==================== block 1
Block 1, met3 routing:
(1 px per um) Cells faint in the background.
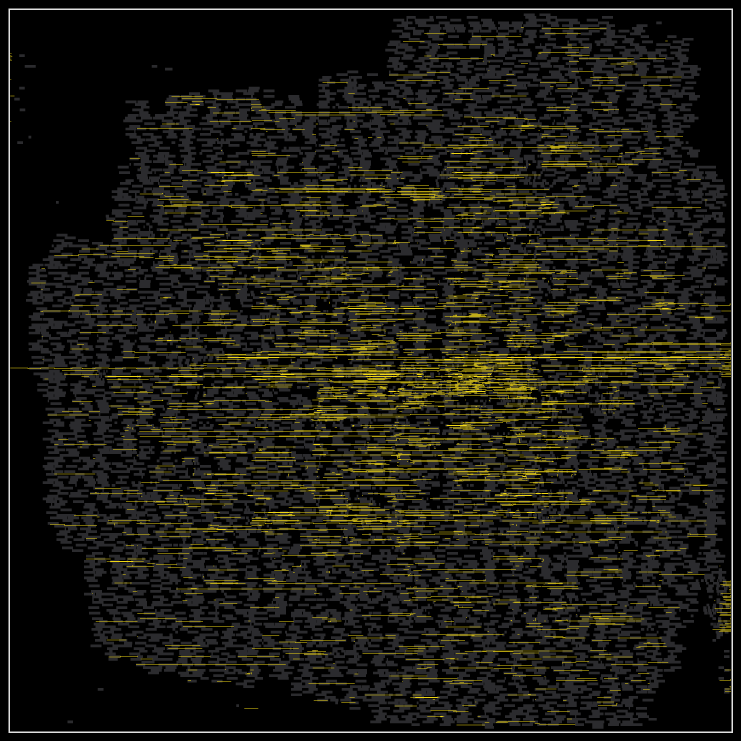

--- src/rtl/probe_capture_buf.sv ---
// Trigger-positioned probe sample buffer with a ready/valid readout stream.
// Define PROBE_CAPTURE_EDGE_TRIG_EN to trigger on a rising edge of the match instead of its level.
module probe_capture_buf #(
    parameter int PROBE_W  = 19,
    parameter int DEPTH    = 256,
    parameter int TRIG_POS = 64
) (
    input  logic               clk,
    input  logic               rst_n,
    input  logic [PROBE_W-1:0] probe,
    input  logic [PROBE_W-1:0] trig_mask,
    input  logic [PROBE_W-1:0] trig_value,
    input  logic               arm,
    input  logic               abort,
    output logic               rd_valid,
    output logic [PROBE_W-1:0] rd_data,
    output logic               rd_last,
    input  logic               rd_ready,
    output logic               busy,
    output logic               triggered,
    output logic               done
);
    localparam int AW = $clog2(DEPTH);
    localparam int CW = AW + 1;

    localparam logic [2:0] S_IDLE = 3'd0;
    localparam logic [2:0] S_FILL = 3'd1;
    localparam logic [2:0] S_WAIT = 3'd2;
    localparam logic [2:0] S_POST = 3'd3;
    localparam logic [2:0] S_DONE = 3'd4;

    localparam logic [CW-1:0] FILL_LAST   = CW'((TRIG_POS > 0) ? TRIG_POS - 1 : 0);
    localparam logic [CW-1:0] POST_LAST   = CW'(DEPTH - TRIG_POS - 1);
    localparam logic [CW-1:0] RD_TOTAL    = CW'(DEPTH);
    localparam logic [CW-1:0] RD_LAST_IDX = CW'(DEPTH - 1);

    logic [PROBE_W-1:0] r_mem [DEPTH];
    logic [2:0]         r_state;
    logic [AW-1:0]      r_wptr;
    logic [AW-1:0]      r_rptr;
    logic [CW-1:0]      r_cnt;
    logic [CW-1:0]      r_rd_cnt;
    logic               r_triggered;
    logic               r_rd_valid;
    logic               r_rd_last;
    logic [PROBE_W-1:0] r_rd_data;

    logic w_match;
    logic w_trig;
    logic w_write;
    logic w_load;
    logic w_xfer_last;

    assign w_match = (((probe ^ trig_value) & trig_mask) == '0);

`ifdef PROBE_CAPTURE_EDGE_TRIG_EN
    logic r_prev_match;
    logic r_hist_valid;

    // The first WAIT cycle has no predecessor, so it can never be an edge.
    assign w_trig = w_match && r_hist_valid && !r_prev_match;

    always_ff @(posedge clk) begin
        if (!rst_n || (r_state != S_WAIT)) begin
            r_prev_match <= 1'b0;
            r_hist_valid <= 1'b0;
        end else begin
            r_prev_match <= w_match;
            r_hist_valid <= 1'b1;
        end
    end
`else
    assign w_trig = w_match;
`endif

    assign w_write     = (r_state == S_FILL) || (r_state == S_WAIT) || (r_state == S_POST);
    assign w_load      = (r_state == S_DONE) && (r_rd_cnt != RD_TOTAL) && (!r_rd_valid || rd_ready);
    assign w_xfer_last = r_rd_valid && rd_ready && r_rd_last;

    always_ff @(posedge clk) begin
        if (w_write) begin
            r_mem[r_wptr] <= probe;
        end
    end

    always_ff @(posedge clk) begin
        if (!rst_n) begin
            r_state     <= S_IDLE;
            r_wptr      <= '0;
            r_rptr      <= '0;
            r_cnt       <= '0;
            r_rd_cnt    <= '0;
            r_triggered <= 1'b0;
            r_rd_valid  <= 1'b0;
            r_rd_last   <= 1'b0;
            r_rd_data   <= '0;
        end else if (abort) begin
            r_state     <= S_IDLE;
            r_cnt       <= '0;
            r_rd_cnt    <= '0;
            r_triggered <= 1'b0;
            r_rd_valid  <= 1'b0;
            r_rd_last   <= 1'b0;
        end else begin
            if (w_write) begin
                r_wptr <= r_wptr + AW'(1);
            end
            case (r_state)
                S_IDLE: begin
                    if (arm) begin
                        r_cnt   <= '0;
                        r_state <= (TRIG_POS == 0) ? S_WAIT : S_FILL;
                    end
                end
                S_FILL: begin
                    if (r_cnt == FILL_LAST) begin
                        r_cnt   <= '0;
                        r_state <= S_WAIT;
                    end else begin
                        r_cnt <= r_cnt + CW'(1);
                    end
                end
                S_WAIT: begin
                    if (w_trig) begin
                        r_triggered <= 1'b1;
                        if (POST_LAST == '0) begin
                            r_state  <= S_DONE;
                            r_rptr   <= r_wptr + AW'(1);
                            r_rd_cnt <= '0;
                        end else begin
                            r_cnt   <= CW'(1);
                            r_state <= S_POST;
                        end
                    end
                end
                S_POST: begin
                    if (r_cnt == POST_LAST) begin
                        r_state  <= S_DONE;
                        r_rptr   <= r_wptr + AW'(1);
                        r_rd_cnt <= '0;
                    end else begin
                        r_cnt <= r_cnt + CW'(1);
                    end
                end
                S_DONE: begin
                    // Output register doubles as the RAM read register; it only advances when empty or accepted.
                    if (w_load) begin
                        r_rd_data  <= r_mem[r_rptr];
                        r_rd_last  <= (r_rd_cnt == RD_LAST_IDX);
                        r_rd_valid <= 1'b1;
                        r_rptr     <= r_rptr + AW'(1);
                        r_rd_cnt   <= r_rd_cnt + CW'(1);
                    end else if (rd_ready) begin
                        r_rd_valid <= 1'b0;
                    end
                    if (w_xfer_last) begin
                        r_state     <= S_IDLE;
                        r_triggered <= 1'b0;
                        r_rd_valid  <= 1'b0;
                        r_rd_last   <= 1'b0;
                    end
                end
                default: r_state <= S_IDLE;
            endcase
        end
    end

    assign rd_valid  = r_rd_valid;
    assign rd_data   = r_rd_data;
    assign rd_last   = r_rd_last;
    assign busy      = (r_state == S_FILL) || (r_state == S_WAIT) || (r_state == S_POST);
    assign triggered = r_triggered;
    assign done      = (r_state == S_DONE);

endmodule

--- config.mk ---
export PLATFORM = sky130hd
export DESIGN_NAME = probe_capture_buf
export DESIGN_NICKNAME = d
export VERILOG_FILES = /design/src/rtl/probe_capture_buf.sv
export SDC_FILE = /design/constraint.sdc
export NUM_CORES = 2
export LEC_CHECK = 0
export CORE_MARGIN = 2
export CORE_UTILIZATION = 37
export CTS_CLUSTER_SIZE = 14
export DETAILED_ROUTE_END_ITERATION = 8
export PLACE_DENSITY_LB_ADDON = 0.12
export SLEW_MARGIN = 10
export SYNTH_ARGS = -nofsm -noshare
export SYNTH_HDL_FRONTEND = slang
export SYNTH_MEMORY_MAX_BITS = 65536
export SYNTH_SLANG_ARGS = --single-unit
--- constraint.sdc ---
create_clock -name clk -period 6.9 [get_ports clk]
set_input_delay 2.07 -clock clk [delete_from_list [all_inputs] [get_ports clk]]
set_output_delay 2.07 -clock clk [all_outputs]
set_load 0.02 [all_outputs]
==================== block 2
### config.mk
export PLATFORM = sky130hd
export DESIGN_NAME = safe_status_panel_flat
export DESIGN_NICKNAME = d
export VERILOG_FILES = /design/src/rtl/safe_status_panel_if.sv /design/src/rtl/safe_status_panel.sv /design/src/flat_wrapper.sv
export SDC_FILE = /design/constraint.sdc
export NUM_CORES = 1
export LEC_CHECK = 0
export ABC_AREA = 0
export CAP_MARGIN = 20
export CORE_MARGIN = 5
export CORE_UTILIZATION = 40
export CTS_CLUSTER_DIAMETER = 60
export DETAILED_ROUTE_END_ITERATION = 10
export GPL_ROUTABILITY_DRIVEN = 0
export HOLD_SLACK_MARGIN = 0.08
export PLACE_DENSITY = 0.57
export SLEW_MARGIN = 10
export SYNTH_ARGS = -nofsm -noshare
export SYNTH_HDL_FRONTEND = slang
export SYNTH_SLANG_ARGS = --single-unit
### constraint.sdc
create_clock -name clk_i -period 4.75 [get_ports clk_i]
set_input_delay 0.7125 -clock clk_i [delete_from_list [all_inputs] [get_ports clk_i]]
set_output_delay 0.7125 -clock clk_i [all_outputs]
set_load 0.03 [all_outputs]
### src/rtl/safe_status_panel_if.sv
// Bundle between the safe's event stream / log reader and the status panel.
// The master side drives events, acknowledge and log-ready; the slave side is the panel.
interface safe_status_panel_if;
  logic [2:0] event_i;
  logic       event_valid_i;
  logic       ack_i;
  logic       log_ready_i;
  logic [2:0] log_data_o;
  logic       log_valid_o;
  logic       led_locked_o;
  logic       led_check_o;
  logic       led_open_o;
  logic       alarm_o;
  logic       overflow_o;

  modport master (
    output event_i, event_valid_i, ack_i, log_ready_i,
    input  log_data_o, log_valid_o, led_locked_o, led_check_o,
    input  led_open_o, alarm_o, overflow_o
  );

  modport slave (
    input  event_i, event_valid_i, ack_i, log_ready_i,
    output log_data_o, log_valid_o, led_locked_o, led_check_o,
    output led_open_o, alarm_o, overflow_o
  );
endinterface

### src/rtl/safe_status_panel.sv
// Front-panel tracker for the safe controller's event stream: panel FSM with
// wrong-code alarm, blinking check LED and a first-word-fall-through event log.
module safe_status_panel #(
  parameter int FIFO_DEPTH   = 4,
  parameter int FAIL_LIMIT   = 3,
  parameter int BLINK_CYCLES = 500
) (
  input  logic               clk_i,
  input  logic               arst_n_i,
  safe_status_panel_if.slave pnl
);

  localparam int AW = $clog2(FIFO_DEPTH);
  localparam int FW = $clog2(FAIL_LIMIT + 1);
  localparam int BW = (BLINK_CYCLES > 1) ? $clog2(BLINK_CYCLES) : 1;

  localparam logic [FW-1:0] FAIL_MAX  = FW'(FAIL_LIMIT);
  localparam logic [FW-1:0] FAIL_ONE  = FW'(1);
  localparam logic [FW-1:0] FAIL_ZERO = FW'(0);
  localparam logic [BW-1:0] BLINK_MAX = BW'(BLINK_CYCLES - 1);
  localparam logic [BW-1:0] BLINK_ONE = BW'(1);
  localparam logic [BW-1:0] BLINK_ZERO = BW'(0);
  localparam logic [AW-1:0] PTR_ONE   = AW'(1);
  localparam logic [AW-1:0] PTR_ZERO  = AW'(0);
  localparam logic [AW:0]   CNT_ONE   = (AW+1)'(1);
  localparam logic [AW:0]   CNT_ZERO  = (AW+1)'(0);
  localparam logic [AW:0]   CNT_FULL  = (AW+1)'(FIFO_DEPTH);

  localparam logic [2:0] EV_IN_LOCK   = 3'd0;
  localparam logic [2:0] EV_IN_CHECK  = 3'd1;
  localparam logic [2:0] EV_IN_OPEN   = 3'd2;
  localparam logic [2:0] EV_PASS_OK   = 3'd3;
  localparam logic [2:0] EV_PASS_FAIL = 3'd4;
  localparam logic [2:0] EV_TIMEOUT   = 3'd5;
  localparam logic [2:0] EV_CLOSE     = 3'd6;
  localparam logic [2:0] EV_RESERVED  = 3'd7;

  typedef enum logic [1:0] {
    P_LOCKED = 2'd0,
    P_CHECK  = 2'd1,
    P_OPEN   = 2'd2,
    P_ALARM  = 2'd3
  } state_t;

  function automatic logic [FW-1:0] fail_sat_inc(input logic [FW-1:0] v);
    logic [FW-1:0] r;
    if (v >= FAIL_MAX) begin
      r = FAIL_MAX;
    end else begin
      r = v + FAIL_ONE;
    end
    return r;
  endfunction

  logic          prev_valid_r;
  logic [2:0]    prev_code_r;
  logic          accept_s;

  state_t        state_r;
  state_t        state_next_s;
  logic [FW-1:0] fail_cnt_r;
  logic [FW-1:0] fail_cnt_next_s;
  logic          enter_check_s;
  logic [BW-1:0] blink_cnt_r;
  logic [BW-1:0] blink_cnt_next_s;
  logic          blink_phase_r;
  logic          blink_phase_next_s;

  logic          led_locked_r;
  logic          led_check_r;
  logic          led_open_r;
  logic          alarm_r;
  logic          overflow_r;

  logic [2:0]    mem_r [FIFO_DEPTH];
  logic [AW-1:0] wr_ptr_r;
  logic [AW-1:0] rd_ptr_r;
  logic [AW:0]   count_r;
  logic [AW:0]   count_next_s;
  logic          log_valid_r;
  logic          full_s;
  logic          pop_s;
  logic          push_s;
  logic          drop_s;

  // Edge-detect the event stream so a level-held code is accepted once.
  always_comb begin
    accept_s = 1'b0;
    if (pnl.event_valid_i && (pnl.event_i != EV_RESERVED) &&
        (!prev_valid_r || (pnl.event_i != prev_code_r))) begin
      accept_s = 1'b1;
    end else begin
      accept_s = 1'b0;
    end
  end

  // Previous-sample registers feeding the edge detector.
  always_ff @(posedge clk_i or negedge arst_n_i) begin
    if (!arst_n_i) begin
      prev_valid_r <= 1'b0;
      prev_code_r  <= 3'd0;
    end else begin
      prev_valid_r <= pnl.event_valid_i;
      prev_code_r  <= pnl.event_i;
    end
  end

  // Panel next-state and fail counter; in alarm only ack matters.
  always_comb begin
    state_next_s    = state_r;
    fail_cnt_next_s = fail_cnt_r;
    enter_check_s   = 1'b0;
    if (state_r == P_ALARM) begin
      if (pnl.ack_i) begin
        state_next_s    = P_LOCKED;
        fail_cnt_next_s = FAIL_ZERO;
      end else begin
        state_next_s = P_ALARM;
      end
    end else if (accept_s) begin
      case (pnl.event_i)
        EV_IN_LOCK, EV_TIMEOUT, EV_CLOSE: state_next_s = P_LOCKED;
        EV_IN_CHECK: begin
          state_next_s  = P_CHECK;
          enter_check_s = 1'b1;
        end
        EV_IN_OPEN: state_next_s = P_OPEN;
        EV_PASS_OK: begin
          state_next_s    = P_OPEN;
          fail_cnt_next_s = FAIL_ZERO;
        end
        EV_PASS_FAIL: begin
          fail_cnt_next_s = fail_sat_inc(fail_cnt_r);
          if (fail_cnt_next_s == FAIL_MAX) begin
            state_next_s = P_ALARM;
          end else begin
            state_next_s = P_LOCKED;
          end
        end
        default: state_next_s = state_r;
      endcase
    end else begin
      state_next_s = state_r;
    end
  end

  // Blink divider restarts on every entry into checking.
  always_comb begin
    blink_cnt_next_s   = blink_cnt_r;
    blink_phase_next_s = blink_phase_r;
    if (enter_check_s) begin
      blink_cnt_next_s   = BLINK_ZERO;
      blink_phase_next_s = 1'b1;
    end else if (state_r == P_CHECK) begin
      if (blink_cnt_r == BLINK_MAX) begin
        blink_cnt_next_s   = BLINK_ZERO;
        blink_phase_next_s = ~blink_phase_r;
      end else begin
        blink_cnt_next_s = blink_cnt_r + BLINK_ONE;
      end
    end else begin
      blink_cnt_next_s   = blink_cnt_r;
      blink_phase_next_s = blink_phase_r;
    end
  end

  // Panel FSM with indicator outputs decoded from the next state.
  always_ff @(posedge clk_i or negedge arst_n_i) begin
    if (!arst_n_i) begin
      state_r       <= P_LOCKED;
      fail_cnt_r    <= FAIL_ZERO;
      blink_cnt_r   <= BLINK_ZERO;
      blink_phase_r <= 1'b1;
      led_locked_r  <= 1'b1;
      led_check_r   <= 1'b0;
      led_open_r    <= 1'b0;
      alarm_r       <= 1'b0;
    end else begin
      state_r       <= state_next_s;
      fail_cnt_r    <= fail_cnt_next_s;
      blink_cnt_r   <= blink_cnt_next_s;
      blink_phase_r <= blink_phase_next_s;
      led_locked_r  <= (state_next_s == P_LOCKED) || (state_next_s == P_CHECK);
      led_check_r   <= (state_next_s == P_CHECK) && blink_phase_next_s;
      led_open_r    <= (state_next_s == P_OPEN);
      alarm_r       <= (state_next_s == P_ALARM);
    end
  end

  // A pop frees a slot in the same cycle, so a full FIFO still takes a push then.
  always_comb begin
    full_s = (count_r == CNT_FULL);
    pop_s  = log_valid_r && pnl.log_ready_i;
    push_s = accept_s && (!full_s || pop_s);
    drop_s = accept_s && full_s && !pop_s;
    if (push_s && !pop_s) begin
      count_next_s = count_r + CNT_ONE;
    end else if (!push_s && pop_s) begin
      count_next_s = count_r - CNT_ONE;
    end else begin
      count_next_s = count_r;
    end
  end

  // Log FIFO storage and pointers.
  always_ff @(posedge clk_i or negedge arst_n_i) begin
    if (!arst_n_i) begin
      for (int i = 0; i < FIFO_DEPTH; i++) begin
        mem_r[i] <= 3'd0;
      end
      wr_ptr_r    <= PTR_ZERO;
      rd_ptr_r    <= PTR_ZERO;
      count_r     <= CNT_ZERO;
      log_valid_r <= 1'b0;
    end else begin
      if (push_s) begin
        mem_r[wr_ptr_r] <= pnl.event_i;
        wr_ptr_r        <= wr_ptr_r + PTR_ONE;
      end else begin
        wr_ptr_r <= wr_ptr_r;
      end
      if (pop_s) begin
        rd_ptr_r <= rd_ptr_r + PTR_ONE;
      end else begin
        rd_ptr_r <= rd_ptr_r;
      end
      count_r     <= count_next_s;
      log_valid_r <= (count_next_s != CNT_ZERO);
    end
  end

  // Sticky overflow; a drop in the same cycle as ack keeps it set.
  always_ff @(posedge clk_i or negedge arst_n_i) begin
    if (!arst_n_i) begin
      overflow_r <= 1'b0;
    end else if (drop_s) begin
      overflow_r <= 1'b1;
    end else if (pnl.ack_i) begin
      overflow_r <= 1'b0;
    end else begin
      overflow_r <= overflow_r;
    end
  end

  assign pnl.log_data_o   = log_valid_r ? mem_r[rd_ptr_r] : 3'd0;
  assign pnl.log_valid_o  = log_valid_r;
  assign pnl.led_locked_o = led_locked_r;
  assign pnl.led_check_o  = led_check_r;
  assign pnl.led_open_o   = led_open_r;
  assign pnl.alarm_o      = alarm_r;
  assign pnl.overflow_o   = overflow_r;

endmodule
### src/flat_wrapper.sv
// flat-port wrapper written by rule: the top's interface ports become plain ports
module safe_status_panel_flat 
#(
  parameter int FIFO_DEPTH   = 4,
  parameter int FAIL_LIMIT   = 3,
  parameter int BLINK_CYCLES = 500
)
  (clk_i, arst_n_i, pnl_event_i, pnl_event_valid_i, pnl_ack_i, pnl_log_ready_i, pnl_log_data_o, pnl_log_valid_o, pnl_led_locked_o, pnl_led_check_o, pnl_led_open_o, pnl_alarm_o, pnl_overflow_o);
  safe_status_panel_if pnl_i ();
  input  logic clk_i;
  input  logic arst_n_i;
  input wire logic [$bits(pnl_i.event_i)-1:0] pnl_event_i;
  input wire logic [$bits(pnl_i.event_valid_i)-1:0] pnl_event_valid_i;
  input wire logic [$bits(pnl_i.ack_i)-1:0] pnl_ack_i;
  input wire logic [$bits(pnl_i.log_ready_i)-1:0] pnl_log_ready_i;
  output wire logic [$bits(pnl_i.log_data_o)-1:0] pnl_log_data_o;
  output wire logic [$bits(pnl_i.log_valid_o)-1:0] pnl_log_valid_o;
  output wire logic [$bits(pnl_i.led_locked_o)-1:0] pnl_led_locked_o;
  output wire logic [$bits(pnl_i.led_check_o)-1:0] pnl_led_check_o;
  output wire logic [$bits(pnl_i.led_open_o)-1:0] pnl_led_open_o;
  output wire logic [$bits(pnl_i.alarm_o)-1:0] pnl_alarm_o;
  output wire logic [$bits(pnl_i.overflow_o)-1:0] pnl_overflow_o;
  assign pnl_i.event_i = pnl_event_i;
  assign pnl_i.event_valid_i = pnl_event_valid_i;
  assign pnl_i.ack_i = pnl_ack_i;
  assign pnl_i.log_ready_i = pnl_log_ready_i;
  assign pnl_log_data_o = pnl_i.log_data_o;
  assign pnl_log_valid_o = pnl_i.log_valid_o;
  assign pnl_led_locked_o = pnl_i.led_locked_o;
  assign pnl_led_check_o = pnl_i.led_check_o;
  assign pnl_led_open_o = pnl_i.led_open_o;
  assign pnl_alarm_o = pnl_i.alarm_o;
  assign pnl_overflow_o = pnl_i.overflow_o;
  safe_status_panel #(.FIFO_DEPTH(FIFO_DEPTH), .FAIL_LIMIT(FAIL_LIMIT), .BLINK_CYCLES(BLINK_CYCLES)) u_core (.clk_i(clk_i), .arst_n_i(arst_n_i), .pnl(pnl_i));
endmodule
==================== block 3
## src/rtl/cfg_router_pkg.sv

```systemverilog
// Shared types and constants for the wishbone config router and its register file.
package cfg_router_pkg;

    typedef enum logic [2:0] {
        ST_IDLE = 3'd0,
        ST_CFG  = 3'd1,
        ST_SLV  = 3'd2,
        ST_ERR  = 3'd3,
        ST_RESP = 3'd4
    } state_t;

    localparam int          STAT_TMO_BIT    = 0;
    localparam int          STAT_DEC_BIT    = 1;
    localparam logic [31:0] ERR_DAT_DEFAULT = 32'hDEADBEEF;

    function automatic logic region_hit(input logic [31:0] adr,
                                        input logic [31:0] base,
                                        input logic [31:0] mask);
        return (adr & mask) == (base & mask);
    endfunction

endpackage

```

## src/rtl/cfg_router_regfile.sv

```systemverilog
// Byte-writable config registers plus the sticky error status word (write-1-to-clear, set wins).
module cfg_router_regfile
    import cfg_router_pkg::*;
#(
    parameter int          NUM_CFG  = 4,
    parameter logic [31:0] CFG_INIT = 32'h0
) (
    input  logic                  clk,
    input  logic                  rst,
    input  logic                  wr_en_i,
    input  logic [3:0]            idx_i,
    input  logic [3:0]            sel_i,
    input  logic [31:0]           wdat_i,
    input  logic                  set_tmo_i,
    input  logic                  set_dec_i,
    output logic [31:0]           rd_dat_o,
    output logic [32*NUM_CFG-1:0] cfg_out_o,
    output logic                  err_tmo_o,
    output logic                  err_dec_o
);

    localparam logic [3:0] STAT_IDX = 4'(NUM_CFG);

    logic err_tmo_q, err_tmo_d;
    logic err_dec_q, err_dec_d;
    logic stat_clr;

    for (genvar gi = 0; gi < NUM_CFG; gi++) begin : g_reg
        logic [31:0] reg_q;

        always_ff @(posedge clk) begin
            if (rst) begin
                reg_q <= CFG_INIT;
            end else if (wr_en_i && (idx_i == 4'(gi))) begin
                for (int b = 0; b < 4; b++) begin
                    if (sel_i[b]) begin
                        reg_q[8*b +: 8] <= wdat_i[8*b +: 8];
                    end
                end
            end
        end

        assign cfg_out_o[32*gi +: 32] = reg_q;
    end

    // Status clears need byte lane 0 selected; a fresh error in the same cycle overrides the clear.
    assign stat_clr  = wr_en_i && (idx_i == STAT_IDX) && sel_i[0];
    assign err_tmo_d = set_tmo_i | (err_tmo_q & ~(stat_clr & wdat_i[STAT_TMO_BIT]));
    assign err_dec_d = set_dec_i | (err_dec_q & ~(stat_clr & wdat_i[STAT_DEC_BIT]));

    always_ff @(posedge clk) begin
        if (rst) begin
            err_tmo_q <= 1'b0;
            err_dec_q <= 1'b0;
        end else begin
            err_tmo_q <= err_tmo_d;
            err_dec_q <= err_dec_d;
        end
    end

    always_comb begin
        rd_dat_o = '0;
        if (idx_i == STAT_IDX) begin
            rd_dat_o[STAT_TMO_BIT] = err_tmo_q;
            rd_dat_o[STAT_DEC_BIT] = err_dec_q;
        end
        for (int i = 0; i < NUM_CFG; i++) begin
            if (idx_i == 4'(i)) begin
                rd_dat_o = cfg_out_o[32*i +: 32];
            end
        end
    end

    assign err_tmo_o = err_tmo_q;
    assign err_dec_o = err_dec_q;

endmodule

```

## src/rtl/cfg_router.sv

```systemverilog
// Wishbone command router: one outstanding command, decoded to the local config file or one of NUM_SLV slaves.
module cfg_router
    import cfg_router_pkg::*;
#(
    parameter int          NUM_SLV    = 4,
    parameter int          NUM_CFG    = 4,
    parameter logic [31:0] ADDR_MASK  = 32'hFFFF0000,
    parameter logic [31:0] CFG_ADDR   = 32'h00000000,
    parameter logic [31:0] SLV_BASE   = 32'h00010000,
    parameter logic [31:0] SLV_STRIDE = 32'h00010000,
    parameter logic [31:0] CFG_INIT   = 32'h0,
    parameter int          TMO_CYC    = 255,
    parameter logic [31:0] ERR_DAT    = ERR_DAT_DEFAULT
) (
    input  logic                  clk,
    input  logic                  rst,
    input  logic                  wb_cmd_val,
    input  logic [31:0]           wb_cmd_adr,
    input  logic                  wb_cmd_we,
    input  logic [3:0]            wb_cmd_sel,
    input  logic [31:0]           wb_cmd_dat,
    output logic                  cmd_rdy,
    output logic                  wb_rd_ack,
    output logic [31:0]           wb_rd_dat,
    output logic [31:0]           cmd_adr,
    output logic                  cmd_we,
    output logic [3:0]            cmd_sel,
    output logic [31:0]           cmd_dat,
    output logic [NUM_SLV-1:0]    slv_cmd_val,
    input  logic [NUM_SLV-1:0]    slv_rd_ack,
    input  logic [32*NUM_SLV-1:0] slv_rd_dat,
    output logic [32*NUM_CFG-1:0] cfg_out,
    output logic                  err_tmo,
    output logic                  err_dec
);

    localparam int TW = (NUM_SLV > 1) ? $clog2(NUM_SLV) : 1;

    state_t        state_q, state_d;
    logic [7:0]    timer_q, timer_d;
    logic [TW-1:0] tgt_q, tgt_d;
    logic [31:0]   rsp_dat_q, rsp_dat_d;
    logic [31:0]   cmd_adr_q, cmd_dat_q;
    logic          cmd_we_q;
    logic [3:0]    cmd_sel_q;

    logic               accept;
    logic               cfg_hit;
    logic [NUM_SLV-1:0] slv_hit;
    logic               slv_any;
    logic [TW-1:0]      slv_idx;
    logic               tgt_ack;
    logic [31:0]        tgt_dat;
    logic               set_tmo, set_dec;
    logic [31:0]        rf_rd_dat;

    assign accept  = wb_cmd_val && (state_q == ST_IDLE);
    assign cfg_hit = region_hit(wb_cmd_adr, CFG_ADDR, ADDR_MASK);

    for (genvar gi = 0; gi < NUM_SLV; gi++) begin : g_slv
        localparam logic [31:0] BASE = SLV_BASE + 32'(gi) * SLV_STRIDE;
        assign slv_hit[gi]     = region_hit(wb_cmd_adr, BASE, ADDR_MASK);
        assign slv_cmd_val[gi] = (state_q == ST_SLV) && (timer_q == 8'd0) && (tgt_q == TW'(gi));
    end

    // Descending scan so the lowest matching slave is the one left standing.
    always_comb begin
        slv_any = |slv_hit;
        slv_idx = '0;
        for (int i = NUM_SLV - 1; i >= 0; i--) begin
            if (slv_hit[i]) begin
                slv_idx = TW'(i);
            end
        end
    end

    always_comb begin
        tgt_ack = 1'b0;
        tgt_dat = '0;
        for (int i = 0; i < NUM_SLV; i++) begin
            if (tgt_q == TW'(i)) begin
                tgt_ack = slv_rd_ack[i];
                tgt_dat = slv_rd_dat[32*i +: 32];
            end
        end
    end

    always_comb begin
        state_d   = state_q;
        timer_d   = timer_q;
        tgt_d     = tgt_q;
        rsp_dat_d = rsp_dat_q;
        set_tmo   = 1'b0;
        set_dec   = 1'b0;
        case (state_q)
            ST_IDLE: begin
                if (accept) begin
                    timer_d = 8'd0;
                    if (cfg_hit) begin
                        state_d = ST_CFG;
                    end else if (slv_any) begin
                        state_d = ST_SLV;
                        tgt_d   = slv_idx;
                    end else begin
                        state_d = ST_ERR;
                        set_dec = 1'b1;
                    end
                end
            end
            ST_SLV: begin
                // A real ack on the timeout cycle takes priority over the error.
                if (tgt_ack) begin
                    rsp_dat_d = cmd_we_q ? 32'h0 : tgt_dat;
                    state_d   = ST_RESP;
                end else if (timer_q == 8'(TMO_CYC)) begin
                    rsp_dat_d = ERR_DAT;
                    set_tmo   = 1'b1;
                    state_d   = ST_RESP;
                end else begin
                    timer_d = timer_q + 8'd1;
                end
            end
            default: state_d = ST_IDLE;
        endcase
    end

    always_ff @(posedge clk) begin
        if (rst) begin
            state_q   <= ST_IDLE;
            timer_q   <= 8'd0;
            tgt_q     <= '0;
            rsp_dat_q <= '0;
            cmd_adr_q <= '0;
            cmd_we_q  <= 1'b0;
            cmd_sel_q <= '0;
            cmd_dat_q <= '0;
        end else begin
            state_q   <= state_d;
            timer_q   <= timer_d;
            tgt_q     <= tgt_d;
            rsp_dat_q <= rsp_dat_d;
            if (accept) begin
                cmd_adr_q <= wb_cmd_adr;
                cmd_we_q  <= wb_cmd_we;
                cmd_sel_q <= wb_cmd_sel;
                cmd_dat_q <= wb_cmd_dat;
            end
        end
    end

    cfg_router_regfile #(
        .NUM_CFG  (NUM_CFG),
        .CFG_INIT (CFG_INIT)
    ) u_regfile (
        .clk       (clk),
        .rst       (rst),
        .wr_en_i   ((state_q == ST_CFG) && cmd_we_q),
        .idx_i     (cmd_adr_q[5:2]),
        .sel_i     (cmd_sel_q),
        .wdat_i    (cmd_dat_q),
        .set_tmo_i (set_tmo),
        .set_dec_i (set_dec),
        .rd_dat_o  (rf_rd_dat),
        .cfg_out_o (cfg_out),
        .err_tmo_o (err_tmo),
        .err_dec_o (err_dec)
    );

    always_comb begin
        wb_rd_ack = 1'b0;
        wb_rd_dat = '0;
        case (state_q)
            ST_CFG: begin
                wb_rd_ack = 1'b1;
                if (!cmd_we_q) wb_rd_dat = rf_rd_dat;
            end
            ST_ERR: begin
                wb_rd_ack = 1'b1;
                if (!cmd_we_q) wb_rd_dat = ERR_DAT;
            end
            ST_RESP: begin
                wb_rd_ack = 1'b1;
                wb_rd_dat = rsp_dat_q;
            end
            default: ;
        endcase
    end

    assign cmd_rdy = (state_q == ST_IDLE);
    assign cmd_adr = cmd_adr_q;
    assign cmd_we  = cmd_we_q;
    assign cmd_sel = cmd_sel_q;
    assign cmd_dat = cmd_dat_q;

endmodule

```

## config.mk

```make
export PLATFORM = sky130hd
export DESIGN_NAME = cfg_router
export DESIGN_NICKNAME = d
export VERILOG_FILES = /design/src/rtl/cfg_router_pkg.sv /design/src/rtl/cfg_router_regfile.sv /design/src/rtl/cfg_router.sv
export SDC_FILE = /design/constraint.sdc
export NUM_CORES = 1
export LEC_CHECK = 0
export ABC_CLOCK_PERIOD_IN_PS = 2500
export CORE_AREA = 2 2 170 172
export CTS_CLUSTER_DIAMETER = 120
export CTS_CLUSTER_SIZE = 12
export DETAILED_ROUTE_END_ITERATION = 16
export DIE_AREA = 0 0 172 174
export PLACE_DENSITY = 0.75
export SYNTH_ARGS = -nofsm -noshare
export SYNTH_HDL_FRONTEND = slang
export SYNTH_SLANG_ARGS = --single-unit
```

## constraint.sdc

```tcl
create_clock -name clk -period 2.5 [get_ports clk]
set_input_delay 0.75 -clock clk [delete_from_list [all_inputs] [get_ports clk]]
set_output_delay 0.75 -clock clk [all_outputs]
set_load 0.1 [all_outputs]
```

==================== block 4
## config.mk

```make
export PLATFORM = sky130hd
export DESIGN_NAME = pipelined_ripple_adder
export DESIGN_NICKNAME = d
export VERILOG_FILES = /design/src/rtl/pipelined_ripple_adder.sv
export SDC_FILE = /design/constraint.sdc
export NUM_CORES = 1
export LEC_CHECK = 0
export ABC_AREA = 0
export CAP_MARGIN = 25
export CORE_UTILIZATION = 46
export DETAILED_ROUTE_END_ITERATION = 16
export PLACE_DENSITY = 0.79
export SLEW_MARGIN = 20
export SYNTH_ARGS = -nofsm -noshare
export SYNTH_HDL_FRONTEND = slang
export SYNTH_SLANG_ARGS = --single-unit
export TNS_END_PERCENT = 1
```

## constraint.sdc

```tcl
create_clock -name clk -period 3.02 [get_ports clk]
set_input_delay 0.755 -clock clk [delete_from_list [all_inputs] [get_ports clk]]
set_output_delay 0.755 -clock clk [all_outputs]
set_load 0.02 [all_outputs]
```

## src/rtl/pipelined_ripple_adder.sv

```systemverilog
// Pipelined ripple-carry adder: WIDTH-bit a + b + cin split into STAGES registered
// ripple slices with global valid/ready stall. Define PIPE_ADD_SUB_EN to add a 'sub' input.
module pipelined_ripple_adder #(
  parameter int WIDTH  = 8,
  parameter int STAGES = 2
) (
  input  logic             clk,
  input  logic             rst_n,
`ifdef PIPE_ADD_SUB_EN
  input  logic             sub,
`endif
  input  logic             in_valid,
  output logic             in_ready,
  input  logic [WIDTH-1:0] a,
  input  logic [WIDTH-1:0] b,
  input  logic             cin,
  output logic             out_valid,
  input  logic             out_ready,
  output logic [WIDTH:0]   sum
);

  localparam int S = WIDTH / STAGES;

  if (STAGES < 1 || STAGES > WIDTH || (WIDTH % STAGES) != 0) begin : g_bad_cfg
    $error("pipelined_ripple_adder: WIDTH must be a multiple of STAGES, 1 <= STAGES <= WIDTH");
  end

  logic [WIDTH-1:0] b_in;
  logic             c_in;
  logic             adv;

`ifdef PIPE_ADD_SUB_EN
  // Subtraction as a + ~b + 1; carry-out then reads as "no borrow".
  assign b_in = sub ? ~b : b;
  assign c_in = sub | cin;
`else
  assign b_in = b;
  assign c_in = cin;
`endif

  // One global stall: the whole pipe moves only when the output slot frees up.
  assign adv      = !out_valid || out_ready;
  assign in_ready = adv;

  for (genvar k = 0; k < STAGES; k++) begin : g_st
    localparam int IW = WIDTH - k * S;   // operand bits still to be summed
    localparam int RW = (k + 1) * S;     // result bits produced so far

    logic [IW-1:0] ain, bin;
    logic          cin_s, vin;
    logic [S-1:0]  slice;
    logic          cout;
    logic [RW-1:0] r_new, r_q, r_d;
    logic          c_q, c_d, v_q, v_d;

    if (k == 0) begin : g_src
      assign ain   = a;
      assign bin   = b_in;
      assign cin_s = c_in;
      assign vin   = in_valid;
      assign r_new = slice;
    end else begin : g_src
      assign ain   = g_st[k-1].g_op.a_q;
      assign bin   = g_st[k-1].g_op.b_q;
      assign cin_s = g_st[k-1].c_q;
      assign vin   = g_st[k-1].v_q;
      assign r_new = {slice, g_st[k-1].r_q};
    end

    always_comb begin
      logic c;
      c     = cin_s;
      slice = '0;
      for (int i = 0; i < S; i++) begin
        slice[i] = ain[i] ^ bin[i] ^ c;
        c        = (ain[i] & bin[i]) | (c & (ain[i] ^ bin[i]));
      end
      cout = c;
    end

    // Data only loads with a real beat, so the last stage holds sum across bubbles.
    always_comb begin
      v_d = v_q;
      c_d = c_q;
      r_d = r_q;
      if (adv) begin
        v_d = vin;
        if (vin) begin
          c_d = cout;
          r_d = r_new;
        end
      end
    end

    always_ff @(posedge clk) begin
      if (!rst_n) begin
        v_q <= 1'b0;
        c_q <= 1'b0;
        r_q <= '0;
      end else begin
        v_q <= v_d;
        c_q <= c_d;
        r_q <= r_d;
      end
    end

    if (IW > S) begin : g_op
      logic [IW-S-1:0] a_q, a_d, b_q, b_d;

      always_comb begin
        a_d = a_q;
        b_d = b_q;
        if (adv && vin) begin
          a_d = ain[IW-1:S];
          b_d = bin[IW-1:S];
        end
      end

      always_ff @(posedge clk) begin
        if (!rst_n) begin
          a_q <= '0;
          b_q <= '0;
        end else begin
          a_q <= a_d;
          b_q <= b_d;
        end
      end
    end
  end

  assign out_valid = g_st[STAGES-1].v_q;
  assign sum       = {g_st[STAGES-1].c_q, g_st[STAGES-1].r_q};

endmodule

```

Block 1, placement by cell class:
(1 px per um)
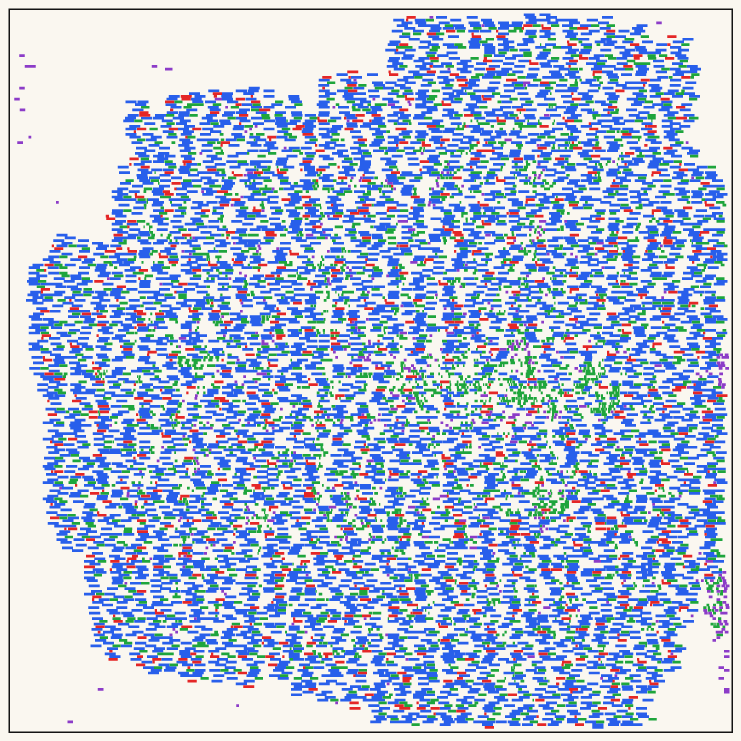
- other buffers and delay cells: purple (cells 518)
- clock drivers and dummy loads: red (cells 966)
- flops: blue (cells 4,923)
- combinational and other logic: green (cells 3,286)
final design instance area without fill: 0.2190 mm^2
Core ar.: 0.5130 mm^2
number of rows created at floorplan: 263

Notes on 'met3 routing' of block 1 above:
- main direction: horizontal
- longest straight run: 265 um
- nets with wire on the layer: 1,056
- wire length on this layer: 50.5 mm
routing usage on met3: 4.518%
total via count after detailed routing: 97,100
Routed WL: 638.2 mm

==> summary.txt, block 1 <==
Notes on the physical implementation.

- By instance count after routing, the leading logic cell types are 4,864 x edfxtp_1, 1,116 x mux4_2, 559 x clkbuf_16, 470 x mux2i_1, 387 x buf_4.
- The multiplexer fraction of the synthesized cell area is 15.80%, for reference.
- In the final design database the tool counted 9,348 nets.
- Entering global routing, the biggest net connects 193 pins.
- The share of cells above drive strength 1 is 27.23%, for reference.
- The required time at the endpoint of the critical path is 4.83 ns, for reference.
- Setup repair after global routing left no endpoint under its margin.
- The highest routing layer actually used is met5, for reference.
- The vertical die dimension reported for this design is 721.5 um.
- The flow ran to the end, and the final reports show no timing, DRC or antenna violations.
- The dominant kind of cell by area is flip-flops and latches, for reference.
- For this configuration, the core starts out at a cell density of 37.13%.
- Counting flops per register, the top entry is r_mem.
- The placement-stage worst setup slack is 1.249 ns, for reference.
## block 1: cells by family (layout without fill, tap and decap cells)
group,Yosys count,after routing
other cells,0,20
xor+xnor,38,38
mux,1602,1602
flops,4923,4923
compound gates,829,829
simple gates,792,792
buf+inv,535,1500
fa+ha+maj,9,9
## block 1: worst max-delay path: stages (launching register included)
cell,delay (ns)
dfxtp_1,0.77
nor2_1,0.31
nor2_2,0.78
clkdlybuf4s50_1,0.97
## block 1: where the power goes
group	total (W)	switching [W]	internal, W
clock network	0.0283	0.0122	0.0161
registers	0.0329	0.00000240	0.0329
logic	0.000766	0.000675	0.0000910
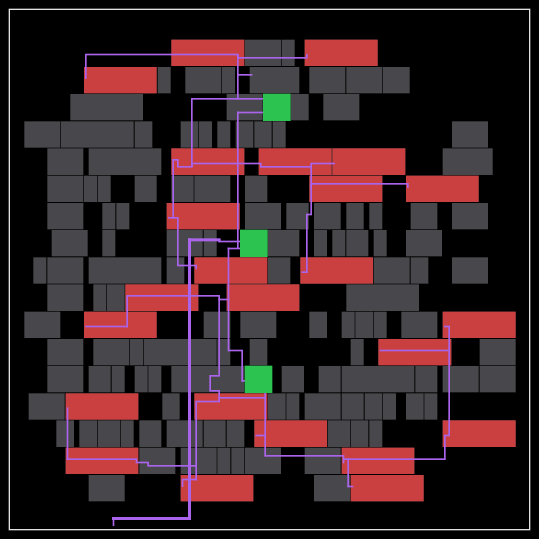
Block 4: clock network drawn from the DEF
(10 px per um)
- flip-flops: red (count 24)
- clock wires: purple (length 292 um)
- clock drivers: green (count 3)
- flops lie: spread over the die
- routed clock nets: 4
later-pin clock latency in the skew report: 0.31 ns
clock distribution power: 0.000168 W
Clock Skew: 0.004629 ns
clock share of power: 26.3%

==> summary.txt, block 4 <==
Notes on the physical implementation.

- After layout the clock buffers and inverters come to 2.464% of cell area.
- In the final timing run, aggregate negative setup slack is 0 ns.
- The count of nets left with antenna violations once routing finished came out at 0.
- The flow ran to the end, and the final reports show no timing, DRC or antenna violations.
- The inverter count is 15, for reference.
- The number of hold buffers added after CTS was 0.
- The path depth of the worst reg2reg path is 9, for reference.
- Of the total power, registers draw 54.7%.
- After filler insertion, the fill cell instance count of the layout stands at 197.
- The chip area is 0.002692 mm^2, for reference.
- STA on the placed design reports a worst setup slack of 0.02161 ns.
- Gates resized during post-CTS repair numbered 0.
- The power report lists the combinational group at 0.000122 W.
- Summing all multi-input logic gate instances after layout gives 539.3 um^2.
- The final core utilization is 64.71%, for reference.
- The design draws 0.0006409 W.
- The net count after synthesis is 152.
- The count of multi-input combinational gates is 73, for reference.
- The cell-mix breakdown from Yosys lists the adder-cell area share as 13.99%.
- Per the Yosys statistics, synthesis produced 123 cells.
block 4: sequential cells by signal, indices dropped and copies added, names as in the netlist:
signal / cells
g_st.c_q: 2
g_st.g_op.a_q: 4
g_st.g_op.b_q: 4
g_st.r_q: 12
g_st.v_q: 1
out_valid: 1
block 4: cell usage in the layout (no fill, tap or decap), types with 2 or more instances in the layout:
| cell type | instances |
|---|---|
| buf_4 | 2 |
| clkbuf_4 | 3 |
| clkdlybuf4s50_1 | 31 |
| dfxtp_1 | 24 |
| fa_1 | 8 |
| inv_1 | 14 |
| mux2i_1 | 2 |
| nand2_1 | 18 |
| nand3_1 | 6 |
| nand4_1 | 14 |
| o211a_1 | 6 |
| o21ai_0 | 10 |
| o21ai_1 | 4 |
block 4: metal layers:
metal	vias up	GRT usage, %	part of all wire [%]
met3	2	2.047	5.0
li1	459	-	-
met1	436	24.68	44
met2	33	30.77	50
met5	-	0	0
met4	0	10.81	1.2
block 4: worst max-delay path: cells and delay by family:
kind	cells	cell delay, ns
and+or+nand+nor	1	0.06
buffers and inverters	3	1.16
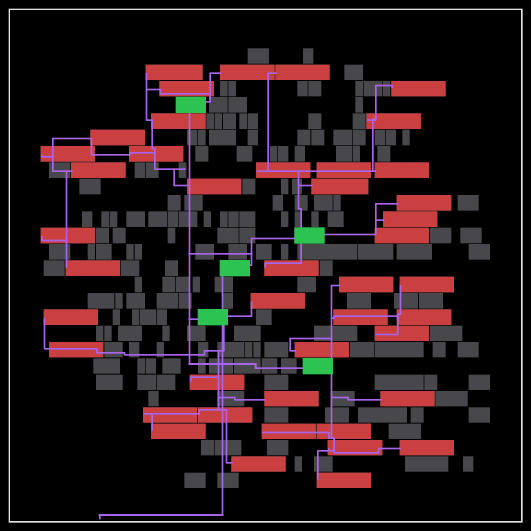
Block 2: clock network drawn from the DEF
(6 px per um)
- flip-flops: red (count 43)
- clock drivers: green (count 5)
- clock wires: purple (length 562 um)
- routed clock nets: 6

==> summary.txt, block 2 <==
Notes on the physical implementation.

- The run finished with clean final reports.
- Post-CTS repair ended up resizing 0 cells.
- The first global-routing pass estimated 7.169 mm of wire.
- For the pin with the worst max-slew slack, the measured transition is 0.5927 ns.
- The leftover overflow at the end of global routing is 0, for reference.
- Once detail routing completed, the nets flagged for antenna violations numbered 0.
- The total power of the final layout is 0.001412 W, for reference.
- The report puts the hold buffer count at CTS at 0.
- The power density relative to cell area is 554.6 mW/mm^2, for reference.
- The chip occupies 0.007256 mm^2.
- The end point of the critical path is pnl_log_data_o[1], for reference.
- The number of synthesized flops with an enable pin is 0, for reference.
- The cell family contributing the most delay on the critical path is buffers and inverters, for reference.
- The die height is 85.18 um, for reference.
- The number of max-capacitance violations reported is 0, for reference.
-- block 2: worst reg2reg max path: stages (launching register included) --
cell      delay (ns)
dfrtp_1         0.41
inv_1           0.13
ha_1            0.18
nand2_1         0.09
nor2_1          0.33
nand3b_1        0.25
mux2_2          0.35
-- block 2: cell usage in the layout (no fill, tap or decap), types with 3 or more instances in the layout --
cell	count
and2_1	5
clkbuf_8	5
a21oi_1	6
inv_1	11
clkdlybuf4s50_1	15
nor3_1	7
xor2_1	3
mux2_4	3
nor2_1	13
nand2_1	17
nand3b_1	6
nand4_1	5
dfrtp_1	41
mux2_2	10
or3_1	4
ha_1	8
o21ai_0	6
mux4_2	3
xnor2_1	7
-- block 2: layout make-up --
type,instances,area share [%]
Multi-Input combinational cell,139,42.41
Timing Repair Buffer,17,6.880
Sequential cell,43,42.36
Tap cell,72,3.538
Clock inverter,1,0.1966
Inverter,11,1.622
Clock buffer,7,2.998
-- block 2: routing by layer --
layer  global-route usage [%]  part of all wire, %  vias up
li1                         -                    -      749
met1                    18.55                   52      691
met5                        0                    0        -
met2                    17.37                   42       24
met4                    5.612                  2.0        0
met3                    2.816                  3.6        6
Block 3, placement by cell class:
(1.5 px per um)
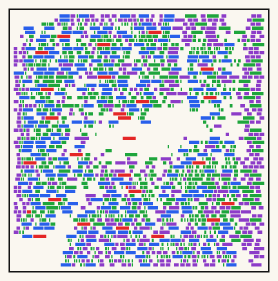
- clock drivers and dummy loads: red (cells 27)
- combinational and other logic: green (cells 853)
- flops: blue (cells 244)
- other buffers and delay cells: purple (cells 547)

Block 3, clock nets:
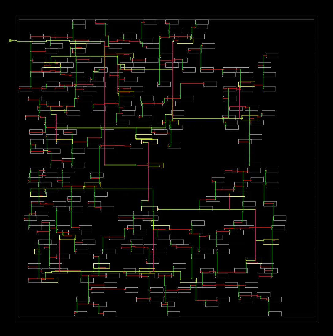
number of clock sinks: 244
Clock Skew: 0.01185 ns

==> summary.txt, block 3 <==
Notes on the physical implementation.

- The run finished, with violations left.
- The final reports fail on setup timing.
- The path depth of the worst reg2reg path is 7, for reference.
- The post-synthesis compound-gate area fraction is 11.31%, for reference.
- The number of ordinary and repair buffers in the finished layout is 547, for reference.
- The worst-margin pin slew is 0.5638 ns, for reference.
- The library cells used most frequently in the layout, excluding fill and tap cells, are 271 x buf_4, 232 x dfxtp_1, 202 x clkdlybuf4s50_1, 169 x nand2_1, 142 x nor2_1.
- The biggest cell delay along the critical path is 0.44 ns, for reference.
- Combinational cells consume a total of 0.00223 W.
- The leading cell type in the layout, fill and taps excluded is buf_4, for reference.
- The weighted congestion reported at the end of routability-driven placement is 0.8869, for reference.
- Traced cell by cell, the critical path runs through inv_1 > nand3b_1 > or4_1 > buf_6 > o211ai_1 > buf_12.
- The hold buffer count at CTS is 0, for reference.
- The placement-stage worst setup slack is -0.1815 ns, for reference.
- The die width is 172 um, for reference.
- Leaving out the clock tree, the finished layout contains an inverter count of 5.
- The final tally of setup violations is 37, for reference.
- The TritonCTS clock tree is built, for reference.
- The type of element launching the critical path is a flop, for reference.
- The final net count is 1,876, for reference.
- In the final layout, the share of cells above drive strength 1 is 31.42%.
- The worst path setup slack after routing is -0.4753 ns, for reference.
==> block 3: state kept, by name, indices dropped and copies added, names as in the netlist, 2 cells and up <==
name	flops
state_q	3
cmd_dat	32
rsp_dat_q	32
u_regfile.g.reg_q	128
timer_q	8
tgt_q	2
cmd_adr	32
cmd_sel	4
==> block 3: metrics by stage <==
step,power [W],utilization [%]
5_1_grt,0.009894,63.21
3_3_place_gp,0.006336,59.23
2_1_floorplan,0.005435,-
3_5_place_dp,0.006360,59.23
6_report,0.009583,63.21
4_1_cts,0.009644,63.06
==> block 3: synth_stat cells, types with 7 or more instances <==
cell / n / share of area, %
nor2_1: 142 / 4.7
a21oi_1: 110 / 4.9
dfxtp_1: 244 / 43
mux4_2: 45 / 9.0
nand2_1: 169 / 5.6
o211ai_1: 18 / 1.2
nand4b_1: 9 / 0.70
o22ai_1: 18 / 1.0
clkbuf_1: 76 / 2.5
a22o_1: 8 / 0.62
nor4_1: 7 / 0.39
mux2_2: 37 / 3.7
o21a_1: 25 / 1.7
nand2b_1: 27 / 1.5
mux2i_1: 132 / 12
nand3_2: 8 / 0.71
o21ai_0: 18 / 0.80
nor3_1: 10 / 0.44

==> screenshots <==
Nets reached from selected ports.
(a)
(10 px per um)
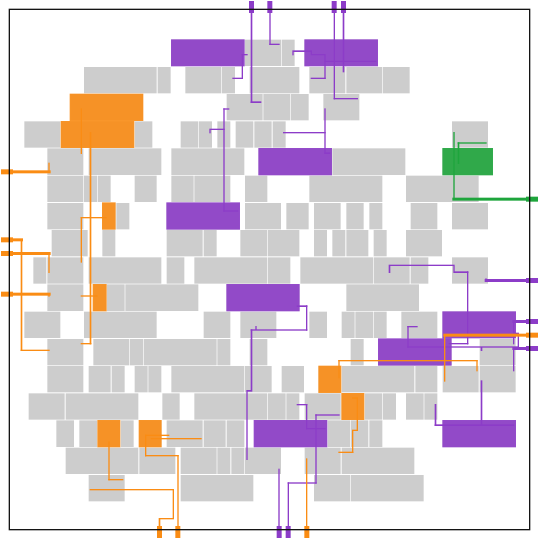
(b)
(6 px per um)
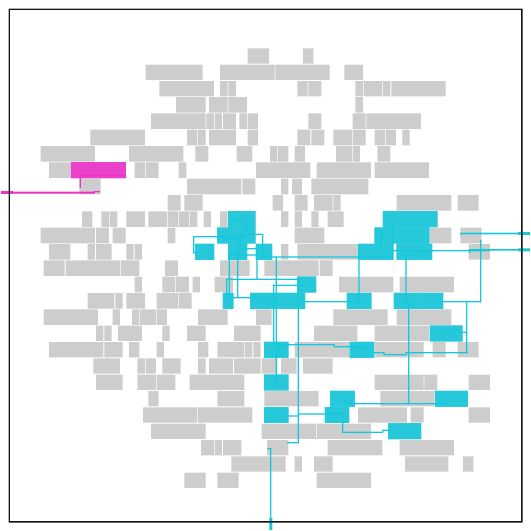
(c)
(1 px per um)
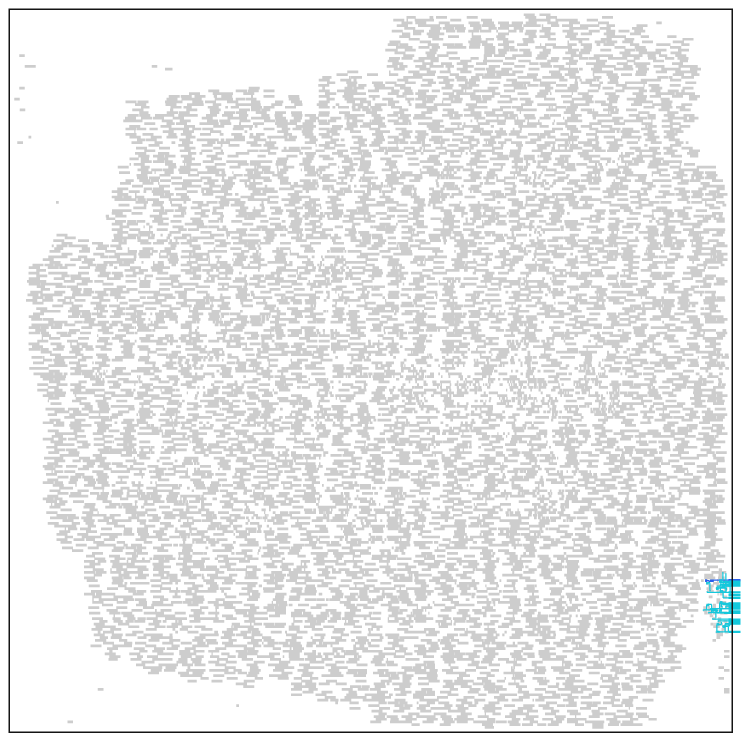
(d)
(3 px per um)
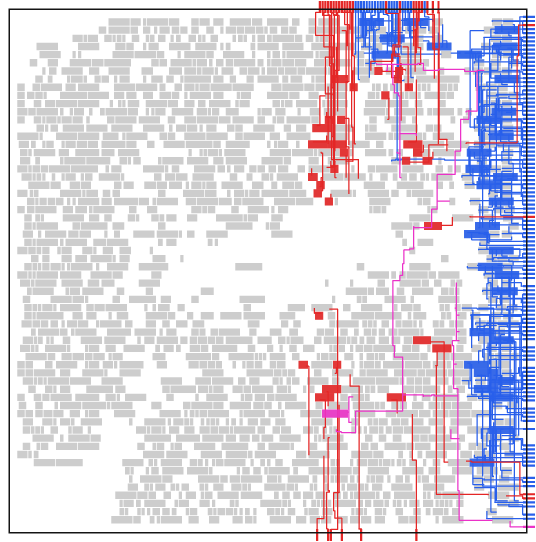
(c) is block 1.
(a) is block 4.
(d) is block 3.
(b) is block 2.
- fewest cells: (a)
- most cells: (c)


==================== block 5
Block 5, clock nets:
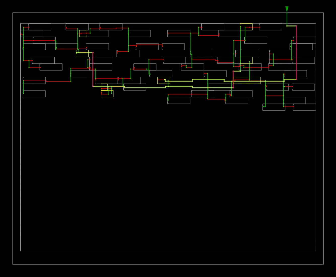

`config.mk`:
```
export PLATFORM = sky130hd
export DESIGN_NAME = tinyalu_pipe
export DESIGN_NICKNAME = d
export VERILOG_FILES = /design/src/rtl/tinyalu_pipe.sv
export SDC_FILE = /design/constraint.sdc
export NUM_CORES = 1
export LEC_CHECK = 0
export ABC_AREA = 1
export CAP_MARGIN = 20
export CELL_PAD_IN_SITES_DETAIL_PLACEMENT = 0
export CELL_PAD_IN_SITES_GLOBAL_PLACEMENT = 1
export CORE_ASPECT_RATIO = 0.8
export CORE_MARGIN = 3
export CORE_UTILIZATION = 48
export CTS_BUF_LIST = sky130_fd_sc_hd__clkbuf_4 sky130_fd_sc_hd__clkbuf_8
export DETAILED_ROUTE_END_ITERATION = 6
export PLACE_DENSITY_LB_ADDON = 0.1
export SETUP_SLACK_MARGIN = 0.05
export SYNTH_ARGS = -nofsm -noshare
export SYNTH_HDL_FRONTEND = slang
export SYNTH_SLANG_ARGS = --single-unit
```
`constraint.sdc`:
```
create_clock -name clk -period 2.2 [get_ports clk]
set_clock_uncertainty 0.2 [all_clocks]
set_input_delay 0.33 -clock clk [delete_from_list [all_inputs] [get_ports clk]]
set_output_delay 0.33 -clock clk [all_outputs]
set_load 0.005 [all_outputs]
```
`src/rtl/tinyalu_pipe.sv`:
```
// Parametrised tiny ALU: single-cycle add/and/xor/sub/or/illegal, plus a
// MUL_STAGES-deep multiply pipeline guarded by a start/ready handshake.
module tinyalu_pipe #(
    parameter int WIDTH      = 8,
    parameter int MUL_STAGES = 3
) (
    input  logic               clk,
    input  logic               reset_n,
    input  logic               start,
    input  logic [WIDTH-1:0]   A,
    input  logic [WIDTH-1:0]   B,
    input  logic [2:0]         op,
    output logic               ready,
    output logic               done,
    output logic               err,
    output logic [2*WIDTH-1:0] result,
    output logic               dbg_state
);

    // Handshake: a request transfers on a rising edge where start && ready
    // and op is not NOP; start while ready is low is simply not taken.

    localparam int RW = 2 * WIDTH;
    localparam int PD = (MUL_STAGES > 1) ? MUL_STAGES - 1 : 1;
    localparam int CW = (MUL_STAGES > 2) ? $clog2(MUL_STAGES - 1) : 1;
    localparam logic [CW-1:0] CNT_LOAD = CW'((MUL_STAGES > 1) ? MUL_STAGES - 2 : 0);

    localparam logic [2:0] OP_NOP = 3'b000;
    localparam logic [2:0] OP_ADD = 3'b001;
    localparam logic [2:0] OP_AND = 3'b010;
    localparam logic [2:0] OP_XOR = 3'b011;
    localparam logic [2:0] OP_MUL = 3'b100;
    localparam logic [2:0] OP_SUB = 3'b101;
    localparam logic [2:0] OP_OR  = 3'b110;
    localparam logic [2:0] OP_ILL = 3'b111;

    typedef enum logic {
        IDLE = 1'b0,
        MUL  = 1'b1
    } state_t;

    state_t        state;
    logic [CW-1:0] cnt;

    logic          accept;
    logic          mul_accept;
    logic          pipe_mul;
    logic [RW-1:0] ext_a;
    logic [RW-1:0] ext_b;
    logic [RW-1:0] alu_res;
    logic          mul_out_vld;
    logic [RW-1:0] mul_out;

    assign ready      = (state == IDLE);
    assign dbg_state  = (state == MUL);
    assign accept     = start && ready && (op != OP_NOP);
    assign mul_accept = accept && (op == OP_MUL);
    assign pipe_mul   = (MUL_STAGES > 1);

    assign ext_a = {{WIDTH{1'b0}}, A};
    assign ext_b = {{WIDTH{1'b0}}, B};

    always_comb begin
        alu_res = '0;
        case (op)
            OP_ADD:  alu_res = ext_a + ext_b;
            OP_AND:  alu_res = ext_a & ext_b;
            OP_XOR:  alu_res = ext_a ^ ext_b;
            OP_MUL:  alu_res = ext_a * ext_b;
            OP_SUB:  alu_res = ext_a - ext_b;
            OP_OR:   alu_res = ext_a | ext_b;
            OP_ILL:  alu_res = '0;
            default: alu_res = '0;
        endcase
    end

    // The output register is the final multiply stage, so the internal
    // pipeline holds only MUL_STAGES-1 stages.
    generate
        if (MUL_STAGES > 1) begin : g_mul_pipe
            logic [RW-1:0] pipe_prod [PD];
            logic [PD-1:0] pipe_vld;

            always_ff @(posedge clk or negedge reset_n) begin
                if (!reset_n) begin
                    pipe_vld <= '0;
                    for (int i = 0; i < PD; i++) begin
                        pipe_prod[i] <= '0;
                    end
                end else begin
                    pipe_vld[0] <= mul_accept;
                    if (mul_accept) begin
                        pipe_prod[0] <= alu_res;
                    end
                    for (int i = 1; i < PD; i++) begin
                        pipe_vld[i]  <= pipe_vld[i-1];
                        pipe_prod[i] <= pipe_prod[i-1];
                    end
                end
            end

            assign mul_out_vld = pipe_vld[PD-1];
            assign mul_out     = pipe_prod[PD-1];
        end else begin : g_mul_comb
            assign mul_out_vld = 1'b0;
            assign mul_out     = '0;
        end
    endgenerate

    always_ff @(posedge clk or negedge reset_n) begin
        if (!reset_n) begin
            state <= IDLE;
            cnt   <= '0;
        end else begin
            case (state)
                IDLE: begin
                    if (mul_accept && pipe_mul) begin
                        state <= MUL;
                        cnt   <= CNT_LOAD;
                    end
                end
                MUL: begin
                    // Counter reaches zero in the cycle before the product lands.
                    if (cnt == '0) begin
                        state <= IDLE;
                    end else begin
                        cnt <= cnt - CW'(1);
                    end
                end
                default: begin
                    state <= IDLE;
                    cnt   <= '0;
                end
            endcase
        end
    end

    always_ff @(posedge clk or negedge reset_n) begin
        if (!reset_n) begin
            done   <= 1'b0;
            err    <= 1'b0;
            result <= '0;
        end else begin
            done <= 1'b0;
            err  <= 1'b0;
            if (mul_out_vld) begin
                done   <= 1'b1;
                result <= mul_out;
            end else if (accept && !(op == OP_MUL && pipe_mul)) begin
                done   <= 1'b1;
                err    <= (op == OP_ILL);
                result <= alu_res;
            end
        end
    end

endmodule

```
==================== block 6
[config.mk]
export PLATFORM = sky130hd
export DESIGN_NAME = mux_sel_pipe
export DESIGN_NICKNAME = d
export VERILOG_FILES = /design/src/rtl/mux_sel_pipe.sv
export SDC_FILE = /design/constraint.sdc
export NUM_CORES = 1
export LEC_CHECK = 0
export ABC_AREA = 1
export CAP_MARGIN = 20
export CORE_ASPECT_RATIO = 0.5
export CORE_MARGIN = 4
export CORE_UTILIZATION = 39
export DETAILED_ROUTE_END_ITERATION = 12
export DONT_BUFFER_PORTS = 1
export HOLD_SLACK_MARGIN = 0.08
export PLACE_DENSITY = 0.5
export SYNTH_ARGS = -nofsm -noshare
export SYNTH_HDL_FRONTEND = slang
export SYNTH_SLANG_ARGS = --single-unit
[constraint.sdc]
create_clock -name clk -period 1.9 [get_ports clk]
set_clock_uncertainty 0.05 [all_clocks]
set_input_delay 0.285 -clock clk [delete_from_list [all_inputs] [get_ports clk]]
set_output_delay 0.285 -clock clk [all_outputs]
set_load 0.01 [all_outputs]
[src/rtl/mux_sel_pipe.sv]
// Parameterised N-way word select feeding a two-entry valid/ready pipe
// (output register plus skid register) with a transfer counter.
module mux_sel_pipe #(
  parameter int WIDTH  = 32,
  parameter int NUM_IN = 3,
  parameter int SEL_W  = 2
) (
  input  logic                    clk,
  input  logic                    reset,
  input  logic [NUM_IN*WIDTH-1:0] in_data,
  input  logic [SEL_W-1:0]        sel,
  input  logic                    in_valid,
  output logic                    in_ready,
  output logic [WIDTH-1:0]        out_data,
  output logic                    out_err,
  output logic                    out_valid,
  input  logic                    out_ready,
  output logic [15:0]             xfer_cnt
);

  // Returns {err, word}; any select without a matching input yields err with a zero word.
  function automatic logic [WIDTH:0] pick_word(
    input logic [NUM_IN*WIDTH-1:0] data,
    input logic [SEL_W-1:0]        s
  );
    logic [WIDTH:0] res;
    res = {1'b1, {WIDTH{1'b0}}};
    for (int k = 0; k < NUM_IN; k++) begin
      if (s == SEL_W'(k)) begin
        res = {1'b0, data[k*WIDTH +: WIDTH]};
      end
    end
    return res;
  endfunction

  logic [WIDTH-1:0] skid_data_r;
  logic             skid_err_r;
  logic             skid_valid_r;
  logic [WIDTH:0]   pick_s;
  logic             accept_s;
  logic             load_s;
  logic             xfer_s;

  // Ready depends only on skid occupancy, so no path from out_ready reaches in_ready.
  assign in_ready = ~skid_valid_r;
  assign pick_s   = pick_word(in_data, sel);
  assign accept_s = in_valid & ~skid_valid_r;
  assign load_s   = ~out_valid | out_ready;
  assign xfer_s   = out_valid & out_ready;

  // Output and skid registers plus the transfer counter.
  always_ff @(posedge clk) begin
    if (reset) begin
      out_data     <= {WIDTH{1'b0}};
      out_err      <= 1'b0;
      out_valid    <= 1'b0;
      skid_data_r  <= {WIDTH{1'b0}};
      skid_err_r   <= 1'b0;
      skid_valid_r <= 1'b0;
      xfer_cnt     <= 16'd0;
    end else begin
      if (xfer_s) begin
        xfer_cnt <= xfer_cnt + 16'd1;
      end
      if (load_s) begin
        // Skid holds the older word, so it always drains first; no accept can coincide.
        if (skid_valid_r) begin
          out_data     <= skid_data_r;
          out_err      <= skid_err_r;
          out_valid    <= 1'b1;
          skid_valid_r <= 1'b0;
        end else if (accept_s) begin
          out_data  <= pick_s[WIDTH-1:0];
          out_err   <= pick_s[WIDTH];
          out_valid <= 1'b1;
        end else begin
          out_valid <= 1'b0;
        end
      end else if (accept_s) begin
        skid_data_r  <= pick_s[WIDTH-1:0];
        skid_err_r   <= pick_s[WIDTH];
        skid_valid_r <= 1'b1;
      end
    end
  end

endmodule

==================== block 7
File: config.mk
export PLATFORM = sky130hd
export DESIGN_NAME = csi2_raw10_40b_32b_gbx_flat
export DESIGN_NICKNAME = d
export VERILOG_FILES = /design/src/rtl/csi2_raw10_40b_32b_gbx_pkg.sv /design/src/rtl/csi2_raw10_40b_32b_gbx_if.sv /design/src/rtl/csi2_raw10_40b_32b_gbx.sv /design/src/flat_wrapper.sv
export SDC_FILE = /design/constraint.sdc
export NUM_CORES = 1
export LEC_CHECK = 0
export CAP_MARGIN = 25
export CELL_PAD_IN_SITES_DETAIL_PLACEMENT = 0
export CELL_PAD_IN_SITES_GLOBAL_PLACEMENT = 1
export CORE_MARGIN = 3
export CORE_UTILIZATION = 33
export DETAILED_ROUTE_END_ITERATION = 8
export PLACE_DENSITY = 0.77
export SETUP_SLACK_MARGIN = 0.3
export SYNTH_ARGS = -nofsm -noshare
export SYNTH_HDL_FRONTEND = slang
export SYNTH_SLANG_ARGS = --single-unit
File: constraint.sdc
create_clock -name clk_i -period 2.8 [get_ports clk_i]
set_input_delay 0.28 -clock clk_i [delete_from_list [all_inputs] [get_ports clk_i]]
set_output_delay 0.28 -clock clk_i [all_outputs]
set_load 0.01 [all_outputs]
File: src/rtl/csi2_raw10_40b_32b_gbx_pkg.sv
// Shared constants and types for the CSI-2 RAW10 gearboxes.
package csi2_raw10_40b_32b_gbx_pkg;

    localparam int unsigned RAW10_GRP_BYTES = 5;
    localparam int unsigned CSI2_WORD_BYTES = 4;
    localparam int unsigned BUF_BYTES       = 8;
    localparam int unsigned CNT_W           = 4;
    localparam int unsigned IN_W            = RAW10_GRP_BYTES * 8;
    localparam int unsigned OUT_W           = CSI2_WORD_BYTES * 8;

    typedef logic [7:0] byte_t;

    // Byte-enable mask for an output word given the number of buffered bytes.
    function automatic logic [CSI2_WORD_BYTES-1:0] keep_from_cnt(input logic [CNT_W-1:0] cnt);
        if (cnt >= CNT_W'(CSI2_WORD_BYTES)) begin
            return '1;
        end
        return 4'((4'h1 << cnt[1:0]) - 4'h1);
    endfunction

endpackage

File: src/rtl/csi2_raw10_40b_32b_gbx_if.sv
// AXI4-Stream bundle used on both sides of the gearbox.
interface axi4_stream_if #(
    parameter int unsigned DATA_W = 32
) ();
    logic [DATA_W-1:0]   tdata;
    logic [DATA_W/8-1:0] tkeep;
    logic                tvalid;
    logic                tready;
    logic                tlast;

    modport master (output tdata, output tkeep, output tvalid, output tlast, input tready);
    modport slave  (input tdata, input tkeep, input tvalid, input tlast, output tready);
endinterface

File: src/rtl/csi2_raw10_40b_32b_gbx.sv
// TX RAW10 gearbox: repacks 5-byte pixel groups into 4-byte CSI-2 payload words,
// zero-padding and tkeep-flagging the short final word of a packet.
module csi2_raw10_40b_32b_gbx
    import csi2_raw10_40b_32b_gbx_pkg::*;
(
    input  logic          clk_i,
    input  logic          rst_i,
    axi4_stream_if.slave  pkt_i,
    axi4_stream_if.master pkt_o
);

    byte_t                      buf_q [BUF_BYTES];
    byte_t                      buf_d [BUF_BYTES];
    byte_t                      in_byte [BUF_BYTES];
    logic [CNT_W-1:0]           cnt_q, cnt_d, cnt_pop;
    logic                       flush_q, flush_d;

    logic [OUT_W-1:0]           tdata_q, tdata_d;
    logic [CSI2_WORD_BYTES-1:0] tkeep_q, tkeep_d;
    logic                       tvalid_q, tvalid_d;
    logic                       tlast_q, tlast_d;

    logic                       pop, push, tready_c;

    assign pop      = tvalid_q & pkt_o.tready;
    assign tready_c = !rst_i & !flush_q &
                      ((cnt_q <= CNT_W'(3)) | (pop & (cnt_q <= CNT_W'(7))));
    assign push     = pkt_i.tvalid & tready_c;

    assign pkt_i.tready = tready_c;
    assign pkt_o.tdata  = tdata_q;
    assign pkt_o.tkeep  = tkeep_q;
    assign pkt_o.tvalid = tvalid_q;
    assign pkt_o.tlast  = tlast_q;

    // Unpack the input group; upper slots are padding so any 3-bit index stays in range.
    always_comb begin
        for (int k = 0; k < BUF_BYTES; k++) begin
            in_byte[k] = '0;
        end
        for (int k = 0; k < RAW10_GRP_BYTES; k++) begin
            in_byte[k] = pkt_i.tdata[8*k +: 8];
        end
    end

    // Buffer update: pop first, then append the new group behind what remains.
    always_comb begin
        for (int i = 0; i < BUF_BYTES; i++) begin
            buf_d[i] = buf_q[i];
        end
        cnt_pop = cnt_q;
        flush_d = flush_q;

        if (pop) begin
            if (tlast_q) begin
                for (int i = 0; i < BUF_BYTES; i++) begin
                    buf_d[i] = '0;
                end
                cnt_pop = '0;
                flush_d = 1'b0;
            end else begin
                for (int i = 0; i < CSI2_WORD_BYTES; i++) begin
                    buf_d[i] = buf_q[i + CSI2_WORD_BYTES];
                end
                for (int i = CSI2_WORD_BYTES; i < BUF_BYTES; i++) begin
                    buf_d[i] = '0;
                end
                cnt_pop = cnt_q - CNT_W'(CSI2_WORD_BYTES);
            end
        end

        cnt_d = cnt_pop;
        if (push) begin
            for (int j = 0; j < BUF_BYTES; j++) begin
                if ((CNT_W'(j) >= cnt_pop) && (CNT_W'(j) < cnt_pop + CNT_W'(RAW10_GRP_BYTES))) begin
                    buf_d[j] = in_byte[3'(CNT_W'(j) - cnt_pop)];
                end
            end
            cnt_d   = cnt_pop + CNT_W'(RAW10_GRP_BYTES);
            flush_d = pkt_i.tlast;
        end
    end

    // Output word derived from the next buffer state so it is registered with it.
    always_comb begin
        tvalid_d = (cnt_d >= CNT_W'(CSI2_WORD_BYTES)) | (flush_d & (cnt_d != '0));
        for (int i = 0; i < CSI2_WORD_BYTES; i++) begin
            tdata_d[8*i +: 8] = (CNT_W'(i) < cnt_d) ? buf_d[i] : '0;
        end
        tkeep_d = keep_from_cnt(cnt_d);
        tlast_d = flush_d & (cnt_d <= CNT_W'(CSI2_WORD_BYTES));
    end

    always_ff @(posedge clk_i) begin
        if (rst_i) begin
            for (int i = 0; i < BUF_BYTES; i++) begin
                buf_q[i] <= '0;
            end
            cnt_q    <= '0;
            flush_q  <= 1'b0;
            tdata_q  <= '0;
            tkeep_q  <= '0;
            tvalid_q <= 1'b0;
            tlast_q  <= 1'b0;
        end else begin
            for (int i = 0; i < BUF_BYTES; i++) begin
                buf_q[i] <= buf_d[i];
            end
            cnt_q    <= cnt_d;
            flush_q  <= flush_d;
            tdata_q  <= tdata_d;
            tkeep_q  <= tkeep_d;
            tvalid_q <= tvalid_d;
            tlast_q  <= tlast_d;
        end
    end

endmodule
File: src/flat_wrapper.sv
// flat-port wrapper written by rule: the top's interface ports become plain ports
module csi2_raw10_40b_32b_gbx_flat import csi2_raw10_40b_32b_gbx_pkg::*;
  (clk_i, rst_i, pkt_i_tdata, pkt_i_tkeep, pkt_i_tvalid, pkt_i_tlast, pkt_i_tready, pkt_o_tdata, pkt_o_tkeep, pkt_o_tvalid, pkt_o_tlast, pkt_o_tready);
  axi4_stream_if pkt_i_i ();
  axi4_stream_if pkt_o_i ();
  input  logic clk_i;
  input  logic rst_i;
  input wire logic [$bits(pkt_i_i.tdata)-1:0] pkt_i_tdata;
  input wire logic [$bits(pkt_i_i.tkeep)-1:0] pkt_i_tkeep;
  input wire logic [$bits(pkt_i_i.tvalid)-1:0] pkt_i_tvalid;
  input wire logic [$bits(pkt_i_i.tlast)-1:0] pkt_i_tlast;
  output wire logic [$bits(pkt_i_i.tready)-1:0] pkt_i_tready;
  output wire logic [$bits(pkt_o_i.tdata)-1:0] pkt_o_tdata;
  output wire logic [$bits(pkt_o_i.tkeep)-1:0] pkt_o_tkeep;
  output wire logic [$bits(pkt_o_i.tvalid)-1:0] pkt_o_tvalid;
  output wire logic [$bits(pkt_o_i.tlast)-1:0] pkt_o_tlast;
  input wire logic [$bits(pkt_o_i.tready)-1:0] pkt_o_tready;
  assign pkt_i_i.tdata = pkt_i_tdata;
  assign pkt_i_i.tkeep = pkt_i_tkeep;
  assign pkt_i_i.tvalid = pkt_i_tvalid;
  assign pkt_i_i.tlast = pkt_i_tlast;
  assign pkt_i_tready = pkt_i_i.tready;
  assign pkt_o_tdata = pkt_o_i.tdata;
  assign pkt_o_tkeep = pkt_o_i.tkeep;
  assign pkt_o_tvalid = pkt_o_i.tvalid;
  assign pkt_o_tlast = pkt_o_i.tlast;
  assign pkt_o_i.tready = pkt_o_tready;
  csi2_raw10_40b_32b_gbx u_core (.clk_i(clk_i), .rst_i(rst_i), .pkt_i(pkt_i_i), .pkt_o(pkt_o_i));
endmodule
==================== block 8
===== src/rtl/player_motion.sv =====
// Frame-rate player physics: requests a collision scan each frame, applies motion and gravity,
// then releases the checker. Optional airborne extra jump is enabled by defining DOUBLE_JUMP_EN.
module player_motion #(
  parameter int WIDTH    = 10,
  parameter int HEIGHT   = 20,
  parameter int H_SPEED  = 2,
  parameter int GRAVITY  = 1,
  parameter int JUMP_V   = 8,
  parameter int MAX_FALL = 8,
  parameter int X_INIT   = 100,
  parameter int Y_INIT   = 100,
  parameter int SCREEN_W = 640,
  parameter int SCREEN_H = 480
) (
  input  logic        clk,
  input  logic        reset,
  input  logic        frame_tick,
  input  logic        btn_left,
  input  logic        btn_right,
  input  logic        btn_jump,
  output logic        coll_start,
  output logic        coll_redo,
  input  logic        coll_done,
  input  logic        coll_up,
  input  logic        coll_down,
  input  logic        coll_left,
  input  logic        coll_right,
  input  logic [43:0] coll_object,
  output logic [9:0]  x,
  output logic [8:0]  y,
  output logic        grounded,
  output logic        overrun
);

  typedef enum logic [2:0] {
    S_FLUSH,
    S_IDLE,
    S_REQ,
    S_WAIT,
    S_APPLY,
    S_RELEASE
  } state_t;

  localparam logic signed [11:0] C_W     = 12'(WIDTH);
  localparam logic signed [11:0] C_H     = 12'(HEIGHT);
  localparam logic signed [11:0] C_HS    = 12'(H_SPEED);
  localparam logic signed [11:0] C_G     = 12'(GRAVITY);
  localparam logic signed [11:0] C_MF    = 12'(MAX_FALL);
  localparam logic signed [11:0] C_X_MAX = 12'(SCREEN_W - WIDTH - 1);
  localparam logic signed [11:0] C_Y_MAX = 12'(SCREEN_H - HEIGHT - 1);
  localparam logic signed [5:0]  C_JUMP  = 6'(-JUMP_V);

  state_t             r_state;
  logic               r_coll_start;
  logic               r_coll_redo;
  logic               r_overrun;
  logic [9:0]         r_x;
  logic [8:0]         r_y;
  logic               r_grounded;
  logic [9:0]         r_px;
  logic [8:0]         r_py;
  logic signed [5:0]  r_vy;
  logic               r_g;
  logic               r_up;
  logic               r_down;
  logic               r_left;
  logic               r_right;
  logic [43:0]        r_obj;
`ifdef DOUBLE_JUMP_EN
  logic               r_jump_prev;
  logic               r_dj_armed;
  logic               w_dj_armed_new;
`endif

  logic [10:0]        w_obj_lx;
  logic [10:0]        w_obj_ty;
  logic [10:0]        w_obj_rx;
  logic [10:0]        w_obj_by;
  logic signed [11:0] w_dx;
  logic signed [11:0] w_x_raw;
  logic [9:0]         w_x_new;
  logic signed [11:0] w_vy_ext;
  logic signed [11:0] w_vy_sum;
  logic signed [11:0] w_y_raw;
  logic [8:0]         w_y_new;
  logic signed [5:0]  w_vy_new;
  logic               w_g_new;

  assign w_obj_lx = r_obj[43:33];
  assign w_obj_ty = r_obj[32:22];
  assign w_obj_rx = r_obj[21:11];
  assign w_obj_by = r_obj[10:0];
  assign w_vy_ext = {{6{r_vy[5]}}, r_vy};
  assign w_vy_sum = w_vy_ext + C_G;

  // Horizontal: wall snap takes priority over free motion, then clamp to the screen.
  always_comb begin
    w_dx = '0;
    if (btn_right && !btn_left) begin
      w_dx = C_HS;
    end else if (btn_left && !btn_right) begin
      w_dx = -C_HS;
    end

    if (w_dx > 12'sd0 && r_right) begin
      w_x_raw = $signed({1'b0, w_obj_lx}) - C_W - 12'sd1;
    end else if (w_dx < 12'sd0 && r_left) begin
      w_x_raw = $signed({1'b0, w_obj_rx}) + 12'sd1;
    end else begin
      w_x_raw = $signed({2'b00, r_px}) + w_dx;
    end

    if (w_x_raw < 12'sd0) begin
      w_x_new = '0;
    end else if (w_x_raw > C_X_MAX) begin
      w_x_new = C_X_MAX[9:0];
    end else begin
      w_x_new = w_x_raw[9:0];
    end
  end

  // Vertical: floor/ceiling contact, gravity with terminal velocity, screen clamp, then jump.
  always_comb begin
    w_y_raw  = $signed({3'b000, r_py});
    w_vy_new = r_vy;
    w_g_new  = 1'b0;
`ifdef DOUBLE_JUMP_EN
    w_dj_armed_new = r_dj_armed;
`endif

    if (r_down && !r_vy[5]) begin
      w_y_raw  = $signed({1'b0, w_obj_ty}) - C_H - 12'sd1;
      w_vy_new = '0;
      w_g_new  = 1'b1;
    end else if (r_up && r_vy[5]) begin
      w_y_raw  = $signed({1'b0, w_obj_by}) + 12'sd1;
      w_vy_new = '0;
    end else begin
      w_y_raw  = $signed({3'b000, r_py}) + w_vy_ext;
      w_vy_new = (w_vy_sum > C_MF) ? C_MF[5:0] : w_vy_sum[5:0];
    end

    if (w_y_raw >= C_Y_MAX) begin
      w_y_new  = C_Y_MAX[8:0];
      w_vy_new = '0;
      w_g_new  = 1'b1;
    end else if (w_y_raw < 12'sd0) begin
      w_y_new  = '0;
      w_vy_new = '0;
    end else begin
      w_y_new = w_y_raw[8:0];
    end

    if (w_g_new && btn_jump) begin
      w_vy_new = C_JUMP;
    end
`ifdef DOUBLE_JUMP_EN
    if (w_g_new) begin
      w_dj_armed_new = 1'b1;
    end else if (r_dj_armed && btn_jump && !r_jump_prev) begin
      w_vy_new       = C_JUMP;
      w_dj_armed_new = 1'b0;
    end
`endif
  end

  // Pulses are registered on the transition, so coll_redo appears in the cycle after FLUSH/RELEASE.
  always_ff @(posedge clk or posedge reset) begin
    if (reset) begin
      r_state      <= S_FLUSH;
      r_coll_start <= 1'b0;
      r_coll_redo  <= 1'b0;
      r_overrun    <= 1'b0;
      r_x          <= 10'(X_INIT);
      r_y          <= 9'(Y_INIT);
      r_grounded   <= 1'b0;
      r_px         <= 10'(X_INIT);
      r_py         <= 9'(Y_INIT);
      r_vy         <= '0;
      r_g          <= 1'b0;
      r_up         <= 1'b0;
      r_down       <= 1'b0;
      r_left       <= 1'b0;
      r_right      <= 1'b0;
      r_obj        <= '0;
`ifdef DOUBLE_JUMP_EN
      r_jump_prev  <= 1'b0;
      r_dj_armed   <= 1'b1;
`endif
    end else begin
      r_coll_start <= 1'b0;
      r_coll_redo  <= 1'b0;
      if (frame_tick && r_state != S_IDLE) begin
        r_overrun <= 1'b1;
      end
      case (r_state)
        S_FLUSH: begin
          r_coll_redo <= 1'b1;
          r_state     <= S_IDLE;
        end
        S_IDLE: begin
          if (frame_tick) begin
            r_coll_start <= 1'b1;
            r_state      <= S_REQ;
          end
        end
        S_REQ: begin
          r_state <= S_WAIT;
        end
        S_WAIT: begin
          if (coll_done) begin
            r_up    <= coll_up;
            r_down  <= coll_down;
            r_left  <= coll_left;
            r_right <= coll_right;
            r_obj   <= coll_object;
            r_state <= S_APPLY;
          end
        end
        S_APPLY: begin
          r_px    <= w_x_new;
          r_py    <= w_y_new;
          r_vy    <= w_vy_new;
          r_g     <= w_g_new;
`ifdef DOUBLE_JUMP_EN
          r_jump_prev <= btn_jump;
          r_dj_armed  <= w_dj_armed_new;
`endif
          r_state <= S_RELEASE;
        end
        S_RELEASE: begin
          r_x         <= r_px;
          r_y         <= r_py;
          r_grounded  <= r_g;
          r_coll_redo <= 1'b1;
          r_state     <= S_IDLE;
        end
        default: begin
          r_state <= S_FLUSH;
        end
      endcase
    end
  end

  assign coll_start = r_coll_start;
  assign coll_redo  = r_coll_redo;
  assign x          = r_x;
  assign y          = r_y;
  assign grounded   = r_grounded;
  assign overrun    = r_overrun;

endmodule


===== config.mk =====
export PLATFORM = sky130hd
export DESIGN_NAME = player_motion
export DESIGN_NICKNAME = d
export VERILOG_FILES = /design/src/rtl/player_motion.sv
export SDC_FILE = /design/constraint.sdc
export NUM_CORES = 1
export LEC_CHECK = 0
export CORE_ASPECT_RATIO = 1.25
export CORE_MARGIN = 5
export CORE_UTILIZATION = 30
export DETAILED_ROUTE_END_ITERATION = 10
export GPL_ROUTABILITY_DRIVEN = 0
export SLEW_MARGIN = 5
export SYNTH_ARGS = -nofsm -noshare
export SYNTH_HDL_FRONTEND = slang
export SYNTH_SLANG_ARGS = --single-unit

===== constraint.sdc =====
create_clock -name clk -period 7.3 [get_ports clk]
set_input_delay 0.73 -clock clk [delete_from_list [all_inputs] [get_ports clk]]
set_output_delay 0.73 -clock clk [all_outputs]
set_load 0.02 [all_outputs]


==> notes/layouts.md <==
Pictures saved along the way, in no particular order.

Clock network drawn from the DEF.
Plate I
(4 px per um)
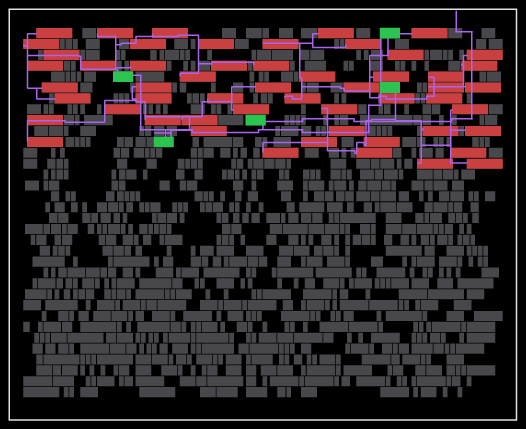
Plate II
(4 px per um)
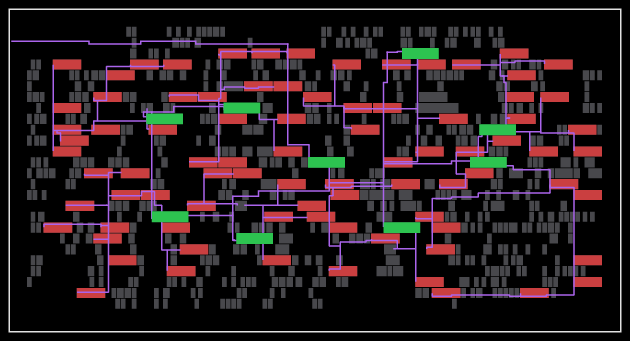
Plate III
(4 px per um)
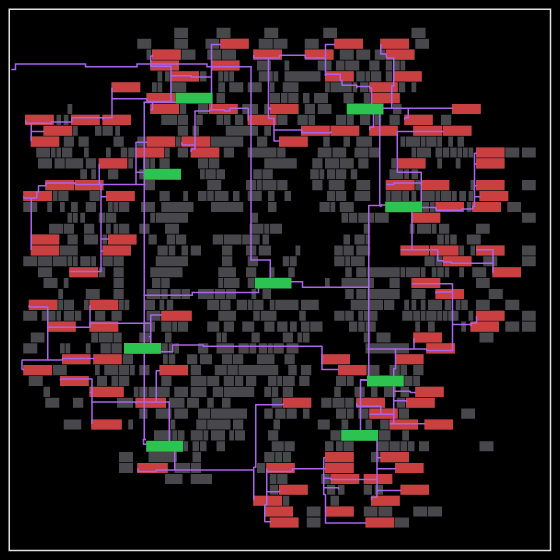
Plate IV
(3 px per um)
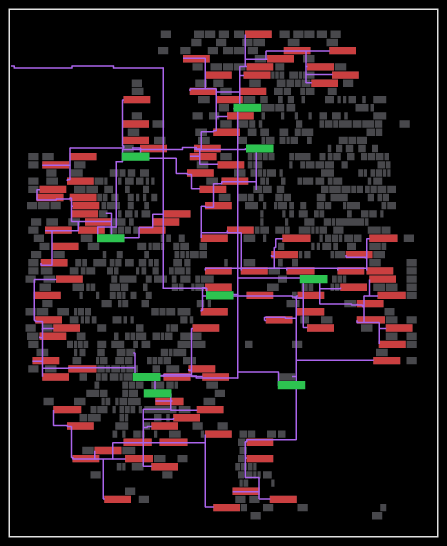
Plate IV comes from block 8.
Plate I comes from block 5.
Plate II comes from block 6.
Plate III comes from block 7.
The one with the fewest sequential cells is Plate I.

Block 6, placement by cell class:
(2 px per um)
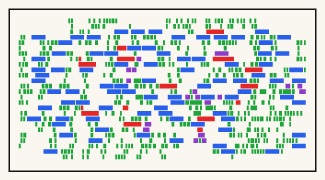
- flops: blue (cells 84)
- clock drivers and dummy loads: red (cells 16)
- combinational and other logic: green (cells 501)
- other buffers and delay cells: purple (cells 18)
number of rows created at floorplan: 26
final design instance area without fill: 0.004536 mm^2

==> summary.txt, block 6 <==
Notes on the physical implementation.

- The flow ran to the end, and the final reports show no timing, DRC or antenna violations.
- Among cell families on the critical path, the largest total delay comes from buffers and inverters.
- The slew check shows that the tightest pin keeps a relative margin of 47.34%.
- The number of global-route vias before repair was 3,527.
- The filler cells instantiated in the layout total 1,095.
- Per the post-synthesis stats, the area per cell is 6.577 um^2.
- The share of synthesized area in the top cell type comes to 41.30%.
- For this run, the leading register cell type out of synthesis is dfxtp_1.
- STA classifies the critical path endpoint as a primary output.
- The weighted congestion reported at the end of routability-driven placement is 0.7661, for reference.
- The endpoint of the worst hold path is xfer_cnt[2]$_SDFFE_PP0P_, for reference.
- The initial antenna violation count was 0.
- After clock tree synthesis, the repair step resized 0 gates.
- The wire length of the first global-routing pass is 18.83 mm, for reference.
- The count of boundary I/O pins is 153, for reference.
- Per the OpenROAD power report, leakage power amounts to 1.919 nW.
- The number of setup buffers added after CTS is 0.
- The async set-reset flop share out of synthesis is 0%, for reference.
- The number of buffers inserted during clock tree synthesis is 9, for reference.
- The biggest cell delay along the critical path is 0.38 ns, for reference.
- The required time at the endpoint of the critical path is 1.56 ns, for reference.
[block 6: report_power, final]
group          internal, W  leakage [nW]  total, W  switching, W
Combinational     0.000145          1.09  0.000425      0.000280
Clock              0.00106         0.146   0.00179      0.000730
Sequential         0.00186         0.687   0.00195     0.0000923
Total              0.00306          1.92   0.00416       0.00110
[block 6: synthesized netlist by cell type (all sizes together) (2+ instances only)]
cell / n
inv: 31
clkinv: 2
buf: 20
o21ai: 78
nor3: 10
nand3: 35
dfxtp: 84
nand2: 160
clkbuf: 15
nor2: 101
a21oi: 76
nand4: 5
[block 6: logic make-up after synthesis]
kind of cell | count (synthesis) | share of synthesized area (%)
AND/OR/NAND/NOR | 311 | 31.78
AND-OR/OR-AND | 155 | 19.11
flip-flops | 84 | 41.30
buffers and inverters | 68 | 7.498
adder cells (fa/ha/maj) | 1 | 0.3073
[block 6: final cells by class]
cell class              count  area share [%]
clock inverters             5           1.324
repair buffers             18           3.531
inverters                  33           2.759
well taps                 140           3.862
flip-flops and latches     84           37.08
clock buffers              11           5.352
multi-input cells         468           46.10
[block 6: sequential cells by signal (all words and copies together) (netlist names)]
name,count
out_data,32
skid_data_r,32
xfer_cnt,16
out_err,1
out_valid,1
skid_err_r,1
skid_valid_r,1
Block 7, met3 routing:
(3 px per um) Cells faint in the background.
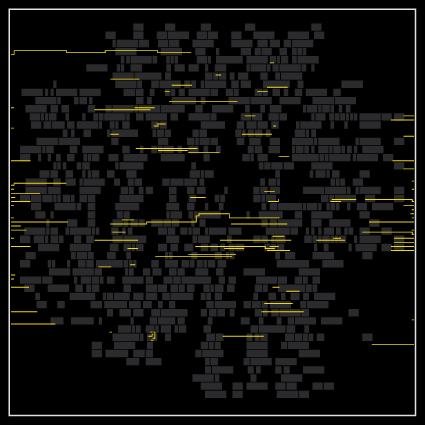
- nets with wire on the layer: 78
- share of all routed wire: 4.5%
- wire length on this layer: 738 um
- longest straight run: 25.3 um
- main direction: horizontal

==> summary.txt, block 7 <==
Notes on the physical implementation.

- The run finished with clean final reports.
- In this run the power spent charging and discharging nets is 0.002268 W.
- The mean cell area of the mapped netlist is 8.650 um^2, for reference.
- The chip area is 0.01820 mm^2, for reference.
- The most common cell in the synthesized netlist is dfxtp_1.
- Pin placement for this block handled 80 I/O pins.
- The number of standard cells after synthesis is 634, for reference.
- The leftover overflow at the end of global routing is 0, for reference.
- The clock group power is 0.00128 W, for reference.
- The main power-consuming group is combinational logic, for reference.
- Endpoints with negative setup slack in the final report add up to 0.
- Per STA, the endpoint of the critical path is u_core.pkt_o.tdata[3]$_SDFF_PP0_.
- In this run, the synthesized area fraction spent on and/or/nand/nor cells is recorded as 21.77%.
- The fraction of area in multi-input gates is 44.04%, for reference.
- The prevailing post-synth register cell is dfxtp_1, for reference.
- The number of sinks on the clock net is 107, for reference.
- Note that the worst hold path type here is flop to flop.
[block 7: how the worst min path moves through the flow]
stage	slack, ns	end	depth (start not counted)	from
after global routing	0.48	u_core.buf_q[1][18]$_SDFF_PP0_	2	u_core.buf_q[1][18]$_SDFF_PP0_
after CTS	0.46	u_core.buf_q[1][18]$_SDFF_PP0_	2	u_core.buf_q[1][18]$_SDFF_PP0_
after global placement	0.44	u_core.buf_q[1][20]$_SDFF_PP0_	2	u_core.buf_q[1][20]$_SDFF_PP0_
after detailed placement	0.45	u_core.buf_q[1][18]$_SDFF_PP0_	2	u_core.buf_q[1][18]$_SDFF_PP0_
final	0.45	u_core.buf_q[1][18]$_SDFF_PP0_	2	u_core.buf_q[1][18]$_SDFF_PP0_
after floorplan	0.43	u_core.buf_q[1][23]$_SDFF_PP0_	2	u_core.buf_q[1][23]$_SDFF_PP0_
[block 7: layer usage]
metal | wire length [um] | vias to the layer above | GRT usage, %
met5 | 0 | - | 0
met4 | 223 | 0 | 6.278
met3 | 737 | 16 | 2.832
met2 | 7691 | 141 | 29.38
met1 | 7739 | 2461 | 24.69
li1 | - | 2472 | -
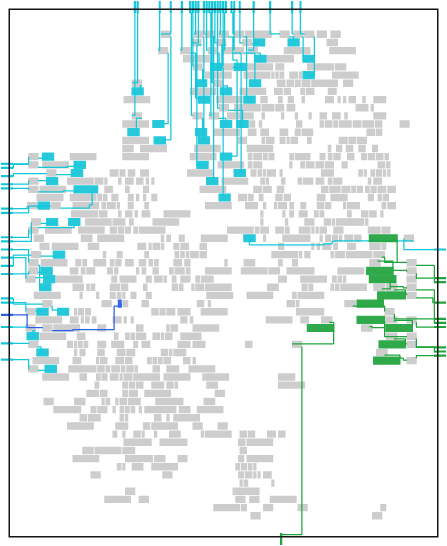
Block 8: nets reached from selected ports
(3 px per um)
- `btn_jump`: blue (direction input; edge left; end cells 1; buffers 1; wire 46.4 um)
- `x`: green (direction output; edge 9 right, 1 bottom; end cells 10; buffers 10; wire 289 um)
- `coll_object`: cyan (direction input; edge 25 top, 18 left, 1 right; end cells 44; buffers 44; wire 1,230 um)

==> summary.txt, block 8 <==
Notes on the physical implementation.

- The flow ran to the end, and the final reports show no timing, DRC or antenna violations.
- The type of element launching the critical path is an input pin, for reference.
- The relative contribution of combinational cells to total power is 49.2%, for reference.
- Yosys reported that registers with async set or reset make up 100.0%.
- Synthesis produced a netlist with a net count of 731.
- The flop and latch count out of synthesis is 100, for reference.
- Of all the cell area in the finished design, the clock network holds 4.103%.
- The layout filler cell count is 2,168, for reference.
- Per the OpenROAD floorplan log, the area of the core is 0.02155 mm^2.
- The dominant cell by count in the synthesized netlist is dfrtp_1, for reference.
- The floorplan step records an initial core utilization of 30.46%.
- The hold path startpoint is overrun$_DFFE_PP0P_, for reference.
- The initial antenna violation count is 0, for reference.
- During I/O placement, the number of pins put on the boundary was 78.
- Sequential cells were found to cover 38.35% of the synthesized design area.
- The wire length per cell is 16.90 um, for reference.
- The number of sinks on the clock net is 100, for reference.
- The slowest stage cell on the critical path is ha_1, for reference.
- The number of cells in the design after placement is 976, for reference.
- The portion of synthesized area spent on multiplexers is 11.99%.
- By count the netlist is led by 88 x dfrtp_1, 69 x mux2_2, 58 x nand2_1, 31 x o21ai_0, 28 x nor2_1.
- The highest layer touched by signal routing is met4.
- Per the TritonCTS log, the buffer count is 9.
- The most used flip-flop cell after synthesis is dfrtp_1.
- The switching portion of total power comes to 43.11%.
- The number of warnings in the stage logs is 29, for reference.
- The power density relative to cell area is 423.6 mW/mm^2, for reference.
- The buffer and inverter count on the worst path is 1, for reference.
- The number of synthesized flops with an enable pin is 0, for reference.
- The worst-case max-slew headroom was logged as 16.97%.
- Per the detail_route log, met2 wirelength is 8.630 mm.
-- block 8: worst reg2reg max path, stage by stage, from the launching register on --
cell      delay [ns]
dfrtp_1         0.79
ha_1            0.42
and2_1          0.18
a22o_1          0.24
o32ai_1         0.38
nor4bb_1        0.13
nor4_2          0.86
nand2b_1        0.37
o311ai_1        0.14
-- block 8: metal layers --
| metal | GRT usage (%) | vias up |
|---|---|---|
| li1 | - | 2540 |
| met1 | 16.72 | 2515 |
| met2 | 23.96 | 130 |
| met3 | 2.832 | 33 |
| met4 | 5.309 | 0 |
| met5 | 0 | - |
-- block 8: power groups by stage --
stage               Clock [W]  Sequential, W  Combinational (W)
floorplan                   0        0.00107            0.00126
global placement            0        0.00115            0.00161
detailed placement          0        0.00117            0.00162
CTS                  0.000535        0.00115            0.00163
global route         0.000560        0.00120            0.00179
finish               0.000513        0.00115            0.00162
-- block 8: per-stage QoR --
step / area (um^2) / hold slack (ns)
after floorplan: 6564 / 0.4616
final: 7746 / 0.4678
after detailed placement: 7428 / 0.4548
after global routing: 7746 / 0.5040
after CTS: 7746 / 0.4734
after global placement: 7428 / 0.4504
Block 5, nets reached from selected ports:
(4 px per um)
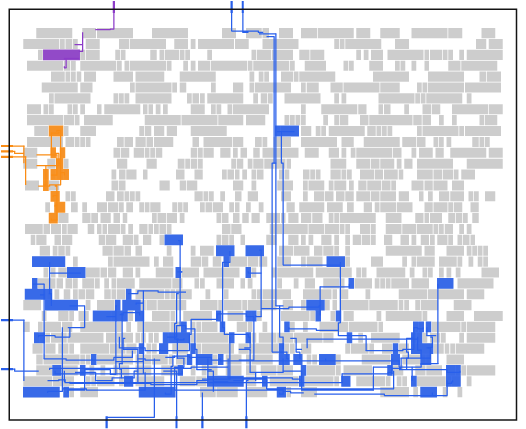
- `A`: blue (direction input; edge 4 bottom, 2 left, 2 top; end cells 81; buffers 27; wire 1,560 um)
- `dbg_state`: purple (direction output; edge top; end cells 1; buffers 1; wire 24.2 um)
- `op`: orange (direction input; edge left; end cells 12; buffers 4; wire 90.7 um)

Notes on 'clock nets' of block 5 above:
number of clock buffers in the layout: 6
Seq cells: 54
clock distribution power: 0.000688 W
TritonCTS buffer count: 5

==> summary.txt, block 5 <==
Notes on the physical implementation.

- Recorded from the global router log, the overflow total was 0.
- 514 cells are multi-input combinational gates.
- Once the floorplan was initialized, standard cells occupied 50.16% of the core.
- The summed standard-cell area reported by yosys is 0.005569 mm^2, for reference.
- Before antenna repair, the detailed router went through 4 iterations.
- Per the CTS log, the buffer count on the longest clock path is 2.
- The library cell used most frequently in the layout, excluding fill and tap cells, is nand2_1.
- The proportion of total power due to net switching is 43.26%, for reference.
- Measured along the y axis, the die boundary spans 102.3 um.
- The adder-cell share of the synthesized area is 27.14%, for reference.
- The run finished, with violations left.
- The worst path setup slack after routing is -1.544 ns, for reference.
- Sequential cells were found to cover 24.26% of the synthesized design area.
- The final tally of setup violations is 26, for reference.
- The final reports fail on setup timing.
- The prevailing post-synth register cell is dfrtp_1, for reference.
- In this run the post-CTS setup repair buffer count came out at 14.
## block 5: final timing paths
| path | from | to | slack, ns | cells past startpoint |
|---|---|---|---|---|
| worst max-delay path | B[5] | result[15]$_DFFE_PN0P_ | -1.54 | 22 |
| worst min-delay path | g_mul_pipe.pipe_vld[0]$_DFF_PN0_ | g_mul_pipe.pipe_vld[1]$_DFF_PN0_ | 0.16 | 0 |
| worst max register to register | dbg_state$_DFF_PN0_ | result[4]$_DFFE_PN0P_ | 0.61 | 7 |
| worst min register to register | g_mul_pipe.pipe_vld[0]$_DFF_PN0_ | g_mul_pipe.pipe_vld[1]$_DFF_PN0_ | 0.16 | 0 |
| max in group asynchronous | reset_n | err$_DFF_PN0_ | 0.87 | 3 |
| min in group asynchronous | reset_n | done$_DFF_PN0_ | 0.48 | 3 |
## block 5: state kept, by name, indices dropped and copies added, names as in the netlist
| register | count |
|---|---|
| g_mul_pipe.pipe_prod | 16 |
| g_mul_pipe.pipe_vld | 2 |
| err | 1 |
| dbg_state | 1 |
| result | 16 |
| mul_out | 16 |
| done | 1 |
| cnt | 1 |

==================== block 9
Block 9, clock network drawn from the DEF:
(4 px per um)
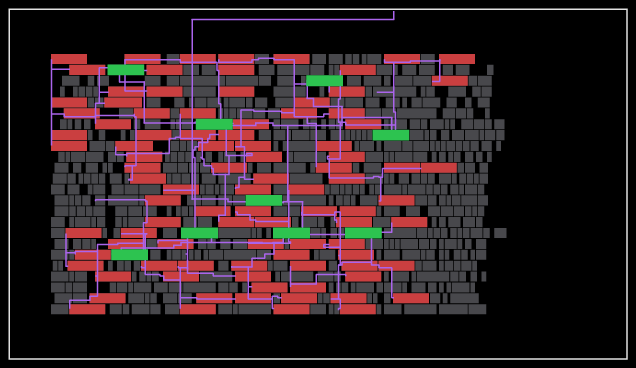

===== src/rtl/keypad_alu_seq_pkg.sv =====
// Shared types for the keypad/ALU sequencer: ALU opcodes, sequencer states and
// the scan-result encoding used by the keypad scanner.
package keypad_alu_pkg;

  typedef enum logic [2:0] {
    OP_ADD = 3'b000,
    OP_SUB = 3'b001,
    OP_AND = 3'b010,
    OP_OR  = 3'b011,
    OP_XOR = 3'b100,
    OP_SHL = 3'b101,
    OP_SHR = 3'b110,
    OP_MOV = 3'b111
  } alu_op_t;

  typedef enum logic [1:0] {
    S_IDLE = 2'd0,
    S_READ = 2'd1,
    S_EXEC = 2'd2,
    S_WB   = 2'd3
  } seq_state_t;

  // A scan result is {empty, code}; bit 4 set means no key was seen.
  localparam logic [4:0] KEY_NONE = 5'h10;

  function automatic logic [1:0] lowest_row(input logic [3:0] row);
    logic [1:0] r;
    r = 2'd0;
    for (int i = 3; i >= 0; i--) begin
      if (row[i]) r = 2'(i);
    end
    return r;
  endfunction

endpackage


===== src/rtl/keypad_alu_seq_if.sv =====
// Command/result bundle between the board-side controller and keypad_alu_seq.
interface keypad_alu_seq_if #(
  parameter int WIDTH = 8,
  parameter int AW    = 2
);
  import keypad_alu_pkg::*;

  // start is sampled only while busy is low; once taken, busy stays high for
  // three cycles and done pulses in the last of them alongside the new
  // result/flags. key_wr qualifies the scanner's one-cycle key_valid pulse.
  logic             key_wr;
  logic             start;
  logic [2:0]       op;
  logic [AW-1:0]    addr_a;
  logic [AW-1:0]    addr_b;
  logic [AW-1:0]    addr_d;
  logic             busy;
  logic             done;
  logic [WIDTH-1:0] result;
  logic             zero_flag;
  logic             carry_flag;
  seq_state_t       dbg_state;

  modport master (
    output key_wr, start, op, addr_a, addr_b, addr_d,
    input  busy, done, result, zero_flag, carry_flag, dbg_state
  );

  modport slave (
    input  key_wr, start, op, addr_a, addr_b, addr_d,
    output busy, done, result, zero_flag, carry_flag, dbg_state
  );

endinterface


===== src/rtl/keypad_alu_seq_kb_scanner.sv =====
// 4x4 keypad scanner: one-hot column drive, end-of-slot row sampling, priority
// encoding (lowest column, then lowest row) and scan-level debounce.
module kb_scanner
  import keypad_alu_pkg::*;
#(
  parameter int SCAN_DIV = 16,
  parameter int DEBOUNCE = 4
) (
  input  logic       clk,
  input  logic       reset,
  input  logic [3:0] kb_row,
  output logic [3:0] kb_col,
  output logic       key_valid,
  output logic [3:0] key_code
);

  localparam int DW = $clog2(SCAN_DIV);
  localparam int CW = $clog2(DEBOUNCE + 1);

  logic [DW-1:0] div_q;
  logic [1:0]    col_q;
  logic [4:0]    hit_q;
  logic [4:0]    prev_q;
  logic [CW-1:0] stab_q;
  logic          armed_q;
  logic          key_valid_q;
  logic [3:0]    key_code_q;

  logic          slot_end;
  logic          scan_end;
  logic [4:0]    samp;
  logic [CW-1:0] stab_d;
  logic          accept;

  always_comb begin
    slot_end = (div_q == DW'(SCAN_DIV - 1));
    scan_end = slot_end && (col_q == 2'd3);
    // Earlier columns already recorded a hit take priority over this one.
    samp = hit_q;
    if (slot_end && (hit_q == KEY_NONE) && (|kb_row)) samp = {1'b0, col_q, lowest_row(kb_row)};
    stab_d = CW'(1);
    if ((samp != KEY_NONE) && (samp == prev_q)) begin
      stab_d = (stab_q == CW'(DEBOUNCE)) ? stab_q : stab_q + 1'b1;
    end
    accept = scan_end && (samp != KEY_NONE) && (stab_d == CW'(DEBOUNCE)) && armed_q;
  end

  always_ff @(posedge clk or posedge reset) begin
    if (reset) begin
      div_q       <= '0;
      col_q       <= 2'd0;
      hit_q       <= KEY_NONE;
      prev_q      <= KEY_NONE;
      stab_q      <= '0;
      armed_q     <= 1'b1;
      key_valid_q <= 1'b0;
      key_code_q  <= 4'd0;
    end else begin
      key_valid_q <= 1'b0;
      if (slot_end) begin
        div_q <= '0;
        col_q <= col_q + 2'd1;
        if (col_q == 2'd3) begin
          hit_q  <= KEY_NONE;
          prev_q <= samp;
          stab_q <= stab_d;
          if (samp == KEY_NONE) armed_q <= 1'b1;
          if (accept) begin
            key_valid_q <= 1'b1;
            key_code_q  <= samp[3:0];
            armed_q     <= 1'b0;
          end
        end else begin
          hit_q <= samp;
        end
      end else begin
        div_q <= div_q + 1'b1;
      end
    end
  end

  assign kb_col    = 4'b0001 << col_q;
  assign key_valid = key_valid_q;
  assign key_code  = key_code_q;

endmodule


===== src/rtl/keypad_alu_seq.sv =====
// Keypad-fed register bank with an 8-op ALU and a four-state sequencer that
// runs one operation per start and writes the result back.
module keypad_alu_seq
  import keypad_alu_pkg::*;
#(
  parameter int WIDTH    = 8,
  parameter int NREGS    = 4,
  parameter int SCAN_DIV = 16,
  parameter int DEBOUNCE = 4
) (
  input  logic             clk,
  input  logic             reset,
  input  logic [3:0]       kb_row,
  output logic [3:0]       kb_col,
  output logic             key_valid,
  output logic [3:0]       key_code,
  keypad_alu_seq_if.slave  bus
);

  localparam int AW = $clog2(NREGS);

  seq_state_t       state_q, state_d;
  alu_op_t          op_q;
  logic [AW-1:0]    sa_q, sb_q, sd_q;
  logic [WIDTH-1:0] opa_q, opb_q, result_q;
  logic             zero_q, carry_q;
  logic [WIDTH-1:0] regs_q [NREGS];
  logic [WIDTH:0]   ext;

  kb_scanner #(
    .SCAN_DIV (SCAN_DIV),
    .DEBOUNCE (DEBOUNCE)
  ) u_scan (
    .clk       (clk),
    .reset     (reset),
    .kb_row    (kb_row),
    .kb_col    (kb_col),
    .key_valid (key_valid),
    .key_code  (key_code)
  );

  always_ff @(posedge clk or posedge reset) begin
    if (reset) state_q <= S_IDLE;
    else       state_q <= state_d;
  end

  always_comb begin
    state_d = state_q;
    unique case (state_q)
      S_IDLE:  if (bus.start) state_d = S_READ;
      S_READ:  state_d = S_EXEC;
      S_EXEC:  state_d = S_WB;
      S_WB:    state_d = S_IDLE;
      default: state_d = S_IDLE;
    endcase
  end

  // ext[WIDTH] is the carry flag for every op; SUB stores "no borrow".
  always_comb begin
    ext = '0;
    case (op_q)
      OP_ADD: ext = {1'b0, opa_q} + {1'b0, opb_q};
      OP_SUB: begin
        ext        = {1'b0, opa_q} - {1'b0, opb_q};
        ext[WIDTH] = ~ext[WIDTH];
      end
      OP_AND: ext = {1'b0, opa_q & opb_q};
      OP_OR:  ext = {1'b0, opa_q | opb_q};
      OP_XOR: ext = {1'b0, opa_q ^ opb_q};
      OP_SHL: ext = {opa_q, 1'b0};
      OP_SHR: ext = {opa_q[0], 1'b0, opa_q[WIDTH-1:1]};
      OP_MOV: ext = {1'b0, opa_q};
      default: ext = '0;
    endcase
  end

  always_ff @(posedge clk or posedge reset) begin
    if (reset) begin
      op_q     <= OP_ADD;
      sa_q     <= '0;
      sb_q     <= '0;
      sd_q     <= '0;
      opa_q    <= '0;
      opb_q    <= '0;
      result_q <= '0;
      zero_q   <= 1'b0;
      carry_q  <= 1'b0;
    end else begin
      if ((state_q == S_IDLE) && bus.start) begin
        op_q <= alu_op_t'(bus.op);
        sa_q <= bus.addr_a;
        sb_q <= bus.addr_b;
        sd_q <= bus.addr_d;
      end
      if (state_q == S_READ) begin
        opa_q <= regs_q[sa_q];
        opb_q <= regs_q[sb_q];
      end
      if (state_q == S_EXEC) begin
        result_q <= ext[WIDTH-1:0];
        carry_q  <= ext[WIDTH];
        zero_q   <= (ext[WIDTH-1:0] == '0);
      end
    end
  end

  // ALU writeback has priority; a coinciding key write is discarded.
  always_ff @(posedge clk or posedge reset) begin
    if (reset) begin
      for (int i = 0; i < NREGS; i++) regs_q[i] <= '0;
    end else if (state_q == S_WB) begin
      regs_q[sd_q] <= result_q;
    end else if (key_valid && bus.key_wr) begin
      regs_q[bus.addr_d] <= {{(WIDTH-4){1'b0}}, key_code};
    end
  end

  assign bus.busy       = (state_q != S_IDLE);
  assign bus.done       = (state_q == S_WB);
  assign bus.result     = result_q;
  assign bus.zero_flag  = zero_q;
  assign bus.carry_flag = carry_q;
  assign bus.dbg_state  = state_q;

endmodule


===== src/flat_wrapper.sv =====
// flat-port wrapper written by rule: the top's interface ports become plain ports
module keypad_alu_seq_flat import keypad_alu_pkg::*;
#(
  parameter int WIDTH    = 8,
  parameter int NREGS    = 4,
  parameter int SCAN_DIV = 16,
  parameter int DEBOUNCE = 4
)
  (clk, reset, kb_row, kb_col, key_valid, key_code, bus_key_wr, bus_start, bus_op, bus_addr_a, bus_addr_b, bus_addr_d, bus_busy, bus_done, bus_result, bus_zero_flag, bus_carry_flag, bus_dbg_state);
  keypad_alu_seq_if #(.WIDTH(WIDTH), .AW((2))) bus_i ();
  input  logic clk;
  input  logic reset;
  input  logic [3:0] kb_row;
  output logic [3:0] kb_col;
  output logic key_valid;
  output logic [3:0] key_code;
  input wire logic [$bits(bus_i.key_wr)-1:0] bus_key_wr;
  input wire logic [$bits(bus_i.start)-1:0] bus_start;
  input wire logic [$bits(bus_i.op)-1:0] bus_op;
  input wire logic [$bits(bus_i.addr_a)-1:0] bus_addr_a;
  input wire logic [$bits(bus_i.addr_b)-1:0] bus_addr_b;
  input wire logic [$bits(bus_i.addr_d)-1:0] bus_addr_d;
  output wire logic [$bits(bus_i.busy)-1:0] bus_busy;
  output wire logic [$bits(bus_i.done)-1:0] bus_done;
  output wire logic [$bits(bus_i.result)-1:0] bus_result;
  output wire logic [$bits(bus_i.zero_flag)-1:0] bus_zero_flag;
  output wire logic [$bits(bus_i.carry_flag)-1:0] bus_carry_flag;
  output wire logic [$bits(bus_i.dbg_state)-1:0] bus_dbg_state;
  assign bus_i.key_wr = bus_key_wr;
  assign bus_i.start = bus_start;
  assign bus_i.op = bus_op;
  assign bus_i.addr_a = bus_addr_a;
  assign bus_i.addr_b = bus_addr_b;
  assign bus_i.addr_d = bus_addr_d;
  assign bus_busy = bus_i.busy;
  assign bus_done = bus_i.done;
  assign bus_result = bus_i.result;
  assign bus_zero_flag = bus_i.zero_flag;
  assign bus_carry_flag = bus_i.carry_flag;
  assign bus_dbg_state = bus_i.dbg_state;
  keypad_alu_seq #(.WIDTH(WIDTH), .NREGS(NREGS), .SCAN_DIV(SCAN_DIV), .DEBOUNCE(DEBOUNCE)) u_core (.clk(clk), .reset(reset), .kb_row(kb_row), .kb_col(kb_col), .key_valid(key_valid), .key_code(key_code), .bus(bus_i));
endmodule

===== config.mk =====
export PLATFORM = sky130hd
export DESIGN_NAME = keypad_alu_seq_flat
export DESIGN_NICKNAME = d
export VERILOG_FILES = /design/src/rtl/keypad_alu_seq_pkg.sv /design/src/rtl/keypad_alu_seq_if.sv /design/src/rtl/keypad_alu_seq_kb_scanner.sv /design/src/rtl/keypad_alu_seq.sv /design/src/flat_wrapper.sv
export SDC_FILE = /design/constraint.sdc
export NUM_CORES = 1
export LEC_CHECK = 0
export CAP_MARGIN = 40
export CORE_ASPECT_RATIO = 0.5
export CORE_MARGIN = 10
export CORE_UTILIZATION = 64
export CTS_CLUSTER_SIZE = 10
export DETAILED_ROUTE_END_ITERATION = 8
export PLACE_DENSITY = 0.95
export SLEW_MARGIN = 5
export SYNTH_ARGS = -nofsm -noshare
export SYNTH_HDL_FRONTEND = slang
export SYNTH_SLANG_ARGS = --single-unit

===== constraint.sdc =====
create_clock -name clk -period 5.18 [get_ports clk]
set_input_delay 1.554 -clock clk [delete_from_list [all_inputs] [get_ports clk]]
set_output_delay 1.554 -clock clk [all_outputs]
set_load 0.02 [all_outputs]

==================== block 10
`config.mk`:
```
export PLATFORM = sky130hd
export DESIGN_NAME = wakeup_mw
export DESIGN_NICKNAME = d
export VERILOG_FILES = /design/src/rtl/wakeup_pkg.sv /design/src/rtl/rs_free_finder.sv /design/src/rtl/wakeup_mw.sv
export SDC_FILE = /design/constraint.sdc
export NUM_CORES = 2
export LEC_CHECK = 0
export ABC_CLOCK_PERIOD_IN_PS = 19600
export CAP_MARGIN = 20
export CORE_AREA = 5 5 180 355
export CTS_CLUSTER_DIAMETER = 100
export DETAILED_ROUTE_END_ITERATION = 12
export DIE_AREA = 0 0 185 360
export GPL_TIMING_DRIVEN = 1
export PLACE_DENSITY = 0.74
export SLEW_MARGIN = 20
export SYNTH_ARGS = -nofsm -noshare
export SYNTH_HDL_FRONTEND = slang
export SYNTH_SLANG_ARGS = --single-unit
```
`constraint.sdc`:
```
create_clock -name clk -period 19.6 [get_ports clk]
set_input_delay 2.94 -clock clk [delete_from_list [all_inputs] [get_ports clk]]
set_output_delay 2.94 -clock clk [all_outputs]
set_load 0.005 [all_outputs]
```
`src/rtl/wakeup_pkg.sv`:
```
// Shared constants, lane struct and popcount helper for the multi-width wakeup matrix.
// Index lanes are LANE_IDX_W wide, so designs up to 256 entries share one struct type.
package wakeup_pkg;

    localparam int RS_ENTRIES_DFLT = 16;
    localparam int NUM_FUS_DFLT    = 2;
    localparam int LANE_IDX_W      = 8;
    localparam int POP_W           = 256;

    typedef struct packed {
        logic                  vld;
        logic [LANE_IDX_W-1:0] idx;
    } lane_idx_t;

    function automatic logic [8:0] popcount(input logic [POP_W-1:0] v);
        logic [8:0] c;
        c = '0;
        for (int i = 0; i < POP_W; i++) begin
            c = c + 9'(v[i]);
        end
        return c;
    endfunction

endpackage

```
`src/rtl/rs_free_finder.sv`:
```
// Multi-output priority encoder: lane k receives the k-th lowest-index free entry.
// Works only from registered valid bits, so a just-retired entry shows up a cycle later.
module rs_free_finder
    import wakeup_pkg::*;
#(
    parameter int RS_ENTRIES = RS_ENTRIES_DFLT,
    parameter int DISP_WIDTH = 2,
    parameter int IDX_W      = $clog2(RS_ENTRIES)
) (
    input  logic [RS_ENTRIES-1:0]       i_valid,
    output logic [DISP_WIDTH*IDX_W-1:0] o_disp_entry,
    output logic [DISP_WIDTH-1:0]       o_disp_ready,
    output logic                        o_full
);

    localparam int CNT_W = IDX_W + 1;

    logic [CNT_W-1:0]            w_rank;
    logic [DISP_WIDTH*IDX_W-1:0] w_entry;
    logic [DISP_WIDTH-1:0]       w_ready;

    always_comb begin
        w_rank  = '0;
        w_entry = '0;
        w_ready = '0;
        for (int i = 0; i < RS_ENTRIES; i++) begin
            if (!i_valid[i]) begin
                for (int k = 0; k < DISP_WIDTH; k++) begin
                    if (w_rank == CNT_W'(k)) begin
                        w_entry[k*IDX_W +: IDX_W] = IDX_W'(i);
                        w_ready[k]                = 1'b1;
                    end
                end
                w_rank = w_rank + 1'b1;
            end
        end
    end

    assign o_disp_entry = w_entry;
    assign o_disp_ready = w_ready;
    assign o_full       = &i_valid;

endmodule

```
`src/rtl/wakeup_mw.sv`:
```
// Multi-width reservation-station wakeup matrix with flush and registered occupancy.
// Optional WAKEUP_REPLAY_EN adds replay ports that clear an entry's granted bit.
module wakeup_mw
    import wakeup_pkg::*;
#(
    parameter int RS_ENTRIES   = RS_ENTRIES_DFLT,
    parameter int NUM_FUS      = NUM_FUS_DFLT,
    parameter int DISP_WIDTH   = 2,
    parameter int ISSUE_WIDTH  = 2,
    parameter int RETIRE_WIDTH = 2,
    parameter int IDX_W        = $clog2(RS_ENTRIES),
    parameter int DEP_W        = RS_ENTRIES * NUM_FUS,
    parameter int OCC_W        = IDX_W + 1
) (
    input  logic                          clk,
    input  logic                          rst,
    input  logic [DISP_WIDTH-1:0]         i_disp_valid,
    input  logic [DISP_WIDTH*DEP_W-1:0]   i_disp_dep_mask,
    output logic [DISP_WIDTH-1:0]         o_disp_ready,
    output logic [DISP_WIDTH*IDX_W-1:0]   o_disp_entry,
    output logic                          o_full,
    output logic [OCC_W-1:0]              o_occupancy,
    output logic [RS_ENTRIES-1:0]         o_reqs,
    input  logic [ISSUE_WIDTH-1:0]        i_grant_valid,
    input  logic [ISSUE_WIDTH*IDX_W-1:0]  i_grant_entry,
    input  logic [DEP_W-1:0]              i_ready_mask,
    input  logic [RETIRE_WIDTH-1:0]       i_retire_valid,
    input  logic [RETIRE_WIDTH*IDX_W-1:0] i_retire_entry,
`ifdef WAKEUP_REPLAY_EN
    input  logic [ISSUE_WIDTH-1:0]        i_replay_valid,
    input  logic [ISSUE_WIDTH*IDX_W-1:0]  i_replay_entry,
`endif
    input  logic                          i_flush
);

    logic [RS_ENTRIES-1:0] r_valid;
    logic [RS_ENTRIES-1:0] r_granted;
    logic [DEP_W-1:0]      r_row [RS_ENTRIES];
    logic [OCC_W-1:0]      r_occupancy;

    logic [RS_ENTRIES-1:0] w_valid_nxt;
    logic [RS_ENTRIES-1:0] w_granted_nxt;
    logic [DEP_W-1:0]      w_row_nxt [RS_ENTRIES];
    logic [OCC_W-1:0]      w_occ_nxt;

    logic [DISP_WIDTH-1:0]       w_disp_ready;
    logic [DISP_WIDTH*IDX_W-1:0] w_disp_entry;
    logic                        w_full;
    logic [DISP_WIDTH-1:0]       w_disp_fire;

    lane_idx_t             w_grant_lane  [ISSUE_WIDTH];
    lane_idx_t             w_retire_lane [RETIRE_WIDTH];
    logic [RS_ENTRIES-1:0] w_grant_hit;
    logic [RS_ENTRIES-1:0] w_retire_hit;
    logic [RS_ENTRIES-1:0] w_replay_hit;

    rs_free_finder #(
        .RS_ENTRIES (RS_ENTRIES),
        .DISP_WIDTH (DISP_WIDTH),
        .IDX_W      (IDX_W)
    ) u_free_finder (
        .i_valid      (r_valid),
        .o_disp_entry (w_disp_entry),
        .o_disp_ready (w_disp_ready),
        .o_full       (w_full)
    );

    assign w_disp_fire = i_disp_valid & w_disp_ready;

    always_comb begin
        for (int p = 0; p < ISSUE_WIDTH; p++) begin
            w_grant_lane[p].vld = i_grant_valid[p];
            w_grant_lane[p].idx = LANE_IDX_W'(i_grant_entry[p*IDX_W +: IDX_W]);
        end
        for (int p = 0; p < RETIRE_WIDTH; p++) begin
            w_retire_lane[p].vld = i_retire_valid[p];
            w_retire_lane[p].idx = LANE_IDX_W'(i_retire_entry[p*IDX_W +: IDX_W]);
        end
    end

`ifdef WAKEUP_REPLAY_EN
    lane_idx_t w_replay_lane [ISSUE_WIDTH];

    always_comb begin
        for (int p = 0; p < ISSUE_WIDTH; p++) begin
            w_replay_lane[p].vld = i_replay_valid[p];
            w_replay_lane[p].idx = LANE_IDX_W'(i_replay_entry[p*IDX_W +: IDX_W]);
        end
    end

    always_comb begin
        w_replay_hit = '0;
        for (int i = 0; i < RS_ENTRIES; i++) begin
            for (int p = 0; p < ISSUE_WIDTH; p++) begin
                if (w_replay_lane[p].vld && w_replay_lane[p].idx == LANE_IDX_W'(i)) begin
                    w_replay_hit[i] = 1'b1;
                end
            end
        end
        w_replay_hit = w_replay_hit & r_valid;
    end
`else
    assign w_replay_hit = '0;
`endif

    // Duplicate indices collapse into one bit, so each entry is counted once.
    always_comb begin
        w_grant_hit  = '0;
        w_retire_hit = '0;
        for (int i = 0; i < RS_ENTRIES; i++) begin
            for (int p = 0; p < ISSUE_WIDTH; p++) begin
                if (w_grant_lane[p].vld && w_grant_lane[p].idx == LANE_IDX_W'(i)) begin
                    w_grant_hit[i] = 1'b1;
                end
            end
            for (int p = 0; p < RETIRE_WIDTH; p++) begin
                if (w_retire_lane[p].vld && w_retire_lane[p].idx == LANE_IDX_W'(i)) begin
                    w_retire_hit[i] = 1'b1;
                end
            end
        end
        w_grant_hit  = w_grant_hit & r_valid;
        w_retire_hit = w_retire_hit & r_valid;
    end

    // Priority, lowest to highest: wakeup, grant, replay, dispatch, retire, flush.
    always_comb begin
        w_valid_nxt   = r_valid;
        w_granted_nxt = (r_granted | w_grant_hit) & ~w_replay_hit;
        for (int i = 0; i < RS_ENTRIES; i++) begin
            w_row_nxt[i] = r_row[i] & ~i_ready_mask;
        end
        for (int k = 0; k < DISP_WIDTH; k++) begin
            if (w_disp_fire[k]) begin
                w_row_nxt[w_disp_entry[k*IDX_W +: IDX_W]]     = i_disp_dep_mask[k*DEP_W +: DEP_W] & ~i_ready_mask;
                w_valid_nxt[w_disp_entry[k*IDX_W +: IDX_W]]   = 1'b1;
                w_granted_nxt[w_disp_entry[k*IDX_W +: IDX_W]] = 1'b0;
            end
        end
        w_valid_nxt   = w_valid_nxt & ~w_retire_hit;
        w_granted_nxt = w_granted_nxt & ~w_retire_hit;
        w_occ_nxt     = r_occupancy + OCC_W'(popcount(POP_W'(w_disp_fire)))
                                    - OCC_W'(popcount(POP_W'(w_retire_hit)));
        if (i_flush) begin
            w_valid_nxt   = '0;
            w_granted_nxt = '0;
            w_occ_nxt     = '0;
            for (int i = 0; i < RS_ENTRIES; i++) begin
                w_row_nxt[i] = '0;
            end
        end
    end

    always_ff @(posedge clk or posedge rst) begin
        if (rst) begin
            r_valid     <= '0;
            r_granted   <= '0;
            r_occupancy <= '0;
            for (int i = 0; i < RS_ENTRIES; i++) begin
                r_row[i] <= '0;
            end
        end else begin
            r_valid     <= w_valid_nxt;
            r_granted   <= w_granted_nxt;
            r_occupancy <= w_occ_nxt;
            for (int i = 0; i < RS_ENTRIES; i++) begin
                r_row[i] <= w_row_nxt[i];
            end
        end
    end

    always_comb begin
        for (int i = 0; i < RS_ENTRIES; i++) begin
            o_reqs[i] = r_valid[i] & ~r_granted[i] & ~(|r_row[i]);
        end
    end

    assign o_disp_ready = w_disp_ready;
    assign o_disp_entry = w_disp_entry;
    assign o_full       = w_full;
    assign o_occupancy  = r_occupancy;

    a_occ_matches_valid: assert property (@(posedge clk) disable iff (rst)
        r_occupancy == OCC_W'(popcount(POP_W'(r_valid))));

endmodule

```
Block 9, nets reached from selected ports:
(4 px per um)
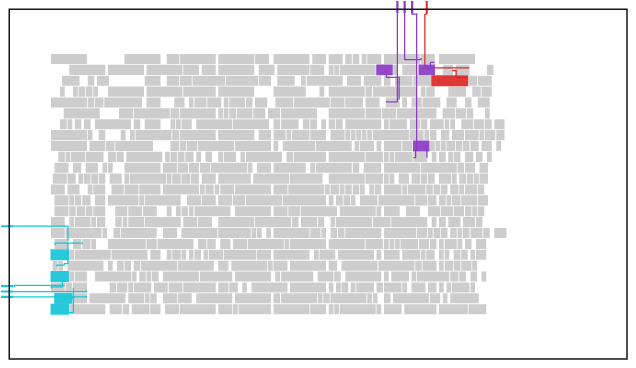
- `kb_col`: cyan (direction output; edge left; end cells 4; buffers 4; wire 98.7 um)
- `bus_op`: purple (direction input; edge top; end cells 3; buffers 3; wire 96.6 um)
- `bus_carry_flag`: red (direction output; edge top; end cells 1; buffers 1; wire 31.0 um)

Block 9, placement by cell class:
(2 px per um)
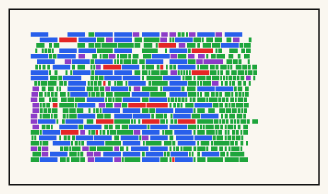
- flops: blue (cells 94)
- combinational and other logic: green (cells 454)
- clock drivers and dummy loads: red (cells 16)
- other buffers and delay cells: purple (cells 45)

About 'clock network drawn from the DEF' of block 9:
- flip-flops: red (count 94)
- clock wires: purple (length 1,220 um)
- clock drivers: green (count 9)
- routed clock nets: 10

==> summary.txt, block 9 <==
Notes on the physical implementation.

- At the end of routability-driven placement, the weighted congestion stood at 0.9631.
- Per the final report, max-transition violations number 0.
- The initial core utilization is 65.84%, for reference.
- The run finished with clean final reports.
- The async set-reset flop share out of synthesis is 100.0%, for reference.
- In this run the worst path has a maximum fanout of 5.
- The worst hold path begins at u_core.bus.carry_flag$_DFFE_PP0P_.
- The final net count is 659, for reference.
- The number of global-route vias before repair is 5,295, for reference.
- The wire length of the first global-routing pass is 28.44 mm, for reference.
- In the finished design, the share of the clock period the worst path needs comes to 71.60%.
- In this run the critical register-to-register path is launched from u_core.opa_q[4]$_DFFE_PP0N_.
- The library cell used as clock root buffer is clkbuf_16, for reference.
- The initial antenna violation count is 0, for reference.
- The endpoint of the worst hold path is u_core.bus.carry_flag$_DFFE_PP0P_, for reference.
- In this run the critical path is formed by clkdlybuf4s50_1 > nor4_1 > nor4_2 > a21oi_1 > xnor2_1 > nor4_4 > nand2_4 > mux2_4.
- The die height is 87.04 um, for reference.
- The number of sinks on the clock net is 94, for reference.
- Setup repair after global routing left no endpoint under its margin.
- The synth_stat.txt file lists the number of cells as 575.
- The post-synthesis compound-gate area fraction is 18.55%, for reference.
- Compared with the post-synthesis result, the final layout area differs by 14.03%.
- Between clock sinks in the finished design, the worst skew comes to 0.009773 ns.
- The deepest level of the CTS H-tree is 3, for reference.
- Endpoints with negative setup slack in the final report add up to 0.
- The end point of the critical path is u_core.u_scan.key_code[1]$_DFFE_PP0P_, for reference.
==> block 9: placed cells by master, fill, tap and decap left out, types with 5 or more instances in the layout <==
master            n
a21o_1            5
a21oi_1          35
a221o_1          12
a221oi_1          5
a22o_1           12
a22oi_1           6
a31oi_1           6
buf_4             5
clkbuf_16         9
clkdlybuf4s50_1  39
dfrtp_1          91
ha_1             36
inv_1            44
mux2_2           18
mux2i_1           9
mux4_2           19
nand2_1          58
nand2b_1         14
nand3_1           5
nor2_1           37
nor3_1            9
o211ai_1          5
o21ai_0          50
xnor2_1           7
==> block 9: through the flow <==
step           instance area [um^2]  setup WS (ns)  util [%]
2_1_floorplan                  5753          1.182         -
3_3_place_gp                   6216          1.182     71.13
3_5_place_dp                   6251          1.125     71.53
4_1_cts                        6560          1.489     75.07
5_1_grt                        6560          1.327     75.07
6_report                       6560          1.471     75.07
==> block 9: area by class of cell <==
cell class | count | area [um^2]
clock buffer | 12 | 236.5
clock inverter | 4 | 72.57
fill | 465 | 2178
inverter | 45 | 170.2
multi-input combinational | 409 | 3123
sequential | 94 | 2356
tap | 117 | 146.4
timing repair buffer | 45 | 455.4
Block 10, placement by cell class:
(1 px per um)
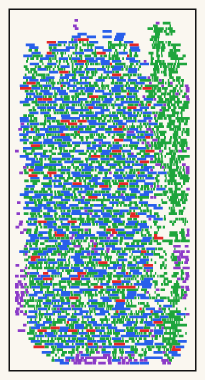
- flops: blue (cells 549)
- clock drivers and dummy loads: red (cells 91)
- combinational and other logic: green (cells 2,739)
- other buffers and delay cells: purple (cells 211)
flop share of the area: 37.67%
final design instance area without fill: 0.03647 mm^2
Core ar.: 0.06086 mm^2

Block 10, nets reached from selected ports:
(1.5 px per um)
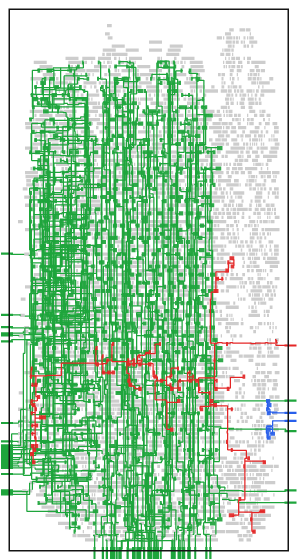
- `i_flush`: red (direction input; edge right; end cells 87; buffers 2; wire 833 um)
- `i_retire_valid`: blue (direction input; edge right; end cells 8; buffers 2; wire 63.8 um)
- `i_disp_dep_mask`: green (direction input; edge 36 bottom, 24 left, 4 right; end cells 1,024; buffers 64; wire 25.5 mm)
port buffer count: 152
number of I/O pins: 153

==> summary.txt, block 10 <==
Notes on the physical implementation.

- The biggest cell delay along the critical path is 0.65 ns, for reference.
- Along the worst path, the maximum fanout reaches 17.
- The worst setup path startpoint is r_valid[0]$_DFF_PP0_, for reference.
- The depth of the critical timing path with buffers and inverters included is 49, for reference.
- The worst path setup slack after routing is 4.489 ns, for reference.
- The post-synthesis cell area is 0.03354 mm^2, for reference.
- In the Yosys report, the sequential cells make up 40.95% of the chip area.
- The summed standard-cell area reported by yosys is 0.03354 mm^2, for reference.
- dfrtp_1 takes more of the synthesized area than any other cell.
- The final net count is 3,741, for reference.
- The number of setup buffers added after CTS is 0.
- The area of all sequential standard cells is 0.01374 mm^2, for reference.
- After synthesis, the share of flip-flops with an asynchronous set or reset is 100.0%.
- The die height is 360 um, for reference.
- The transition time recorded at the tightest slew-check pin is 1.292 ns.
- The final worst-path cycle share is 77.09%, for reference.
- The smallest hold slack is 0.5387 ns, for reference.
- The count of TritonRoute iterations in the first routing pass is 7, for reference.
- The initial core utilization is 55.12%, for reference.
- In the layout the commonest cells are 549 x dfrtp_1, 522 x nand2_1, 299 x mux2i_1, 296 x a21oi_1, 202 x o21ai_0.
- The most common cell type on the critical path is ha_1, for reference.
- The run finished with clean final reports.
- Max-slew check failures listed in the final report amount to 0.
block 10: per-layer routing:
metal | global-route usage [%] | up-vias | share of wire (%)
li1 | - | 13240 | -
met5 | 0 | - | 0.026
met3 | 4.880 | 766 | 6.2
met1 | 37.76 | 14610 | 32
met4 | 32.31 | 6 | 12
met2 | 62.08 | 1753 | 50
block 10: cell type report:
type                       count  share of cell area [%]
tap                          780                   2.676
multi-input combinational   2670                   48.84
clock inverter                16                  0.4528
inverter                      69                  0.7342
sequential                   549                   37.67
timing repair buffer         211                   5.407
antenna                        5                 0.03431
clock buffer                  75                   4.192
block 10: kinds of logic after synthesis:
group           share of synthesized area [%]
mux                                     9.023
xor+xnor                                2.145
simple gates                            17.55
buf+inv                                 6.192
flops                                   40.95
fa+ha+maj                               2.902
compound gates                          21.23
block 10: sequential cells by signal, indices dropped and copies added (netlist names):
signal / flops
r_row: 512
r_valid: 16
r_granted: 16
o_occupancy: 5

==> gallery <==
Met3 routing.
picture 1
(1.5 px per um) Cells faint in the background.
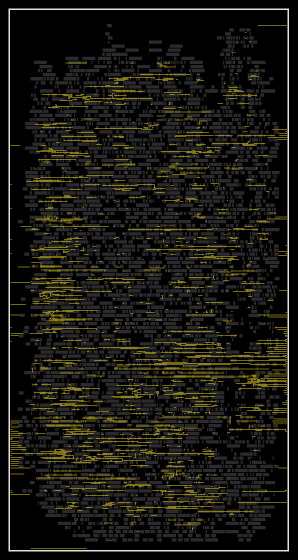
picture 2
(3 px per um) Cells faint in the background.
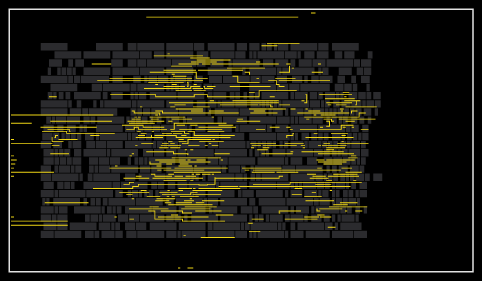
block 10 -> picture 1
block 9 -> picture 2
- largest die: picture 1


==================== block 11
Block 11, met3 routing:
(3 px per um) Cells faint in the background.
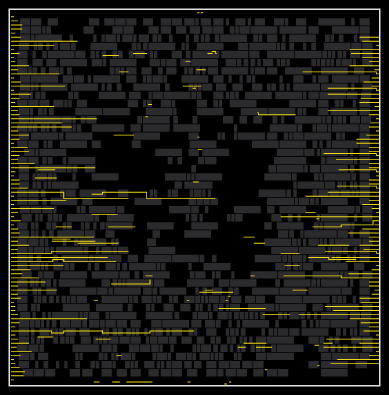

==> config.mk <==
export PLATFORM = sky130hd
export DESIGN_NAME = ram_arbiter
export DESIGN_NICKNAME = d
export VERILOG_FILES = /design/src/rtl/ram_arbiter.sv
export SDC_FILE = /design/constraint.sdc
export NUM_CORES = 1
export LEC_CHECK = 0
export ABC_AREA = 1
export CORE_AREA = 2 2 121 123
export CTS_BUF_LIST = sky130_fd_sc_hd__clkbuf_8 sky130_fd_sc_hd__clkbuf_16
export CTS_CLUSTER_DIAMETER = 50
export DETAILED_ROUTE_END_ITERATION = 6
export DIE_AREA = 0 0 123 125
export PLACE_DENSITY = 0.86
export SLEW_MARGIN = 40
export SYNTH_ARGS = -nofsm -noshare
export SYNTH_HDL_FRONTEND = slang
export SYNTH_SLANG_ARGS = --single-unit
==> constraint.sdc <==
create_clock -name iRAM_CLK -period 2.9 [get_ports iRAM_CLK]
set_clock_uncertainty 0.2 [all_clocks]
set_input_delay 0.29 -clock iRAM_CLK [delete_from_list [all_inputs] [get_ports iRAM_CLK]]
set_output_delay 0.29 -clock iRAM_CLK [all_outputs]
set_load 0.03 [all_outputs]
==> src/rtl/ram_arbiter.sv <==
// ram_arbiter: two-requester arbiter/sequencer for the single-port data RAM.
// Requester 0 is the CPU load/store unit, requester 1 the DMA/debug loader.
// Each transaction takes IDLE (arbitrate/latch) -> ACCESS (RAM pins) -> DONE (ACK).
// Optional macro RAM_ARB_RANGE_CHECK_EN: out-of-window or misaligned addresses
// are not forwarded to the RAM and complete with ERR = 1.
//
// state     | meaning
// ----------+-----------------------------------------------------------
// ST_IDLE   | waiting for a request; winner picked and latched on the edge
// ST_ACCESS | RAM CE/RD/WR/ADDR/WDATA driven for exactly one cycle
// ST_DONE   | ACK/ERR/RDATA presented to the granted requester for one cycle
module ram_arbiter #(
    parameter int unsigned ARB_MODE   = 0,
    parameter logic [31:0] RAM_ORIGIN = 32'h100,
    parameter logic [31:0] RAM_LENGTH = 32'h08000
) (
    input  logic        iRAM_CLK,
    input  logic        iRAM_RST,
    input  logic        iM0_REQ,
    input  logic        iM0_WE,
    input  logic [31:0] iM0_ADDR,
    input  logic [31:0] iM0_WDATA,
    output logic        oM0_ACK,
    output logic [31:0] oM0_RDATA,
    output logic        oM0_ERR,
    input  logic        iM1_REQ,
    input  logic        iM1_WE,
    input  logic [31:0] iM1_ADDR,
    input  logic [31:0] iM1_WDATA,
    output logic        oM1_ACK,
    output logic [31:0] oM1_RDATA,
    output logic        oM1_ERR,
    output logic        oRAM_CE,
    output logic        oRAM_RD,
    output logic        oRAM_WR,
    output logic [31:0] oRAM_ADDR,
    output logic [31:0] oRAM_WDATA,
    input  logic [31:0] iRAM_RDATA,
    output logic [1:0]  oGNT,
    output logic        oBUSY
);

    localparam logic [1:0] ST_IDLE   = 2'd0;
    localparam logic [1:0] ST_ACCESS = 2'd1;
    localparam logic [1:0] ST_DONE   = 2'd2;

    logic [1:0]  state;
    logic        last_gnt;   // 1 = requester 1 was granted last
    logic        lat_bad;    // latched transaction failed the window check
    logic [1:0]  gnt;
    logic        busy;
    logic        ram_ce;
    logic        ram_rd;
    logic        ram_wr;
    logic [31:0] ram_addr;
    logic [31:0] ram_wdata;
    logic        m0_ack;
    logic        m1_ack;
    logic        m0_err;
    logic        m1_err;
    logic [31:0] m0_rdata;
    logic [31:0] m1_rdata;

    logic        any_req;
    logic        pick_m1;
    logic        sel_we;
    logic [31:0] sel_addr;
    logic [31:0] sel_wdata;
    logic        sel_bad;
    logic [32:0] win_lo;
    logic [32:0] win_hi;
    logic        out_of_window;

    // Arbitration: pick the winner among current requests and mux its transaction.
    always_comb begin
        any_req = iM0_REQ | iM1_REQ;
        if (iM0_REQ && iM1_REQ) begin
            // Tie: round-robin hands it to whoever was not granted last,
            // fixed priority always favours requester 0.
            pick_m1 = (ARB_MODE == 0) ? ~last_gnt : 1'b0;
        end else begin
            pick_m1 = iM1_REQ;
        end
        sel_we    = pick_m1 ? iM1_WE    : iM0_WE;
        sel_addr  = pick_m1 ? iM1_ADDR  : iM0_ADDR;
        sel_wdata = pick_m1 ? iM1_WDATA : iM0_WDATA;
    end

    // Window/alignment test on the selected address; 33 bits so the window end cannot wrap.
    always_comb begin
        win_lo        = {1'b0, RAM_ORIGIN};
        win_hi        = {1'b0, RAM_ORIGIN} + {1'b0, RAM_LENGTH};
        out_of_window = ({1'b0, sel_addr} < win_lo) ||
                        ({1'b0, sel_addr} >= win_hi) ||
                        (sel_addr[1:0] != 2'b00);
    end

`ifdef RAM_ARB_RANGE_CHECK_EN
    assign sel_bad = out_of_window;
`else
    // Check disabled: every access is forwarded and ERR stays 0. The window
    // terms remain elaborated so both builds share one parameter set.
    assign sel_bad = out_of_window & 1'b0;
`endif

    // Sequencer FSM with all outputs registered.
    always_ff @(posedge iRAM_CLK or negedge iRAM_RST) begin
        if (!iRAM_RST) begin
            state     <= ST_IDLE;
            last_gnt  <= 1'b1;
            lat_bad   <= 1'b0;
            gnt       <= 2'b00;
            busy      <= 1'b0;
            ram_ce    <= 1'b0;
            ram_rd    <= 1'b0;
            ram_wr    <= 1'b0;
            ram_addr  <= '0;
            ram_wdata <= '0;
            m0_ack    <= 1'b0;
            m1_ack    <= 1'b0;
            m0_err    <= 1'b0;
            m1_err    <= 1'b0;
            m0_rdata  <= '0;
            m1_rdata  <= '0;
        end else begin
            case (state)
                ST_IDLE: begin
                    if (any_req) begin
                        state     <= ST_ACCESS;
                        busy      <= 1'b1;
                        gnt       <= pick_m1 ? 2'b10 : 2'b01;
                        last_gnt  <= pick_m1;
                        lat_bad   <= sel_bad;
                        ram_ce    <= ~sel_bad;
                        ram_rd    <= ~sel_bad & ~sel_we;
                        ram_wr    <= ~sel_bad & sel_we;
                        ram_addr  <= sel_addr;
                        ram_wdata <= sel_we ? sel_wdata : '0;
                    end
                end
                ST_ACCESS: begin
                    state     <= ST_DONE;
                    ram_ce    <= 1'b0;
                    ram_rd    <= 1'b0;
                    ram_wr    <= 1'b0;
                    ram_addr  <= '0;
                    ram_wdata <= '0;
                    // A transaction that did not read the RAM (write or rejected
                    // address) returns 0 on RDATA.
                    if (gnt[0]) begin
                        m0_ack   <= 1'b1;
                        m0_err   <= lat_bad;
                        m0_rdata <= ram_rd ? iRAM_RDATA : '0;
                    end
                    if (gnt[1]) begin
                        m1_ack   <= 1'b1;
                        m1_err   <= lat_bad;
                        m1_rdata <= ram_rd ? iRAM_RDATA : '0;
                    end
                end
                ST_DONE: begin
                    state   <= ST_IDLE;
                    busy    <= 1'b0;
                    gnt     <= 2'b00;
                    lat_bad <= 1'b0;
                    m0_ack  <= 1'b0;
                    m1_ack  <= 1'b0;
                    m0_err  <= 1'b0;
                    m1_err  <= 1'b0;
                end
                default: begin
                    state <= ST_IDLE;
                end
            endcase
        end
    end

    assign oM0_ACK    = m0_ack;
    assign oM0_RDATA  = m0_rdata;
    assign oM0_ERR    = m0_err;
    assign oM1_ACK    = m1_ack;
    assign oM1_RDATA  = m1_rdata;
    assign oM1_ERR    = m1_err;
    assign oRAM_CE    = ram_ce;
    assign oRAM_RD    = ram_rd;
    assign oRAM_WR    = ram_wr;
    assign oRAM_ADDR  = ram_addr;
    assign oRAM_WDATA = ram_wdata;
    assign oGNT       = gnt;
    assign oBUSY      = busy;

endmodule

==================== block 12
$ cat src/rtl/turn_scheduler.sv
// Blackjack round sequencer: deals the opening cards, grants the turn to one player at a time, runs the dealer draw loop.
// All outputs are registered; each card request is held until it is acknowledged. TURN_TIMEOUT_EN enables auto-stand of idle players.
module turn_scheduler #(
  parameter int NUM_PLAYERS    = 2,
  parameter int DEALER_STAND   = 17,
  parameter int TIMEOUT_CYCLES = 45000000
) (
  input  logic                               i_clk,
  input  logic                               i_reset,
  input  logic                               i_dealButtonPushed,
  input  logic [NUM_PLAYERS-1:0]             i_ready,
  input  logic [2*NUM_PLAYERS-1:0]           i_command,
  input  logic [NUM_PLAYERS-1:0]             i_bust,
  input  logic [4:0]                         i_dealerScore,
  input  logic                               i_cardAck,
  output logic [NUM_PLAYERS-1:0]             o_turnIndicator,
  output logic                               o_cardReq,
  output logic [$clog2(NUM_PLAYERS+1)-1:0]   o_cardDest,
  output logic                               o_clearHands,
  output logic                               o_dealerTurn,
  output logic                               o_roundDone,
  output logic                               o_timeout
);

  localparam int PW = (NUM_PLAYERS > 1) ? $clog2(NUM_PLAYERS) : 1;
  localparam int DW = $clog2(NUM_PLAYERS + 1);
  localparam logic [3:0] NP1       = 4'(NUM_PLAYERS + 1);
  localparam logic [3:0] DEAL_LAST = 4'(2 * NUM_PLAYERS + 1);
  localparam logic [4:0] STAND_V   = 5'(DEALER_STAND);
  localparam logic [1:0] CMD_HIT   = 2'd1;
  localparam logic [1:0] CMD_STAND = 2'd2;

  typedef enum logic [3:0] {
    S_IDLE,
    S_CLEAR,
    S_INIT_DEAL,
    S_SETTLE,
    S_PLAYER,
    S_PLAYER_WAIT,
    S_DEALER,
    S_DEALER_WAIT,
    S_DONE
  } state_t;

  state_t          state, state_n;
  logic [PW-1:0]   player_idx, p_n;
  logic [3:0]      deal_cnt, deal_n;
  logic            to_dealer, to_dealer_n;
  logic            req_n;
  logic [DW-1:0]   dest_n;
  logic [NUM_PLAYERS-1:0] turn_n;
  logic [1:0]      cmd;
  logic            adv;
  logic            auto_stand;
  logic            timed_out;

  always_comb begin
    state_n     = state;
    p_n         = player_idx;
    deal_n      = deal_cnt;
    to_dealer_n = to_dealer;
    req_n       = o_cardReq;
    dest_n      = o_cardDest;
    adv         = 1'b0;
    auto_stand  = 1'b0;
    cmd         = i_command[2*int'(player_idx) +: 2];

    case (state)
      S_IDLE, S_DONE: begin
        if (i_dealButtonPushed) state_n = S_CLEAR;
      end
      S_CLEAR: begin
        deal_n  = '0;
        state_n = S_INIT_DEAL;
      end
      S_INIT_DEAL: begin
        if (!o_cardReq) begin
          req_n  = 1'b1;
          dest_n = (deal_cnt >= NP1) ? DW'(deal_cnt - NP1) : DW'(deal_cnt);
        end else if (i_cardAck) begin
          req_n  = 1'b0;
          deal_n = deal_cnt + 4'd1;
          if (deal_cnt == DEAL_LAST) begin
            state_n     = S_SETTLE;
            p_n         = '0;
            to_dealer_n = 1'b0;
          end
        end
      end
      S_SETTLE: begin
        state_n = to_dealer ? S_DEALER : S_PLAYER;
      end
      S_PLAYER: begin
        // Bust beats any command; reserved/NONE commands are no-ops.
        if (i_bust[player_idx]) begin
          adv = 1'b1;
        end else if (i_ready[player_idx]) begin
          if (cmd == CMD_STAND) begin
            adv = 1'b1;
          end else if (cmd == CMD_HIT) begin
            state_n = S_PLAYER_WAIT;
            req_n   = 1'b1;
            dest_n  = DW'(player_idx);
          end
        end else if (timed_out) begin
          adv        = 1'b1;
          auto_stand = 1'b1;
        end
        if (adv) begin
          if (player_idx == PW'(NUM_PLAYERS - 1)) state_n = S_DEALER;
          else                                    p_n     = player_idx + PW'(1);
        end
      end
      S_PLAYER_WAIT: begin
        if (o_cardReq && i_cardAck) begin
          req_n       = 1'b0;
          state_n     = S_SETTLE;
          to_dealer_n = 1'b0;
        end
      end
      S_DEALER: begin
        if (&i_bust) begin
          state_n = S_DONE;
        end else if (i_dealerScore < STAND_V) begin
          state_n = S_DEALER_WAIT;
          req_n   = 1'b1;
          dest_n  = DW'(NUM_PLAYERS);
        end else begin
          state_n = S_DONE;
        end
      end
      S_DEALER_WAIT: begin
        if (o_cardReq && i_cardAck) begin
          req_n       = 1'b0;
          state_n     = S_SETTLE;
          to_dealer_n = 1'b1;
        end
      end
      default: state_n = S_IDLE;
    endcase

    turn_n = '0;
    if (state_n == S_PLAYER) turn_n[p_n] = 1'b1;
  end

  always_ff @(posedge i_clk) begin
    if (i_reset) begin
      state           <= S_IDLE;
      player_idx      <= '0;
      deal_cnt        <= '0;
      to_dealer       <= 1'b0;
      o_cardReq       <= 1'b0;
      o_cardDest      <= '0;
      o_turnIndicator <= '0;
      o_clearHands    <= 1'b0;
      o_dealerTurn    <= 1'b0;
      o_roundDone     <= 1'b0;
    end else begin
      state           <= state_n;
      player_idx      <= p_n;
      deal_cnt        <= deal_n;
      to_dealer       <= to_dealer_n;
      o_cardReq       <= req_n;
      o_cardDest      <= dest_n;
      o_turnIndicator <= turn_n;
      o_clearHands    <= (state_n == S_CLEAR);
      o_dealerTurn    <= (state_n == S_DEALER) || (state_n == S_DEALER_WAIT);
      o_roundDone     <= (state_n == S_DONE);
    end
  end

`ifdef TURN_TIMEOUT_EN
  localparam logic [31:0] TO_LAST = 32'(TIMEOUT_CYCLES - 1);
  logic [31:0] to_cnt;

  assign timed_out = (state == S_PLAYER) && (to_cnt >= TO_LAST);

  // Restarts for each new turn and on any button press of the active player.
  always_ff @(posedge i_clk) begin
    if (i_reset) begin
      to_cnt    <= '0;
      o_timeout <= 1'b0;
    end else begin
      o_timeout <= auto_stand;
      if (state == S_PLAYER) begin
        if (i_ready[player_idx] || state_n != S_PLAYER || p_n != player_idx)
          to_cnt <= '0;
        else
          to_cnt <= to_cnt + 32'd1;
      end else if (state_n == S_PLAYER) begin
        to_cnt <= '0;
      end
    end
  end
`else
  logic unused_cfg;
  assign timed_out  = 1'b0;
  assign o_timeout  = 1'b0;
  assign unused_cfg = ^{32'(TIMEOUT_CYCLES), auto_stand};
`endif

endmodule

$ cat config.mk
export PLATFORM = sky130hd
export DESIGN_NAME = turn_scheduler
export DESIGN_NICKNAME = d
export VERILOG_FILES = /design/src/rtl/turn_scheduler.sv
export SDC_FILE = /design/constraint.sdc
export NUM_CORES = 1
export LEC_CHECK = 0
export CORE_MARGIN = 2
export CORE_UTILIZATION = 48
export CTS_CLUSTER_DIAMETER = 100
export CTS_CLUSTER_SIZE = 14
export DETAILED_ROUTE_END_ITERATION = 10
export PLACE_DENSITY = 0.78
export SLEW_MARGIN = 20
export SYNTH_ARGS = -nofsm -noshare
export SYNTH_HDL_FRONTEND = slang
export SYNTH_SLANG_ARGS = --single-unit
export TNS_END_PERCENT = 100
$ cat constraint.sdc
create_clock -name i_clk -period 1.6 [get_ports i_clk]
set_input_delay 0.4 -clock i_clk [delete_from_list [all_inputs] [get_ports i_clk]]
set_output_delay 0.4 -clock i_clk [all_outputs]
set_load 0.05 [all_outputs]
Block 11, clock network drawn from the DEF:
(4 px per um)
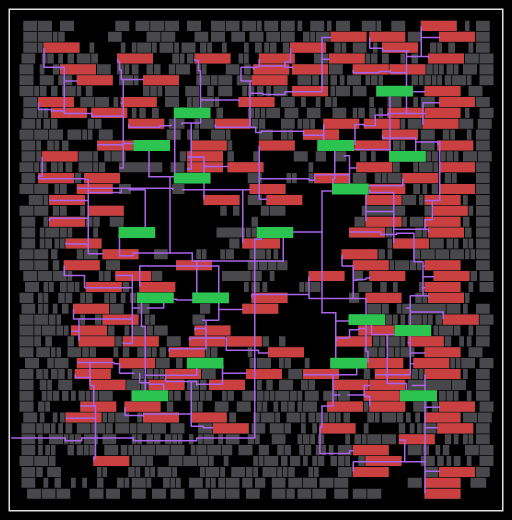
- clock wires: purple (length 1,750 um)
- flip-flops: red (count 139)
- clock drivers: green (count 17)
- flops lie: spread over the die
- routed clock nets: 18

Block 11, placement by cell class:
(2 px per um)
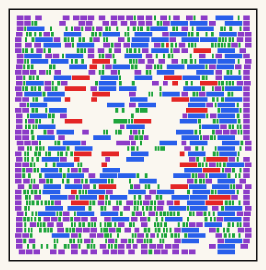
- combinational and other logic: green (cells 527)
- clock drivers and dummy loads: red (cells 32)
- flops: blue (cells 139)
- other buffers and delay cells: purple (cells 317)
final design instance area without fill: 0.009816 mm^2
number of rows created at floorplan: 44
Core ar.: 0.01420 mm^2
share of the core filled with cells in the final layout: 69.11%

Notes on 'met3 routing' of block 11 above:
- longest straight run: 32.4 um
- wire length on this layer: 1,680 um
- main direction: horizontal
- share of all routed wire: 8.8%
- nets with wire on the layer: 205

==> summary.txt, block 11 <==
Notes on the physical implementation.

- The flow ran to the end, and the final reports show no timing, DRC or antenna violations.
- The worst register-to-register path has a depth of 7.
- The global-route track usage on met3 is 8.029%, for reference.
- The cell type with the largest total area after synthesis is dfrtp_1, for reference.
- The relative contribution of combinational cells to total power is 49.9%, for reference.
- The antenna diode count is 0, for reference.
- In this run the cell area of the synthesized design comes to 0.006093 mm^2.
- The slowest stage cell on the critical path is clkdlybuf4s50_1, for reference.
- The number of global-route vias before repair is 6,020.
- According to the floorplan report, the die width is 123 um.
- The final standard cell count with taps included and fillers excluded is 1,199, for reference.
- The post-route DRC violation count is 0, for reference.
- The routed design shows a wire length per standard cell of 15.91 um.
- The power density relative to cell area is 1125 mW/mm^2, for reference.
- Setup repair after global routing left no endpoint under its margin.
- The highest routing layer actually used is met4, for reference.
- The flop and latch count out of synthesis is 139, for reference.
- After Yosys synthesis, and, or, nand and nor cells account for 30.99% of the synthesized area.
- The first-iteration detailed-routing DRC count is 365, for reference.
- The number of warnings in the stage logs is 26, for reference.
- The summed negative setup slack over all endpoints is 0 ns, for reference.
- From bottom edge to top edge, the die measures 125 um.
==> block 11: registers in the layout, indices dropped and copies added, names as in the netlist <==
register,cells
oRAM_RD,1
state,2
oM0_RDATA,32
oM1_ACK,1
oRAM_WR,1
oM0_ACK,1
oGNT,2
oRAM_WDATA,32
last_gnt,1
oBUSY,1
oRAM_ADDR,32
oRAM_CE,1
oM1_RDATA,32
==> block 11: cell type report <==
cell class | instances | area [um^2]
timing repair buffer | 317 | 3149
sequential | 139 | 3480
tap | 184 | 230.2
clock inverter | 15 | 214.0
inverter | 11 | 41.29
clock buffer | 17 | 425.4
fill | 1117 | 4388
multi-input combinational | 516 | 2276
==> block 11: repair_timing <==
action | in CTS | in global routing
hold endpoints to repair | 59 | 0
resized | 0 | 0
hold buffers | 1 | 0
==> block 11: per-stage QoR <==
stage | power (W) | cell area (um^2)
2_1_floorplan | 0.006390 | 6097
3_3_place_gp | 0.008600 | 9161
3_5_place_dp | 0.008719 | 9166
4_1_cts | 0.01113 | 9816
5_1_grt | 0.01170 | 9816
6_report | 0.01104 | 9816
Block 12, met3 routing:
(8 px per um) Cells faint in the background.
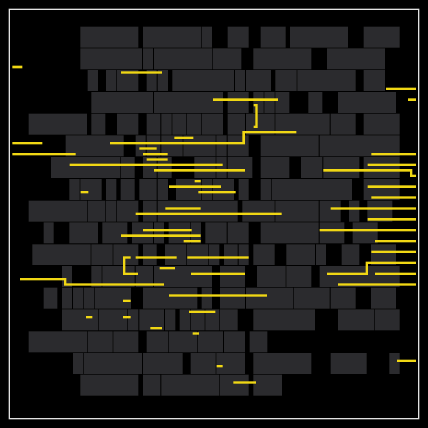
- share of all routed wire: 9.2%
- longest straight run: 18.9 um
routing usage on met3: 3.801%
total via count after detailed routing: 1,173

==> summary.txt, block 12 <==
Notes on the physical implementation.

- Clock latency on the worst-skew pair, taken at its later pin, is 0.30 ns.
- The maximum achievable frequency is 588.7 MHz, for reference.
- The final tally of setup violations is 1, for reference.
- The worst path setup slack after routing is -0.09862 ns, for reference.
- The async set-reset flop share out of synthesis is 0%, for reference.
- The maximum number of pins on one net before global-route repair is 11, for reference.
- The deepest level of the CTS H-tree is 1, for reference.
- Combinational cells account for 41.1% of the total power.
- Post-synth the commonest register cell is dfxtp_1.
- The run finished, with violations left.
- Counting flops with a built-in enable in the synthesized netlist gives 0.
- The slowest stage cell on the critical path is dfxtp_1, for reference.
- Global routing used 25.56% of the available tracks across all layers.
- STA classifies the critical path endpoint as a flop.
- For this design the static power due to leakage is 0.7551 nW.
- The end point of the critical path is o_cardDest[0]$_SDFFE_PP0P_, for reference.
- The worst setup path is launched from a flop.
- The smallest hold slack is 0.4992 ns, for reference.
- The tightest min-delay check is of the flop to flop type.
- The final reports fail on setup timing.
- The first global-routing pass estimated 5.009 mm of wire.
- The die width is 50.99 um, for reference.
block 12: routing by layer:
layer	part of all wire, %	vias up	global-route usage, %
met1	35	548	28.83
met2	51	70	46.10
met5	0	-	0
met4	4.9	0	13.06
met3	9.2	19	3.801
li1	-	536	-
block 12: cell type report:
cell class	instances	area (um^2)
tap	28	35.03
sequential	18	369.1
timing repair buffer	45	479.2
multi-input combinational	96	745.7
fill	131	460.4
inverter	6	22.52
clock buffer	4	36.28
block 12: power by group through the flow:
stage / logic [W] / clock network [W] / registers (W)
floorplan: 0.000257 / 0 / 0.000568
global placement: 0.000497 / 0 / 0.000534
detailed placement: 0.000511 / 0 / 0.000536
CTS: 0.000547 / 0.000291 / 0.000528
global route: 0.000612 / 0.000310 / 0.000539
finish: 0.000576 / 0.000287 / 0.000538
block 12: tightest hold or removal path, stage by stage, from the launching register on:
cell and delay (ns):
dfxtp_1 0.33, nand3_1 0.07, a21oi_1 0.06
block 12: repair_timing:
item / 4_1_cts / 5_1_grt
endpoints found under the setup margin: 11 / 12
gates resized: 17 / 19
setup buffers: 1 / 0
endpoints found under the hold margin: 0 / 0
pin swaps: 7 / 7

==> gallery <==
Clock nets.
shot_01.png
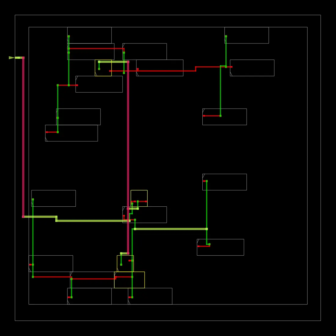
shot_02.png
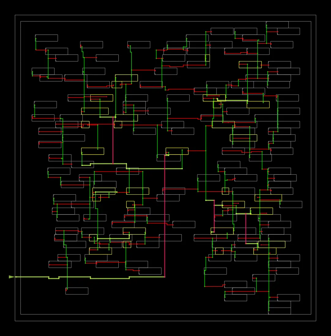
shot_02.png comes from block 11.
shot_01.png comes from block 12.
Of these, most clock buffers: shot_02.png
Of these, most sequential cells: shot_02.png


==================== block 13
Block 13, clock network drawn from the DEF:
(3 px per um)
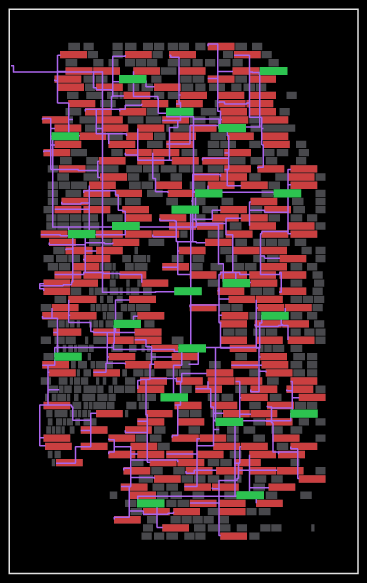

[config.mk]
export PLATFORM = sky130hd
export DESIGN_NAME = spi_sensor_poller
export DESIGN_NICKNAME = d
export VERILOG_FILES = /design/src/rtl/spi_sensor_poller.sv
export SDC_FILE = /design/constraint.sdc
export NUM_CORES = 1
export LEC_CHECK = 0
export CAP_MARGIN = 15
export CORE_ASPECT_RATIO = 1.75
export CORE_MARGIN = 10
export CORE_UTILIZATION = 55
export CTS_CLUSTER_DIAMETER = 40
export DETAILED_ROUTE_END_ITERATION = 8
export HOLD_SLACK_MARGIN = 0.1
export PLACE_DENSITY = 0.83
export SLEW_MARGIN = 20
export SYNTH_ARGS = -nofsm -noshare
export SYNTH_HDL_FRONTEND = slang
export SYNTH_SLANG_ARGS = --single-unit
[constraint.sdc]
create_clock -name clk -period 9.5 [get_ports clk]
set_input_delay 1.9 -clock clk [delete_from_list [all_inputs] [get_ports clk]]
set_output_delay 1.9 -clock clk [all_outputs]
set_load 0.03 [all_outputs]
[src/rtl/spi_sensor_poller.sv]
// SPI mode-3 master that writes one configuration register after reset, then
// burst-reads NUM_CH channels per frame into a double-buffered sample register.
module spi_sensor_poller #(
  parameter int unsigned CLK_DIV    = 2,
  parameter int unsigned NUM_CH     = 6,
  parameter int unsigned CH_W       = 16,
  parameter logic [7:0]  CFG_ADDR   = 8'h10,
  parameter logic [7:0]  CFG_VAL    = 8'h60,
  parameter logic [7:0]  DATA_ADDR  = 8'h22,
  parameter int unsigned CONTINUOUS = 1,
  parameter int unsigned GAP        = 16
) (
  input  logic                     clk,
  input  logic                     reset,
  input  logic                     req,
  input  logic                     SDO,
  output logic                     CS,
  output logic                     SPC,
  output logic                     SDI,
  output logic [NUM_CH*CH_W-1:0]   curr_data,
  output logic                     valid,
  output logic                     busy,
  output logic                     missed
);
  localparam int unsigned DATA_W   = NUM_CH * CH_W;
  localparam int unsigned CFG_BITS = 16;
  localparam int unsigned RD_BITS  = 8 + DATA_W;
  localparam int unsigned DIV_W    = (CLK_DIV > 1) ? $clog2(CLK_DIV) : 1;
  localparam int unsigned HP_W     = $clog2(2 * RD_BITS + 1);
  localparam int unsigned GAP_W    = $clog2(GAP);
  localparam int unsigned NBYTES   = DATA_W / 8;
  localparam int unsigned BPC      = CH_W / 8;

  typedef enum logic [1:0] {CFG_WR, GAP_WAIT, IDLE, RD_FRAME} state_e;

  state_e              state_q, state_d;
  logic                cs_q, cs_d, spc_q, spc_d, sdi_q, sdi_d;
  logic                valid_q, valid_d, end_q, end_d, missed_q, missed_d;
  logic [DIV_W-1:0]    div_q, div_d;
  logic [HP_W-1:0]     hp_q, hp_d;
  logic [GAP_W-1:0]    gap_q, gap_d;
  logic [15:0]         tx_q, tx_d;
  logic [DATA_W-1:0]   rx_q, rx_d, data_q, data_d, rx_ordered;
  logic                in_frame, tick, last_hp, frame_done, gap_done, start_rd;

  // hp_q counts SPC half-periods since CS fell: odd = SPC low, even = SPC high.
  assign in_frame   = (state_q == CFG_WR || state_q == RD_FRAME) && !cs_q;
  assign tick       = div_q == DIV_W'(CLK_DIV - 1);
  assign last_hp    = hp_q == ((state_q == CFG_WR) ? HP_W'(2 * CFG_BITS) : HP_W'(2 * RD_BITS));
  assign frame_done = in_frame && tick && last_hp;
  assign gap_done   = (state_q == GAP_WAIT) && (gap_q == GAP_W'(GAP - 1));
  assign start_rd   = (gap_done && CONTINUOUS != 0) || (state_q == IDLE && req);

  // Bytes arrive low byte first per channel; rx_q holds them in arrival order.
  always_comb begin
    rx_ordered = '0;
    for (int unsigned c = 0; c < NUM_CH; c++)
      for (int unsigned k = 0; k < BPC; k++)
        rx_ordered[(NUM_CH-1-c)*CH_W + k*8 +: 8] = rx_q[(NBYTES-1-(c*BPC+k))*8 +: 8];
  end

  always_ff @(posedge clk or posedge reset) begin
    if (reset) begin
      state_q  <= CFG_WR;
      cs_q     <= 1'b1;
      spc_q    <= 1'b1;
      sdi_q    <= 1'b0;
      valid_q  <= 1'b0;
      end_q    <= 1'b0;
      missed_q <= 1'b0;
      div_q    <= '0;
      hp_q     <= '0;
      gap_q    <= '0;
      tx_q     <= '0;
      rx_q     <= '0;
      data_q   <= '0;
    end else begin
      state_q  <= state_d;
      cs_q     <= cs_d;
      spc_q    <= spc_d;
      sdi_q    <= sdi_d;
      valid_q  <= valid_d;
      end_q    <= end_d;
      missed_q <= missed_d;
      div_q    <= div_d;
      hp_q     <= hp_d;
      gap_q    <= gap_d;
      tx_q     <= tx_d;
      rx_q     <= rx_d;
      data_q   <= data_d;
    end
  end

  always_comb begin
    state_d = state_q;
    case (state_q)
      CFG_WR:   if (frame_done) state_d = GAP_WAIT;
      GAP_WAIT: if (gap_done) state_d = (CONTINUOUS != 0) ? RD_FRAME : IDLE;
      IDLE:     if (req) state_d = RD_FRAME;
      RD_FRAME: if (frame_done) state_d = GAP_WAIT;
      default:  state_d = CFG_WR;
    endcase
  end

  always_comb begin
    cs_d     = cs_q;
    spc_d    = spc_q;
    sdi_d    = sdi_q;
    valid_d  = 1'b0;
    end_d    = 1'b0;
    missed_d = missed_q | (req && (CONTINUOUS == 0) && (state_q != IDLE));
    div_d    = div_q;
    hp_d     = hp_q;
    gap_d    = gap_q;
    tx_d     = tx_q;
    rx_d     = rx_q;
    data_d   = data_q;
    if (start_rd) begin
      cs_d = 1'b0;
      div_d = '0;
      hp_d = '0;
      tx_d = {1'b1, DATA_ADDR[6:0], 8'h00};
    end else if (state_q == CFG_WR && cs_q) begin
      cs_d = 1'b0;
      div_d = '0;
      hp_d = '0;
      tx_d = {1'b0, CFG_ADDR[6:0], CFG_VAL};
    end else if (in_frame) begin
      if (!tick) begin
        div_d = div_q + 1'b1;
      end else begin
        div_d = '0;
        if (last_hp) begin
          cs_d  = 1'b1;
          spc_d = 1'b1;
          sdi_d = 1'b0;
          end_d = 1'b1;
          gap_d = '0;
          if (state_q == RD_FRAME) begin
            valid_d = 1'b1;
            data_d  = rx_ordered;
          end
        end else begin
          hp_d = hp_q + 1'b1;
          if (!hp_q[0]) begin
            spc_d = 1'b0;
            sdi_d = tx_q[15];
            tx_d  = {tx_q[14:0], 1'b0};
          end else begin
            spc_d = 1'b1;
            if (state_q == RD_FRAME) rx_d = {rx_q[DATA_W-2:0], SDO};
          end
        end
      end
    end else if (state_q == GAP_WAIT) begin
      gap_d = gap_done ? '0 : gap_q + 1'b1;
    end
  end

  assign CS        = cs_q;
  assign SPC       = spc_q;
  assign SDI       = sdi_q;
  assign curr_data = data_q;
  assign valid     = valid_q;
  assign busy      = !cs_q || end_q;
  assign missed    = missed_q;

endmodule

==================== block 14
===== src/rtl/uart_tx_arbiter.sv =====
// Purpose: shares one UART byte transmitter among NUM_REQ requesters.
//   Packets are never interleaved; round-robin arbitration between packets.
//   A launch timeout guards tx_start; a lock timeout frees a stalled owner.
// Ports:
//   clk, rst              clock, async active-high reset
//   req_valid/data/last   per-requester byte offer (data is 8*NUM_REQ wide)
//   req_ready             one-hot, 1-cycle accept pulse
//   tx_start/tx_data      transmitter launch request and byte
//   tx_busy               transmitter is sending a frame
//   grant_id, locked      current/last owner, packet in progress
//   err_launch, err_lock  1-cycle timeout pulses
module uart_tx_arbiter #(
    parameter int NUM_REQ        = 3,
    parameter int LAUNCH_TIMEOUT = 1024,
    parameter int LOCK_TIMEOUT   = 65535,
    localparam int IDW           = $clog2(NUM_REQ)
) (
    input  logic                 clk,
    input  logic                 rst,
    input  logic [NUM_REQ-1:0]   req_valid,
    input  logic [8*NUM_REQ-1:0] req_data,
    input  logic [NUM_REQ-1:0]   req_last,
    output logic [NUM_REQ-1:0]   req_ready,
    output logic                 tx_start,
    output logic [7:0]           tx_data,
    input  logic                 tx_busy,
    output logic [IDW-1:0]       grant_id,
    output logic                 locked,
    output logic                 err_launch,
    output logic                 err_lock
);

    localparam int LCW = $clog2(LAUNCH_TIMEOUT + 1);
    localparam int LKW = $clog2(LOCK_TIMEOUT + 1);

    typedef enum logic [1:0] {
        S_IDLE,
        S_LAUNCH,
        S_BUSY
    } state_t;

    state_t             state_q, state_d;
    logic               tx_start_q, tx_start_d;
    logic [7:0]         tx_data_q, tx_data_d;
    logic [NUM_REQ-1:0] req_ready_q, req_ready_d;
    logic [IDW-1:0]     grant_q, grant_d;
    logic [IDW-1:0]     rr_ptr_q, rr_ptr_d;
    logic               locked_q, locked_d;
    logic               err_launch_q, err_launch_d;
    logic               err_lock_q, err_lock_d;
    logic [LCW-1:0]     launch_cnt_q, launch_cnt_d;
    logic [LKW-1:0]     lock_cnt_q, lock_cnt_d;

    logic               own_valid;
    logic               win_found;
    logic [IDW-1:0]     win_idx;
    logic [7:0]         win_data;
    logic               win_last;
    int                 scan_idx;

    always_comb begin
        own_valid = 1'b0;
        for (int i = 0; i < NUM_REQ; i++) begin
            if (grant_q == IDW'(i)) begin
                own_valid = req_valid[i];
            end
        end
    end

    // While locked only the owner is eligible; otherwise scan upward
    // from the slot after the last finished packet, wrapping.
    always_comb begin
        win_found = 1'b0;
        win_idx   = '0;
        scan_idx  = 0;
        if (locked_q) begin
            win_found = own_valid;
            win_idx   = grant_q;
        end else begin
            for (int k = 1; k <= NUM_REQ; k++) begin
                scan_idx = int'(rr_ptr_q) + k;
                if (scan_idx >= NUM_REQ) begin
                    scan_idx = scan_idx - NUM_REQ;
                end
                if (!win_found && req_valid[scan_idx[IDW-1:0]]) begin
                    win_found = 1'b1;
                    win_idx   = scan_idx[IDW-1:0];
                end
            end
        end
    end

    always_comb begin
        win_data = '0;
        win_last = 1'b0;
        for (int i = 0; i < NUM_REQ; i++) begin
            if (win_idx == IDW'(i)) begin
                win_data = req_data[8*i +: 8];
                win_last = req_last[i];
            end
        end
    end

    always_comb begin
        state_d      = state_q;
        tx_start_d   = tx_start_q;
        tx_data_d    = tx_data_q;
        req_ready_d  = '0;
        grant_d      = grant_q;
        rr_ptr_d     = rr_ptr_q;
        locked_d     = locked_q;
        err_launch_d = 1'b0;
        err_lock_d   = 1'b0;
        launch_cnt_d = launch_cnt_q;
        lock_cnt_d   = lock_cnt_q;
        unique case (state_q)
            S_IDLE: begin
                if (win_found) begin
                    req_ready_d = NUM_REQ'(1) << win_idx;
                    tx_data_d   = win_data;
                    grant_d     = win_idx;
                    lock_cnt_d  = '0;
                    state_d     = S_LAUNCH;
                    if (win_last) begin
                        locked_d = 1'b0;
                        rr_ptr_d = win_idx;
                    end else begin
                        locked_d = 1'b1;
                    end
                end else if (locked_q) begin
                    // Owner is idle: count towards releasing the lock.
                    if (lock_cnt_q == LKW'(LOCK_TIMEOUT - 1)) begin
                        locked_d   = 1'b0;
                        rr_ptr_d   = grant_q;
                        err_lock_d = 1'b1;
                        lock_cnt_d = '0;
                    end else begin
                        lock_cnt_d = lock_cnt_q + 1'b1;
                    end
                end
            end
            S_LAUNCH: begin
                // tx_busy only counts once start is actually on the wire,
                // so a frame still draining is not mistaken for ours.
                if (!tx_start_q) begin
                    tx_start_d = 1'b1;
                end else if (tx_busy) begin
                    tx_start_d   = 1'b0;
                    launch_cnt_d = '0;
                    state_d      = S_BUSY;
                end else if (launch_cnt_q == LCW'(LAUNCH_TIMEOUT - 1)) begin
                    tx_start_d   = 1'b0;
                    err_launch_d = 1'b1;
                    launch_cnt_d = '0;
                    state_d      = S_IDLE;
                end else begin
                    launch_cnt_d = launch_cnt_q + 1'b1;
                end
            end
            S_BUSY: begin
                if (!tx_busy) begin
                    state_d = S_IDLE;
                end
            end
            default: begin
                state_d = S_IDLE;
            end
        endcase
    end

    always_ff @(posedge clk or posedge rst) begin
        if (rst) begin
            state_q      <= S_IDLE;
            tx_start_q   <= 1'b0;
            tx_data_q    <= '0;
            req_ready_q  <= '0;
            grant_q      <= '0;
            rr_ptr_q     <= IDW'(NUM_REQ - 1);
            locked_q     <= 1'b0;
            err_launch_q <= 1'b0;
            err_lock_q   <= 1'b0;
            launch_cnt_q <= '0;
            lock_cnt_q   <= '0;
        end else begin
            state_q      <= state_d;
            tx_start_q   <= tx_start_d;
            tx_data_q    <= tx_data_d;
            req_ready_q  <= req_ready_d;
            grant_q      <= grant_d;
            rr_ptr_q     <= rr_ptr_d;
            locked_q     <= locked_d;
            err_launch_q <= err_launch_d;
            err_lock_q   <= err_lock_d;
            launch_cnt_q <= launch_cnt_d;
            lock_cnt_q   <= lock_cnt_d;
        end
    end

    assign req_ready  = req_ready_q;
    assign tx_start   = tx_start_q;
    assign tx_data    = tx_data_q;
    assign grant_id   = grant_q;
    assign locked     = locked_q;
    assign err_launch = err_launch_q;
    assign err_lock   = err_lock_q;

endmodule

===== config.mk =====
export PLATFORM = sky130hd
export DESIGN_NAME = uart_tx_arbiter
export DESIGN_NICKNAME = d
export VERILOG_FILES = /design/src/rtl/uart_tx_arbiter.sv
export SDC_FILE = /design/constraint.sdc
export NUM_CORES = 1
export LEC_CHECK = 0
export CORE_ASPECT_RATIO = 1.1
export CORE_UTILIZATION = 57
export CTS_CLUSTER_DIAMETER = 150
export DETAILED_ROUTE_END_ITERATION = 8
export PLACE_DENSITY = 0.86
export SLEW_MARGIN = 20
export SYNTH_ARGS = -nofsm -noshare
export SYNTH_HDL_FRONTEND = slang
export SYNTH_SLANG_ARGS = --single-unit
export TNS_END_PERCENT = 20

===== constraint.sdc =====
create_clock -name clk -period 9.45 [get_ports clk]
set_clock_uncertainty 0.2 [all_clocks]
set_input_delay 1.89 -clock clk [delete_from_list [all_inputs] [get_ports clk]]
set_output_delay 1.89 -clock clk [all_outputs]
set_load 0.01 [all_outputs]

==================== block 15
**src/rtl/interrupt_arbiter.sv**
```systemverilog
// Interrupt gateway plus round-robin claim/complete arbiter: masked level requests latch
// as pending, the core claims one source ID at a time and releases it on completion.
module interrupt_arbiter #(
  parameter int N_interrupts = 32,
  parameter int ID_W         = $clog2(N_interrupts + 1)
) (
  input  logic                    CLK,
  input  logic                    nRST,
  input  logic [N_interrupts-1:0] interrupt_requests_masked,
  input  logic                    claim_req,
  input  logic                    complete_req,
  input  logic [ID_W-1:0]         complete_id,
  output logic                    interrupt_out,
  output logic                    claim_valid,
  output logic [ID_W-1:0]         claim_id,
  output logic [N_interrupts-1:0] pending,
  output logic [N_interrupts-1:0] in_service
);

  localparam int N     = N_interrupts;
  localparam int PTR_W = $clog2(N_interrupts);
  localparam logic [PTR_W:0]   L_N    = (PTR_W + 1)'(N_interrupts);
  localparam logic [PTR_W-1:0] L_LAST = PTR_W'(N_interrupts - 1);
  localparam logic [ID_W-1:0]  L_NID  = ID_W'(N_interrupts);

  logic [N-1:0]     r_pending;
  logic [N-1:0]     r_inService;
  logic [PTR_W-1:0] r_rrPtr;
  logic             r_claimValid;
  logic [ID_W-1:0]  r_claimId;
  logic             r_intOut;

  logic [N-1:0]     w_rot;
  logic             w_found;
  logic [PTR_W-1:0] w_pos;
  logic [PTR_W:0]   w_sum;
  logic [PTR_W-1:0] w_win;
  logic [PTR_W-1:0] w_ptrNext;
  logic [ID_W-1:0]  w_winId;
  logic [ID_W-1:0]  w_cidx;
  logic             w_cidOk;
  logic [N-1:0]     w_claimMask;
  logic [N-1:0]     w_clrMask;
  logic [N-1:0]     w_pendNext;
  logic [N-1:0]     w_isNext;

  // Rotate pending so that index rr_ptr sits at bit 0; the lowest set bit is then the winner.
  assign w_rot = N'({r_pending, r_pending} >> r_rrPtr);

  always_comb begin
    w_found = 1'b0;
    w_pos   = '0;
    for (int j = N - 1; j >= 0; j--) begin
      if (w_rot[j]) begin
        w_found = 1'b1;
        w_pos   = PTR_W'(j);
      end
    end
  end

  assign w_sum     = {1'b0, r_rrPtr} + {1'b0, w_pos};
  assign w_win     = (w_sum >= L_N) ? PTR_W'(w_sum - L_N) : w_sum[PTR_W-1:0];
  assign w_ptrNext = (w_win == L_LAST) ? '0 : w_win + PTR_W'(1);
  assign w_winId   = ID_W'(w_win) + ID_W'(1);

  assign w_cidOk     = complete_req && (complete_id != '0) && (complete_id <= L_NID);
  assign w_cidx      = complete_id - ID_W'(1);
  assign w_clrMask   = w_cidOk ? (N'(1) << w_cidx) : '0;
  assign w_claimMask = (claim_req && w_found) ? (N'(1) << w_win) : '0;

  // Gateway uses the registered in_service, so a completed source re-pends one edge later.
  assign w_pendNext = (r_pending | (interrupt_requests_masked & ~r_pending & ~r_inService))
                      & ~w_claimMask;
  assign w_isNext   = (r_inService & ~w_clrMask) | w_claimMask;

  always_ff @(posedge CLK or negedge nRST) begin
    if (!nRST) begin
      r_pending    <= '0;
      r_inService  <= '0;
      r_rrPtr      <= '0;
      r_claimValid <= 1'b0;
      r_claimId    <= '0;
      r_intOut     <= 1'b0;
    end else begin
      r_pending    <= w_pendNext;
      r_inService  <= w_isNext;
      r_intOut     <= |w_pendNext;
      r_claimValid <= claim_req;
      if (claim_req) begin
        r_claimId <= w_found ? w_winId : '0;
        if (w_found) begin
          r_rrPtr <= w_ptrNext;
        end
      end
    end
  end

  assign pending       = r_pending;
  assign in_service    = r_inService;
  assign claim_valid   = r_claimValid;
  assign claim_id      = r_claimId;
  assign interrupt_out = r_intOut;

endmodule

```
**config.mk**
```make
export PLATFORM = sky130hd
export DESIGN_NAME = interrupt_arbiter
export DESIGN_NICKNAME = d
export VERILOG_FILES = /design/src/rtl/interrupt_arbiter.sv
export SDC_FILE = /design/constraint.sdc
export NUM_CORES = 1
export LEC_CHECK = 0
export ABC_AREA = 0
export CAP_MARGIN = 10
export CORE_AREA = 2 2 161 163
export DETAILED_ROUTE_END_ITERATION = 6
export DIE_AREA = 0 0 163 165
export SYNTH_ARGS = -nofsm -noshare
export SYNTH_HDL_FRONTEND = slang
export SYNTH_SLANG_ARGS = --single-unit
```
**constraint.sdc**
```tcl
create_clock -name CLK -period 11.2 [get_ports CLK]
set_input_delay 2.24 -clock CLK [delete_from_list [all_inputs] [get_ports CLK]]
set_output_delay 2.24 -clock CLK [all_outputs]
set_load 0.01 [all_outputs]
```

## Gallery

Met3 routing.
image #1
(4 px per um) Cells faint in the background.
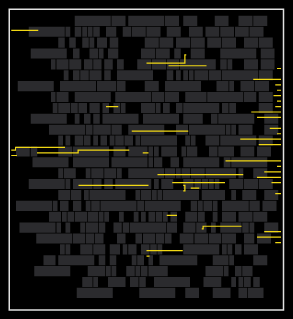
image #2
(2 px per um) Cells faint in the background.
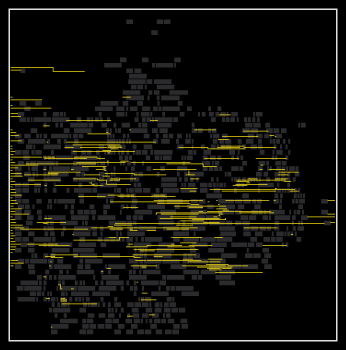
image #3
(2 px per um) Cells faint in the background.
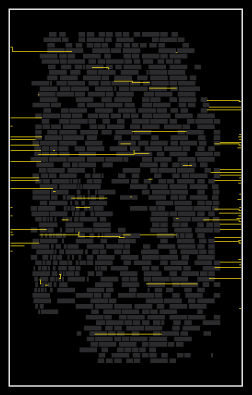
Of these, smallest die: image #1
- image #3 = block 13
- image #1 = block 14
- image #2 = block 15

Block 13, placement by cell class:
(2 px per um)
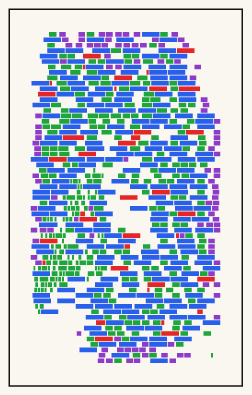
- flops: blue (cells 223)
- clock drivers and dummy loads: red (cells 36)
- other buffers and delay cells: purple (cells 110)
- combinational and other logic: green (cells 312)
share of the core filled with cells in the final layout: 67.59%
flop share of the area: 52.28%

Notes on 'clock network drawn from the DEF' of block 13 above:
- clock wires: purple (length 2,420 um)
- clock drivers: green (count 21)
- flip-flops: red (count 223)
- routed clock nets: 22
Clock Skew: 0.009802 ns
clock distribution power: 0.000818 W
clock share of power: 45.6%

==> summary.txt, block 13 <==
Notes on the physical implementation.

- The report lists the cells along the critical path as clkdlybuf4s50_1 > a21boi_1 > nand2_1 > or4_4 > buf_4 > mux2_4.
- The final net count is 679, for reference.
- Setup repair after global routing left no endpoint under its margin.
- The internal power of the cells totals 0.001435 W.
- For this design the static power due to leakage is 5.269 nW.
- The total count of max-transition violations in the final report is 0, for reference.
- The final tally of setup violations is 0, for reference.
- In this run the remaining antenna-violating nets after routing total 0.
- The worst setup path is captured at a flop.
- The final critical-path required period is 4.249 ns, for reference.
- According to the hold report, the worst path is of the flop to flop type.
- For this run the top cell type by instance count after synthesis was dfrtp_1.
- The first-iteration detailed-routing DRC count is 215, for reference.
- TritonCTS created 21 clock buffers.
- According to the floorplan report, the total die area is 0.02172 mm^2.
- Headroom to the max-slew limit came out at 34.22%.
- The proportion of total power due to net switching is 20.06%, for reference.
- By count the netlist is led by 221 x dfrtp_1, 152 x mux2_2, 40 x mux2_4, 18 x buf_2, 18 x nor2_1.
- The leftover overflow at the end of global routing is 0, for reference.
- The hold path startpoint is SPC$_DFFE_PP1P_, for reference.
- In the CTS report, the clock slew at the register clock pins of the worst setup and hold paths is listed as 0.07 ns.
- The flow ran to the end, and the final reports show no timing, DRC or antenna violations.
- The dominant kind of cell by area is flip-flops and latches, for reference.
- Warnings raised by the tools during the run amount to 32.
- In this run the top signal layer used is met4.
- Per the post-synthesis stats, the area per cell is 15.74 um^2.
==> block 13: kinds of logic (layout without fill, tap and decap cells) <==
family                     after synthesis  in the layout  synth area share (%)
adders and majority gates                7              7                0.9920
other                                    1              1               0.04248
muxes                                  203            203                 27.48
DFF                                    223            223                 63.24
xor gates and xnor gates                 7              7                0.6945
buffers and inverters                   36            156                 2.254
AOI/OAI and AO/OA                       31             31                 2.197
and+or+nand+nor                         53             53                 3.104
==> block 13: final timing paths <==
kind,end,cells past startpoint,slack [ns]
setup reg to reg,rx_q[93]$_DFFE_PP0P_,8,6.00
min in group asynchronous,rx_q[9]$_DFFE_PP0P_,2,1.94
max in group asynchronous,SDI$_DFFE_PP0P_,4,5.63
hold / removal,SPC$_DFFE_PP1P_,2,0.49
setup / recovery,rx_q[13]$_DFFE_PP0P_,6,5.25
hold reg to reg,SPC$_DFFE_PP1P_,2,0.49
==> block 13: flip-flops by register name (all words and copies together) (netlist names) <==
register and count:
hp_q 8, state_q 2, div_q 1, valid 1, SPC 1, end_q 1
rx_q 96, SDI 1, curr_data 96, tx_q 11, gap_q 4, CS 1
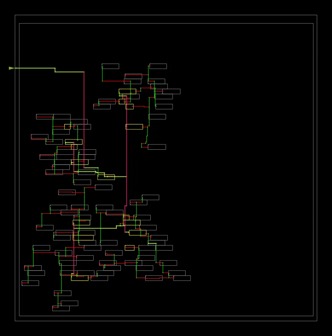
Block 15: clock nets
Seq cells: 77
TritonCTS buffer count: 9
number of clock sinks: 77

==> summary.txt, block 15 <==
Notes on the physical implementation.

- The flop and latch count out of synthesis is 77, for reference.
- Setup repair after global routing left no endpoint under its margin.
- The total count of max-transition violations in the final report is 0, for reference.
- The main power-consuming group is combinational logic, for reference.
- According to the Yosys statistics, the synthesized design has a chip area of 0.007193 mm^2.
- Looking at the post-CTS report, the setup buffer insertion count equals 0.
- VDD sags by at most 0.1082 mV.
- Per the layout report, the design carries 121 non-clock buffers.
- The final layout report lists a filler cell count of 2,554.
- Warnings raised by the tools during the run amount to 30.
- The finished design was reported to have a net count of 930.
- The per-cell via count in the routed design is 5.947, for reference.
- Leaving out fill and tap cells, the most frequent cells in the layout are 112 x clkdlybuf4s50_1, 74 x dfrtp_1, 73 x o21ai_0, 64 x nand2_1, 57 x nor2_1.
- Counting along the longest clock path gives a buffer depth of 2.
- The flow ran to the end, and the final reports show no timing, DRC or antenna violations.
- The smallest hold slack is 0.4997 ns, for reference.
- The power report shows net switching accounting for 49.72% of the total.
- The initial antenna violation count is 1.
- Yosys attributes the largest share of cell area to dfrtp_1 27%, mux4_2 15%, mux2i_1 5.4%.
-- block 15: registers in the layout, summed over array words and instances (netlist names) --
signal / flops
interrupt_out: 1
r_rrPtr: 5
pending: 32
claim_valid: 1
in_service: 32
claim_id: 6
-- block 15: critical path: cells and delay by family (launching register included) --
| kind | cells | cell delay [ns] |
|---|---|---|
| compound gates | 10 | 2.40 |
| xor+xnor | 1 | 0.32 |
| fa+ha+maj | 2 | 0.70 |
| buf+inv | 1 | 0.54 |
| flops | 1 | 0.52 |
| mux | 3 | 1.57 |
| simple gates | 4 | 1.17 |
-- block 15: logic make-up (layout without fill, tap and decap cells) --
family / Yosys count / count (layout) / synth area share (%)
AND-OR/OR-AND: 252 / 252 / 23.73
AND/OR/NAND/NOR: 248 / 248 / 17.01
multiplexers: 108 / 108 / 23.59
buffers and inverters: 98 / 178 / 5.966
flip-flops: 77 / 77 / 26.79
adder cells (fa/ha/maj): 12 / 12 / 2.192
XOR/XNOR: 6 / 6 / 0.7306
-- block 15: metal layers --
metal  GRT usage (%)  up-vias  wire [um]
li1                -     3220          -
met1           27.90     3520      11790
met3           3.164       60       2371
met2           33.36      402      12820
met4           7.924        0        863
met5               0        -          0
Block 14, clock nets:
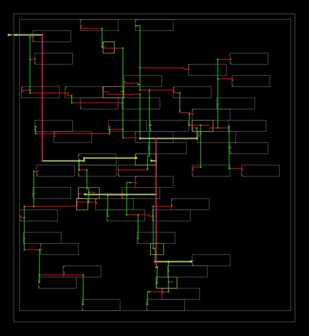
TritonCTS buffer count: 5
number of clock buffers in the layout: 5
number of clock sinks: 48
Seq cells: 48

==> summary.txt, block 14 <==
Notes on the physical implementation.

- In the final design, more cell area goes to combinational gates than to any other class.
- The share of synthesized cell area in and, or, nand and nor gates is 21.91%, for reference.
- By count the netlist is led by 47 x dfrtp_1, 35 x nor2_1, 32 x nand2_1, 20 x o21ai_0, 15 x nand3_1.
- The wire length of the first global-routing pass is 9.432 mm, for reference.
- The worst path setup slack after routing is 4.720 ns, for reference.
- In this run the remaining antenna-violating nets after routing total 0.
- The power in combinational cells is 0.000547 W, for reference.
- Of the total power, registers draw 31.5%.
- The summed negative setup slack over all endpoints is 0 ns, for reference.
- The hold buffer count at CTS is 0, for reference.
- The chip area line in the Yosys stat output reads 0.002746 mm^2.
- The worst hold path begins at launch_cnt_q[10]$_DFFE_PP0P_.
- The proportion of cell area spent on the clock network is 2.769%, for reference.
- The biggest cell delay along the critical path is 0.72 ns, for reference.
- The count of multi-input combinational gates is 225, for reference.
- The initial antenna violation count was 0.
- Per the synth log, the flip-flop and latch total comes to 48.
- The flow ran to the end, and the final reports show no timing, DRC or antenna violations.
- The terminus of the critical flop-to-flop path is tx_data[1]$_DFFE_PP0P_, for reference.
- The die height is 74.80 um, for reference.
- The number of ordinary and repair buffers in the finished layout is 49, for reference.
==> block 14: state kept, by name (all words and copies together), names as in the netlist <==
signal	cells
lock_cnt_q	16
launch_cnt_q	11
tx_data	8
req_ready	3
grant_id	2
rr_ptr_q	2
state_q	2
err_launch	1
err_lock	1
locked	1
tx_start	1
==> block 14: logic make-up after synthesis <==
group / count (synthesis)
simple gates: 124
mux: 15
buf+inv: 20
flops: 48
compound gates: 67
fa+ha+maj: 6
xor+xnor: 13
==> block 14: metal layers <==
| layer | share of wire [%] | GRT usage (%) | vias up |
|---|---|---|---|
| met2 | 50 | 41.72 | 52 |
| met5 | 0 | 0 | - |
| met3 | 4.1 | 5.758 | 6 |
| met4 | 1.0 | 9.028 | 0 |
| li1 | - | - | 1138 |
| met1 | 45 | 31.03 | 1127 |
==> block 14: critical path, delay by kind of cell <==
kind / cells / cell delay (ns)
AND-OR/OR-AND: 5 / 2.03
buffers and inverters: 1 / 0.51
multiplexers: 1 / 0.29

==================== block 16
Block 16, clock network drawn from the DEF:
(3 px per um)
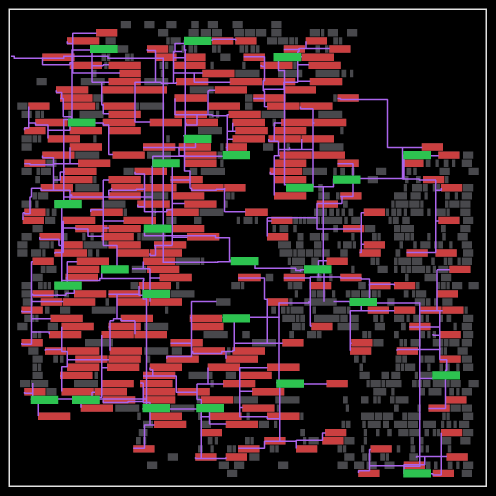

<file path="config.mk">
export PLATFORM = sky130hd
export DESIGN_NAME = nn_sample_sequencer
export DESIGN_NICKNAME = d
export VERILOG_FILES = /design/src/rtl/nn_pkg.sv /design/src/rtl/nn_sample_fifo.sv /design/src/rtl/nn_sample_sequencer.sv
export SDC_FILE = /design/constraint.sdc
export NUM_CORES = 1
export LEC_CHECK = 0
export CAP_MARGIN = 20
export CORE_MARGIN = 2
export CORE_UTILIZATION = 37
export DETAILED_ROUTE_END_ITERATION = 8
export SLEW_MARGIN = 20
export SYNTH_ARGS = -nofsm -noshare
export SYNTH_HDL_FRONTEND = slang
export SYNTH_SLANG_ARGS = --single-unit
</file>
<file path="constraint.sdc">
create_clock -name CLK -period 3.2 [get_ports CLK]
set_clock_uncertainty 0.1 [all_clocks]
set_input_delay 0.32 -clock CLK [delete_from_list [all_inputs] [get_ports CLK]]
set_output_delay 0.32 -clock CLK [all_outputs]
set_load 0.02 [all_outputs]
</file>
<file path="src/rtl/nn_pkg.sv">
// rtl/nn_pkg.sv - shared widths, FSM encoding and sample type for the NN sample sequencer
package nn_pkg;

    localparam int NN_XW    = 9;
    localparam int NN_YW    = 17;
    localparam int NN_NFEAT = 4;

    typedef enum logic [1:0] {
        IDLE = 2'd0,
        HOLD = 2'd1,
        EMIT = 2'd2
    } state_t;

    typedef struct packed {
        logic signed [NN_XW-1:0] x3;
        logic signed [NN_XW-1:0] x2;
        logic signed [NN_XW-1:0] x1;
        logic signed [NN_XW-1:0] x0;
    } sample_t;

endpackage

</file>
<file path="src/rtl/nn_sample_fifo.sv">
// rtl/nn_sample_fifo.sv - synchronous sample FIFO, no push-to-pop bypass
// Head is read combinationally from storage; a pop advances it on the edge.
module nn_sample_fifo #(
    parameter int WIDTH = 36,
    parameter int DEPTH = 4
) (
    input  logic             CLK,
    input  logic             RST,
    input  logic             push,
    input  logic             pop,
    input  logic [WIDTH-1:0] din,
    output logic [WIDTH-1:0] dout,
    output logic             full,
    output logic             empty
);

    localparam int AW = $clog2(DEPTH);
    localparam int CNTW = AW + 1;

    logic [WIDTH-1:0] mem [DEPTH];
    logic [AW-1:0]    wr_ptr;
    logic [AW-1:0]    rd_ptr;
    logic [CNTW-1:0]  count;
    logic             do_push;
    logic             do_pop;

    assign full    = (count == CNTW'(DEPTH));
    assign empty   = (count == '0);
    assign do_push = push && !full;
    assign do_pop  = pop && !empty;
    assign dout    = mem[rd_ptr];

    always_ff @(posedge CLK) begin
        if (do_push) begin
            mem[wr_ptr] <= din;
        end
    end

    always_ff @(posedge CLK) begin
        if (RST) begin
            wr_ptr <= '0;
            rd_ptr <= '0;
            count  <= '0;
        end else begin
            if (do_push) begin
                wr_ptr <= wr_ptr + 1'b1;
            end
            if (do_pop) begin
                rd_ptr <= rd_ptr + 1'b1;
            end
            case ({do_push, do_pop})
                2'b10:   count <= count + 1'b1;
                2'b01:   count <= count - 1'b1;
                default: count <= count;
            endcase
        end
    end

endmodule

</file>
<file path="src/rtl/nn_sample_sequencer.sv">
// rtl/nn_sample_sequencer.sv - buffers samples, holds each on the core inputs, emits captured results
// One sample in flight: IDLE pops, HOLD waits for the core to settle, EMIT waits for the consumer.
module nn_sample_sequencer
    import nn_pkg::*;
#(
    parameter int XW          = NN_XW,
    parameter int YW          = NN_YW,
    parameter int DEPTH       = 4,
    parameter int HOLD_CYCLES = 24
) (
    input  logic                 CLK,
    input  logic                 RST,
    input  logic                 s_valid,
    output logic                 s_ready,
    input  logic signed [XW-1:0] s_x0,
    input  logic signed [XW-1:0] s_x1,
    input  logic signed [XW-1:0] s_x2,
    input  logic signed [XW-1:0] s_x3,
    output logic signed [XW-1:0] x0,
    output logic signed [XW-1:0] x1,
    output logic signed [XW-1:0] x2,
    output logic signed [XW-1:0] x3,
    input  logic signed [YW-1:0] y0,
    input  logic signed [YW-1:0] y1,
    output logic                 m_valid,
    input  logic                 m_ready,
    output logic signed [YW-1:0] m_y0,
    output logic signed [YW-1:0] m_y1,
    output logic                 m_class,
    output logic                 busy
);

    localparam int SW = NN_NFEAT * XW;
    localparam int CW = (HOLD_CYCLES > 1) ? $clog2(HOLD_CYCLES) : 1;
    localparam logic [CW-1:0] CNT_LOAD = CW'(HOLD_CYCLES - 1);

    state_t        state;
    state_t        state_n;
    logic [CW-1:0] cnt;
    logic [SW-1:0] head;
    logic          fifo_full;
    logic          fifo_empty;
    logic          fifo_pop;
    logic          load;
    logic          capture;

    nn_sample_fifo #(
        .WIDTH (SW),
        .DEPTH (DEPTH)
    ) u_fifo (
        .CLK   (CLK),
        .RST   (RST),
        .push  (s_valid && !fifo_full),
        .pop   (fifo_pop),
        .din   ({s_x3, s_x2, s_x1, s_x0}),
        .dout  (head),
        .full  (fifo_full),
        .empty (fifo_empty)
    );

    assign s_ready = !fifo_full;
    assign busy    = (state != IDLE) || !fifo_empty;

    always_comb begin
        state_n  = state;
        fifo_pop = 1'b0;
        load     = 1'b0;
        capture  = 1'b0;
        case (state)
            IDLE: begin
                if (!fifo_empty) begin
                    fifo_pop = 1'b1;
                    load     = 1'b1;
                    state_n  = HOLD;
                end
            end
            HOLD: begin
                if (cnt == '0) begin
                    capture = 1'b1;
                    state_n = EMIT;
                end
            end
            EMIT: begin
                // Returning to IDLE first leaves one bubble before the next pop.
                if (m_ready) begin
                    state_n = IDLE;
                end
            end
            default: state_n = IDLE;
        endcase
    end

    always_ff @(posedge CLK) begin
        if (RST) begin
            state   <= IDLE;
            cnt     <= '0;
            x0      <= '0;
            x1      <= '0;
            x2      <= '0;
            x3      <= '0;
            m_valid <= 1'b0;
            m_y0    <= '0;
            m_y1    <= '0;
            m_class <= 1'b0;
        end else begin
            state <= state_n;
            if (load) begin
                x0  <= $signed(head[XW-1:0]);
                x1  <= $signed(head[2*XW-1:XW]);
                x2  <= $signed(head[3*XW-1:2*XW]);
                x3  <= $signed(head[4*XW-1:3*XW]);
                cnt <= CNT_LOAD;
            end else if (state == HOLD && cnt != '0) begin
                cnt <= cnt - 1'b1;
            end
            if (capture) begin
                m_y0    <= y0;
                m_y1    <= y1;
                m_class <= (y1 > y0);
                m_valid <= 1'b1;
            end else if (state == EMIT && m_ready) begin
                m_valid <= 1'b0;
            end
        end
    end

endmodule
</file>
==================== block 17
**config.mk**
```make
export PLATFORM = sky130hd
export DESIGN_NAME = seg_scan
export DESIGN_NICKNAME = d
export VERILOG_FILES = /design/src/rtl/seg_scan.sv
export SDC_FILE = /design/constraint.sdc
export NUM_CORES = 1
export LEC_CHECK = 0
export CORE_AREA = 2 2 67 69
export DETAILED_ROUTE_END_ITERATION = 16
export DIE_AREA = 0 0 69 71
export PLACE_DENSITY = 0.82
export SKIP_LAST_GASP = 1
export SYNTH_ARGS = -nofsm -noshare
export SYNTH_HDL_FRONTEND = slang
export SYNTH_SLANG_ARGS = --single-unit
```
**constraint.sdc**
```tcl
create_clock -name clk -period 5 [get_ports clk]
set_input_delay 0.75 -clock clk [delete_from_list [all_inputs] [get_ports clk]]
set_output_delay 0.75 -clock clk [all_outputs]
set_load 0.1 [all_outputs]
```
**src/rtl/seg_scan.sv**
```systemverilog
// Three-digit multiplexed seven-segment driver with frame-aligned digit update,
// leading-zero blanking, anti-ghosting dead time and invalid-digit flag.
module seg_scan #(
    parameter int unsigned SCAN_DIV = 1000,
    parameter int unsigned DEAD     = 2,
    parameter bit          CA       = 1'b1
) (
    input  logic       clk,
    input  logic       rst_n,
    input  logic [3:0] bai,
    input  logic [3:0] shi,
    input  logic [3:0] ge,
    input  logic       load,
    input  logic       blank_en,
    output logic [6:0] seg,
    output logic [2:0] dig_sel,
    output logic       frame_done,
    output logic       err
);

    localparam int unsigned    PW       = $clog2(SCAN_DIV);
    localparam logic [PW-1:0]  PCNT_MAX = PW'(SCAN_DIV - 1);
    localparam logic [PW-1:0]  DEAD_CNT = PW'(DEAD);
    localparam logic [6:0]     SEG_OFF  = CA ? 7'h7F : 7'h00;
    localparam logic [2:0]     SEL_OFF  = CA ? 3'b111 : 3'b000;

    typedef enum logic [1:0] {StBai, StShi, StGe} slot_e;

    slot_e         state_q, state_d;
    logic [PW-1:0] pcnt_q, pcnt_d;
    logic [11:0]   pend_q, pend_d;
    logic          pend_v_q, pend_v_d;
    logic [11:0]   disp_q, disp_d;
    logic [6:0]    seg_q, seg_d;
    logic [2:0]    dig_sel_q, dig_sel_d;
    logic          frame_done_q, frame_done_d;
    logic          err_q, err_d;

    logic          wrap;
    logic          frame_wrap;
    logic [3:0]    digit;
    logic          blank;
    logic [2:0]    onehot;
    logic [6:0]    pattern;

    function automatic logic [6:0] decode(input logic [3:0] d);
        logic [6:0] p;
        case (d)
            4'd0:    p = 7'h3F;
            4'd1:    p = 7'h06;
            4'd2:    p = 7'h5B;
            4'd3:    p = 7'h4F;
            4'd4:    p = 7'h66;
            4'd5:    p = 7'h6D;
            4'd6:    p = 7'h7D;
            4'd7:    p = 7'h07;
            4'd8:    p = 7'h7F;
            4'd9:    p = 7'h6F;
            default: p = 7'h40;
        endcase
        return p;
    endfunction

    always_comb begin
        wrap       = (pcnt_q == PCNT_MAX);
        pcnt_d     = wrap ? '0 : pcnt_q + 1'b1;
        state_d    = state_q;
        if (wrap) begin
            case (state_q)
                StBai:   state_d = StShi;
                StShi:   state_d = StGe;
                default: state_d = StBai;
            endcase
        end
        frame_wrap = wrap && (state_q == StGe);

        pend_d   = pend_q;
        pend_v_d = pend_v_q;
        disp_d   = disp_q;
        if (load) begin
            pend_d   = {bai, shi, ge};
            pend_v_d = 1'b1;
        end
        // A load coinciding with the frame wrap goes straight to the display.
        if (frame_wrap) begin
            if (load) begin
                disp_d   = {bai, shi, ge};
                pend_v_d = 1'b0;
            end else if (pend_v_q) begin
                disp_d   = pend_q;
                pend_v_d = 1'b0;
            end
        end
    end

    // Outputs are computed from next-state values so the registered seg/dig_sel
    // line up with the slot and prescaler count they belong to.
    always_comb begin
        digit  = disp_d[3:0];
        blank  = 1'b0;
        onehot = 3'b001;
        case (state_d)
            StBai: begin
                digit  = disp_d[11:8];
                blank  = blank_en && (digit == 4'd0);
                onehot = 3'b100;
            end
            StShi: begin
                digit  = disp_d[7:4];
                blank  = blank_en && (disp_d[11:8] == 4'd0) && (digit == 4'd0);
                onehot = 3'b010;
            end
            default: begin
                digit  = disp_d[3:0];
                blank  = 1'b0;
                onehot = 3'b001;
            end
        endcase
        pattern      = blank ? 7'h00 : decode(digit);
        seg_d        = CA ? ~pattern : pattern;
        dig_sel_d    = (pcnt_d < DEAD_CNT) ? SEL_OFF : (CA ? ~onehot : onehot);
        frame_done_d = (state_d == StGe) && (pcnt_d == PCNT_MAX);
        err_d        = (disp_q[11:8] > 4'd9) || (disp_q[7:4] > 4'd9) || (disp_q[3:0] > 4'd9);
    end

    always_ff @(posedge clk or negedge rst_n) begin
        if (!rst_n) begin
            state_q      <= StBai;
            pcnt_q       <= '0;
            pend_q       <= '0;
            pend_v_q     <= 1'b0;
            disp_q       <= '0;
            seg_q        <= SEG_OFF;
            dig_sel_q    <= SEL_OFF;
            frame_done_q <= 1'b0;
            err_q        <= 1'b0;
        end else begin
            state_q      <= state_d;
            pcnt_q       <= pcnt_d;
            pend_q       <= pend_d;
            pend_v_q     <= pend_v_d;
            disp_q       <= disp_d;
            seg_q        <= seg_d;
            dig_sel_q    <= dig_sel_d;
            frame_done_q <= frame_done_d;
            err_q        <= err_d;
        end
    end

    assign seg        = seg_q;
    assign dig_sel    = dig_sel_q;
    assign frame_done = frame_done_q;
    assign err        = err_q;

endmodule

```
==================== block 18
===== config.mk =====
export PLATFORM = sky130hd
export DESIGN_NAME = pid_pwm_out
export DESIGN_NICKNAME = d
export VERILOG_FILES = /design/src/rtl/pid_pwm_out.sv
export SDC_FILE = /design/constraint.sdc
export NUM_CORES = 1
export LEC_CHECK = 0
export ABC_AREA = 1
export CAP_MARGIN = 20
export CELL_PAD_IN_SITES_DETAIL_PLACEMENT = 1
export CELL_PAD_IN_SITES_GLOBAL_PLACEMENT = 2
export CORE_ASPECT_RATIO = 1.75
export CORE_MARGIN = 2
export CORE_UTILIZATION = 35
export DETAILED_ROUTE_END_ITERATION = 16
export PLACE_DENSITY_LB_ADDON = 0.1
export SETUP_SLACK_MARGIN = 0.15
export SLEW_MARGIN = 20
export SYNTH_ARGS = -nofsm -noshare
export SYNTH_HDL_FRONTEND = slang
export SYNTH_SLANG_ARGS = --single-unit

===== constraint.sdc =====
create_clock -name Clk_G -period 4.4 [get_ports Clk_G]
set_clock_uncertainty 0.1 [all_clocks]
set_input_delay 1.1 -clock Clk_G [delete_from_list [all_inputs] [get_ports Clk_G]]
set_output_delay 1.1 -clock Clk_G [all_outputs]
set_load 0.02 [all_outputs]

===== src/rtl/pid_pwm_out.sv =====
// pid_pwm_out: output stage of the servo position loop.
// Converts the signed controller output into a direction bit plus a saturated
// duty magnitude, and drives a fixed-period PWM whose duty/direction change
// only at period boundaries. Period_Tick doubles as the controller sample strobe.
module pid_pwm_out #(
  parameter int cant_bits = 13,
  parameter int SHIFT     = 4,
  parameter int DW        = 12,
  parameter int PER       = 2500,
  parameter int PWM_MAX   = 2375
) (
  input  logic                          Clk_G,
  input  logic                          Rst_G,
  input  logic signed [2*cant_bits-1:0] U_In,
  input  logic                          U_Valid,
  output logic                          Busy,
  output logic                          PWM,
  output logic                          Dir,
  output logic                          Sat,
  output logic                          Period_Tick
);

  localparam int UW = 2 * cant_bits;
  localparam logic [DW-1:0] CNT_LAST  = DW'(PER - 1);
  localparam logic [DW-1:0] DUTY_MAX  = DW'(PWM_MAX);
  localparam logic [UW-1:0] MAG_LIMIT = UW'(PWM_MAX);

  typedef enum logic [1:0] {
    IDLE  = 2'd0,
    SCALE = 2'd1,
    CLAMP = 2'd2
  } state_t;

  state_t        state;
  logic [DW-1:0] cnt;
  logic [DW-1:0] duty_act;
  logic [DW-1:0] duty_shd;
  logic          dir_shd;
  logic          pending;
  logic [UW-1:0] u_r;
  logic          dir_r;
  logic [UW-1:0] mag_r;
  logic [UW-1:0] u_abs;

  // Magnitude of the captured sample as an unsigned value; the most negative
  // input maps to 2**(UW-1), which still fits in UW unsigned bits.
  always_comb begin
    u_abs = u_r[UW-1] ? (~u_r + UW'(1)) : u_r;
  end

  // PWM is decoded from registers only, so it cannot glitch within a period.
  always_comb begin
    PWM  = (cnt < duty_act);
    Busy = (state != IDLE);
  end

  // Period counter, boundary-synchronous duty/direction update and the
  // conversion FSM. They share one block because pending is set by the FSM
  // and cleared by the wrap; a CLAMP write on the wrap edge must win so the
  // freshly stored shadow is applied at the following wrap.
  always_ff @(posedge Clk_G or posedge Rst_G) begin
    if (Rst_G) begin
      cnt         <= '0;
      duty_act    <= '0;
      duty_shd    <= '0;
      dir_shd     <= 1'b0;
      pending     <= 1'b0;
      Dir         <= 1'b0;
      Sat         <= 1'b0;
      Period_Tick <= 1'b0;
      state       <= IDLE;
      u_r         <= '0;
      dir_r       <= 1'b0;
      mag_r       <= '0;
    end else begin
      Period_Tick <= (cnt == CNT_LAST);

      if (cnt == CNT_LAST) begin
        cnt <= '0;
        // Only a completed conversion is ever applied, and only here.
        if (pending) begin
          duty_act <= duty_shd;
          Dir      <= dir_shd;
          pending  <= 1'b0;
        end
      end else begin
        cnt <= cnt + DW'(1);
      end

      case (state)
        IDLE: begin
          if (U_Valid) begin
            u_r   <= $unsigned(U_In);
            state <= SCALE;
          end
        end
        SCALE: begin
          dir_r <= u_r[UW-1];
          mag_r <= u_abs >> SHIFT;
          state <= CLAMP;
        end
        CLAMP: begin
          if (mag_r > MAG_LIMIT) begin
            duty_shd <= DUTY_MAX;
            Sat      <= 1'b1;
          end else begin
            duty_shd <= mag_r[DW-1:0];
            Sat      <= 1'b0;
          end
          dir_shd <= dir_r;
          pending <= 1'b1;
          state   <= IDLE;
        end
        default: begin
          state <= IDLE;
        end
      endcase
    end
  end

endmodule


==================== block 19
**src/rtl/t_state_sequencer.sv**
```systemverilog
// T-state and machine-cycle sequencer: advances XPT/CMA from the decoders' hold/end
// requests, samples the WAIT pin during T2 and counts inserted wait states.
module t_state_sequencer #(
    parameter int M_WIDTH    = 3,
    parameter int M_LAST     = 5,
    parameter int WCNT_WIDTH = 4
) (
    input  logic                  CLK,
    input  logic                  notRESET,
    input  logic                  notWAIT,
    input  logic                  PR_Halt_XPT,
    input  logic                  P2_End_M,
    input  logic                  P2_End_Instr,
    output logic [1:0]            XPT,
    output logic [1:0]            notXPT,
    output logic                  TWAIT,
    output logic [M_WIDTH-1:0]    CMA,
    output logic                  M1,
    output logic [WCNT_WIDTH-1:0] WCNT,
    output logic                  OVF
);

    localparam logic [1:0] ST_T1 = 2'd0;
    localparam logic [1:0] ST_T2 = 2'd1;
    localparam logic [1:0] ST_T4 = 2'd3;
    localparam logic [M_WIDTH-1:0] LP_M_LAST = M_LAST[M_WIDTH-1:0];

    logic [1:0]            r_xpt;
    logic [1:0]            r_not_xpt;
    logic                  r_twait;
    logic [M_WIDTH-1:0]    r_cma;
    logic [WCNT_WIDTH-1:0] r_wcnt;
    logic                  r_ovf;

    logic [1:0]            w_xpt_nxt;
    logic [M_WIDTH-1:0]    w_cma_nxt;
    logic [WCNT_WIDTH-1:0] w_wcnt_nxt;
    logic                  w_ovf_nxt;
    logic                  w_twait_nxt;

    always_comb begin
        w_xpt_nxt  = r_xpt;
        w_cma_nxt  = r_cma;
        w_wcnt_nxt = r_wcnt;
        w_ovf_nxt  = r_ovf;
        if (P2_End_Instr) begin
            w_xpt_nxt  = ST_T1;
            w_cma_nxt  = '0;
            w_wcnt_nxt = '0;
            w_ovf_nxt  = 1'b0;
        end else if (P2_End_M) begin
            w_xpt_nxt  = ST_T1;
            w_wcnt_nxt = '0;
            if (r_cma < LP_M_LAST) begin
                w_cma_nxt = r_cma + 1'b1;
            end else begin
                w_ovf_nxt = 1'b1;
            end
        end else if (PR_Halt_XPT) begin
            if (r_wcnt != '1) begin
                w_wcnt_nxt = r_wcnt + 1'b1;
            end
        end else if (r_xpt != ST_T4) begin
            w_xpt_nxt = r_xpt + 2'd1;
        end
    end

    // The wait pin only matters for the state being entered, so T2 entry can already flag a wait.
    assign w_twait_nxt = (w_xpt_nxt == ST_T2) & ~notWAIT;

    always_ff @(posedge CLK or negedge notRESET) begin
        if (!notRESET) begin
            r_xpt     <= ST_T1;
            r_not_xpt <= ~ST_T1;
            r_twait   <= 1'b0;
            r_cma     <= '0;
            r_wcnt    <= '0;
            r_ovf     <= 1'b0;
        end else begin
            r_xpt     <= w_xpt_nxt;
            r_not_xpt <= ~w_xpt_nxt;
            r_twait   <= w_twait_nxt;
            r_cma     <= w_cma_nxt;
            r_wcnt    <= w_wcnt_nxt;
            r_ovf     <= w_ovf_nxt;
        end
    end

    assign XPT    = r_xpt;
    assign notXPT = r_not_xpt;
    assign TWAIT  = r_twait;
    assign CMA    = r_cma;
    assign M1     = (r_cma == '0);
    assign WCNT   = r_wcnt;
    assign OVF    = r_ovf;

endmodule

```
**config.mk**
```make
export PLATFORM = sky130hd
export DESIGN_NAME = t_state_sequencer
export DESIGN_NICKNAME = d
export VERILOG_FILES = /design/src/rtl/t_state_sequencer.sv
export SDC_FILE = /design/constraint.sdc
export NUM_CORES = 1
export LEC_CHECK = 0
export CELL_PAD_IN_SITES_DETAIL_PLACEMENT = 2
export CELL_PAD_IN_SITES_GLOBAL_PLACEMENT = 2
export CORE_MARGIN = 4
export CORE_UTILIZATION = 25
export CTS_BUF_LIST = sky130_fd_sc_hd__clkbuf_2 sky130_fd_sc_hd__clkbuf_4 sky130_fd_sc_hd__clkbuf_8
export DETAILED_ROUTE_END_ITERATION = 8
export DONT_BUFFER_PORTS = 1
export GPL_ROUTABILITY_DRIVEN = 0
export GPL_TIMING_DRIVEN = 0
export PLACE_DENSITY = 0.58
export SYNTH_ARGS = -nofsm -noshare
export SYNTH_HDL_FRONTEND = slang
export SYNTH_SLANG_ARGS = --single-unit
```
**constraint.sdc**
```tcl
create_clock -name CLK -period 3.05 [get_ports CLK]
set_input_delay 0.305 -clock CLK [delete_from_list [all_inputs] [get_ports CLK]]
set_output_delay 0.305 -clock CLK [all_outputs]
set_load 0.02 [all_outputs]
```
==================== block 20
### config.mk
export PLATFORM = sky130hd
export DESIGN_NAME = muldiv_unit
export DESIGN_NICKNAME = d
export VERILOG_FILES = /design/src/rtl/muldiv_unit.sv
export SDC_FILE = /design/constraint.sdc
export NUM_CORES = 1
export LEC_CHECK = 0
export CAP_MARGIN = 40
export CORE_ASPECT_RATIO = 2
export CORE_MARGIN = 10
export CORE_UTILIZATION = 35
export CTS_BUF_LIST = sky130_fd_sc_hd__clkbuf_8
export CTS_CLUSTER_DIAMETER = 30
export DETAILED_ROUTE_END_ITERATION = 10
export GPL_ROUTABILITY_DRIVEN = 1
export HOLD_SLACK_MARGIN = 0.03
export SYNTH_ARGS = -nofsm -noshare
export SYNTH_HDL_FRONTEND = slang
export SYNTH_SLANG_ARGS = --single-unit
### constraint.sdc
create_clock -name clock -period 5.47 [get_ports clock]
set_input_delay 0.8205 -clock clock [delete_from_list [all_inputs] [get_ports clock]]
set_output_delay 0.8205 -clock clock [all_outputs]
set_load 0.03 [all_outputs]
### src/rtl/muldiv_unit.sv
// Iterative radix-2 multiply/divide unit with architectural HI/LO registers.
// One operation takes WIDTH CALC cycles plus one FIX cycle for sign correction.
module muldiv_unit #(
  parameter int unsigned WIDTH = 32
) (
  input  logic             clock,
  input  logic             resetn,
  input  logic             start,
  input  logic [1:0]       op,
  input  logic [WIDTH-1:0] rs,
  input  logic [WIDTH-1:0] rt,
  input  logic             cancel,
  input  logic             hi_we,
  input  logic             lo_we,
  input  logic [WIDTH-1:0] wdata,
  output logic             busy,
  output logic             done,
  output logic             div_by_zero,
  output logic [WIDTH-1:0] hi,
  output logic [WIDTH-1:0] lo
);

  localparam int unsigned CntW = $clog2(WIDTH + 1);
  localparam int unsigned W2   = 2 * WIDTH;

  typedef enum logic [1:0] {StIdle, StCalc, StFix} state_e;

  state_e           state_q, state_d;
  logic [CntW-1:0]  cnt_q, cnt_d;
  logic [1:0]       op_q, op_d;
  logic             sa_q, sa_d, sb_q, sb_d;
  logic [WIDTH-1:0] opb_q, opb_d, rs_q, rs_d, hi_q, hi_d, lo_q, lo_d;
  logic [W2-1:0]    acc_q, acc_d;
  logic             done_q, done_d, dbz_q, dbz_d;

  logic             in_signed;
  logic [WIDTH-1:0] abs_rs, abs_rt;

  assign in_signed = ~op[0];
  assign abs_rs    = (in_signed && rs[WIDTH-1]) ? -rs : rs;
  assign abs_rt    = (in_signed && rt[WIDTH-1]) ? -rt : rt;

  // acc holds {partial product, multiplier} or {remainder, dividend/quotient}
  logic [WIDTH:0]   mul_sum, div_sh, div_diff;
  logic             div_ge;
  logic [WIDTH-1:0] rem_new;
  logic [W2-1:0]    mul_next, div_next;

  assign mul_sum  = {1'b0, acc_q[W2-1:WIDTH]} + {1'b0, (acc_q[0] ? opb_q : {WIDTH{1'b0}})};
  assign mul_next = {mul_sum, acc_q[WIDTH-1:1]};
  assign div_sh   = {acc_q[W2-1:WIDTH], acc_q[WIDTH-1]};
  assign div_ge   = div_sh >= {1'b0, opb_q};
  assign div_diff = div_sh - {1'b0, opb_q};
  assign rem_new  = div_ge ? div_diff[WIDTH-1:0] : div_sh[WIDTH-1:0];
  assign div_next = {rem_new, acc_q[WIDTH-2:0], div_ge};

  logic             is_signed, res_dbz;
  logic [W2-1:0]    prod_fix;
  logic [WIDTH-1:0] quo_fix, rem_fix, res_hi, res_lo;

  assign is_signed = ~op_q[0];
  assign prod_fix  = (is_signed && (sa_q ^ sb_q)) ? -acc_q : acc_q;
  assign quo_fix   = (is_signed && (sa_q ^ sb_q)) ? -acc_q[WIDTH-1:0] : acc_q[WIDTH-1:0];
  assign rem_fix   = (is_signed && sa_q) ? -acc_q[W2-1:WIDTH] : acc_q[W2-1:WIDTH];
  assign res_dbz   = op_q[1] && (opb_q == {WIDTH{1'b0}});

  always_comb begin
    res_hi = prod_fix[W2-1:WIDTH];
    res_lo = prod_fix[WIDTH-1:0];
    if (op_q[1]) begin
      if (res_dbz) begin
        res_hi = rs_q;
        res_lo = {WIDTH{1'b1}};
      end else begin
        res_hi = rem_fix;
        res_lo = quo_fix;
      end
    end
  end

  always_comb begin
    state_d = state_q;
    cnt_d   = cnt_q;
    op_d    = op_q;
    sa_d    = sa_q;
    sb_d    = sb_q;
    opb_d   = opb_q;
    rs_d    = rs_q;
    acc_d   = acc_q;
    hi_d    = hi_we ? wdata : hi_q;
    lo_d    = lo_we ? wdata : lo_q;
    done_d  = 1'b0;
    dbz_d   = 1'b0;
    unique case (state_q)
      StIdle: begin
        if (start && !cancel) begin
          op_d    = op;
          sa_d    = in_signed & rs[WIDTH-1];
          sb_d    = in_signed & rt[WIDTH-1];
          opb_d   = abs_rt;
          rs_d    = rs;
          acc_d   = {{WIDTH{1'b0}}, abs_rs};
          cnt_d   = CntW'(WIDTH);
          state_d = StCalc;
        end
      end
      StCalc: begin
        if (cancel) begin
          cnt_d   = '0;
          state_d = StIdle;
        end else begin
          acc_d = op_q[1] ? div_next : mul_next;
          cnt_d = cnt_q - CntW'(1);
          if (cnt_q == CntW'(1)) state_d = StFix;
        end
      end
      StFix: begin
        state_d = StIdle;
        if (!cancel) begin
          hi_d   = res_hi;
          lo_d   = res_lo;
          done_d = 1'b1;
          dbz_d  = res_dbz;
        end
      end
      default: state_d = StIdle;
    endcase
  end

  always_ff @(posedge clock) begin
    if (!resetn) begin
      state_q <= StIdle;
      cnt_q   <= '0;
      op_q    <= '0;
      sa_q    <= 1'b0;
      sb_q    <= 1'b0;
      opb_q   <= '0;
      rs_q    <= '0;
      acc_q   <= '0;
      hi_q    <= '0;
      lo_q    <= '0;
      done_q  <= 1'b0;
      dbz_q   <= 1'b0;
    end else begin
      state_q <= state_d;
      cnt_q   <= cnt_d;
      op_q    <= op_d;
      sa_q    <= sa_d;
      sb_q    <= sb_d;
      opb_q   <= opb_d;
      rs_q    <= rs_d;
      acc_q   <= acc_d;
      hi_q    <= hi_d;
      lo_q    <= lo_d;
      done_q  <= done_d;
      dbz_q   <= dbz_d;
    end
  end

  assign busy        = (state_q != StIdle);
  assign done        = done_q;
  assign div_by_zero = dbz_q;
  assign hi          = hi_q;
  assign lo          = lo_q;

endmodule
Block 19, met3 routing:
(6 px per um) Cells faint in the background.
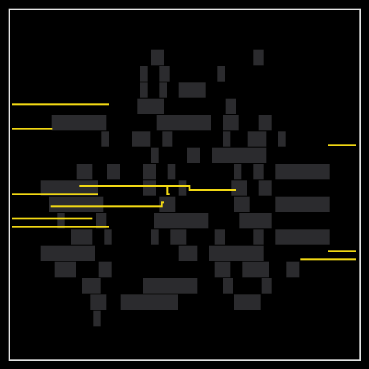
- longest straight run: 18.4 um
- share of all routed wire: 8.1%
- nets with wire on the layer: 9
- main direction: horizontal

==> summary.txt, block 19 <==
Notes on the physical implementation.

- The required time at the endpoint of the critical path is 2.74 ns, for reference.
- The async set-reset flop share out of synthesis is 100.0%, for reference.
- The power report lists the combinational group at 0.0000265 W.
- For reference, the placement row count at floorplan is 17.
- The count of boundary I/O pins is 20, for reference.
- Summing internal, switching and leakage power gives 0.0003322 W.
- The number of buffers added for setup after CTS is 0, for reference.
- The finished design was reported to have a net count of 76.
- Measured along the x axis, the die boundary spans 58.23 um.
- The power spent charging and discharging nets is 0.00008497 W, for reference.
- The largest share of the power goes to registers.
- Per the run report, area growth between synthesis and finish was 11.90%.
- The worst setup path is captured at a primary output.
- The worst setup path startpoint is CMA[0]$_DFFE_PN0P_, for reference.
- In this run the deepest clock path goes through 2 buffers.
- The number of hold buffers added after CTS was 1.
- On met3, the global router reports a usage of 6.682%.
- In this run the standard cell core region covers 0.002297 mm^2.
- TritonCTS built the clock tree.
- In the synthesized netlist, mux cells make up 0% of the area.
- The routing layer with the top usage in global route is met2, for reference.
- The total routed wire length on the met1 layer is 651 um, for reference.
- The cell-mix breakdown from Yosys lists the XOR/XNOR area share as 0%.
- The flow ran to the end, and the final reports show no timing, DRC or antenna violations.
- Setup repair after global routing left no endpoint under its margin.
- The routed design has 1.603 mm of wire.
- The wire length of the first global-routing pass is 2.663 mm, for reference.
## block 19: sequential cells by signal, summed over array words and instances, names as in the netlist
name,count
WCNT,4
CMA,3
XPT,2
notXPT,2
OVF,1
TWAIT,1
## block 19: layout make-up
type,count,area [um^2],area share [%]
Sequential cell,13,327.8,46.45
Tap cell,28,35.03,4.965
Buffer,1,5.005,0.7092
Multi-Input combinational cell,42,279.0,39.54
Inverter,5,18.77,2.660
Clock buffer,4,30.03,4.255
Timing Repair Buffer,1,10.01,1.418
## block 19: worst paths after layout
path,endpoint,slack (ns),cells past startpoint
max,M1,1.34,3
min,CMA[0]$_DFFE_PN0P_,0.08,1
max reg2reg,WCNT[1]$_DFFE_PN0P_,1.64,4
min reg2reg,OVF$_DFFE_PN0P_,0.66,2
max in group asynchronous,OVF$_DFFE_PN0P_,2.19,1
min in group asynchronous,XPT[0]$_DFF_PN0_,0.47,1
## block 19: worst register-to-register path: cells and delay by family (launching register included)
kind | cells | cell delay (ns)
flip-flops | 1 | 0.50
adder cells (fa/ha/maj) | 1 | 0.32
AND-OR/OR-AND | 2 | 0.24
AND/OR/NAND/NOR | 1 | 0.23
Block 20, clock network drawn from the DEF:
(2 px per um)
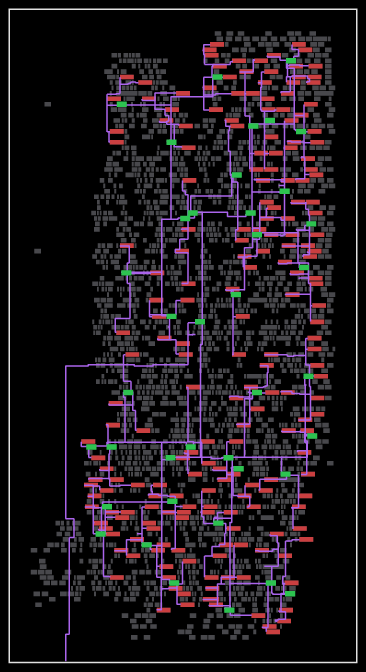
- clock drivers: green (count 39)
- flip-flops: red (count 206)
- clock wires: purple (length 3,670 um)
- routed clock nets: 40

Block 20, placement by cell class:
(1 px per um)
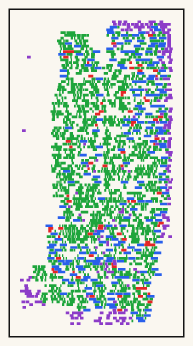
- other buffers and delay cells: purple (cells 209)
- clock drivers and dummy loads: red (cells 68)
- flops: blue (cells 206)
- combinational and other logic: green (cells 1,824)

==> summary.txt, block 20 <==
Notes on the physical implementation.

- The global router reports that the layer with the highest usage is met2.
- Signal nets in the final route climb as high as met4.
- In the floorplan report the effective utilization is 35.20%.
- The largest single stage delay on the critical path is 0.80 ns.
- The wire length per cell is 25.76 um, for reference.
- The number of sinks on the clock net is 206, for reference.
- The worst setup path is launched from a flop.
- The warning tally printed by Yosys for this design is 0.
- The final tally of setup violations is 0, for reference.
- The area share of the largest cell type after synthesis is 25.18%, for reference.
- The path depth of the worst reg2reg path is 12, for reference.
- In this run the post-CTS setup repair buffer count came out at 0.
- In this run the tool buffered the top-level ports with 170 buffer cells.
- The number of standard cells after synthesis is 2,196, for reference.
- Per the TritonCTS log, the buffer count is 39.
- The tally of clock buffers in the finished layout is 44, for reference.
- The static leakage is 7.639 nW, for reference.
- The timing report lists the critical path depth as 12 cells.
- The maximum clock insertion buffer count is 3, for reference.
- The pre-antenna-repair detailed-routing pass consisted of 6 iterations.
- The start-to-end type of the worst setup path is flop to flop, for reference.
- The run finished with clean final reports.
- The depth of the worst hold-timing path is 2, for reference.
- The detail route stage leaves a number of antenna-violating nets equal to 0.
- The endpoint of the worst hold path is rs_q[12]$_SDFFE_PN0P_, for reference.
- Of all the cell area in the finished design, the clock network holds 4.273%.
- The number of synthesized flops with an enable pin is 0, for reference.
- For the pin with the worst max-slew slack, the measured transition is 0.9814 ns.
-- block 20: logic make-up (layout without fill, tap and decap cells) --
logic type,count (synthesis),in the layout,synth area share (%)
other,0,1,0
DFF,206,206,25.18
muxes,112,112,6.914
AOI/OAI and AO/OA,700,700,27.19
xor gates and xnor gates,175,175,9.359
adders and majority gates,72,72,5.592
buffers and inverters,239,350,5.638
and+or+nand+nor,692,692,20.12
-- block 20: worst min-delay path, delay by kind of cell, from the launching register on --
family,cells,cell delay [ns]
flops,1,0.30
simple gates,1,0.05
compound gates,1,0.05
-- block 20: through the flow --
stage | power, W | cell area [um^2] | util, % | hold slack (ns) | cells
after floorplan | 0.002369 | 16380 | - | 0.4267 | 2196
after global placement | 0.002825 | 18480 | 39.72 | 0.4365 | 2859
after detailed placement | 0.002840 | 18570 | 39.92 | 0.4399 | 2864
after CTS | 0.004501 | 19400 | 41.70 | 0.4479 | 2932
after global routing | 0.004663 | 19410 | 41.72 | 0.4712 | 2935
final | 0.004511 | 19410 | 41.72 | 0.4513 | 2935
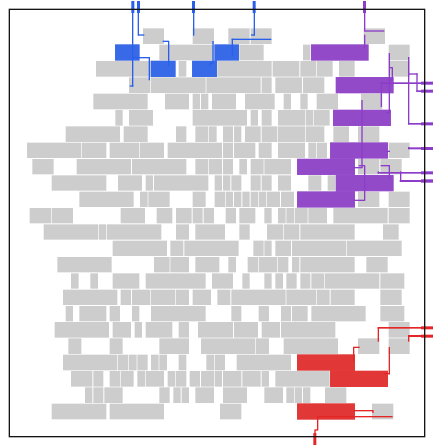
Block 17: nets reached from selected ports
(6 px per um)
- `ge`: blue (direction input; edge top; end cells 4; buffers 4; wire 51.3 um)
- `seg`: purple (direction output; edge 6 right, 1 top; end cells 7; buffers 7; wire 90.0 um)
- `dig_sel`: red (direction output; edge 2 right, 1 bottom; end cells 3; buffers 3; wire 40.2 um)
port buffer count: 27
number of I/O pins: 28

Block 17, clock network drawn from the DEF:
(6 px per um)
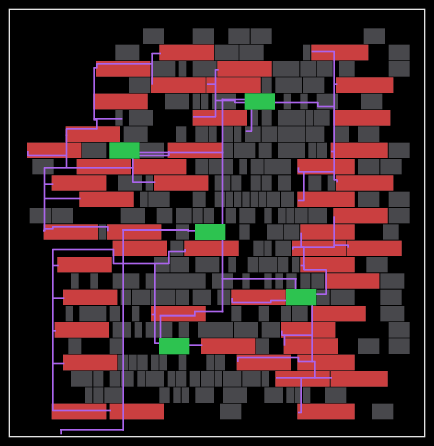
- flip-flops: red (count 49)
- clock drivers: green (count 5)
- clock wires: purple (length 526 um)
- flops lie: spread over the die
clock share of power: 30.6%
Clock Skew: 0.006923 ns
clock distribution power: 0.000228 W
later-pin clock latency in the skew report: 0.31 ns

==> summary.txt, block 17 <==
Notes on the physical implementation.

- The flow ran to the end, and the final reports show no timing, DRC or antenna violations.
- The power density relative to cell area is 262.1 mW/mm^2, for reference.
- The cell type with the largest total area after synthesis is dfrtp_1, for reference.
- According to the tapcell log, the count of inserted taps is 52.
- Using the TritonRoute via totals, the vias-per-cell ratio works out to 5.865.
- The kind of cell with the highest combined delay along the critical path is buffers and inverters.
- The global route stage reports its total congestion overflow as 0.
- The met2 demand-to-capacity share in global routing is 32.26%, for reference.
- By area the synthesized netlist is led by dfrtp_1 40%, dfstp_2 11%, mux2_2 8.8%.
- The required time at the endpoint of the critical path is 5.22 ns, for reference.
- The layout summary lists the proportion of cells stronger than drive strength 1 as 18.22%.
- The critical path in the final layout is reported with a setup slack of 1.762 ns.
- Nets still carrying antenna violations after routing amount to 0.
- In the final timing run, aggregate negative setup slack is 0 ns.
- The number of max-capacitance violations reported is 0, for reference.
- The async set-reset flop share out of synthesis is 100.0%, for reference.
- The flop and latch count out of synthesis is 49, for reference.
- In the synthesized netlist, the cells that appear most often are 39 x dfrtp_1, 29 x nand2_1, 19 x mux2_2, 16 x nor2_1, 12 x o21ai_0.
- The final-report hold violation count is 0, for reference.
- After layout, the inverter instance count without clock inverters stands at 7.
- For this design, the slowest cell found on the critical path is clkdlybuf4s50_1.
## block 17: sequential cells by signal, indices dropped and copies added, names as in the netlist
register / flops
disp_q: 12
pend_q: 12
pcnt_q: 10
seg: 7
dig_sel: 3
state_q: 2
err: 1
frame_done: 1
pend_v_q: 1
## block 17: per-stage QoR
step	instances	hold WS (ns)	instance area, um^2
2_1_floorplan	229	0.4536	2439
3_3_place_gp	302	0.4818	2751
3_5_place_dp	302	0.4844	2751
4_1_cts	310	0.5027	2839
5_1_grt	310	0.5166	2839
6_report	310	0.4948	2839
## block 17: power by group
group | total (W) | internal [W] | switching, W
Sequential | 0.000422 | 0.000416 | 0.00000640
Combinational | 0.0000940 | 0.0000343 | 0.0000597
Clock | 0.000228 | 0.0000986 | 0.000129
## block 17: layer usage
layer | vias to the layer above | part of all wire (%)
li1 | 865 | -
met1 | 876 | 46
met2 | 68 | 46
met3 | 9 | 5.8
met4 | 0 | 1.8
met5 | - | 0
## block 17: cells by family (layout without fill, tap and decap cells)
kind of cell,after synthesis,count (layout),synth area share [%]
compound gates,39,39,10.06
xor+xnor,6,6,2.155
fa+ha+maj,8,8,4.105
buf+inv,15,44,2.412
flops,49,49,50.80
mux,24,24,10.83
simple gates,88,88,19.65
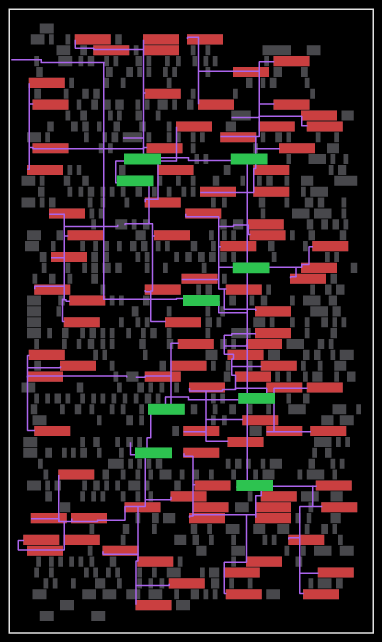
Block 18: clock network drawn from the DEF
(4 px per um)
- flip-flops: red (count 92)
- clock wires: purple (length 1,220 um)
- clock drivers: green (count 9)
- flops lie: spread over the die
later-pin clock latency in the skew report: 0.34 ns
clock distribution power: 0.000754 W
clock share of power: 30.1%

Block 18, nets reached from selected ports:
(4 px per um)
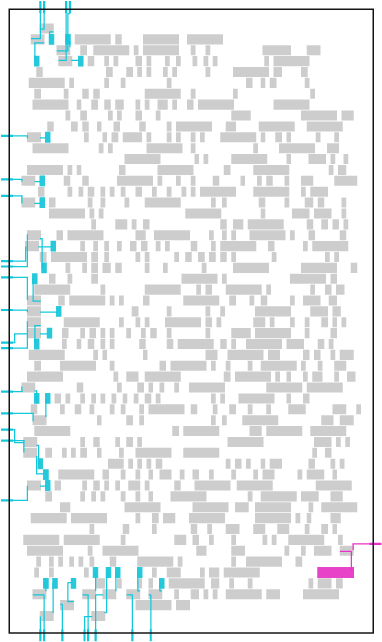
- `Period_Tick`: magenta (direction output; edge right; end cells 1; buffers 1; wire 13.6 um)
- `U_In`: cyan (direction input; edge 14 left, 8 bottom, 4 top; end cells 26; buffers 26; wire 316 um)

==> summary.txt, block 18 <==
Notes on the physical implementation.

- The run finished with clean final reports.
- The initial antenna violation count is 0, for reference.
- The worst path uses 79.53% of the clock period.
- The highest routing layer actually used is met4, for reference.
- TritonCTS built the clock tree.
- The class of the worst hold path is flop to flop, for reference.
- The area of all sequential standard cells is 0.002302 mm^2, for reference.
- The post-route utilization of the core is recorded as 41.84%.
- The chip area is 0.01410 mm^2, for reference.
- The most critical setup path has its startpoint at cnt[5]$_DFF_PP0_.
- After global routing the overflow that remains totals 0.
- The count of TritonRoute iterations in the first routing pass is 4, for reference.
- The worst setup path is launched from a flop.
- In this run, synthesis produced a sequential element count of 92.
- The cell internal power dissipation is 0.001683 W, for reference.
- The multiplexer fraction of the synthesized cell area is 0.6534%, for reference.
- The overall global routing resource usage is 16.79%, for reference.
- The number of standard cells after synthesis is 574, for reference.
- After synthesis, the chip area reported by Yosys is 0.004596 mm^2.
[block 18: cell usage after synthesis (6+ instances only)]
| master | number | area share, % |
|---|---|---|
| nor2_1 | 45 | 3.7 |
| a21oi_1 | 8 | 0.87 |
| xor2_1 | 8 | 1.5 |
| o21ai_2 | 7 | 1.3 |
| o21ai_0 | 59 | 6.4 |
| buf_2 | 6 | 0.65 |
| ha_1 | 12 | 3.3 |
| dfrtp_1 | 92 | 50 |
| nand2_1 | 184 | 15 |
| nand3_1 | 42 | 4.6 |
| inv_1 | 67 | 5.5 |
[block 18: final cells by class]
| class | instances | area share, % |
|---|---|---|
| repair buffers | 38 | 6.832 |
| inverters | 71 | 4.997 |
| multi-input cells | 396 | 35.93 |
| well taps | 171 | 3.974 |
| clock inverters | 4 | 0.5578 |
| flip-flops and latches | 92 | 42.76 |
| clock buffers | 12 | 4.950 |
[block 18: worst max-delay path: stages (launching register included)]
cell	delay (ns)
dfrtp_1	0.45
ha_1	0.34
nand2_1	0.06
inv_1	0.03
o21ai_0	0.17
a21oi_1	0.09
nor3_1	0.19
clkdlybuf4s50_1	0.63
Block 16, met3 routing:
(2 px per um) Cells faint in the background.
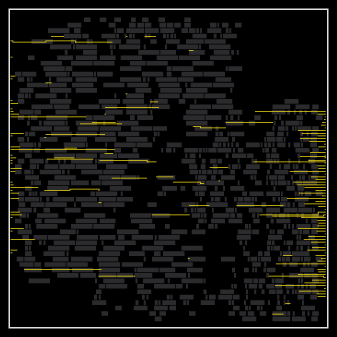
- nets with wire on the layer: 114
- longest straight run: 51.8 um
- share of all routed wire: 6.6%

Notes on 'clock network drawn from the DEF' of block 16 above:
- clock wires: purple (length 2,810 um)
- clock drivers: green (count 26)
- flip-flops: red (count 230)
- routed clock nets: 27
later-pin clock latency in the skew report: 0.54 ns
clock share of power: 28.5%
clock distribution power: 0.00274 W

==> summary.txt, block 16 <==
Notes on the physical implementation.

- The data-path buffer share of cell area in the final layout is 13.72%, for reference.
- For reference, the most critical setup path is categorized as flop to flop.
- In this run the horizontal extent of the chip is 158.5 um.
- By instance count after routing, the leading logic cell types are 149 x nand2_1, 146 x clkdlybuf4s50_1, 144 x edfxtp_1, 84 x dfxtp_1, 83 x a21oi_1.
- The endpoint of the worst hold path is m_y0[12]$_SDFFE_PP0P_, for reference.
- The initial antenna violation count came to 2.
- The run finished with clean final reports.
- After layout, the minimum clock period comes to 2.303 ns.
- Buffers added to address setup during post-CTS repair amount to 0.
- Per the placement report, the placed cell count is 1,094.
- In the synthesized netlist, the cells that appear most often are 149 x nand2_1, 144 x edfxtp_1, 86 x dfxtp_1, 83 x a21oi_1, 36 x mux4_2.
- The relative contribution of combinational cells to total power is 30.5%, for reference.
- The area of all sequential standard cells is 0.006048 mm^2, for reference.
- The biggest cell delay along the critical path is 0.37 ns, for reference.
- The layout report gives the multi-input gate share of total cell area as 22.10%.
- The critical path crosses 10 cells after its start point.
- The total detailed-routing wirelength is 18.98 mm, for reference.
- The routed layout has 5,452 vias.
- The maximum number of pins on one net before global-route repair is 87, for reference.
- The type of element launching the critical path is a flop, for reference.
- The area fraction of the largest cell type after synthesis is 48.94%.
- Global routing finished with a remaining overflow of 0.
- The async set-reset flop share out of synthesis is 0%, for reference.
- TritonCTS built the clock tree.
- The power report lists cell-internal power as 0.006533 W.
- Max fanout on the critical path was recorded as 6.
- Looking at the critical path, the single cell with the biggest stage delay is fa_1.
- The buffer_ports step reported a buffer count of 147.
- Per the summary, power density relative to cell area is 836.3 mW/mm^2.
- Per the layout report, the design carries 2,110 filler cells.
- The clock network takes up 7.077% of total cell area after layout.
- The total of warnings raised by yosys is 0, for reference.
- The number of sequential cells is 230, for reference.
- Setup repair after global routing left no endpoint under its margin.
## block 16: cell families (layout without fill, tap and decap cells)
| logic type | after synthesis | after routing | share of synthesized area (%) |
|---|---|---|---|
| AOI/OAI and AO/OA | 98 | 98 | 5.834 |
| xor gates and xnor gates | 9 | 9 | 0.8921 |
| and+or+nand+nor | 188 | 188 | 9.091 |
| muxes | 36 | 36 | 9.176 |
| DFF | 230 | 230 | 68.42 |
| buffers and inverters | 62 | 237 | 2.959 |
| adders and majority gates | 25 | 25 | 3.625 |
## block 16: sequential cells by signal, indices dropped and copies added (netlist names)
signal and flops:
m_y0 17, u_fifo.count 3, m_class 1, cnt 5
x3 9, u_fifo.wr_ptr 2, m_y1 17, u_fifo.rd_ptr 2
u_fifo.mem 144, x0 9, m_valid 1, x2 9
state 2, x1 9
## block 16: worst reg2reg max path, cell delays in order, from the launching register on
cell,delay (ns)
dfxtp_1,0.33
inv_1,0.10
nand3_1,0.18
and2_1,0.26
inv_1,0.08
ha_1,0.17
inv_1,0.06
fa_1,0.37
xor2_1,0.16
or3_1,0.30
a21oi_1,0.14

==> notes/layouts.md <==
Pictures saved along the way, in no particular order.

Clock nets.
panel A
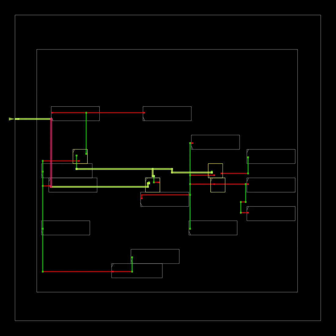
panel B
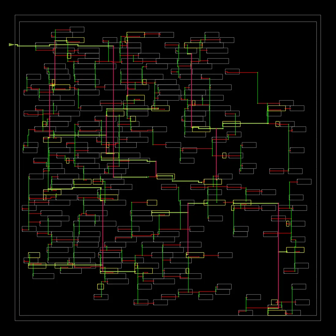
panel C
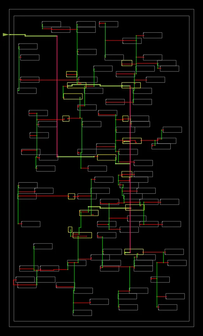
panel D
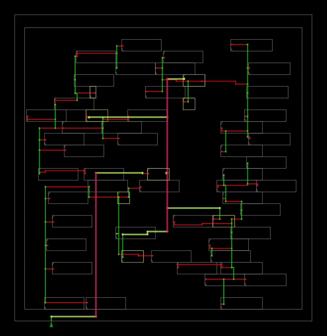
panel E
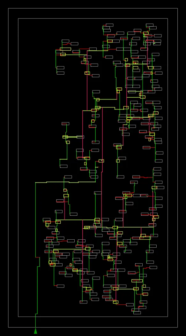
- fewest sequential cells: panel A
| picture | from |
|---|---|
| panel E | block 20 |
| panel D | block 17 |
| panel C | block 18 |
| panel A | block 19 |
| panel B | block 16 |


==================== block 21
Block 21, met3 routing:
(3 px per um) Cells faint in the background.
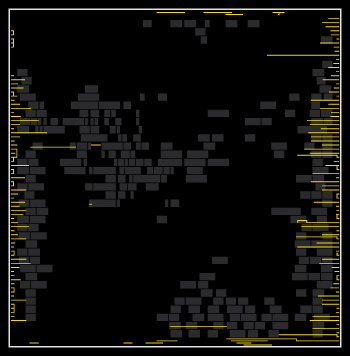

### config.mk
export PLATFORM = sky130hd
export DESIGN_NAME = mem_arbiter
export DESIGN_NICKNAME = d
export VERILOG_FILES = /design/src/rtl/mem_arbiter.sv
export SDC_FILE = /design/constraint.sdc
export NUM_CORES = 1
export LEC_CHECK = 0
export CORE_AREA = 2 2 108 110
export CTS_CLUSTER_SIZE = 30
export DETAILED_ROUTE_END_ITERATION = 8
export DIE_AREA = 0 0 110 112
export PLACE_DENSITY = 0.59
export SLEW_MARGIN = 0
export SYNTH_ARGS = -nofsm -noshare
export SYNTH_HDL_FRONTEND = slang
export SYNTH_SLANG_ARGS = --single-unit
### constraint.sdc
create_clock -name clk_i -period 2.3 [get_ports clk_i]
set_input_delay 0.46 -clock clk_i [delete_from_list [all_inputs] [get_ports clk_i]]
set_output_delay 0.46 -clock clk_i [all_outputs]
set_load 0.01 [all_outputs]
### src/rtl/mem_arbiter.sv
`default_nettype none
// ============================================================================
// Module      : mem_arbiter
// Description : Shares one req/gnt/rvalid memory port between the fetch and
//               load/store ports. Grants are locked to the selected port
//               across gnt wait states. Granted-but-unanswered transactions
//               are tracked in an in-order ID FIFO so that responses are
//               routed back to the port that issued them.
//               Optional feature macro: MEM_ARB_RR_EN (round-robin on ties;
//               fixed data-over-instr priority when undefined).
// Revision    : 1.0 - initial release
// ============================================================================
module mem_arbiter #(
    parameter int ADDR_WIDTH      = 32,
    parameter int DATA_WIDTH      = 32,
    parameter int MAX_OUTSTANDING = 2
) (
    input  logic                    clk_i,
    input  logic                    rst_i,
    // instruction fetch port
    input  logic                    instr_req_i,
    input  logic [ADDR_WIDTH-1:0]   instr_addr_i,
    output logic                    instr_gnt_o,
    output logic                    instr_rvalid_o,
    output logic [DATA_WIDTH-1:0]   instr_rdata_o,
    // load/store port
    input  logic                    data_req_i,
    input  logic                    data_we_i,
    input  logic [DATA_WIDTH/8-1:0] data_be_i,
    input  logic [ADDR_WIDTH-1:0]   data_addr_i,
    input  logic [DATA_WIDTH-1:0]   data_wdata_i,
    output logic                    data_gnt_o,
    output logic                    data_rvalid_o,
    output logic [DATA_WIDTH-1:0]   data_rdata_o,
    // shared memory port
    output logic                    mem_req_o,
    output logic                    mem_we_o,
    output logic [DATA_WIDTH/8-1:0] mem_be_o,
    output logic [ADDR_WIDTH-1:0]   mem_addr_o,
    output logic [DATA_WIDTH-1:0]   mem_wdata_o,
    input  logic                    mem_gnt_i,
    input  logic                    mem_rvalid_i,
    input  logic [DATA_WIDTH-1:0]   mem_rdata_i,
    // status
    output logic                    busy_o,
    output logic                    rsp_err_o
);

    localparam int c_PTR_W = (MAX_OUTSTANDING > 1) ? $clog2(MAX_OUTSTANDING) : 1;
    localparam int c_CNT_W = $clog2(MAX_OUTSTANDING + 1);

    typedef enum logic [1:0] {
        LOCK_NONE  = 2'd0,
        LOCK_INSTR = 2'd1,
        LOCK_DATA  = 2'd2
    } lock_t;

    lock_t                      r_lock;
    lock_t                      w_lock_nxt;
    logic                       w_sel_valid;
    logic                       w_sel_data;    // 1 = data port selected
    logic                       w_full;
    logic                       w_empty;
    logic                       w_mem_req;
    logic                       w_push;
    logic                       w_pop;
    logic                       w_head;
    logic                       w_last_data;

    logic [MAX_OUTSTANDING-1:0] r_ids;
    logic [c_PTR_W-1:0]         r_wptr;
    logic [c_PTR_W-1:0]         r_rptr;
    logic [c_CNT_W-1:0]         r_count;
    logic                       r_err;

    // Advance a FIFO pointer, wrapping at MAX_OUTSTANDING.
    function automatic logic [c_PTR_W-1:0] f_ptr_inc(input logic [c_PTR_W-1:0] p);
        if (p == c_PTR_W'(MAX_OUTSTANDING - 1)) begin
            return '0;
        end
        return p + 1'b1;
    endfunction

`ifdef MEM_ARB_RR_EN
    logic r_last_data;

    // Remember which port completed the most recent handshake; data at reset
    // so the first tie goes to instr.
    always_ff @(posedge clk_i) begin
        if (rst_i) begin
            r_last_data <= 1'b1;
        end else if (w_push) begin
            r_last_data <= w_sel_data;
        end
    end

    assign w_last_data = r_last_data;
`else
    assign w_last_data = 1'b0;
`endif

    assign w_full    = (r_count == c_CNT_W'(MAX_OUTSTANDING));
    assign w_empty   = (r_count == '0);
    assign w_mem_req = w_sel_valid && !w_full;
    assign w_push    = w_mem_req && mem_gnt_i;
    assign w_pop     = mem_rvalid_i && !w_empty;
    assign w_head    = r_ids[r_rptr];

    // Lock state register.
    always_ff @(posedge clk_i) begin
        if (rst_i) begin
            r_lock <= LOCK_NONE;
        end else begin
            r_lock <= w_lock_nxt;
        end
    end

    // Port selection and lock next-state: a held lock forwards only its port.
    always_comb begin
        w_sel_valid = 1'b0;
        w_sel_data  = 1'b0;
        w_lock_nxt  = r_lock;
        case (r_lock)
            LOCK_INSTR: begin
                w_sel_valid = instr_req_i;
                w_sel_data  = 1'b0;
            end
            LOCK_DATA: begin
                w_sel_valid = data_req_i;
                w_sel_data  = 1'b1;
            end
            default: begin
                if (instr_req_i && data_req_i) begin
                    w_sel_valid = 1'b1;
`ifdef MEM_ARB_RR_EN
                    w_sel_data  = !w_last_data;
`else
                    w_sel_data  = 1'b1;
`endif
                end else if (instr_req_i) begin
                    w_sel_valid = 1'b1;
                    w_sel_data  = 1'b0;
                end else if (data_req_i) begin
                    w_sel_valid = 1'b1;
                    w_sel_data  = 1'b1;
                end
            end
        endcase

        if (r_lock == LOCK_NONE) begin
            if (w_mem_req && !mem_gnt_i) begin
                w_lock_nxt = w_sel_data ? LOCK_DATA : LOCK_INSTR;
            end
        end else if (w_push) begin
            w_lock_nxt = LOCK_NONE;
        end
    end

    // Response-ID FIFO and the sticky unexpected-response flag.
    always_ff @(posedge clk_i) begin
        if (rst_i) begin
            r_ids   <= '0;
            r_wptr  <= '0;
            r_rptr  <= '0;
            r_count <= '0;
            r_err   <= 1'b0;
        end else begin
            if (w_push) begin
                r_ids[r_wptr] <= w_sel_data;
                r_wptr        <= f_ptr_inc(r_wptr);
            end
            if (w_pop) begin
                r_rptr <= f_ptr_inc(r_rptr);
            end
            if (w_push && !w_pop) begin
                r_count <= r_count + 1'b1;
            end else if (!w_push && w_pop) begin
                r_count <= r_count - 1'b1;
            end
            if (mem_rvalid_i && w_empty) begin
                r_err <= 1'b1;
            end
        end
    end

    // Request mux: fetches are full-word reads.
    assign mem_req_o   = w_mem_req;
    assign mem_we_o    = w_sel_data ? data_we_i : 1'b0;
    assign mem_be_o    = w_sel_data ? data_be_i : {(DATA_WIDTH/8){1'b1}};
    assign mem_addr_o  = w_sel_data ? data_addr_i : instr_addr_i;
    assign mem_wdata_o = data_wdata_i;

    assign instr_gnt_o = w_mem_req && !w_sel_data && mem_gnt_i;
    assign data_gnt_o  = w_mem_req &&  w_sel_data && mem_gnt_i;

    // Response routing by FIFO head; unexpected responses are dropped.
    assign instr_rvalid_o = w_pop && !w_head;
    assign data_rvalid_o  = w_pop &&  w_head;
    assign instr_rdata_o  = mem_rdata_i;
    assign data_rdata_o   = mem_rdata_i;

    assign busy_o    = !w_empty;
    assign rsp_err_o = r_err;

endmodule
`default_nettype wire
==================== block 22
[config.mk]
export PLATFORM = sky130hd
export DESIGN_NAME = pool2d_stream
export DESIGN_NICKNAME = d
export VERILOG_FILES = /design/src/rtl/pool_pkg.sv /design/src/rtl/pool_combine.sv /design/src/rtl/pool2d_stream.sv
export SDC_FILE = /design/constraint.sdc
export NUM_CORES = 1
export LEC_CHECK = 0
export ABC_CLOCK_PERIOD_IN_PS = 3640
export CAP_MARGIN = 25
export CORE_MARGIN = 2
export CORE_UTILIZATION = 54
export CTS_CLUSTER_SIZE = 12
export DETAILED_ROUTE_END_ITERATION = 16
export PLACE_DENSITY = 0.89
export SLEW_MARGIN = 20
export SYNTH_ARGS = -nofsm -noshare
export SYNTH_HDL_FRONTEND = slang
export SYNTH_SLANG_ARGS = --single-unit
[constraint.sdc]
create_clock -name clk -period 3.64 [get_ports clk]
set_input_delay 0.364 -clock clk [delete_from_list [all_inputs] [get_ports clk]]
set_output_delay 0.364 -clock clk [all_outputs]
set_load 0.01 [all_outputs]
[src/rtl/pool_pkg.sv]
// Shared definitions for the streaming 2-D pooling block.
package pool_pkg;

  localparam logic POOL_AVG = 1'b0;
  localparam logic POOL_MAX = 1'b1;

  typedef enum logic [1:0] {
    IDLE,
    RUN,
    DONE
  } state_t;

  // Partial-sum width: room for POOL*POOL signed pixels without overflow.
  function automatic int acc_w(input int data_w, input int pool);
    return data_w + 2 * $clog2(pool);
  endfunction

endpackage

[src/rtl/pool_combine.sv]
// Combinational reduce of one pixel into a window partial (sum or max).
module pool_combine
  import pool_pkg::*;
#(
  parameter int DATA_W = 32,
  parameter int ACC_W  = 34
) (
  input  logic signed [ACC_W-1:0]  part,
  input  logic signed [DATA_W-1:0] px,
  input  logic                     mode,
  input  logic                     first,
  output logic signed [ACC_W-1:0]  next
);

  logic signed [ACC_W-1:0] px_ext;

  // First pixel of a window overwrites; later pixels accumulate or compare.
  always_comb begin
    px_ext = {{(ACC_W-DATA_W){px[DATA_W-1]}}, px};
    next   = px_ext;
    if (!first) begin
      if (mode == POOL_MAX) begin
        next = (px_ext > part) ? px_ext : part;
      end else begin
        next = part + px_ext;
      end
    end
  end

endmodule

[src/rtl/pool2d_stream.sv]
// Streaming POOLxPOOL / stride-POOL pooling over one raster-order feature map.
// Holds one row of window partials; emits pooled pixels in raster order.
module pool2d_stream
  import pool_pkg::*;
#(
  parameter int DATA_W = 32,
  parameter int FM_W   = 6,
  parameter int FM_H   = 6,
  parameter int POOL   = 2
) (
  input  logic              clk,
  input  logic              rst_n,
  input  logic              start,
  input  logic              mode,
  input  logic              in_valid,
  output logic              in_ready,
  input  logic [DATA_W-1:0] in_data,
  output logic              out_valid,
  input  logic              out_ready,
  output logic [DATA_W-1:0] out_data,
  output logic              busy,
  output logic              done
);

  localparam int LOG2P = $clog2(POOL);
  localparam int ACC_W = acc_w(DATA_W, POOL);
  localparam int OW    = FM_W / POOL;
  localparam int CW    = (FM_W > 1) ? $clog2(FM_W) : 1;
  localparam int RW    = (FM_H > 1) ? $clog2(FM_H) : 1;
  localparam int OXW   = (OW > 1) ? $clog2(OW) : 1;

  if ((FM_W % POOL) != 0) begin : g_bad_fm_w
    $error("pool2d_stream: FM_W must be a multiple of POOL");
  end
  if ((FM_H % POOL) != 0) begin : g_bad_fm_h
    $error("pool2d_stream: FM_H must be a multiple of POOL");
  end
  if (POOL < 2 || POOL > 8 || (POOL & (POOL - 1)) != 0) begin : g_bad_pool
    $error("pool2d_stream: POOL must be a power of two in 2..8");
  end

  state_t                  state;
  logic                    mode_q;
  logic [CW-1:0]           col;
  logic [RW-1:0]           row;
  logic                    last_taken;
  logic signed [ACC_W-1:0] part [OW];

  logic [LOG2P-1:0]        wx, wy;
  logic [OXW-1:0]          ox;
  logic                    first, win_end, last_px, accept;
  logic signed [ACC_W-1:0] part_cur, part_next;
  logic [DATA_W-1:0]       pooled;

  assign in_ready = (state == RUN) && !last_taken && (!out_valid || out_ready);
  assign accept   = in_valid && in_ready;

  // Window position decode and pooled-value selection for the current pixel.
  always_comb begin
    wx       = col[LOG2P-1:0];
    wy       = row[LOG2P-1:0];
    ox       = OXW'(col >> LOG2P);
    first    = (wx == '0) && (wy == '0);
    win_end  = (wx == LOG2P'(POOL - 1)) && (wy == LOG2P'(POOL - 1));
    last_px  = (col == CW'(FM_W - 1)) && (row == RW'(FM_H - 1));
    part_cur = part[ox];
    // Taking the DATA_W bits above the 2*log2(POOL) LSBs is the arithmetic
    // right shift (floor) followed by truncation.
    pooled   = (mode_q == POOL_MAX) ? part_next[DATA_W-1:0]
                                    : part_next[2*LOG2P +: DATA_W];
  end

  pool_combine #(
    .DATA_W(DATA_W),
    .ACC_W (ACC_W)
  ) u_combine (
    .part (part_cur),
    .px   (in_data),
    .mode (mode_q),
    .first(first),
    .next (part_next)
  );

  // Row of window partials; contents are don't-care across reset.
  always_ff @(posedge clk) begin
    if (accept) begin
      part[ox] <= part_next;
    end
  end

  // Frame FSM, raster counters and registered output stage.
  always_ff @(posedge clk) begin
    if (!rst_n) begin
      state      <= IDLE;
      mode_q     <= POOL_AVG;
      col        <= '0;
      row        <= '0;
      last_taken <= 1'b0;
      out_valid  <= 1'b0;
      out_data   <= '0;
      busy       <= 1'b0;
      done       <= 1'b0;
    end else begin
      done <= 1'b0;
      case (state)
        IDLE: begin
          if (start) begin
            state      <= RUN;
            busy       <= 1'b1;
            mode_q     <= mode;
            col        <= '0;
            row        <= '0;
            last_taken <= 1'b0;
          end
        end
        RUN: begin
          if (out_valid && out_ready) begin
            out_valid <= 1'b0;
            if (last_taken) begin
              state <= DONE;
              busy  <= 1'b0;
              done  <= 1'b1;
            end
          end
          if (accept) begin
            if (col == CW'(FM_W - 1)) begin
              col <= '0;
              row <= (row == RW'(FM_H - 1)) ? '0 : row + 1'b1;
            end else begin
              col <= col + 1'b1;
            end
            if (last_px) begin
              last_taken <= 1'b1;
            end
            if (win_end) begin
              out_valid <= 1'b1;
              out_data  <= pooled;
            end
          end
        end
        DONE: begin
          state <= IDLE;
        end
        default: begin
          state <= IDLE;
        end
      endcase
    end
  end

endmodule


==> notes/layouts.md <==
Pictures saved along the way, in no particular order.

Clock nets.
Plate I
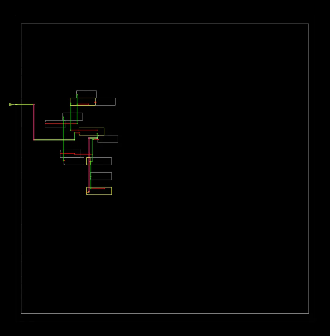
Plate II
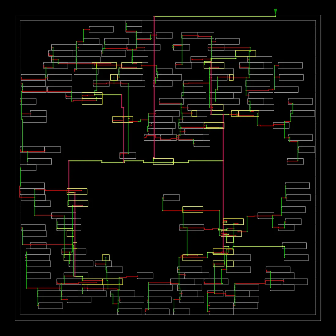
The one with the most clock buffers is Plate II.
The one with the most sequential cells is Plate II.
block 21 -> Plate I
block 22 -> Plate II

Block 21, placement by cell class:
(2 px per um)
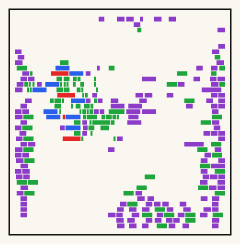
- flops: blue (cells 9)
- combinational and other logic: green (cells 94)
- clock drivers and dummy loads: red (cells 4)
- other buffers and delay cells: purple (cells 144)
number of rows created at floorplan: 39
share of the core filled with cells in the final layout: 26.07%
Core ar.: 0.01117 mm^2
final design instance area without fill: 0.002913 mm^2
flop share of the area: 6.271%

Notes on 'met3 routing' of block 21 above:
- nets with wire on the layer: 119
- main direction: horizontal
- longest straight run: 23.8 um
- wire length on this layer: 725 um
- share of all routed wire: 12%

==> summary.txt, block 21 <==
Notes on the physical implementation.

- In the post-route analysis, the smallest setup slack over all paths is -0.1494 ns.
- The flow reported a cell area power density of 809.7 mW/mm^2.
- Of the cells placed in the final design, the portion with a size suffix greater than 1 is 44.62%.
- The class of the worst hold path is flop to flop, for reference.
- The post-synthesis to final-layout area growth is 71.93%, for reference.
- Yosys stat counts 203 cells in the synthesized netlist.
- The flow ran to the end, but the final reports show violations.
- The worst setup path is captured at a primary output.
- The main logic family after synthesis is buffers and inverters, for reference.
- OpenROAD emitted warnings numbering 30.
- The xor/xnor cell area share of the yosys netlist is 1.551%, for reference.
- The clock network latency to the later pin of the worst-skew pair is 0.23 ns, for reference.
- In this run the most used layer during global routing was met2.
- The checks that failed: setup timing.
- In the routed design, unresolved DRC markers number 0.
- The share of the core area taken by cells at floorplan is 15.16%.
- The summed standard-cell area reported by yosys is 0.001694 mm^2, for reference.
- The share of synthesized cell area in and, or, nand and nor gates is 9.601%, for reference.
- The leading cell type in the layout, fill and taps excluded is clkdlybuf4s50_1, for reference.
- The cell-mix breakdown from Yosys lists the compound-gate area share as 4.653%.
- The final tally of setup violations is 29, for reference.
- From bottom edge to top edge, the die measures 112 um.
- Summed over all instances, the cell type with the most area after synthesis is buf_4.
- In this run the number of H-tree levels came out at 1.
- Once the clock tree was built, the setup fixing pass inserted 12 buffers.
- The flop and latch count out of synthesis is 9, for reference.
- By instance count after routing, the leading logic cell types are 77 x clkdlybuf4s50_1, 42 x buf_6, 32 x mux2_4, 11 x buf_4, 8 x nor2_1.
- The chip area is 0.01232 mm^2, for reference.
- The highest routing layer actually used is met5, for reference.
- The detailed router reports a met3 wire length of 725 um.
- The number of buffers inserted by port buffering is 118, for reference.
## block 21: cells in the mapped netlist, types with 2 or more instances
cell / number
a21oi_1: 2
a32o_1: 2
buf_4: 97
buf_6: 3
dfxtp_1: 9
ha_1: 4
inv_1: 8
mux2_1: 32
mux2i_1: 3
nand2_1: 6
nand3_1: 3
nor2_1: 8
nor2b_1: 4
o22ai_1: 2
or2_2: 4
xor2_1: 3
## block 21: final cells by class
type | instances | area (um^2)
multi-input combinational | 86 | 878.3
timing repair buffer | 144 | 1564
inverter | 8 | 30.03
clock buffer | 4 | 78.83
fill | 1187 | 8262
tap | 143 | 178.9
sequential | 9 | 182.7
## block 21: sequential cells by signal, summed over array words and instances (netlist names)
register,flops
rsp_err_o,1
r_rptr,1
r_lock,2
r_count,2
r_wptr,1
r_ids,2
## block 21: where the power goes
| group | switching (W) | internal [W] | total (W) |
|---|---|---|---|
| sequential | 0.0000317 | 0.000201 | 0.000232 |
| combinational | 0.000664 | 0.00116 | 0.00182 |
| clock | 0.0000731 | 0.000231 | 0.000305 |
## block 21: tightest hold or removal path, stage by stage (launching register included)
cell	delay, ns
dfxtp_1	0.30
nand2_1	0.05
mux2i_1	0.06
Block 22, clock network drawn from the DEF:
(3 px per um)
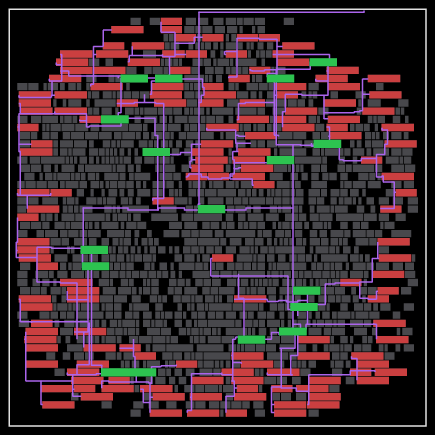
- clock wires: purple (length 1,980 um)
- flip-flops: red (count 149)
- clock drivers: green (count 17)
- flops lie: spread over the die
- routed clock nets: 18

==> summary.txt, block 22 <==
Notes on the physical implementation.

- The fraction of final cell area spent on clock buffers and inverters in this run is 4.359%.
- The switching portion of total power comes to 32.18%.
- The final reports fail on setup timing.
- Endpoints with negative setup slack in the final report add up to 100.
- The data required time reported for the critical path is 3.83 ns.
- Summed over all nets, the half-perimeter wirelength after detailed placement is 22.58 mm.
- The count of boundary I/O pins is 74, for reference.
- Looking at the reg2reg group, the worst path ends at part[2][20]$_DFFE_PP_.
- After layout, the inverter instance count without clock inverters stands at 63.
- The data-path buffer share of cell area in the final layout is 18.35%, for reference.
- Of the total synthesized cell area, the portion taken by AND, OR, NAND and NOR gates is 13.72%.
- The layout has 277 buffers outside the clock class.
- The adder-cell share of the synthesized area is 10.08%, for reference.
- The repair_antennas step left the layout with diodes totalling 0.
- The placement-stage worst setup slack is -0.2588 ns, for reference.
- The TritonCTS clock tree is built, for reference.
- The flow ran to the end, but the final reports show violations.
- The number of buffers inserted by port buffering is 73, for reference.
- In the finished design, the share of the clock period the worst path needs comes to 104.7%.
- The smallest hold slack is 0.4567 ns, for reference.
- Based on the critical path, the design can be clocked at up to 262.4 MHz.
- Ranked by instance count, the synthesized netlist is headed by 106 x nor2_1, 102 x edfxtp_1, 91 x nand2_1, 86 x a21oi_1, 77 x ha_1.
- The worst path setup slack after routing is -0.1706 ns, for reference.
- The worst-case reg-to-reg setup slack stands at -0.17 ns.
- The portion of total power attributed to the clock network is 33.2%, for reference.
- Setup repair after global routing could not meet its margin everywhere.
- The fraction of area in multi-input gates is 43.53%, for reference.
- Counting I/O delays and the setup requirement, the final critical path takes 3.811 ns.
- The number of buffers inserted during clock tree synthesis is 17, for reference.
- The die is 138.4 um wide.
-- block 22: registers in the layout, indices dropped and copies added (netlist names), named ones only --
| name | count |
|---|---|
| out_data | 32 |
| busy | 1 |
| last_taken | 1 |
| done | 1 |
| row | 3 |
| col | 3 |
| mode_q | 1 |
| state | 2 |
| out_valid | 1 |
| part | 102 |
-- block 22: layer usage --
metal  track usage [%]  share of wire (%)  vias up
met4             18.64                5.8        0
met1             41.13                 37     4697
met2             54.72                 47      690
met3             6.096                 10      180
met5                 0                  0        -
li1                  -                  -     4371
-- block 22: how the worst min path moves through the flow --
stage | end | startpoint | slack (ns) | depth (start not counted)
after detailed placement | out_data[9]$_SDFFE_PN0P_ | out_data[9]$_SDFFE_PN0P_ | 0.45 | 1
after global placement | out_data[3]$_SDFFE_PN0P_ | out_data[3]$_SDFFE_PN0P_ | 0.43 | 1
final | busy$_SDFFE_PN0P_ | busy$_SDFFE_PN0P_ | 0.46 | 2
after global routing | busy$_SDFFE_PN0P_ | busy$_SDFFE_PN0P_ | 0.49 | 2
after CTS | busy$_SDFFE_PN0P_ | busy$_SDFFE_PN0P_ | 0.46 | 2
after floorplan | state[0]$_SDFFE_PN0P_ | state[1]$_SDFFE_PN0P_ | 0.44 | 1


==> notes/layouts.md <==
Pictures saved along the way, in no particular order.

Placement by cell class.
Plate I
(4 px per um)
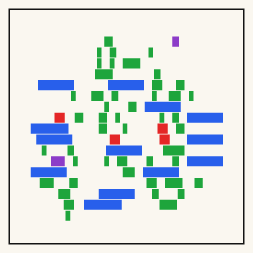
Plate II
(6 px per um)
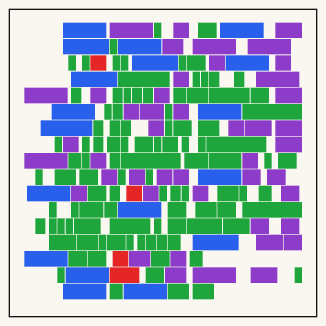
Plate III
(4 px per um)
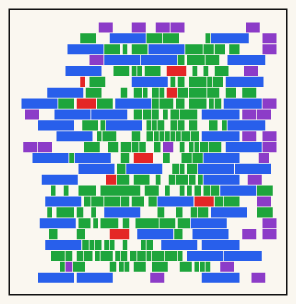
Plate IV
(3 px per um)
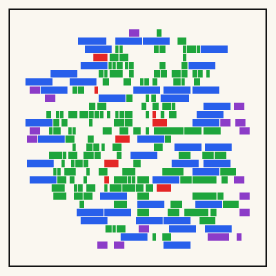
Plate V
(1.5 px per um)
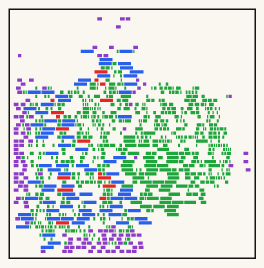
Plate VI
(2 px per um)
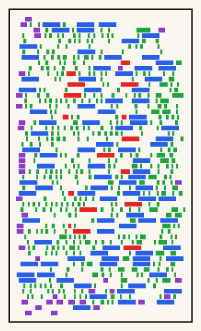
The one with the fewest sequential cells is Plate I.
The one with the most cells is Plate V.
- Plate II = block 12
- Plate I = block 19
- Plate III = block 17
- Plate V = block 15
- Plate IV = block 2
- Plate VI = block 18


==> screenshots <==
Nets reached from selected ports.
image #1
(8 px per um)
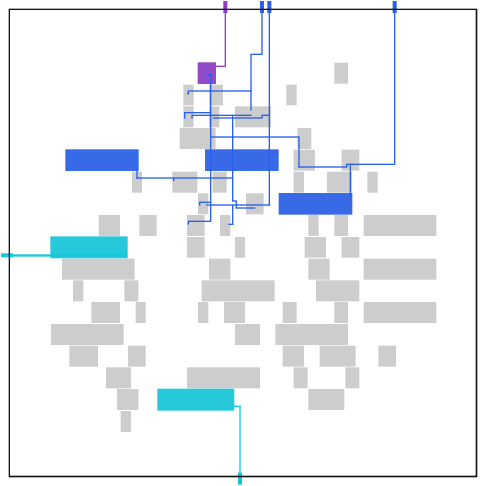
image #2
(3 px per um)
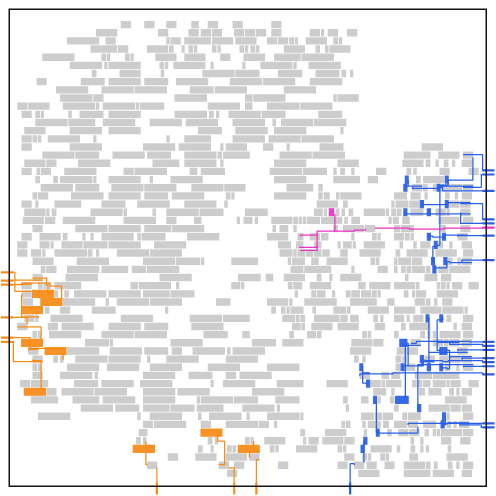
image #3
(4 px per um)
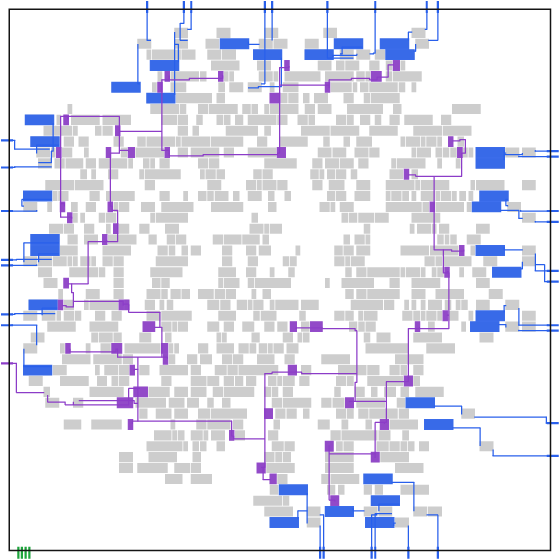
image #4
(4 px per um)
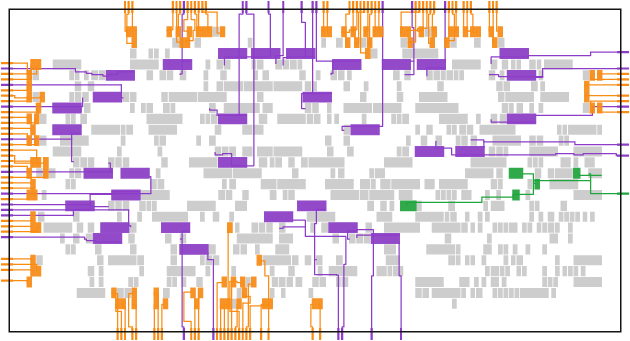
image #5
(4 px per um)
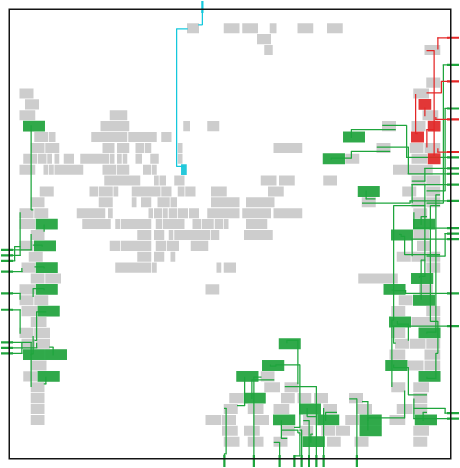
image #6
(4 px per um)
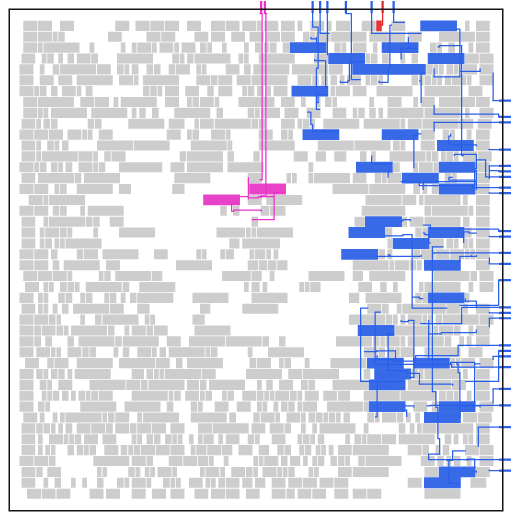
block 19 -> image #1
block 6 -> image #4
block 16 -> image #2
block 11 -> image #6
block 21 -> image #5
block 7 -> image #3
Of these, smallest die: image #1

Key to image #5:
- `mem_be_o`: red (direction output; edge right; end cells 4; buffers 4; wire 67.6 um)
- `mem_req_o`: cyan (direction output; edge top; end cells 1; buffers 1; wire 43.3 um)
- `instr_addr_i`: green (direction input; edge 14 right, 9 bottom, 9 left; end cells 32; buffers 32; wire 862 um)

Power figures rest on the tool's default switching activity, not on a simulated workload.
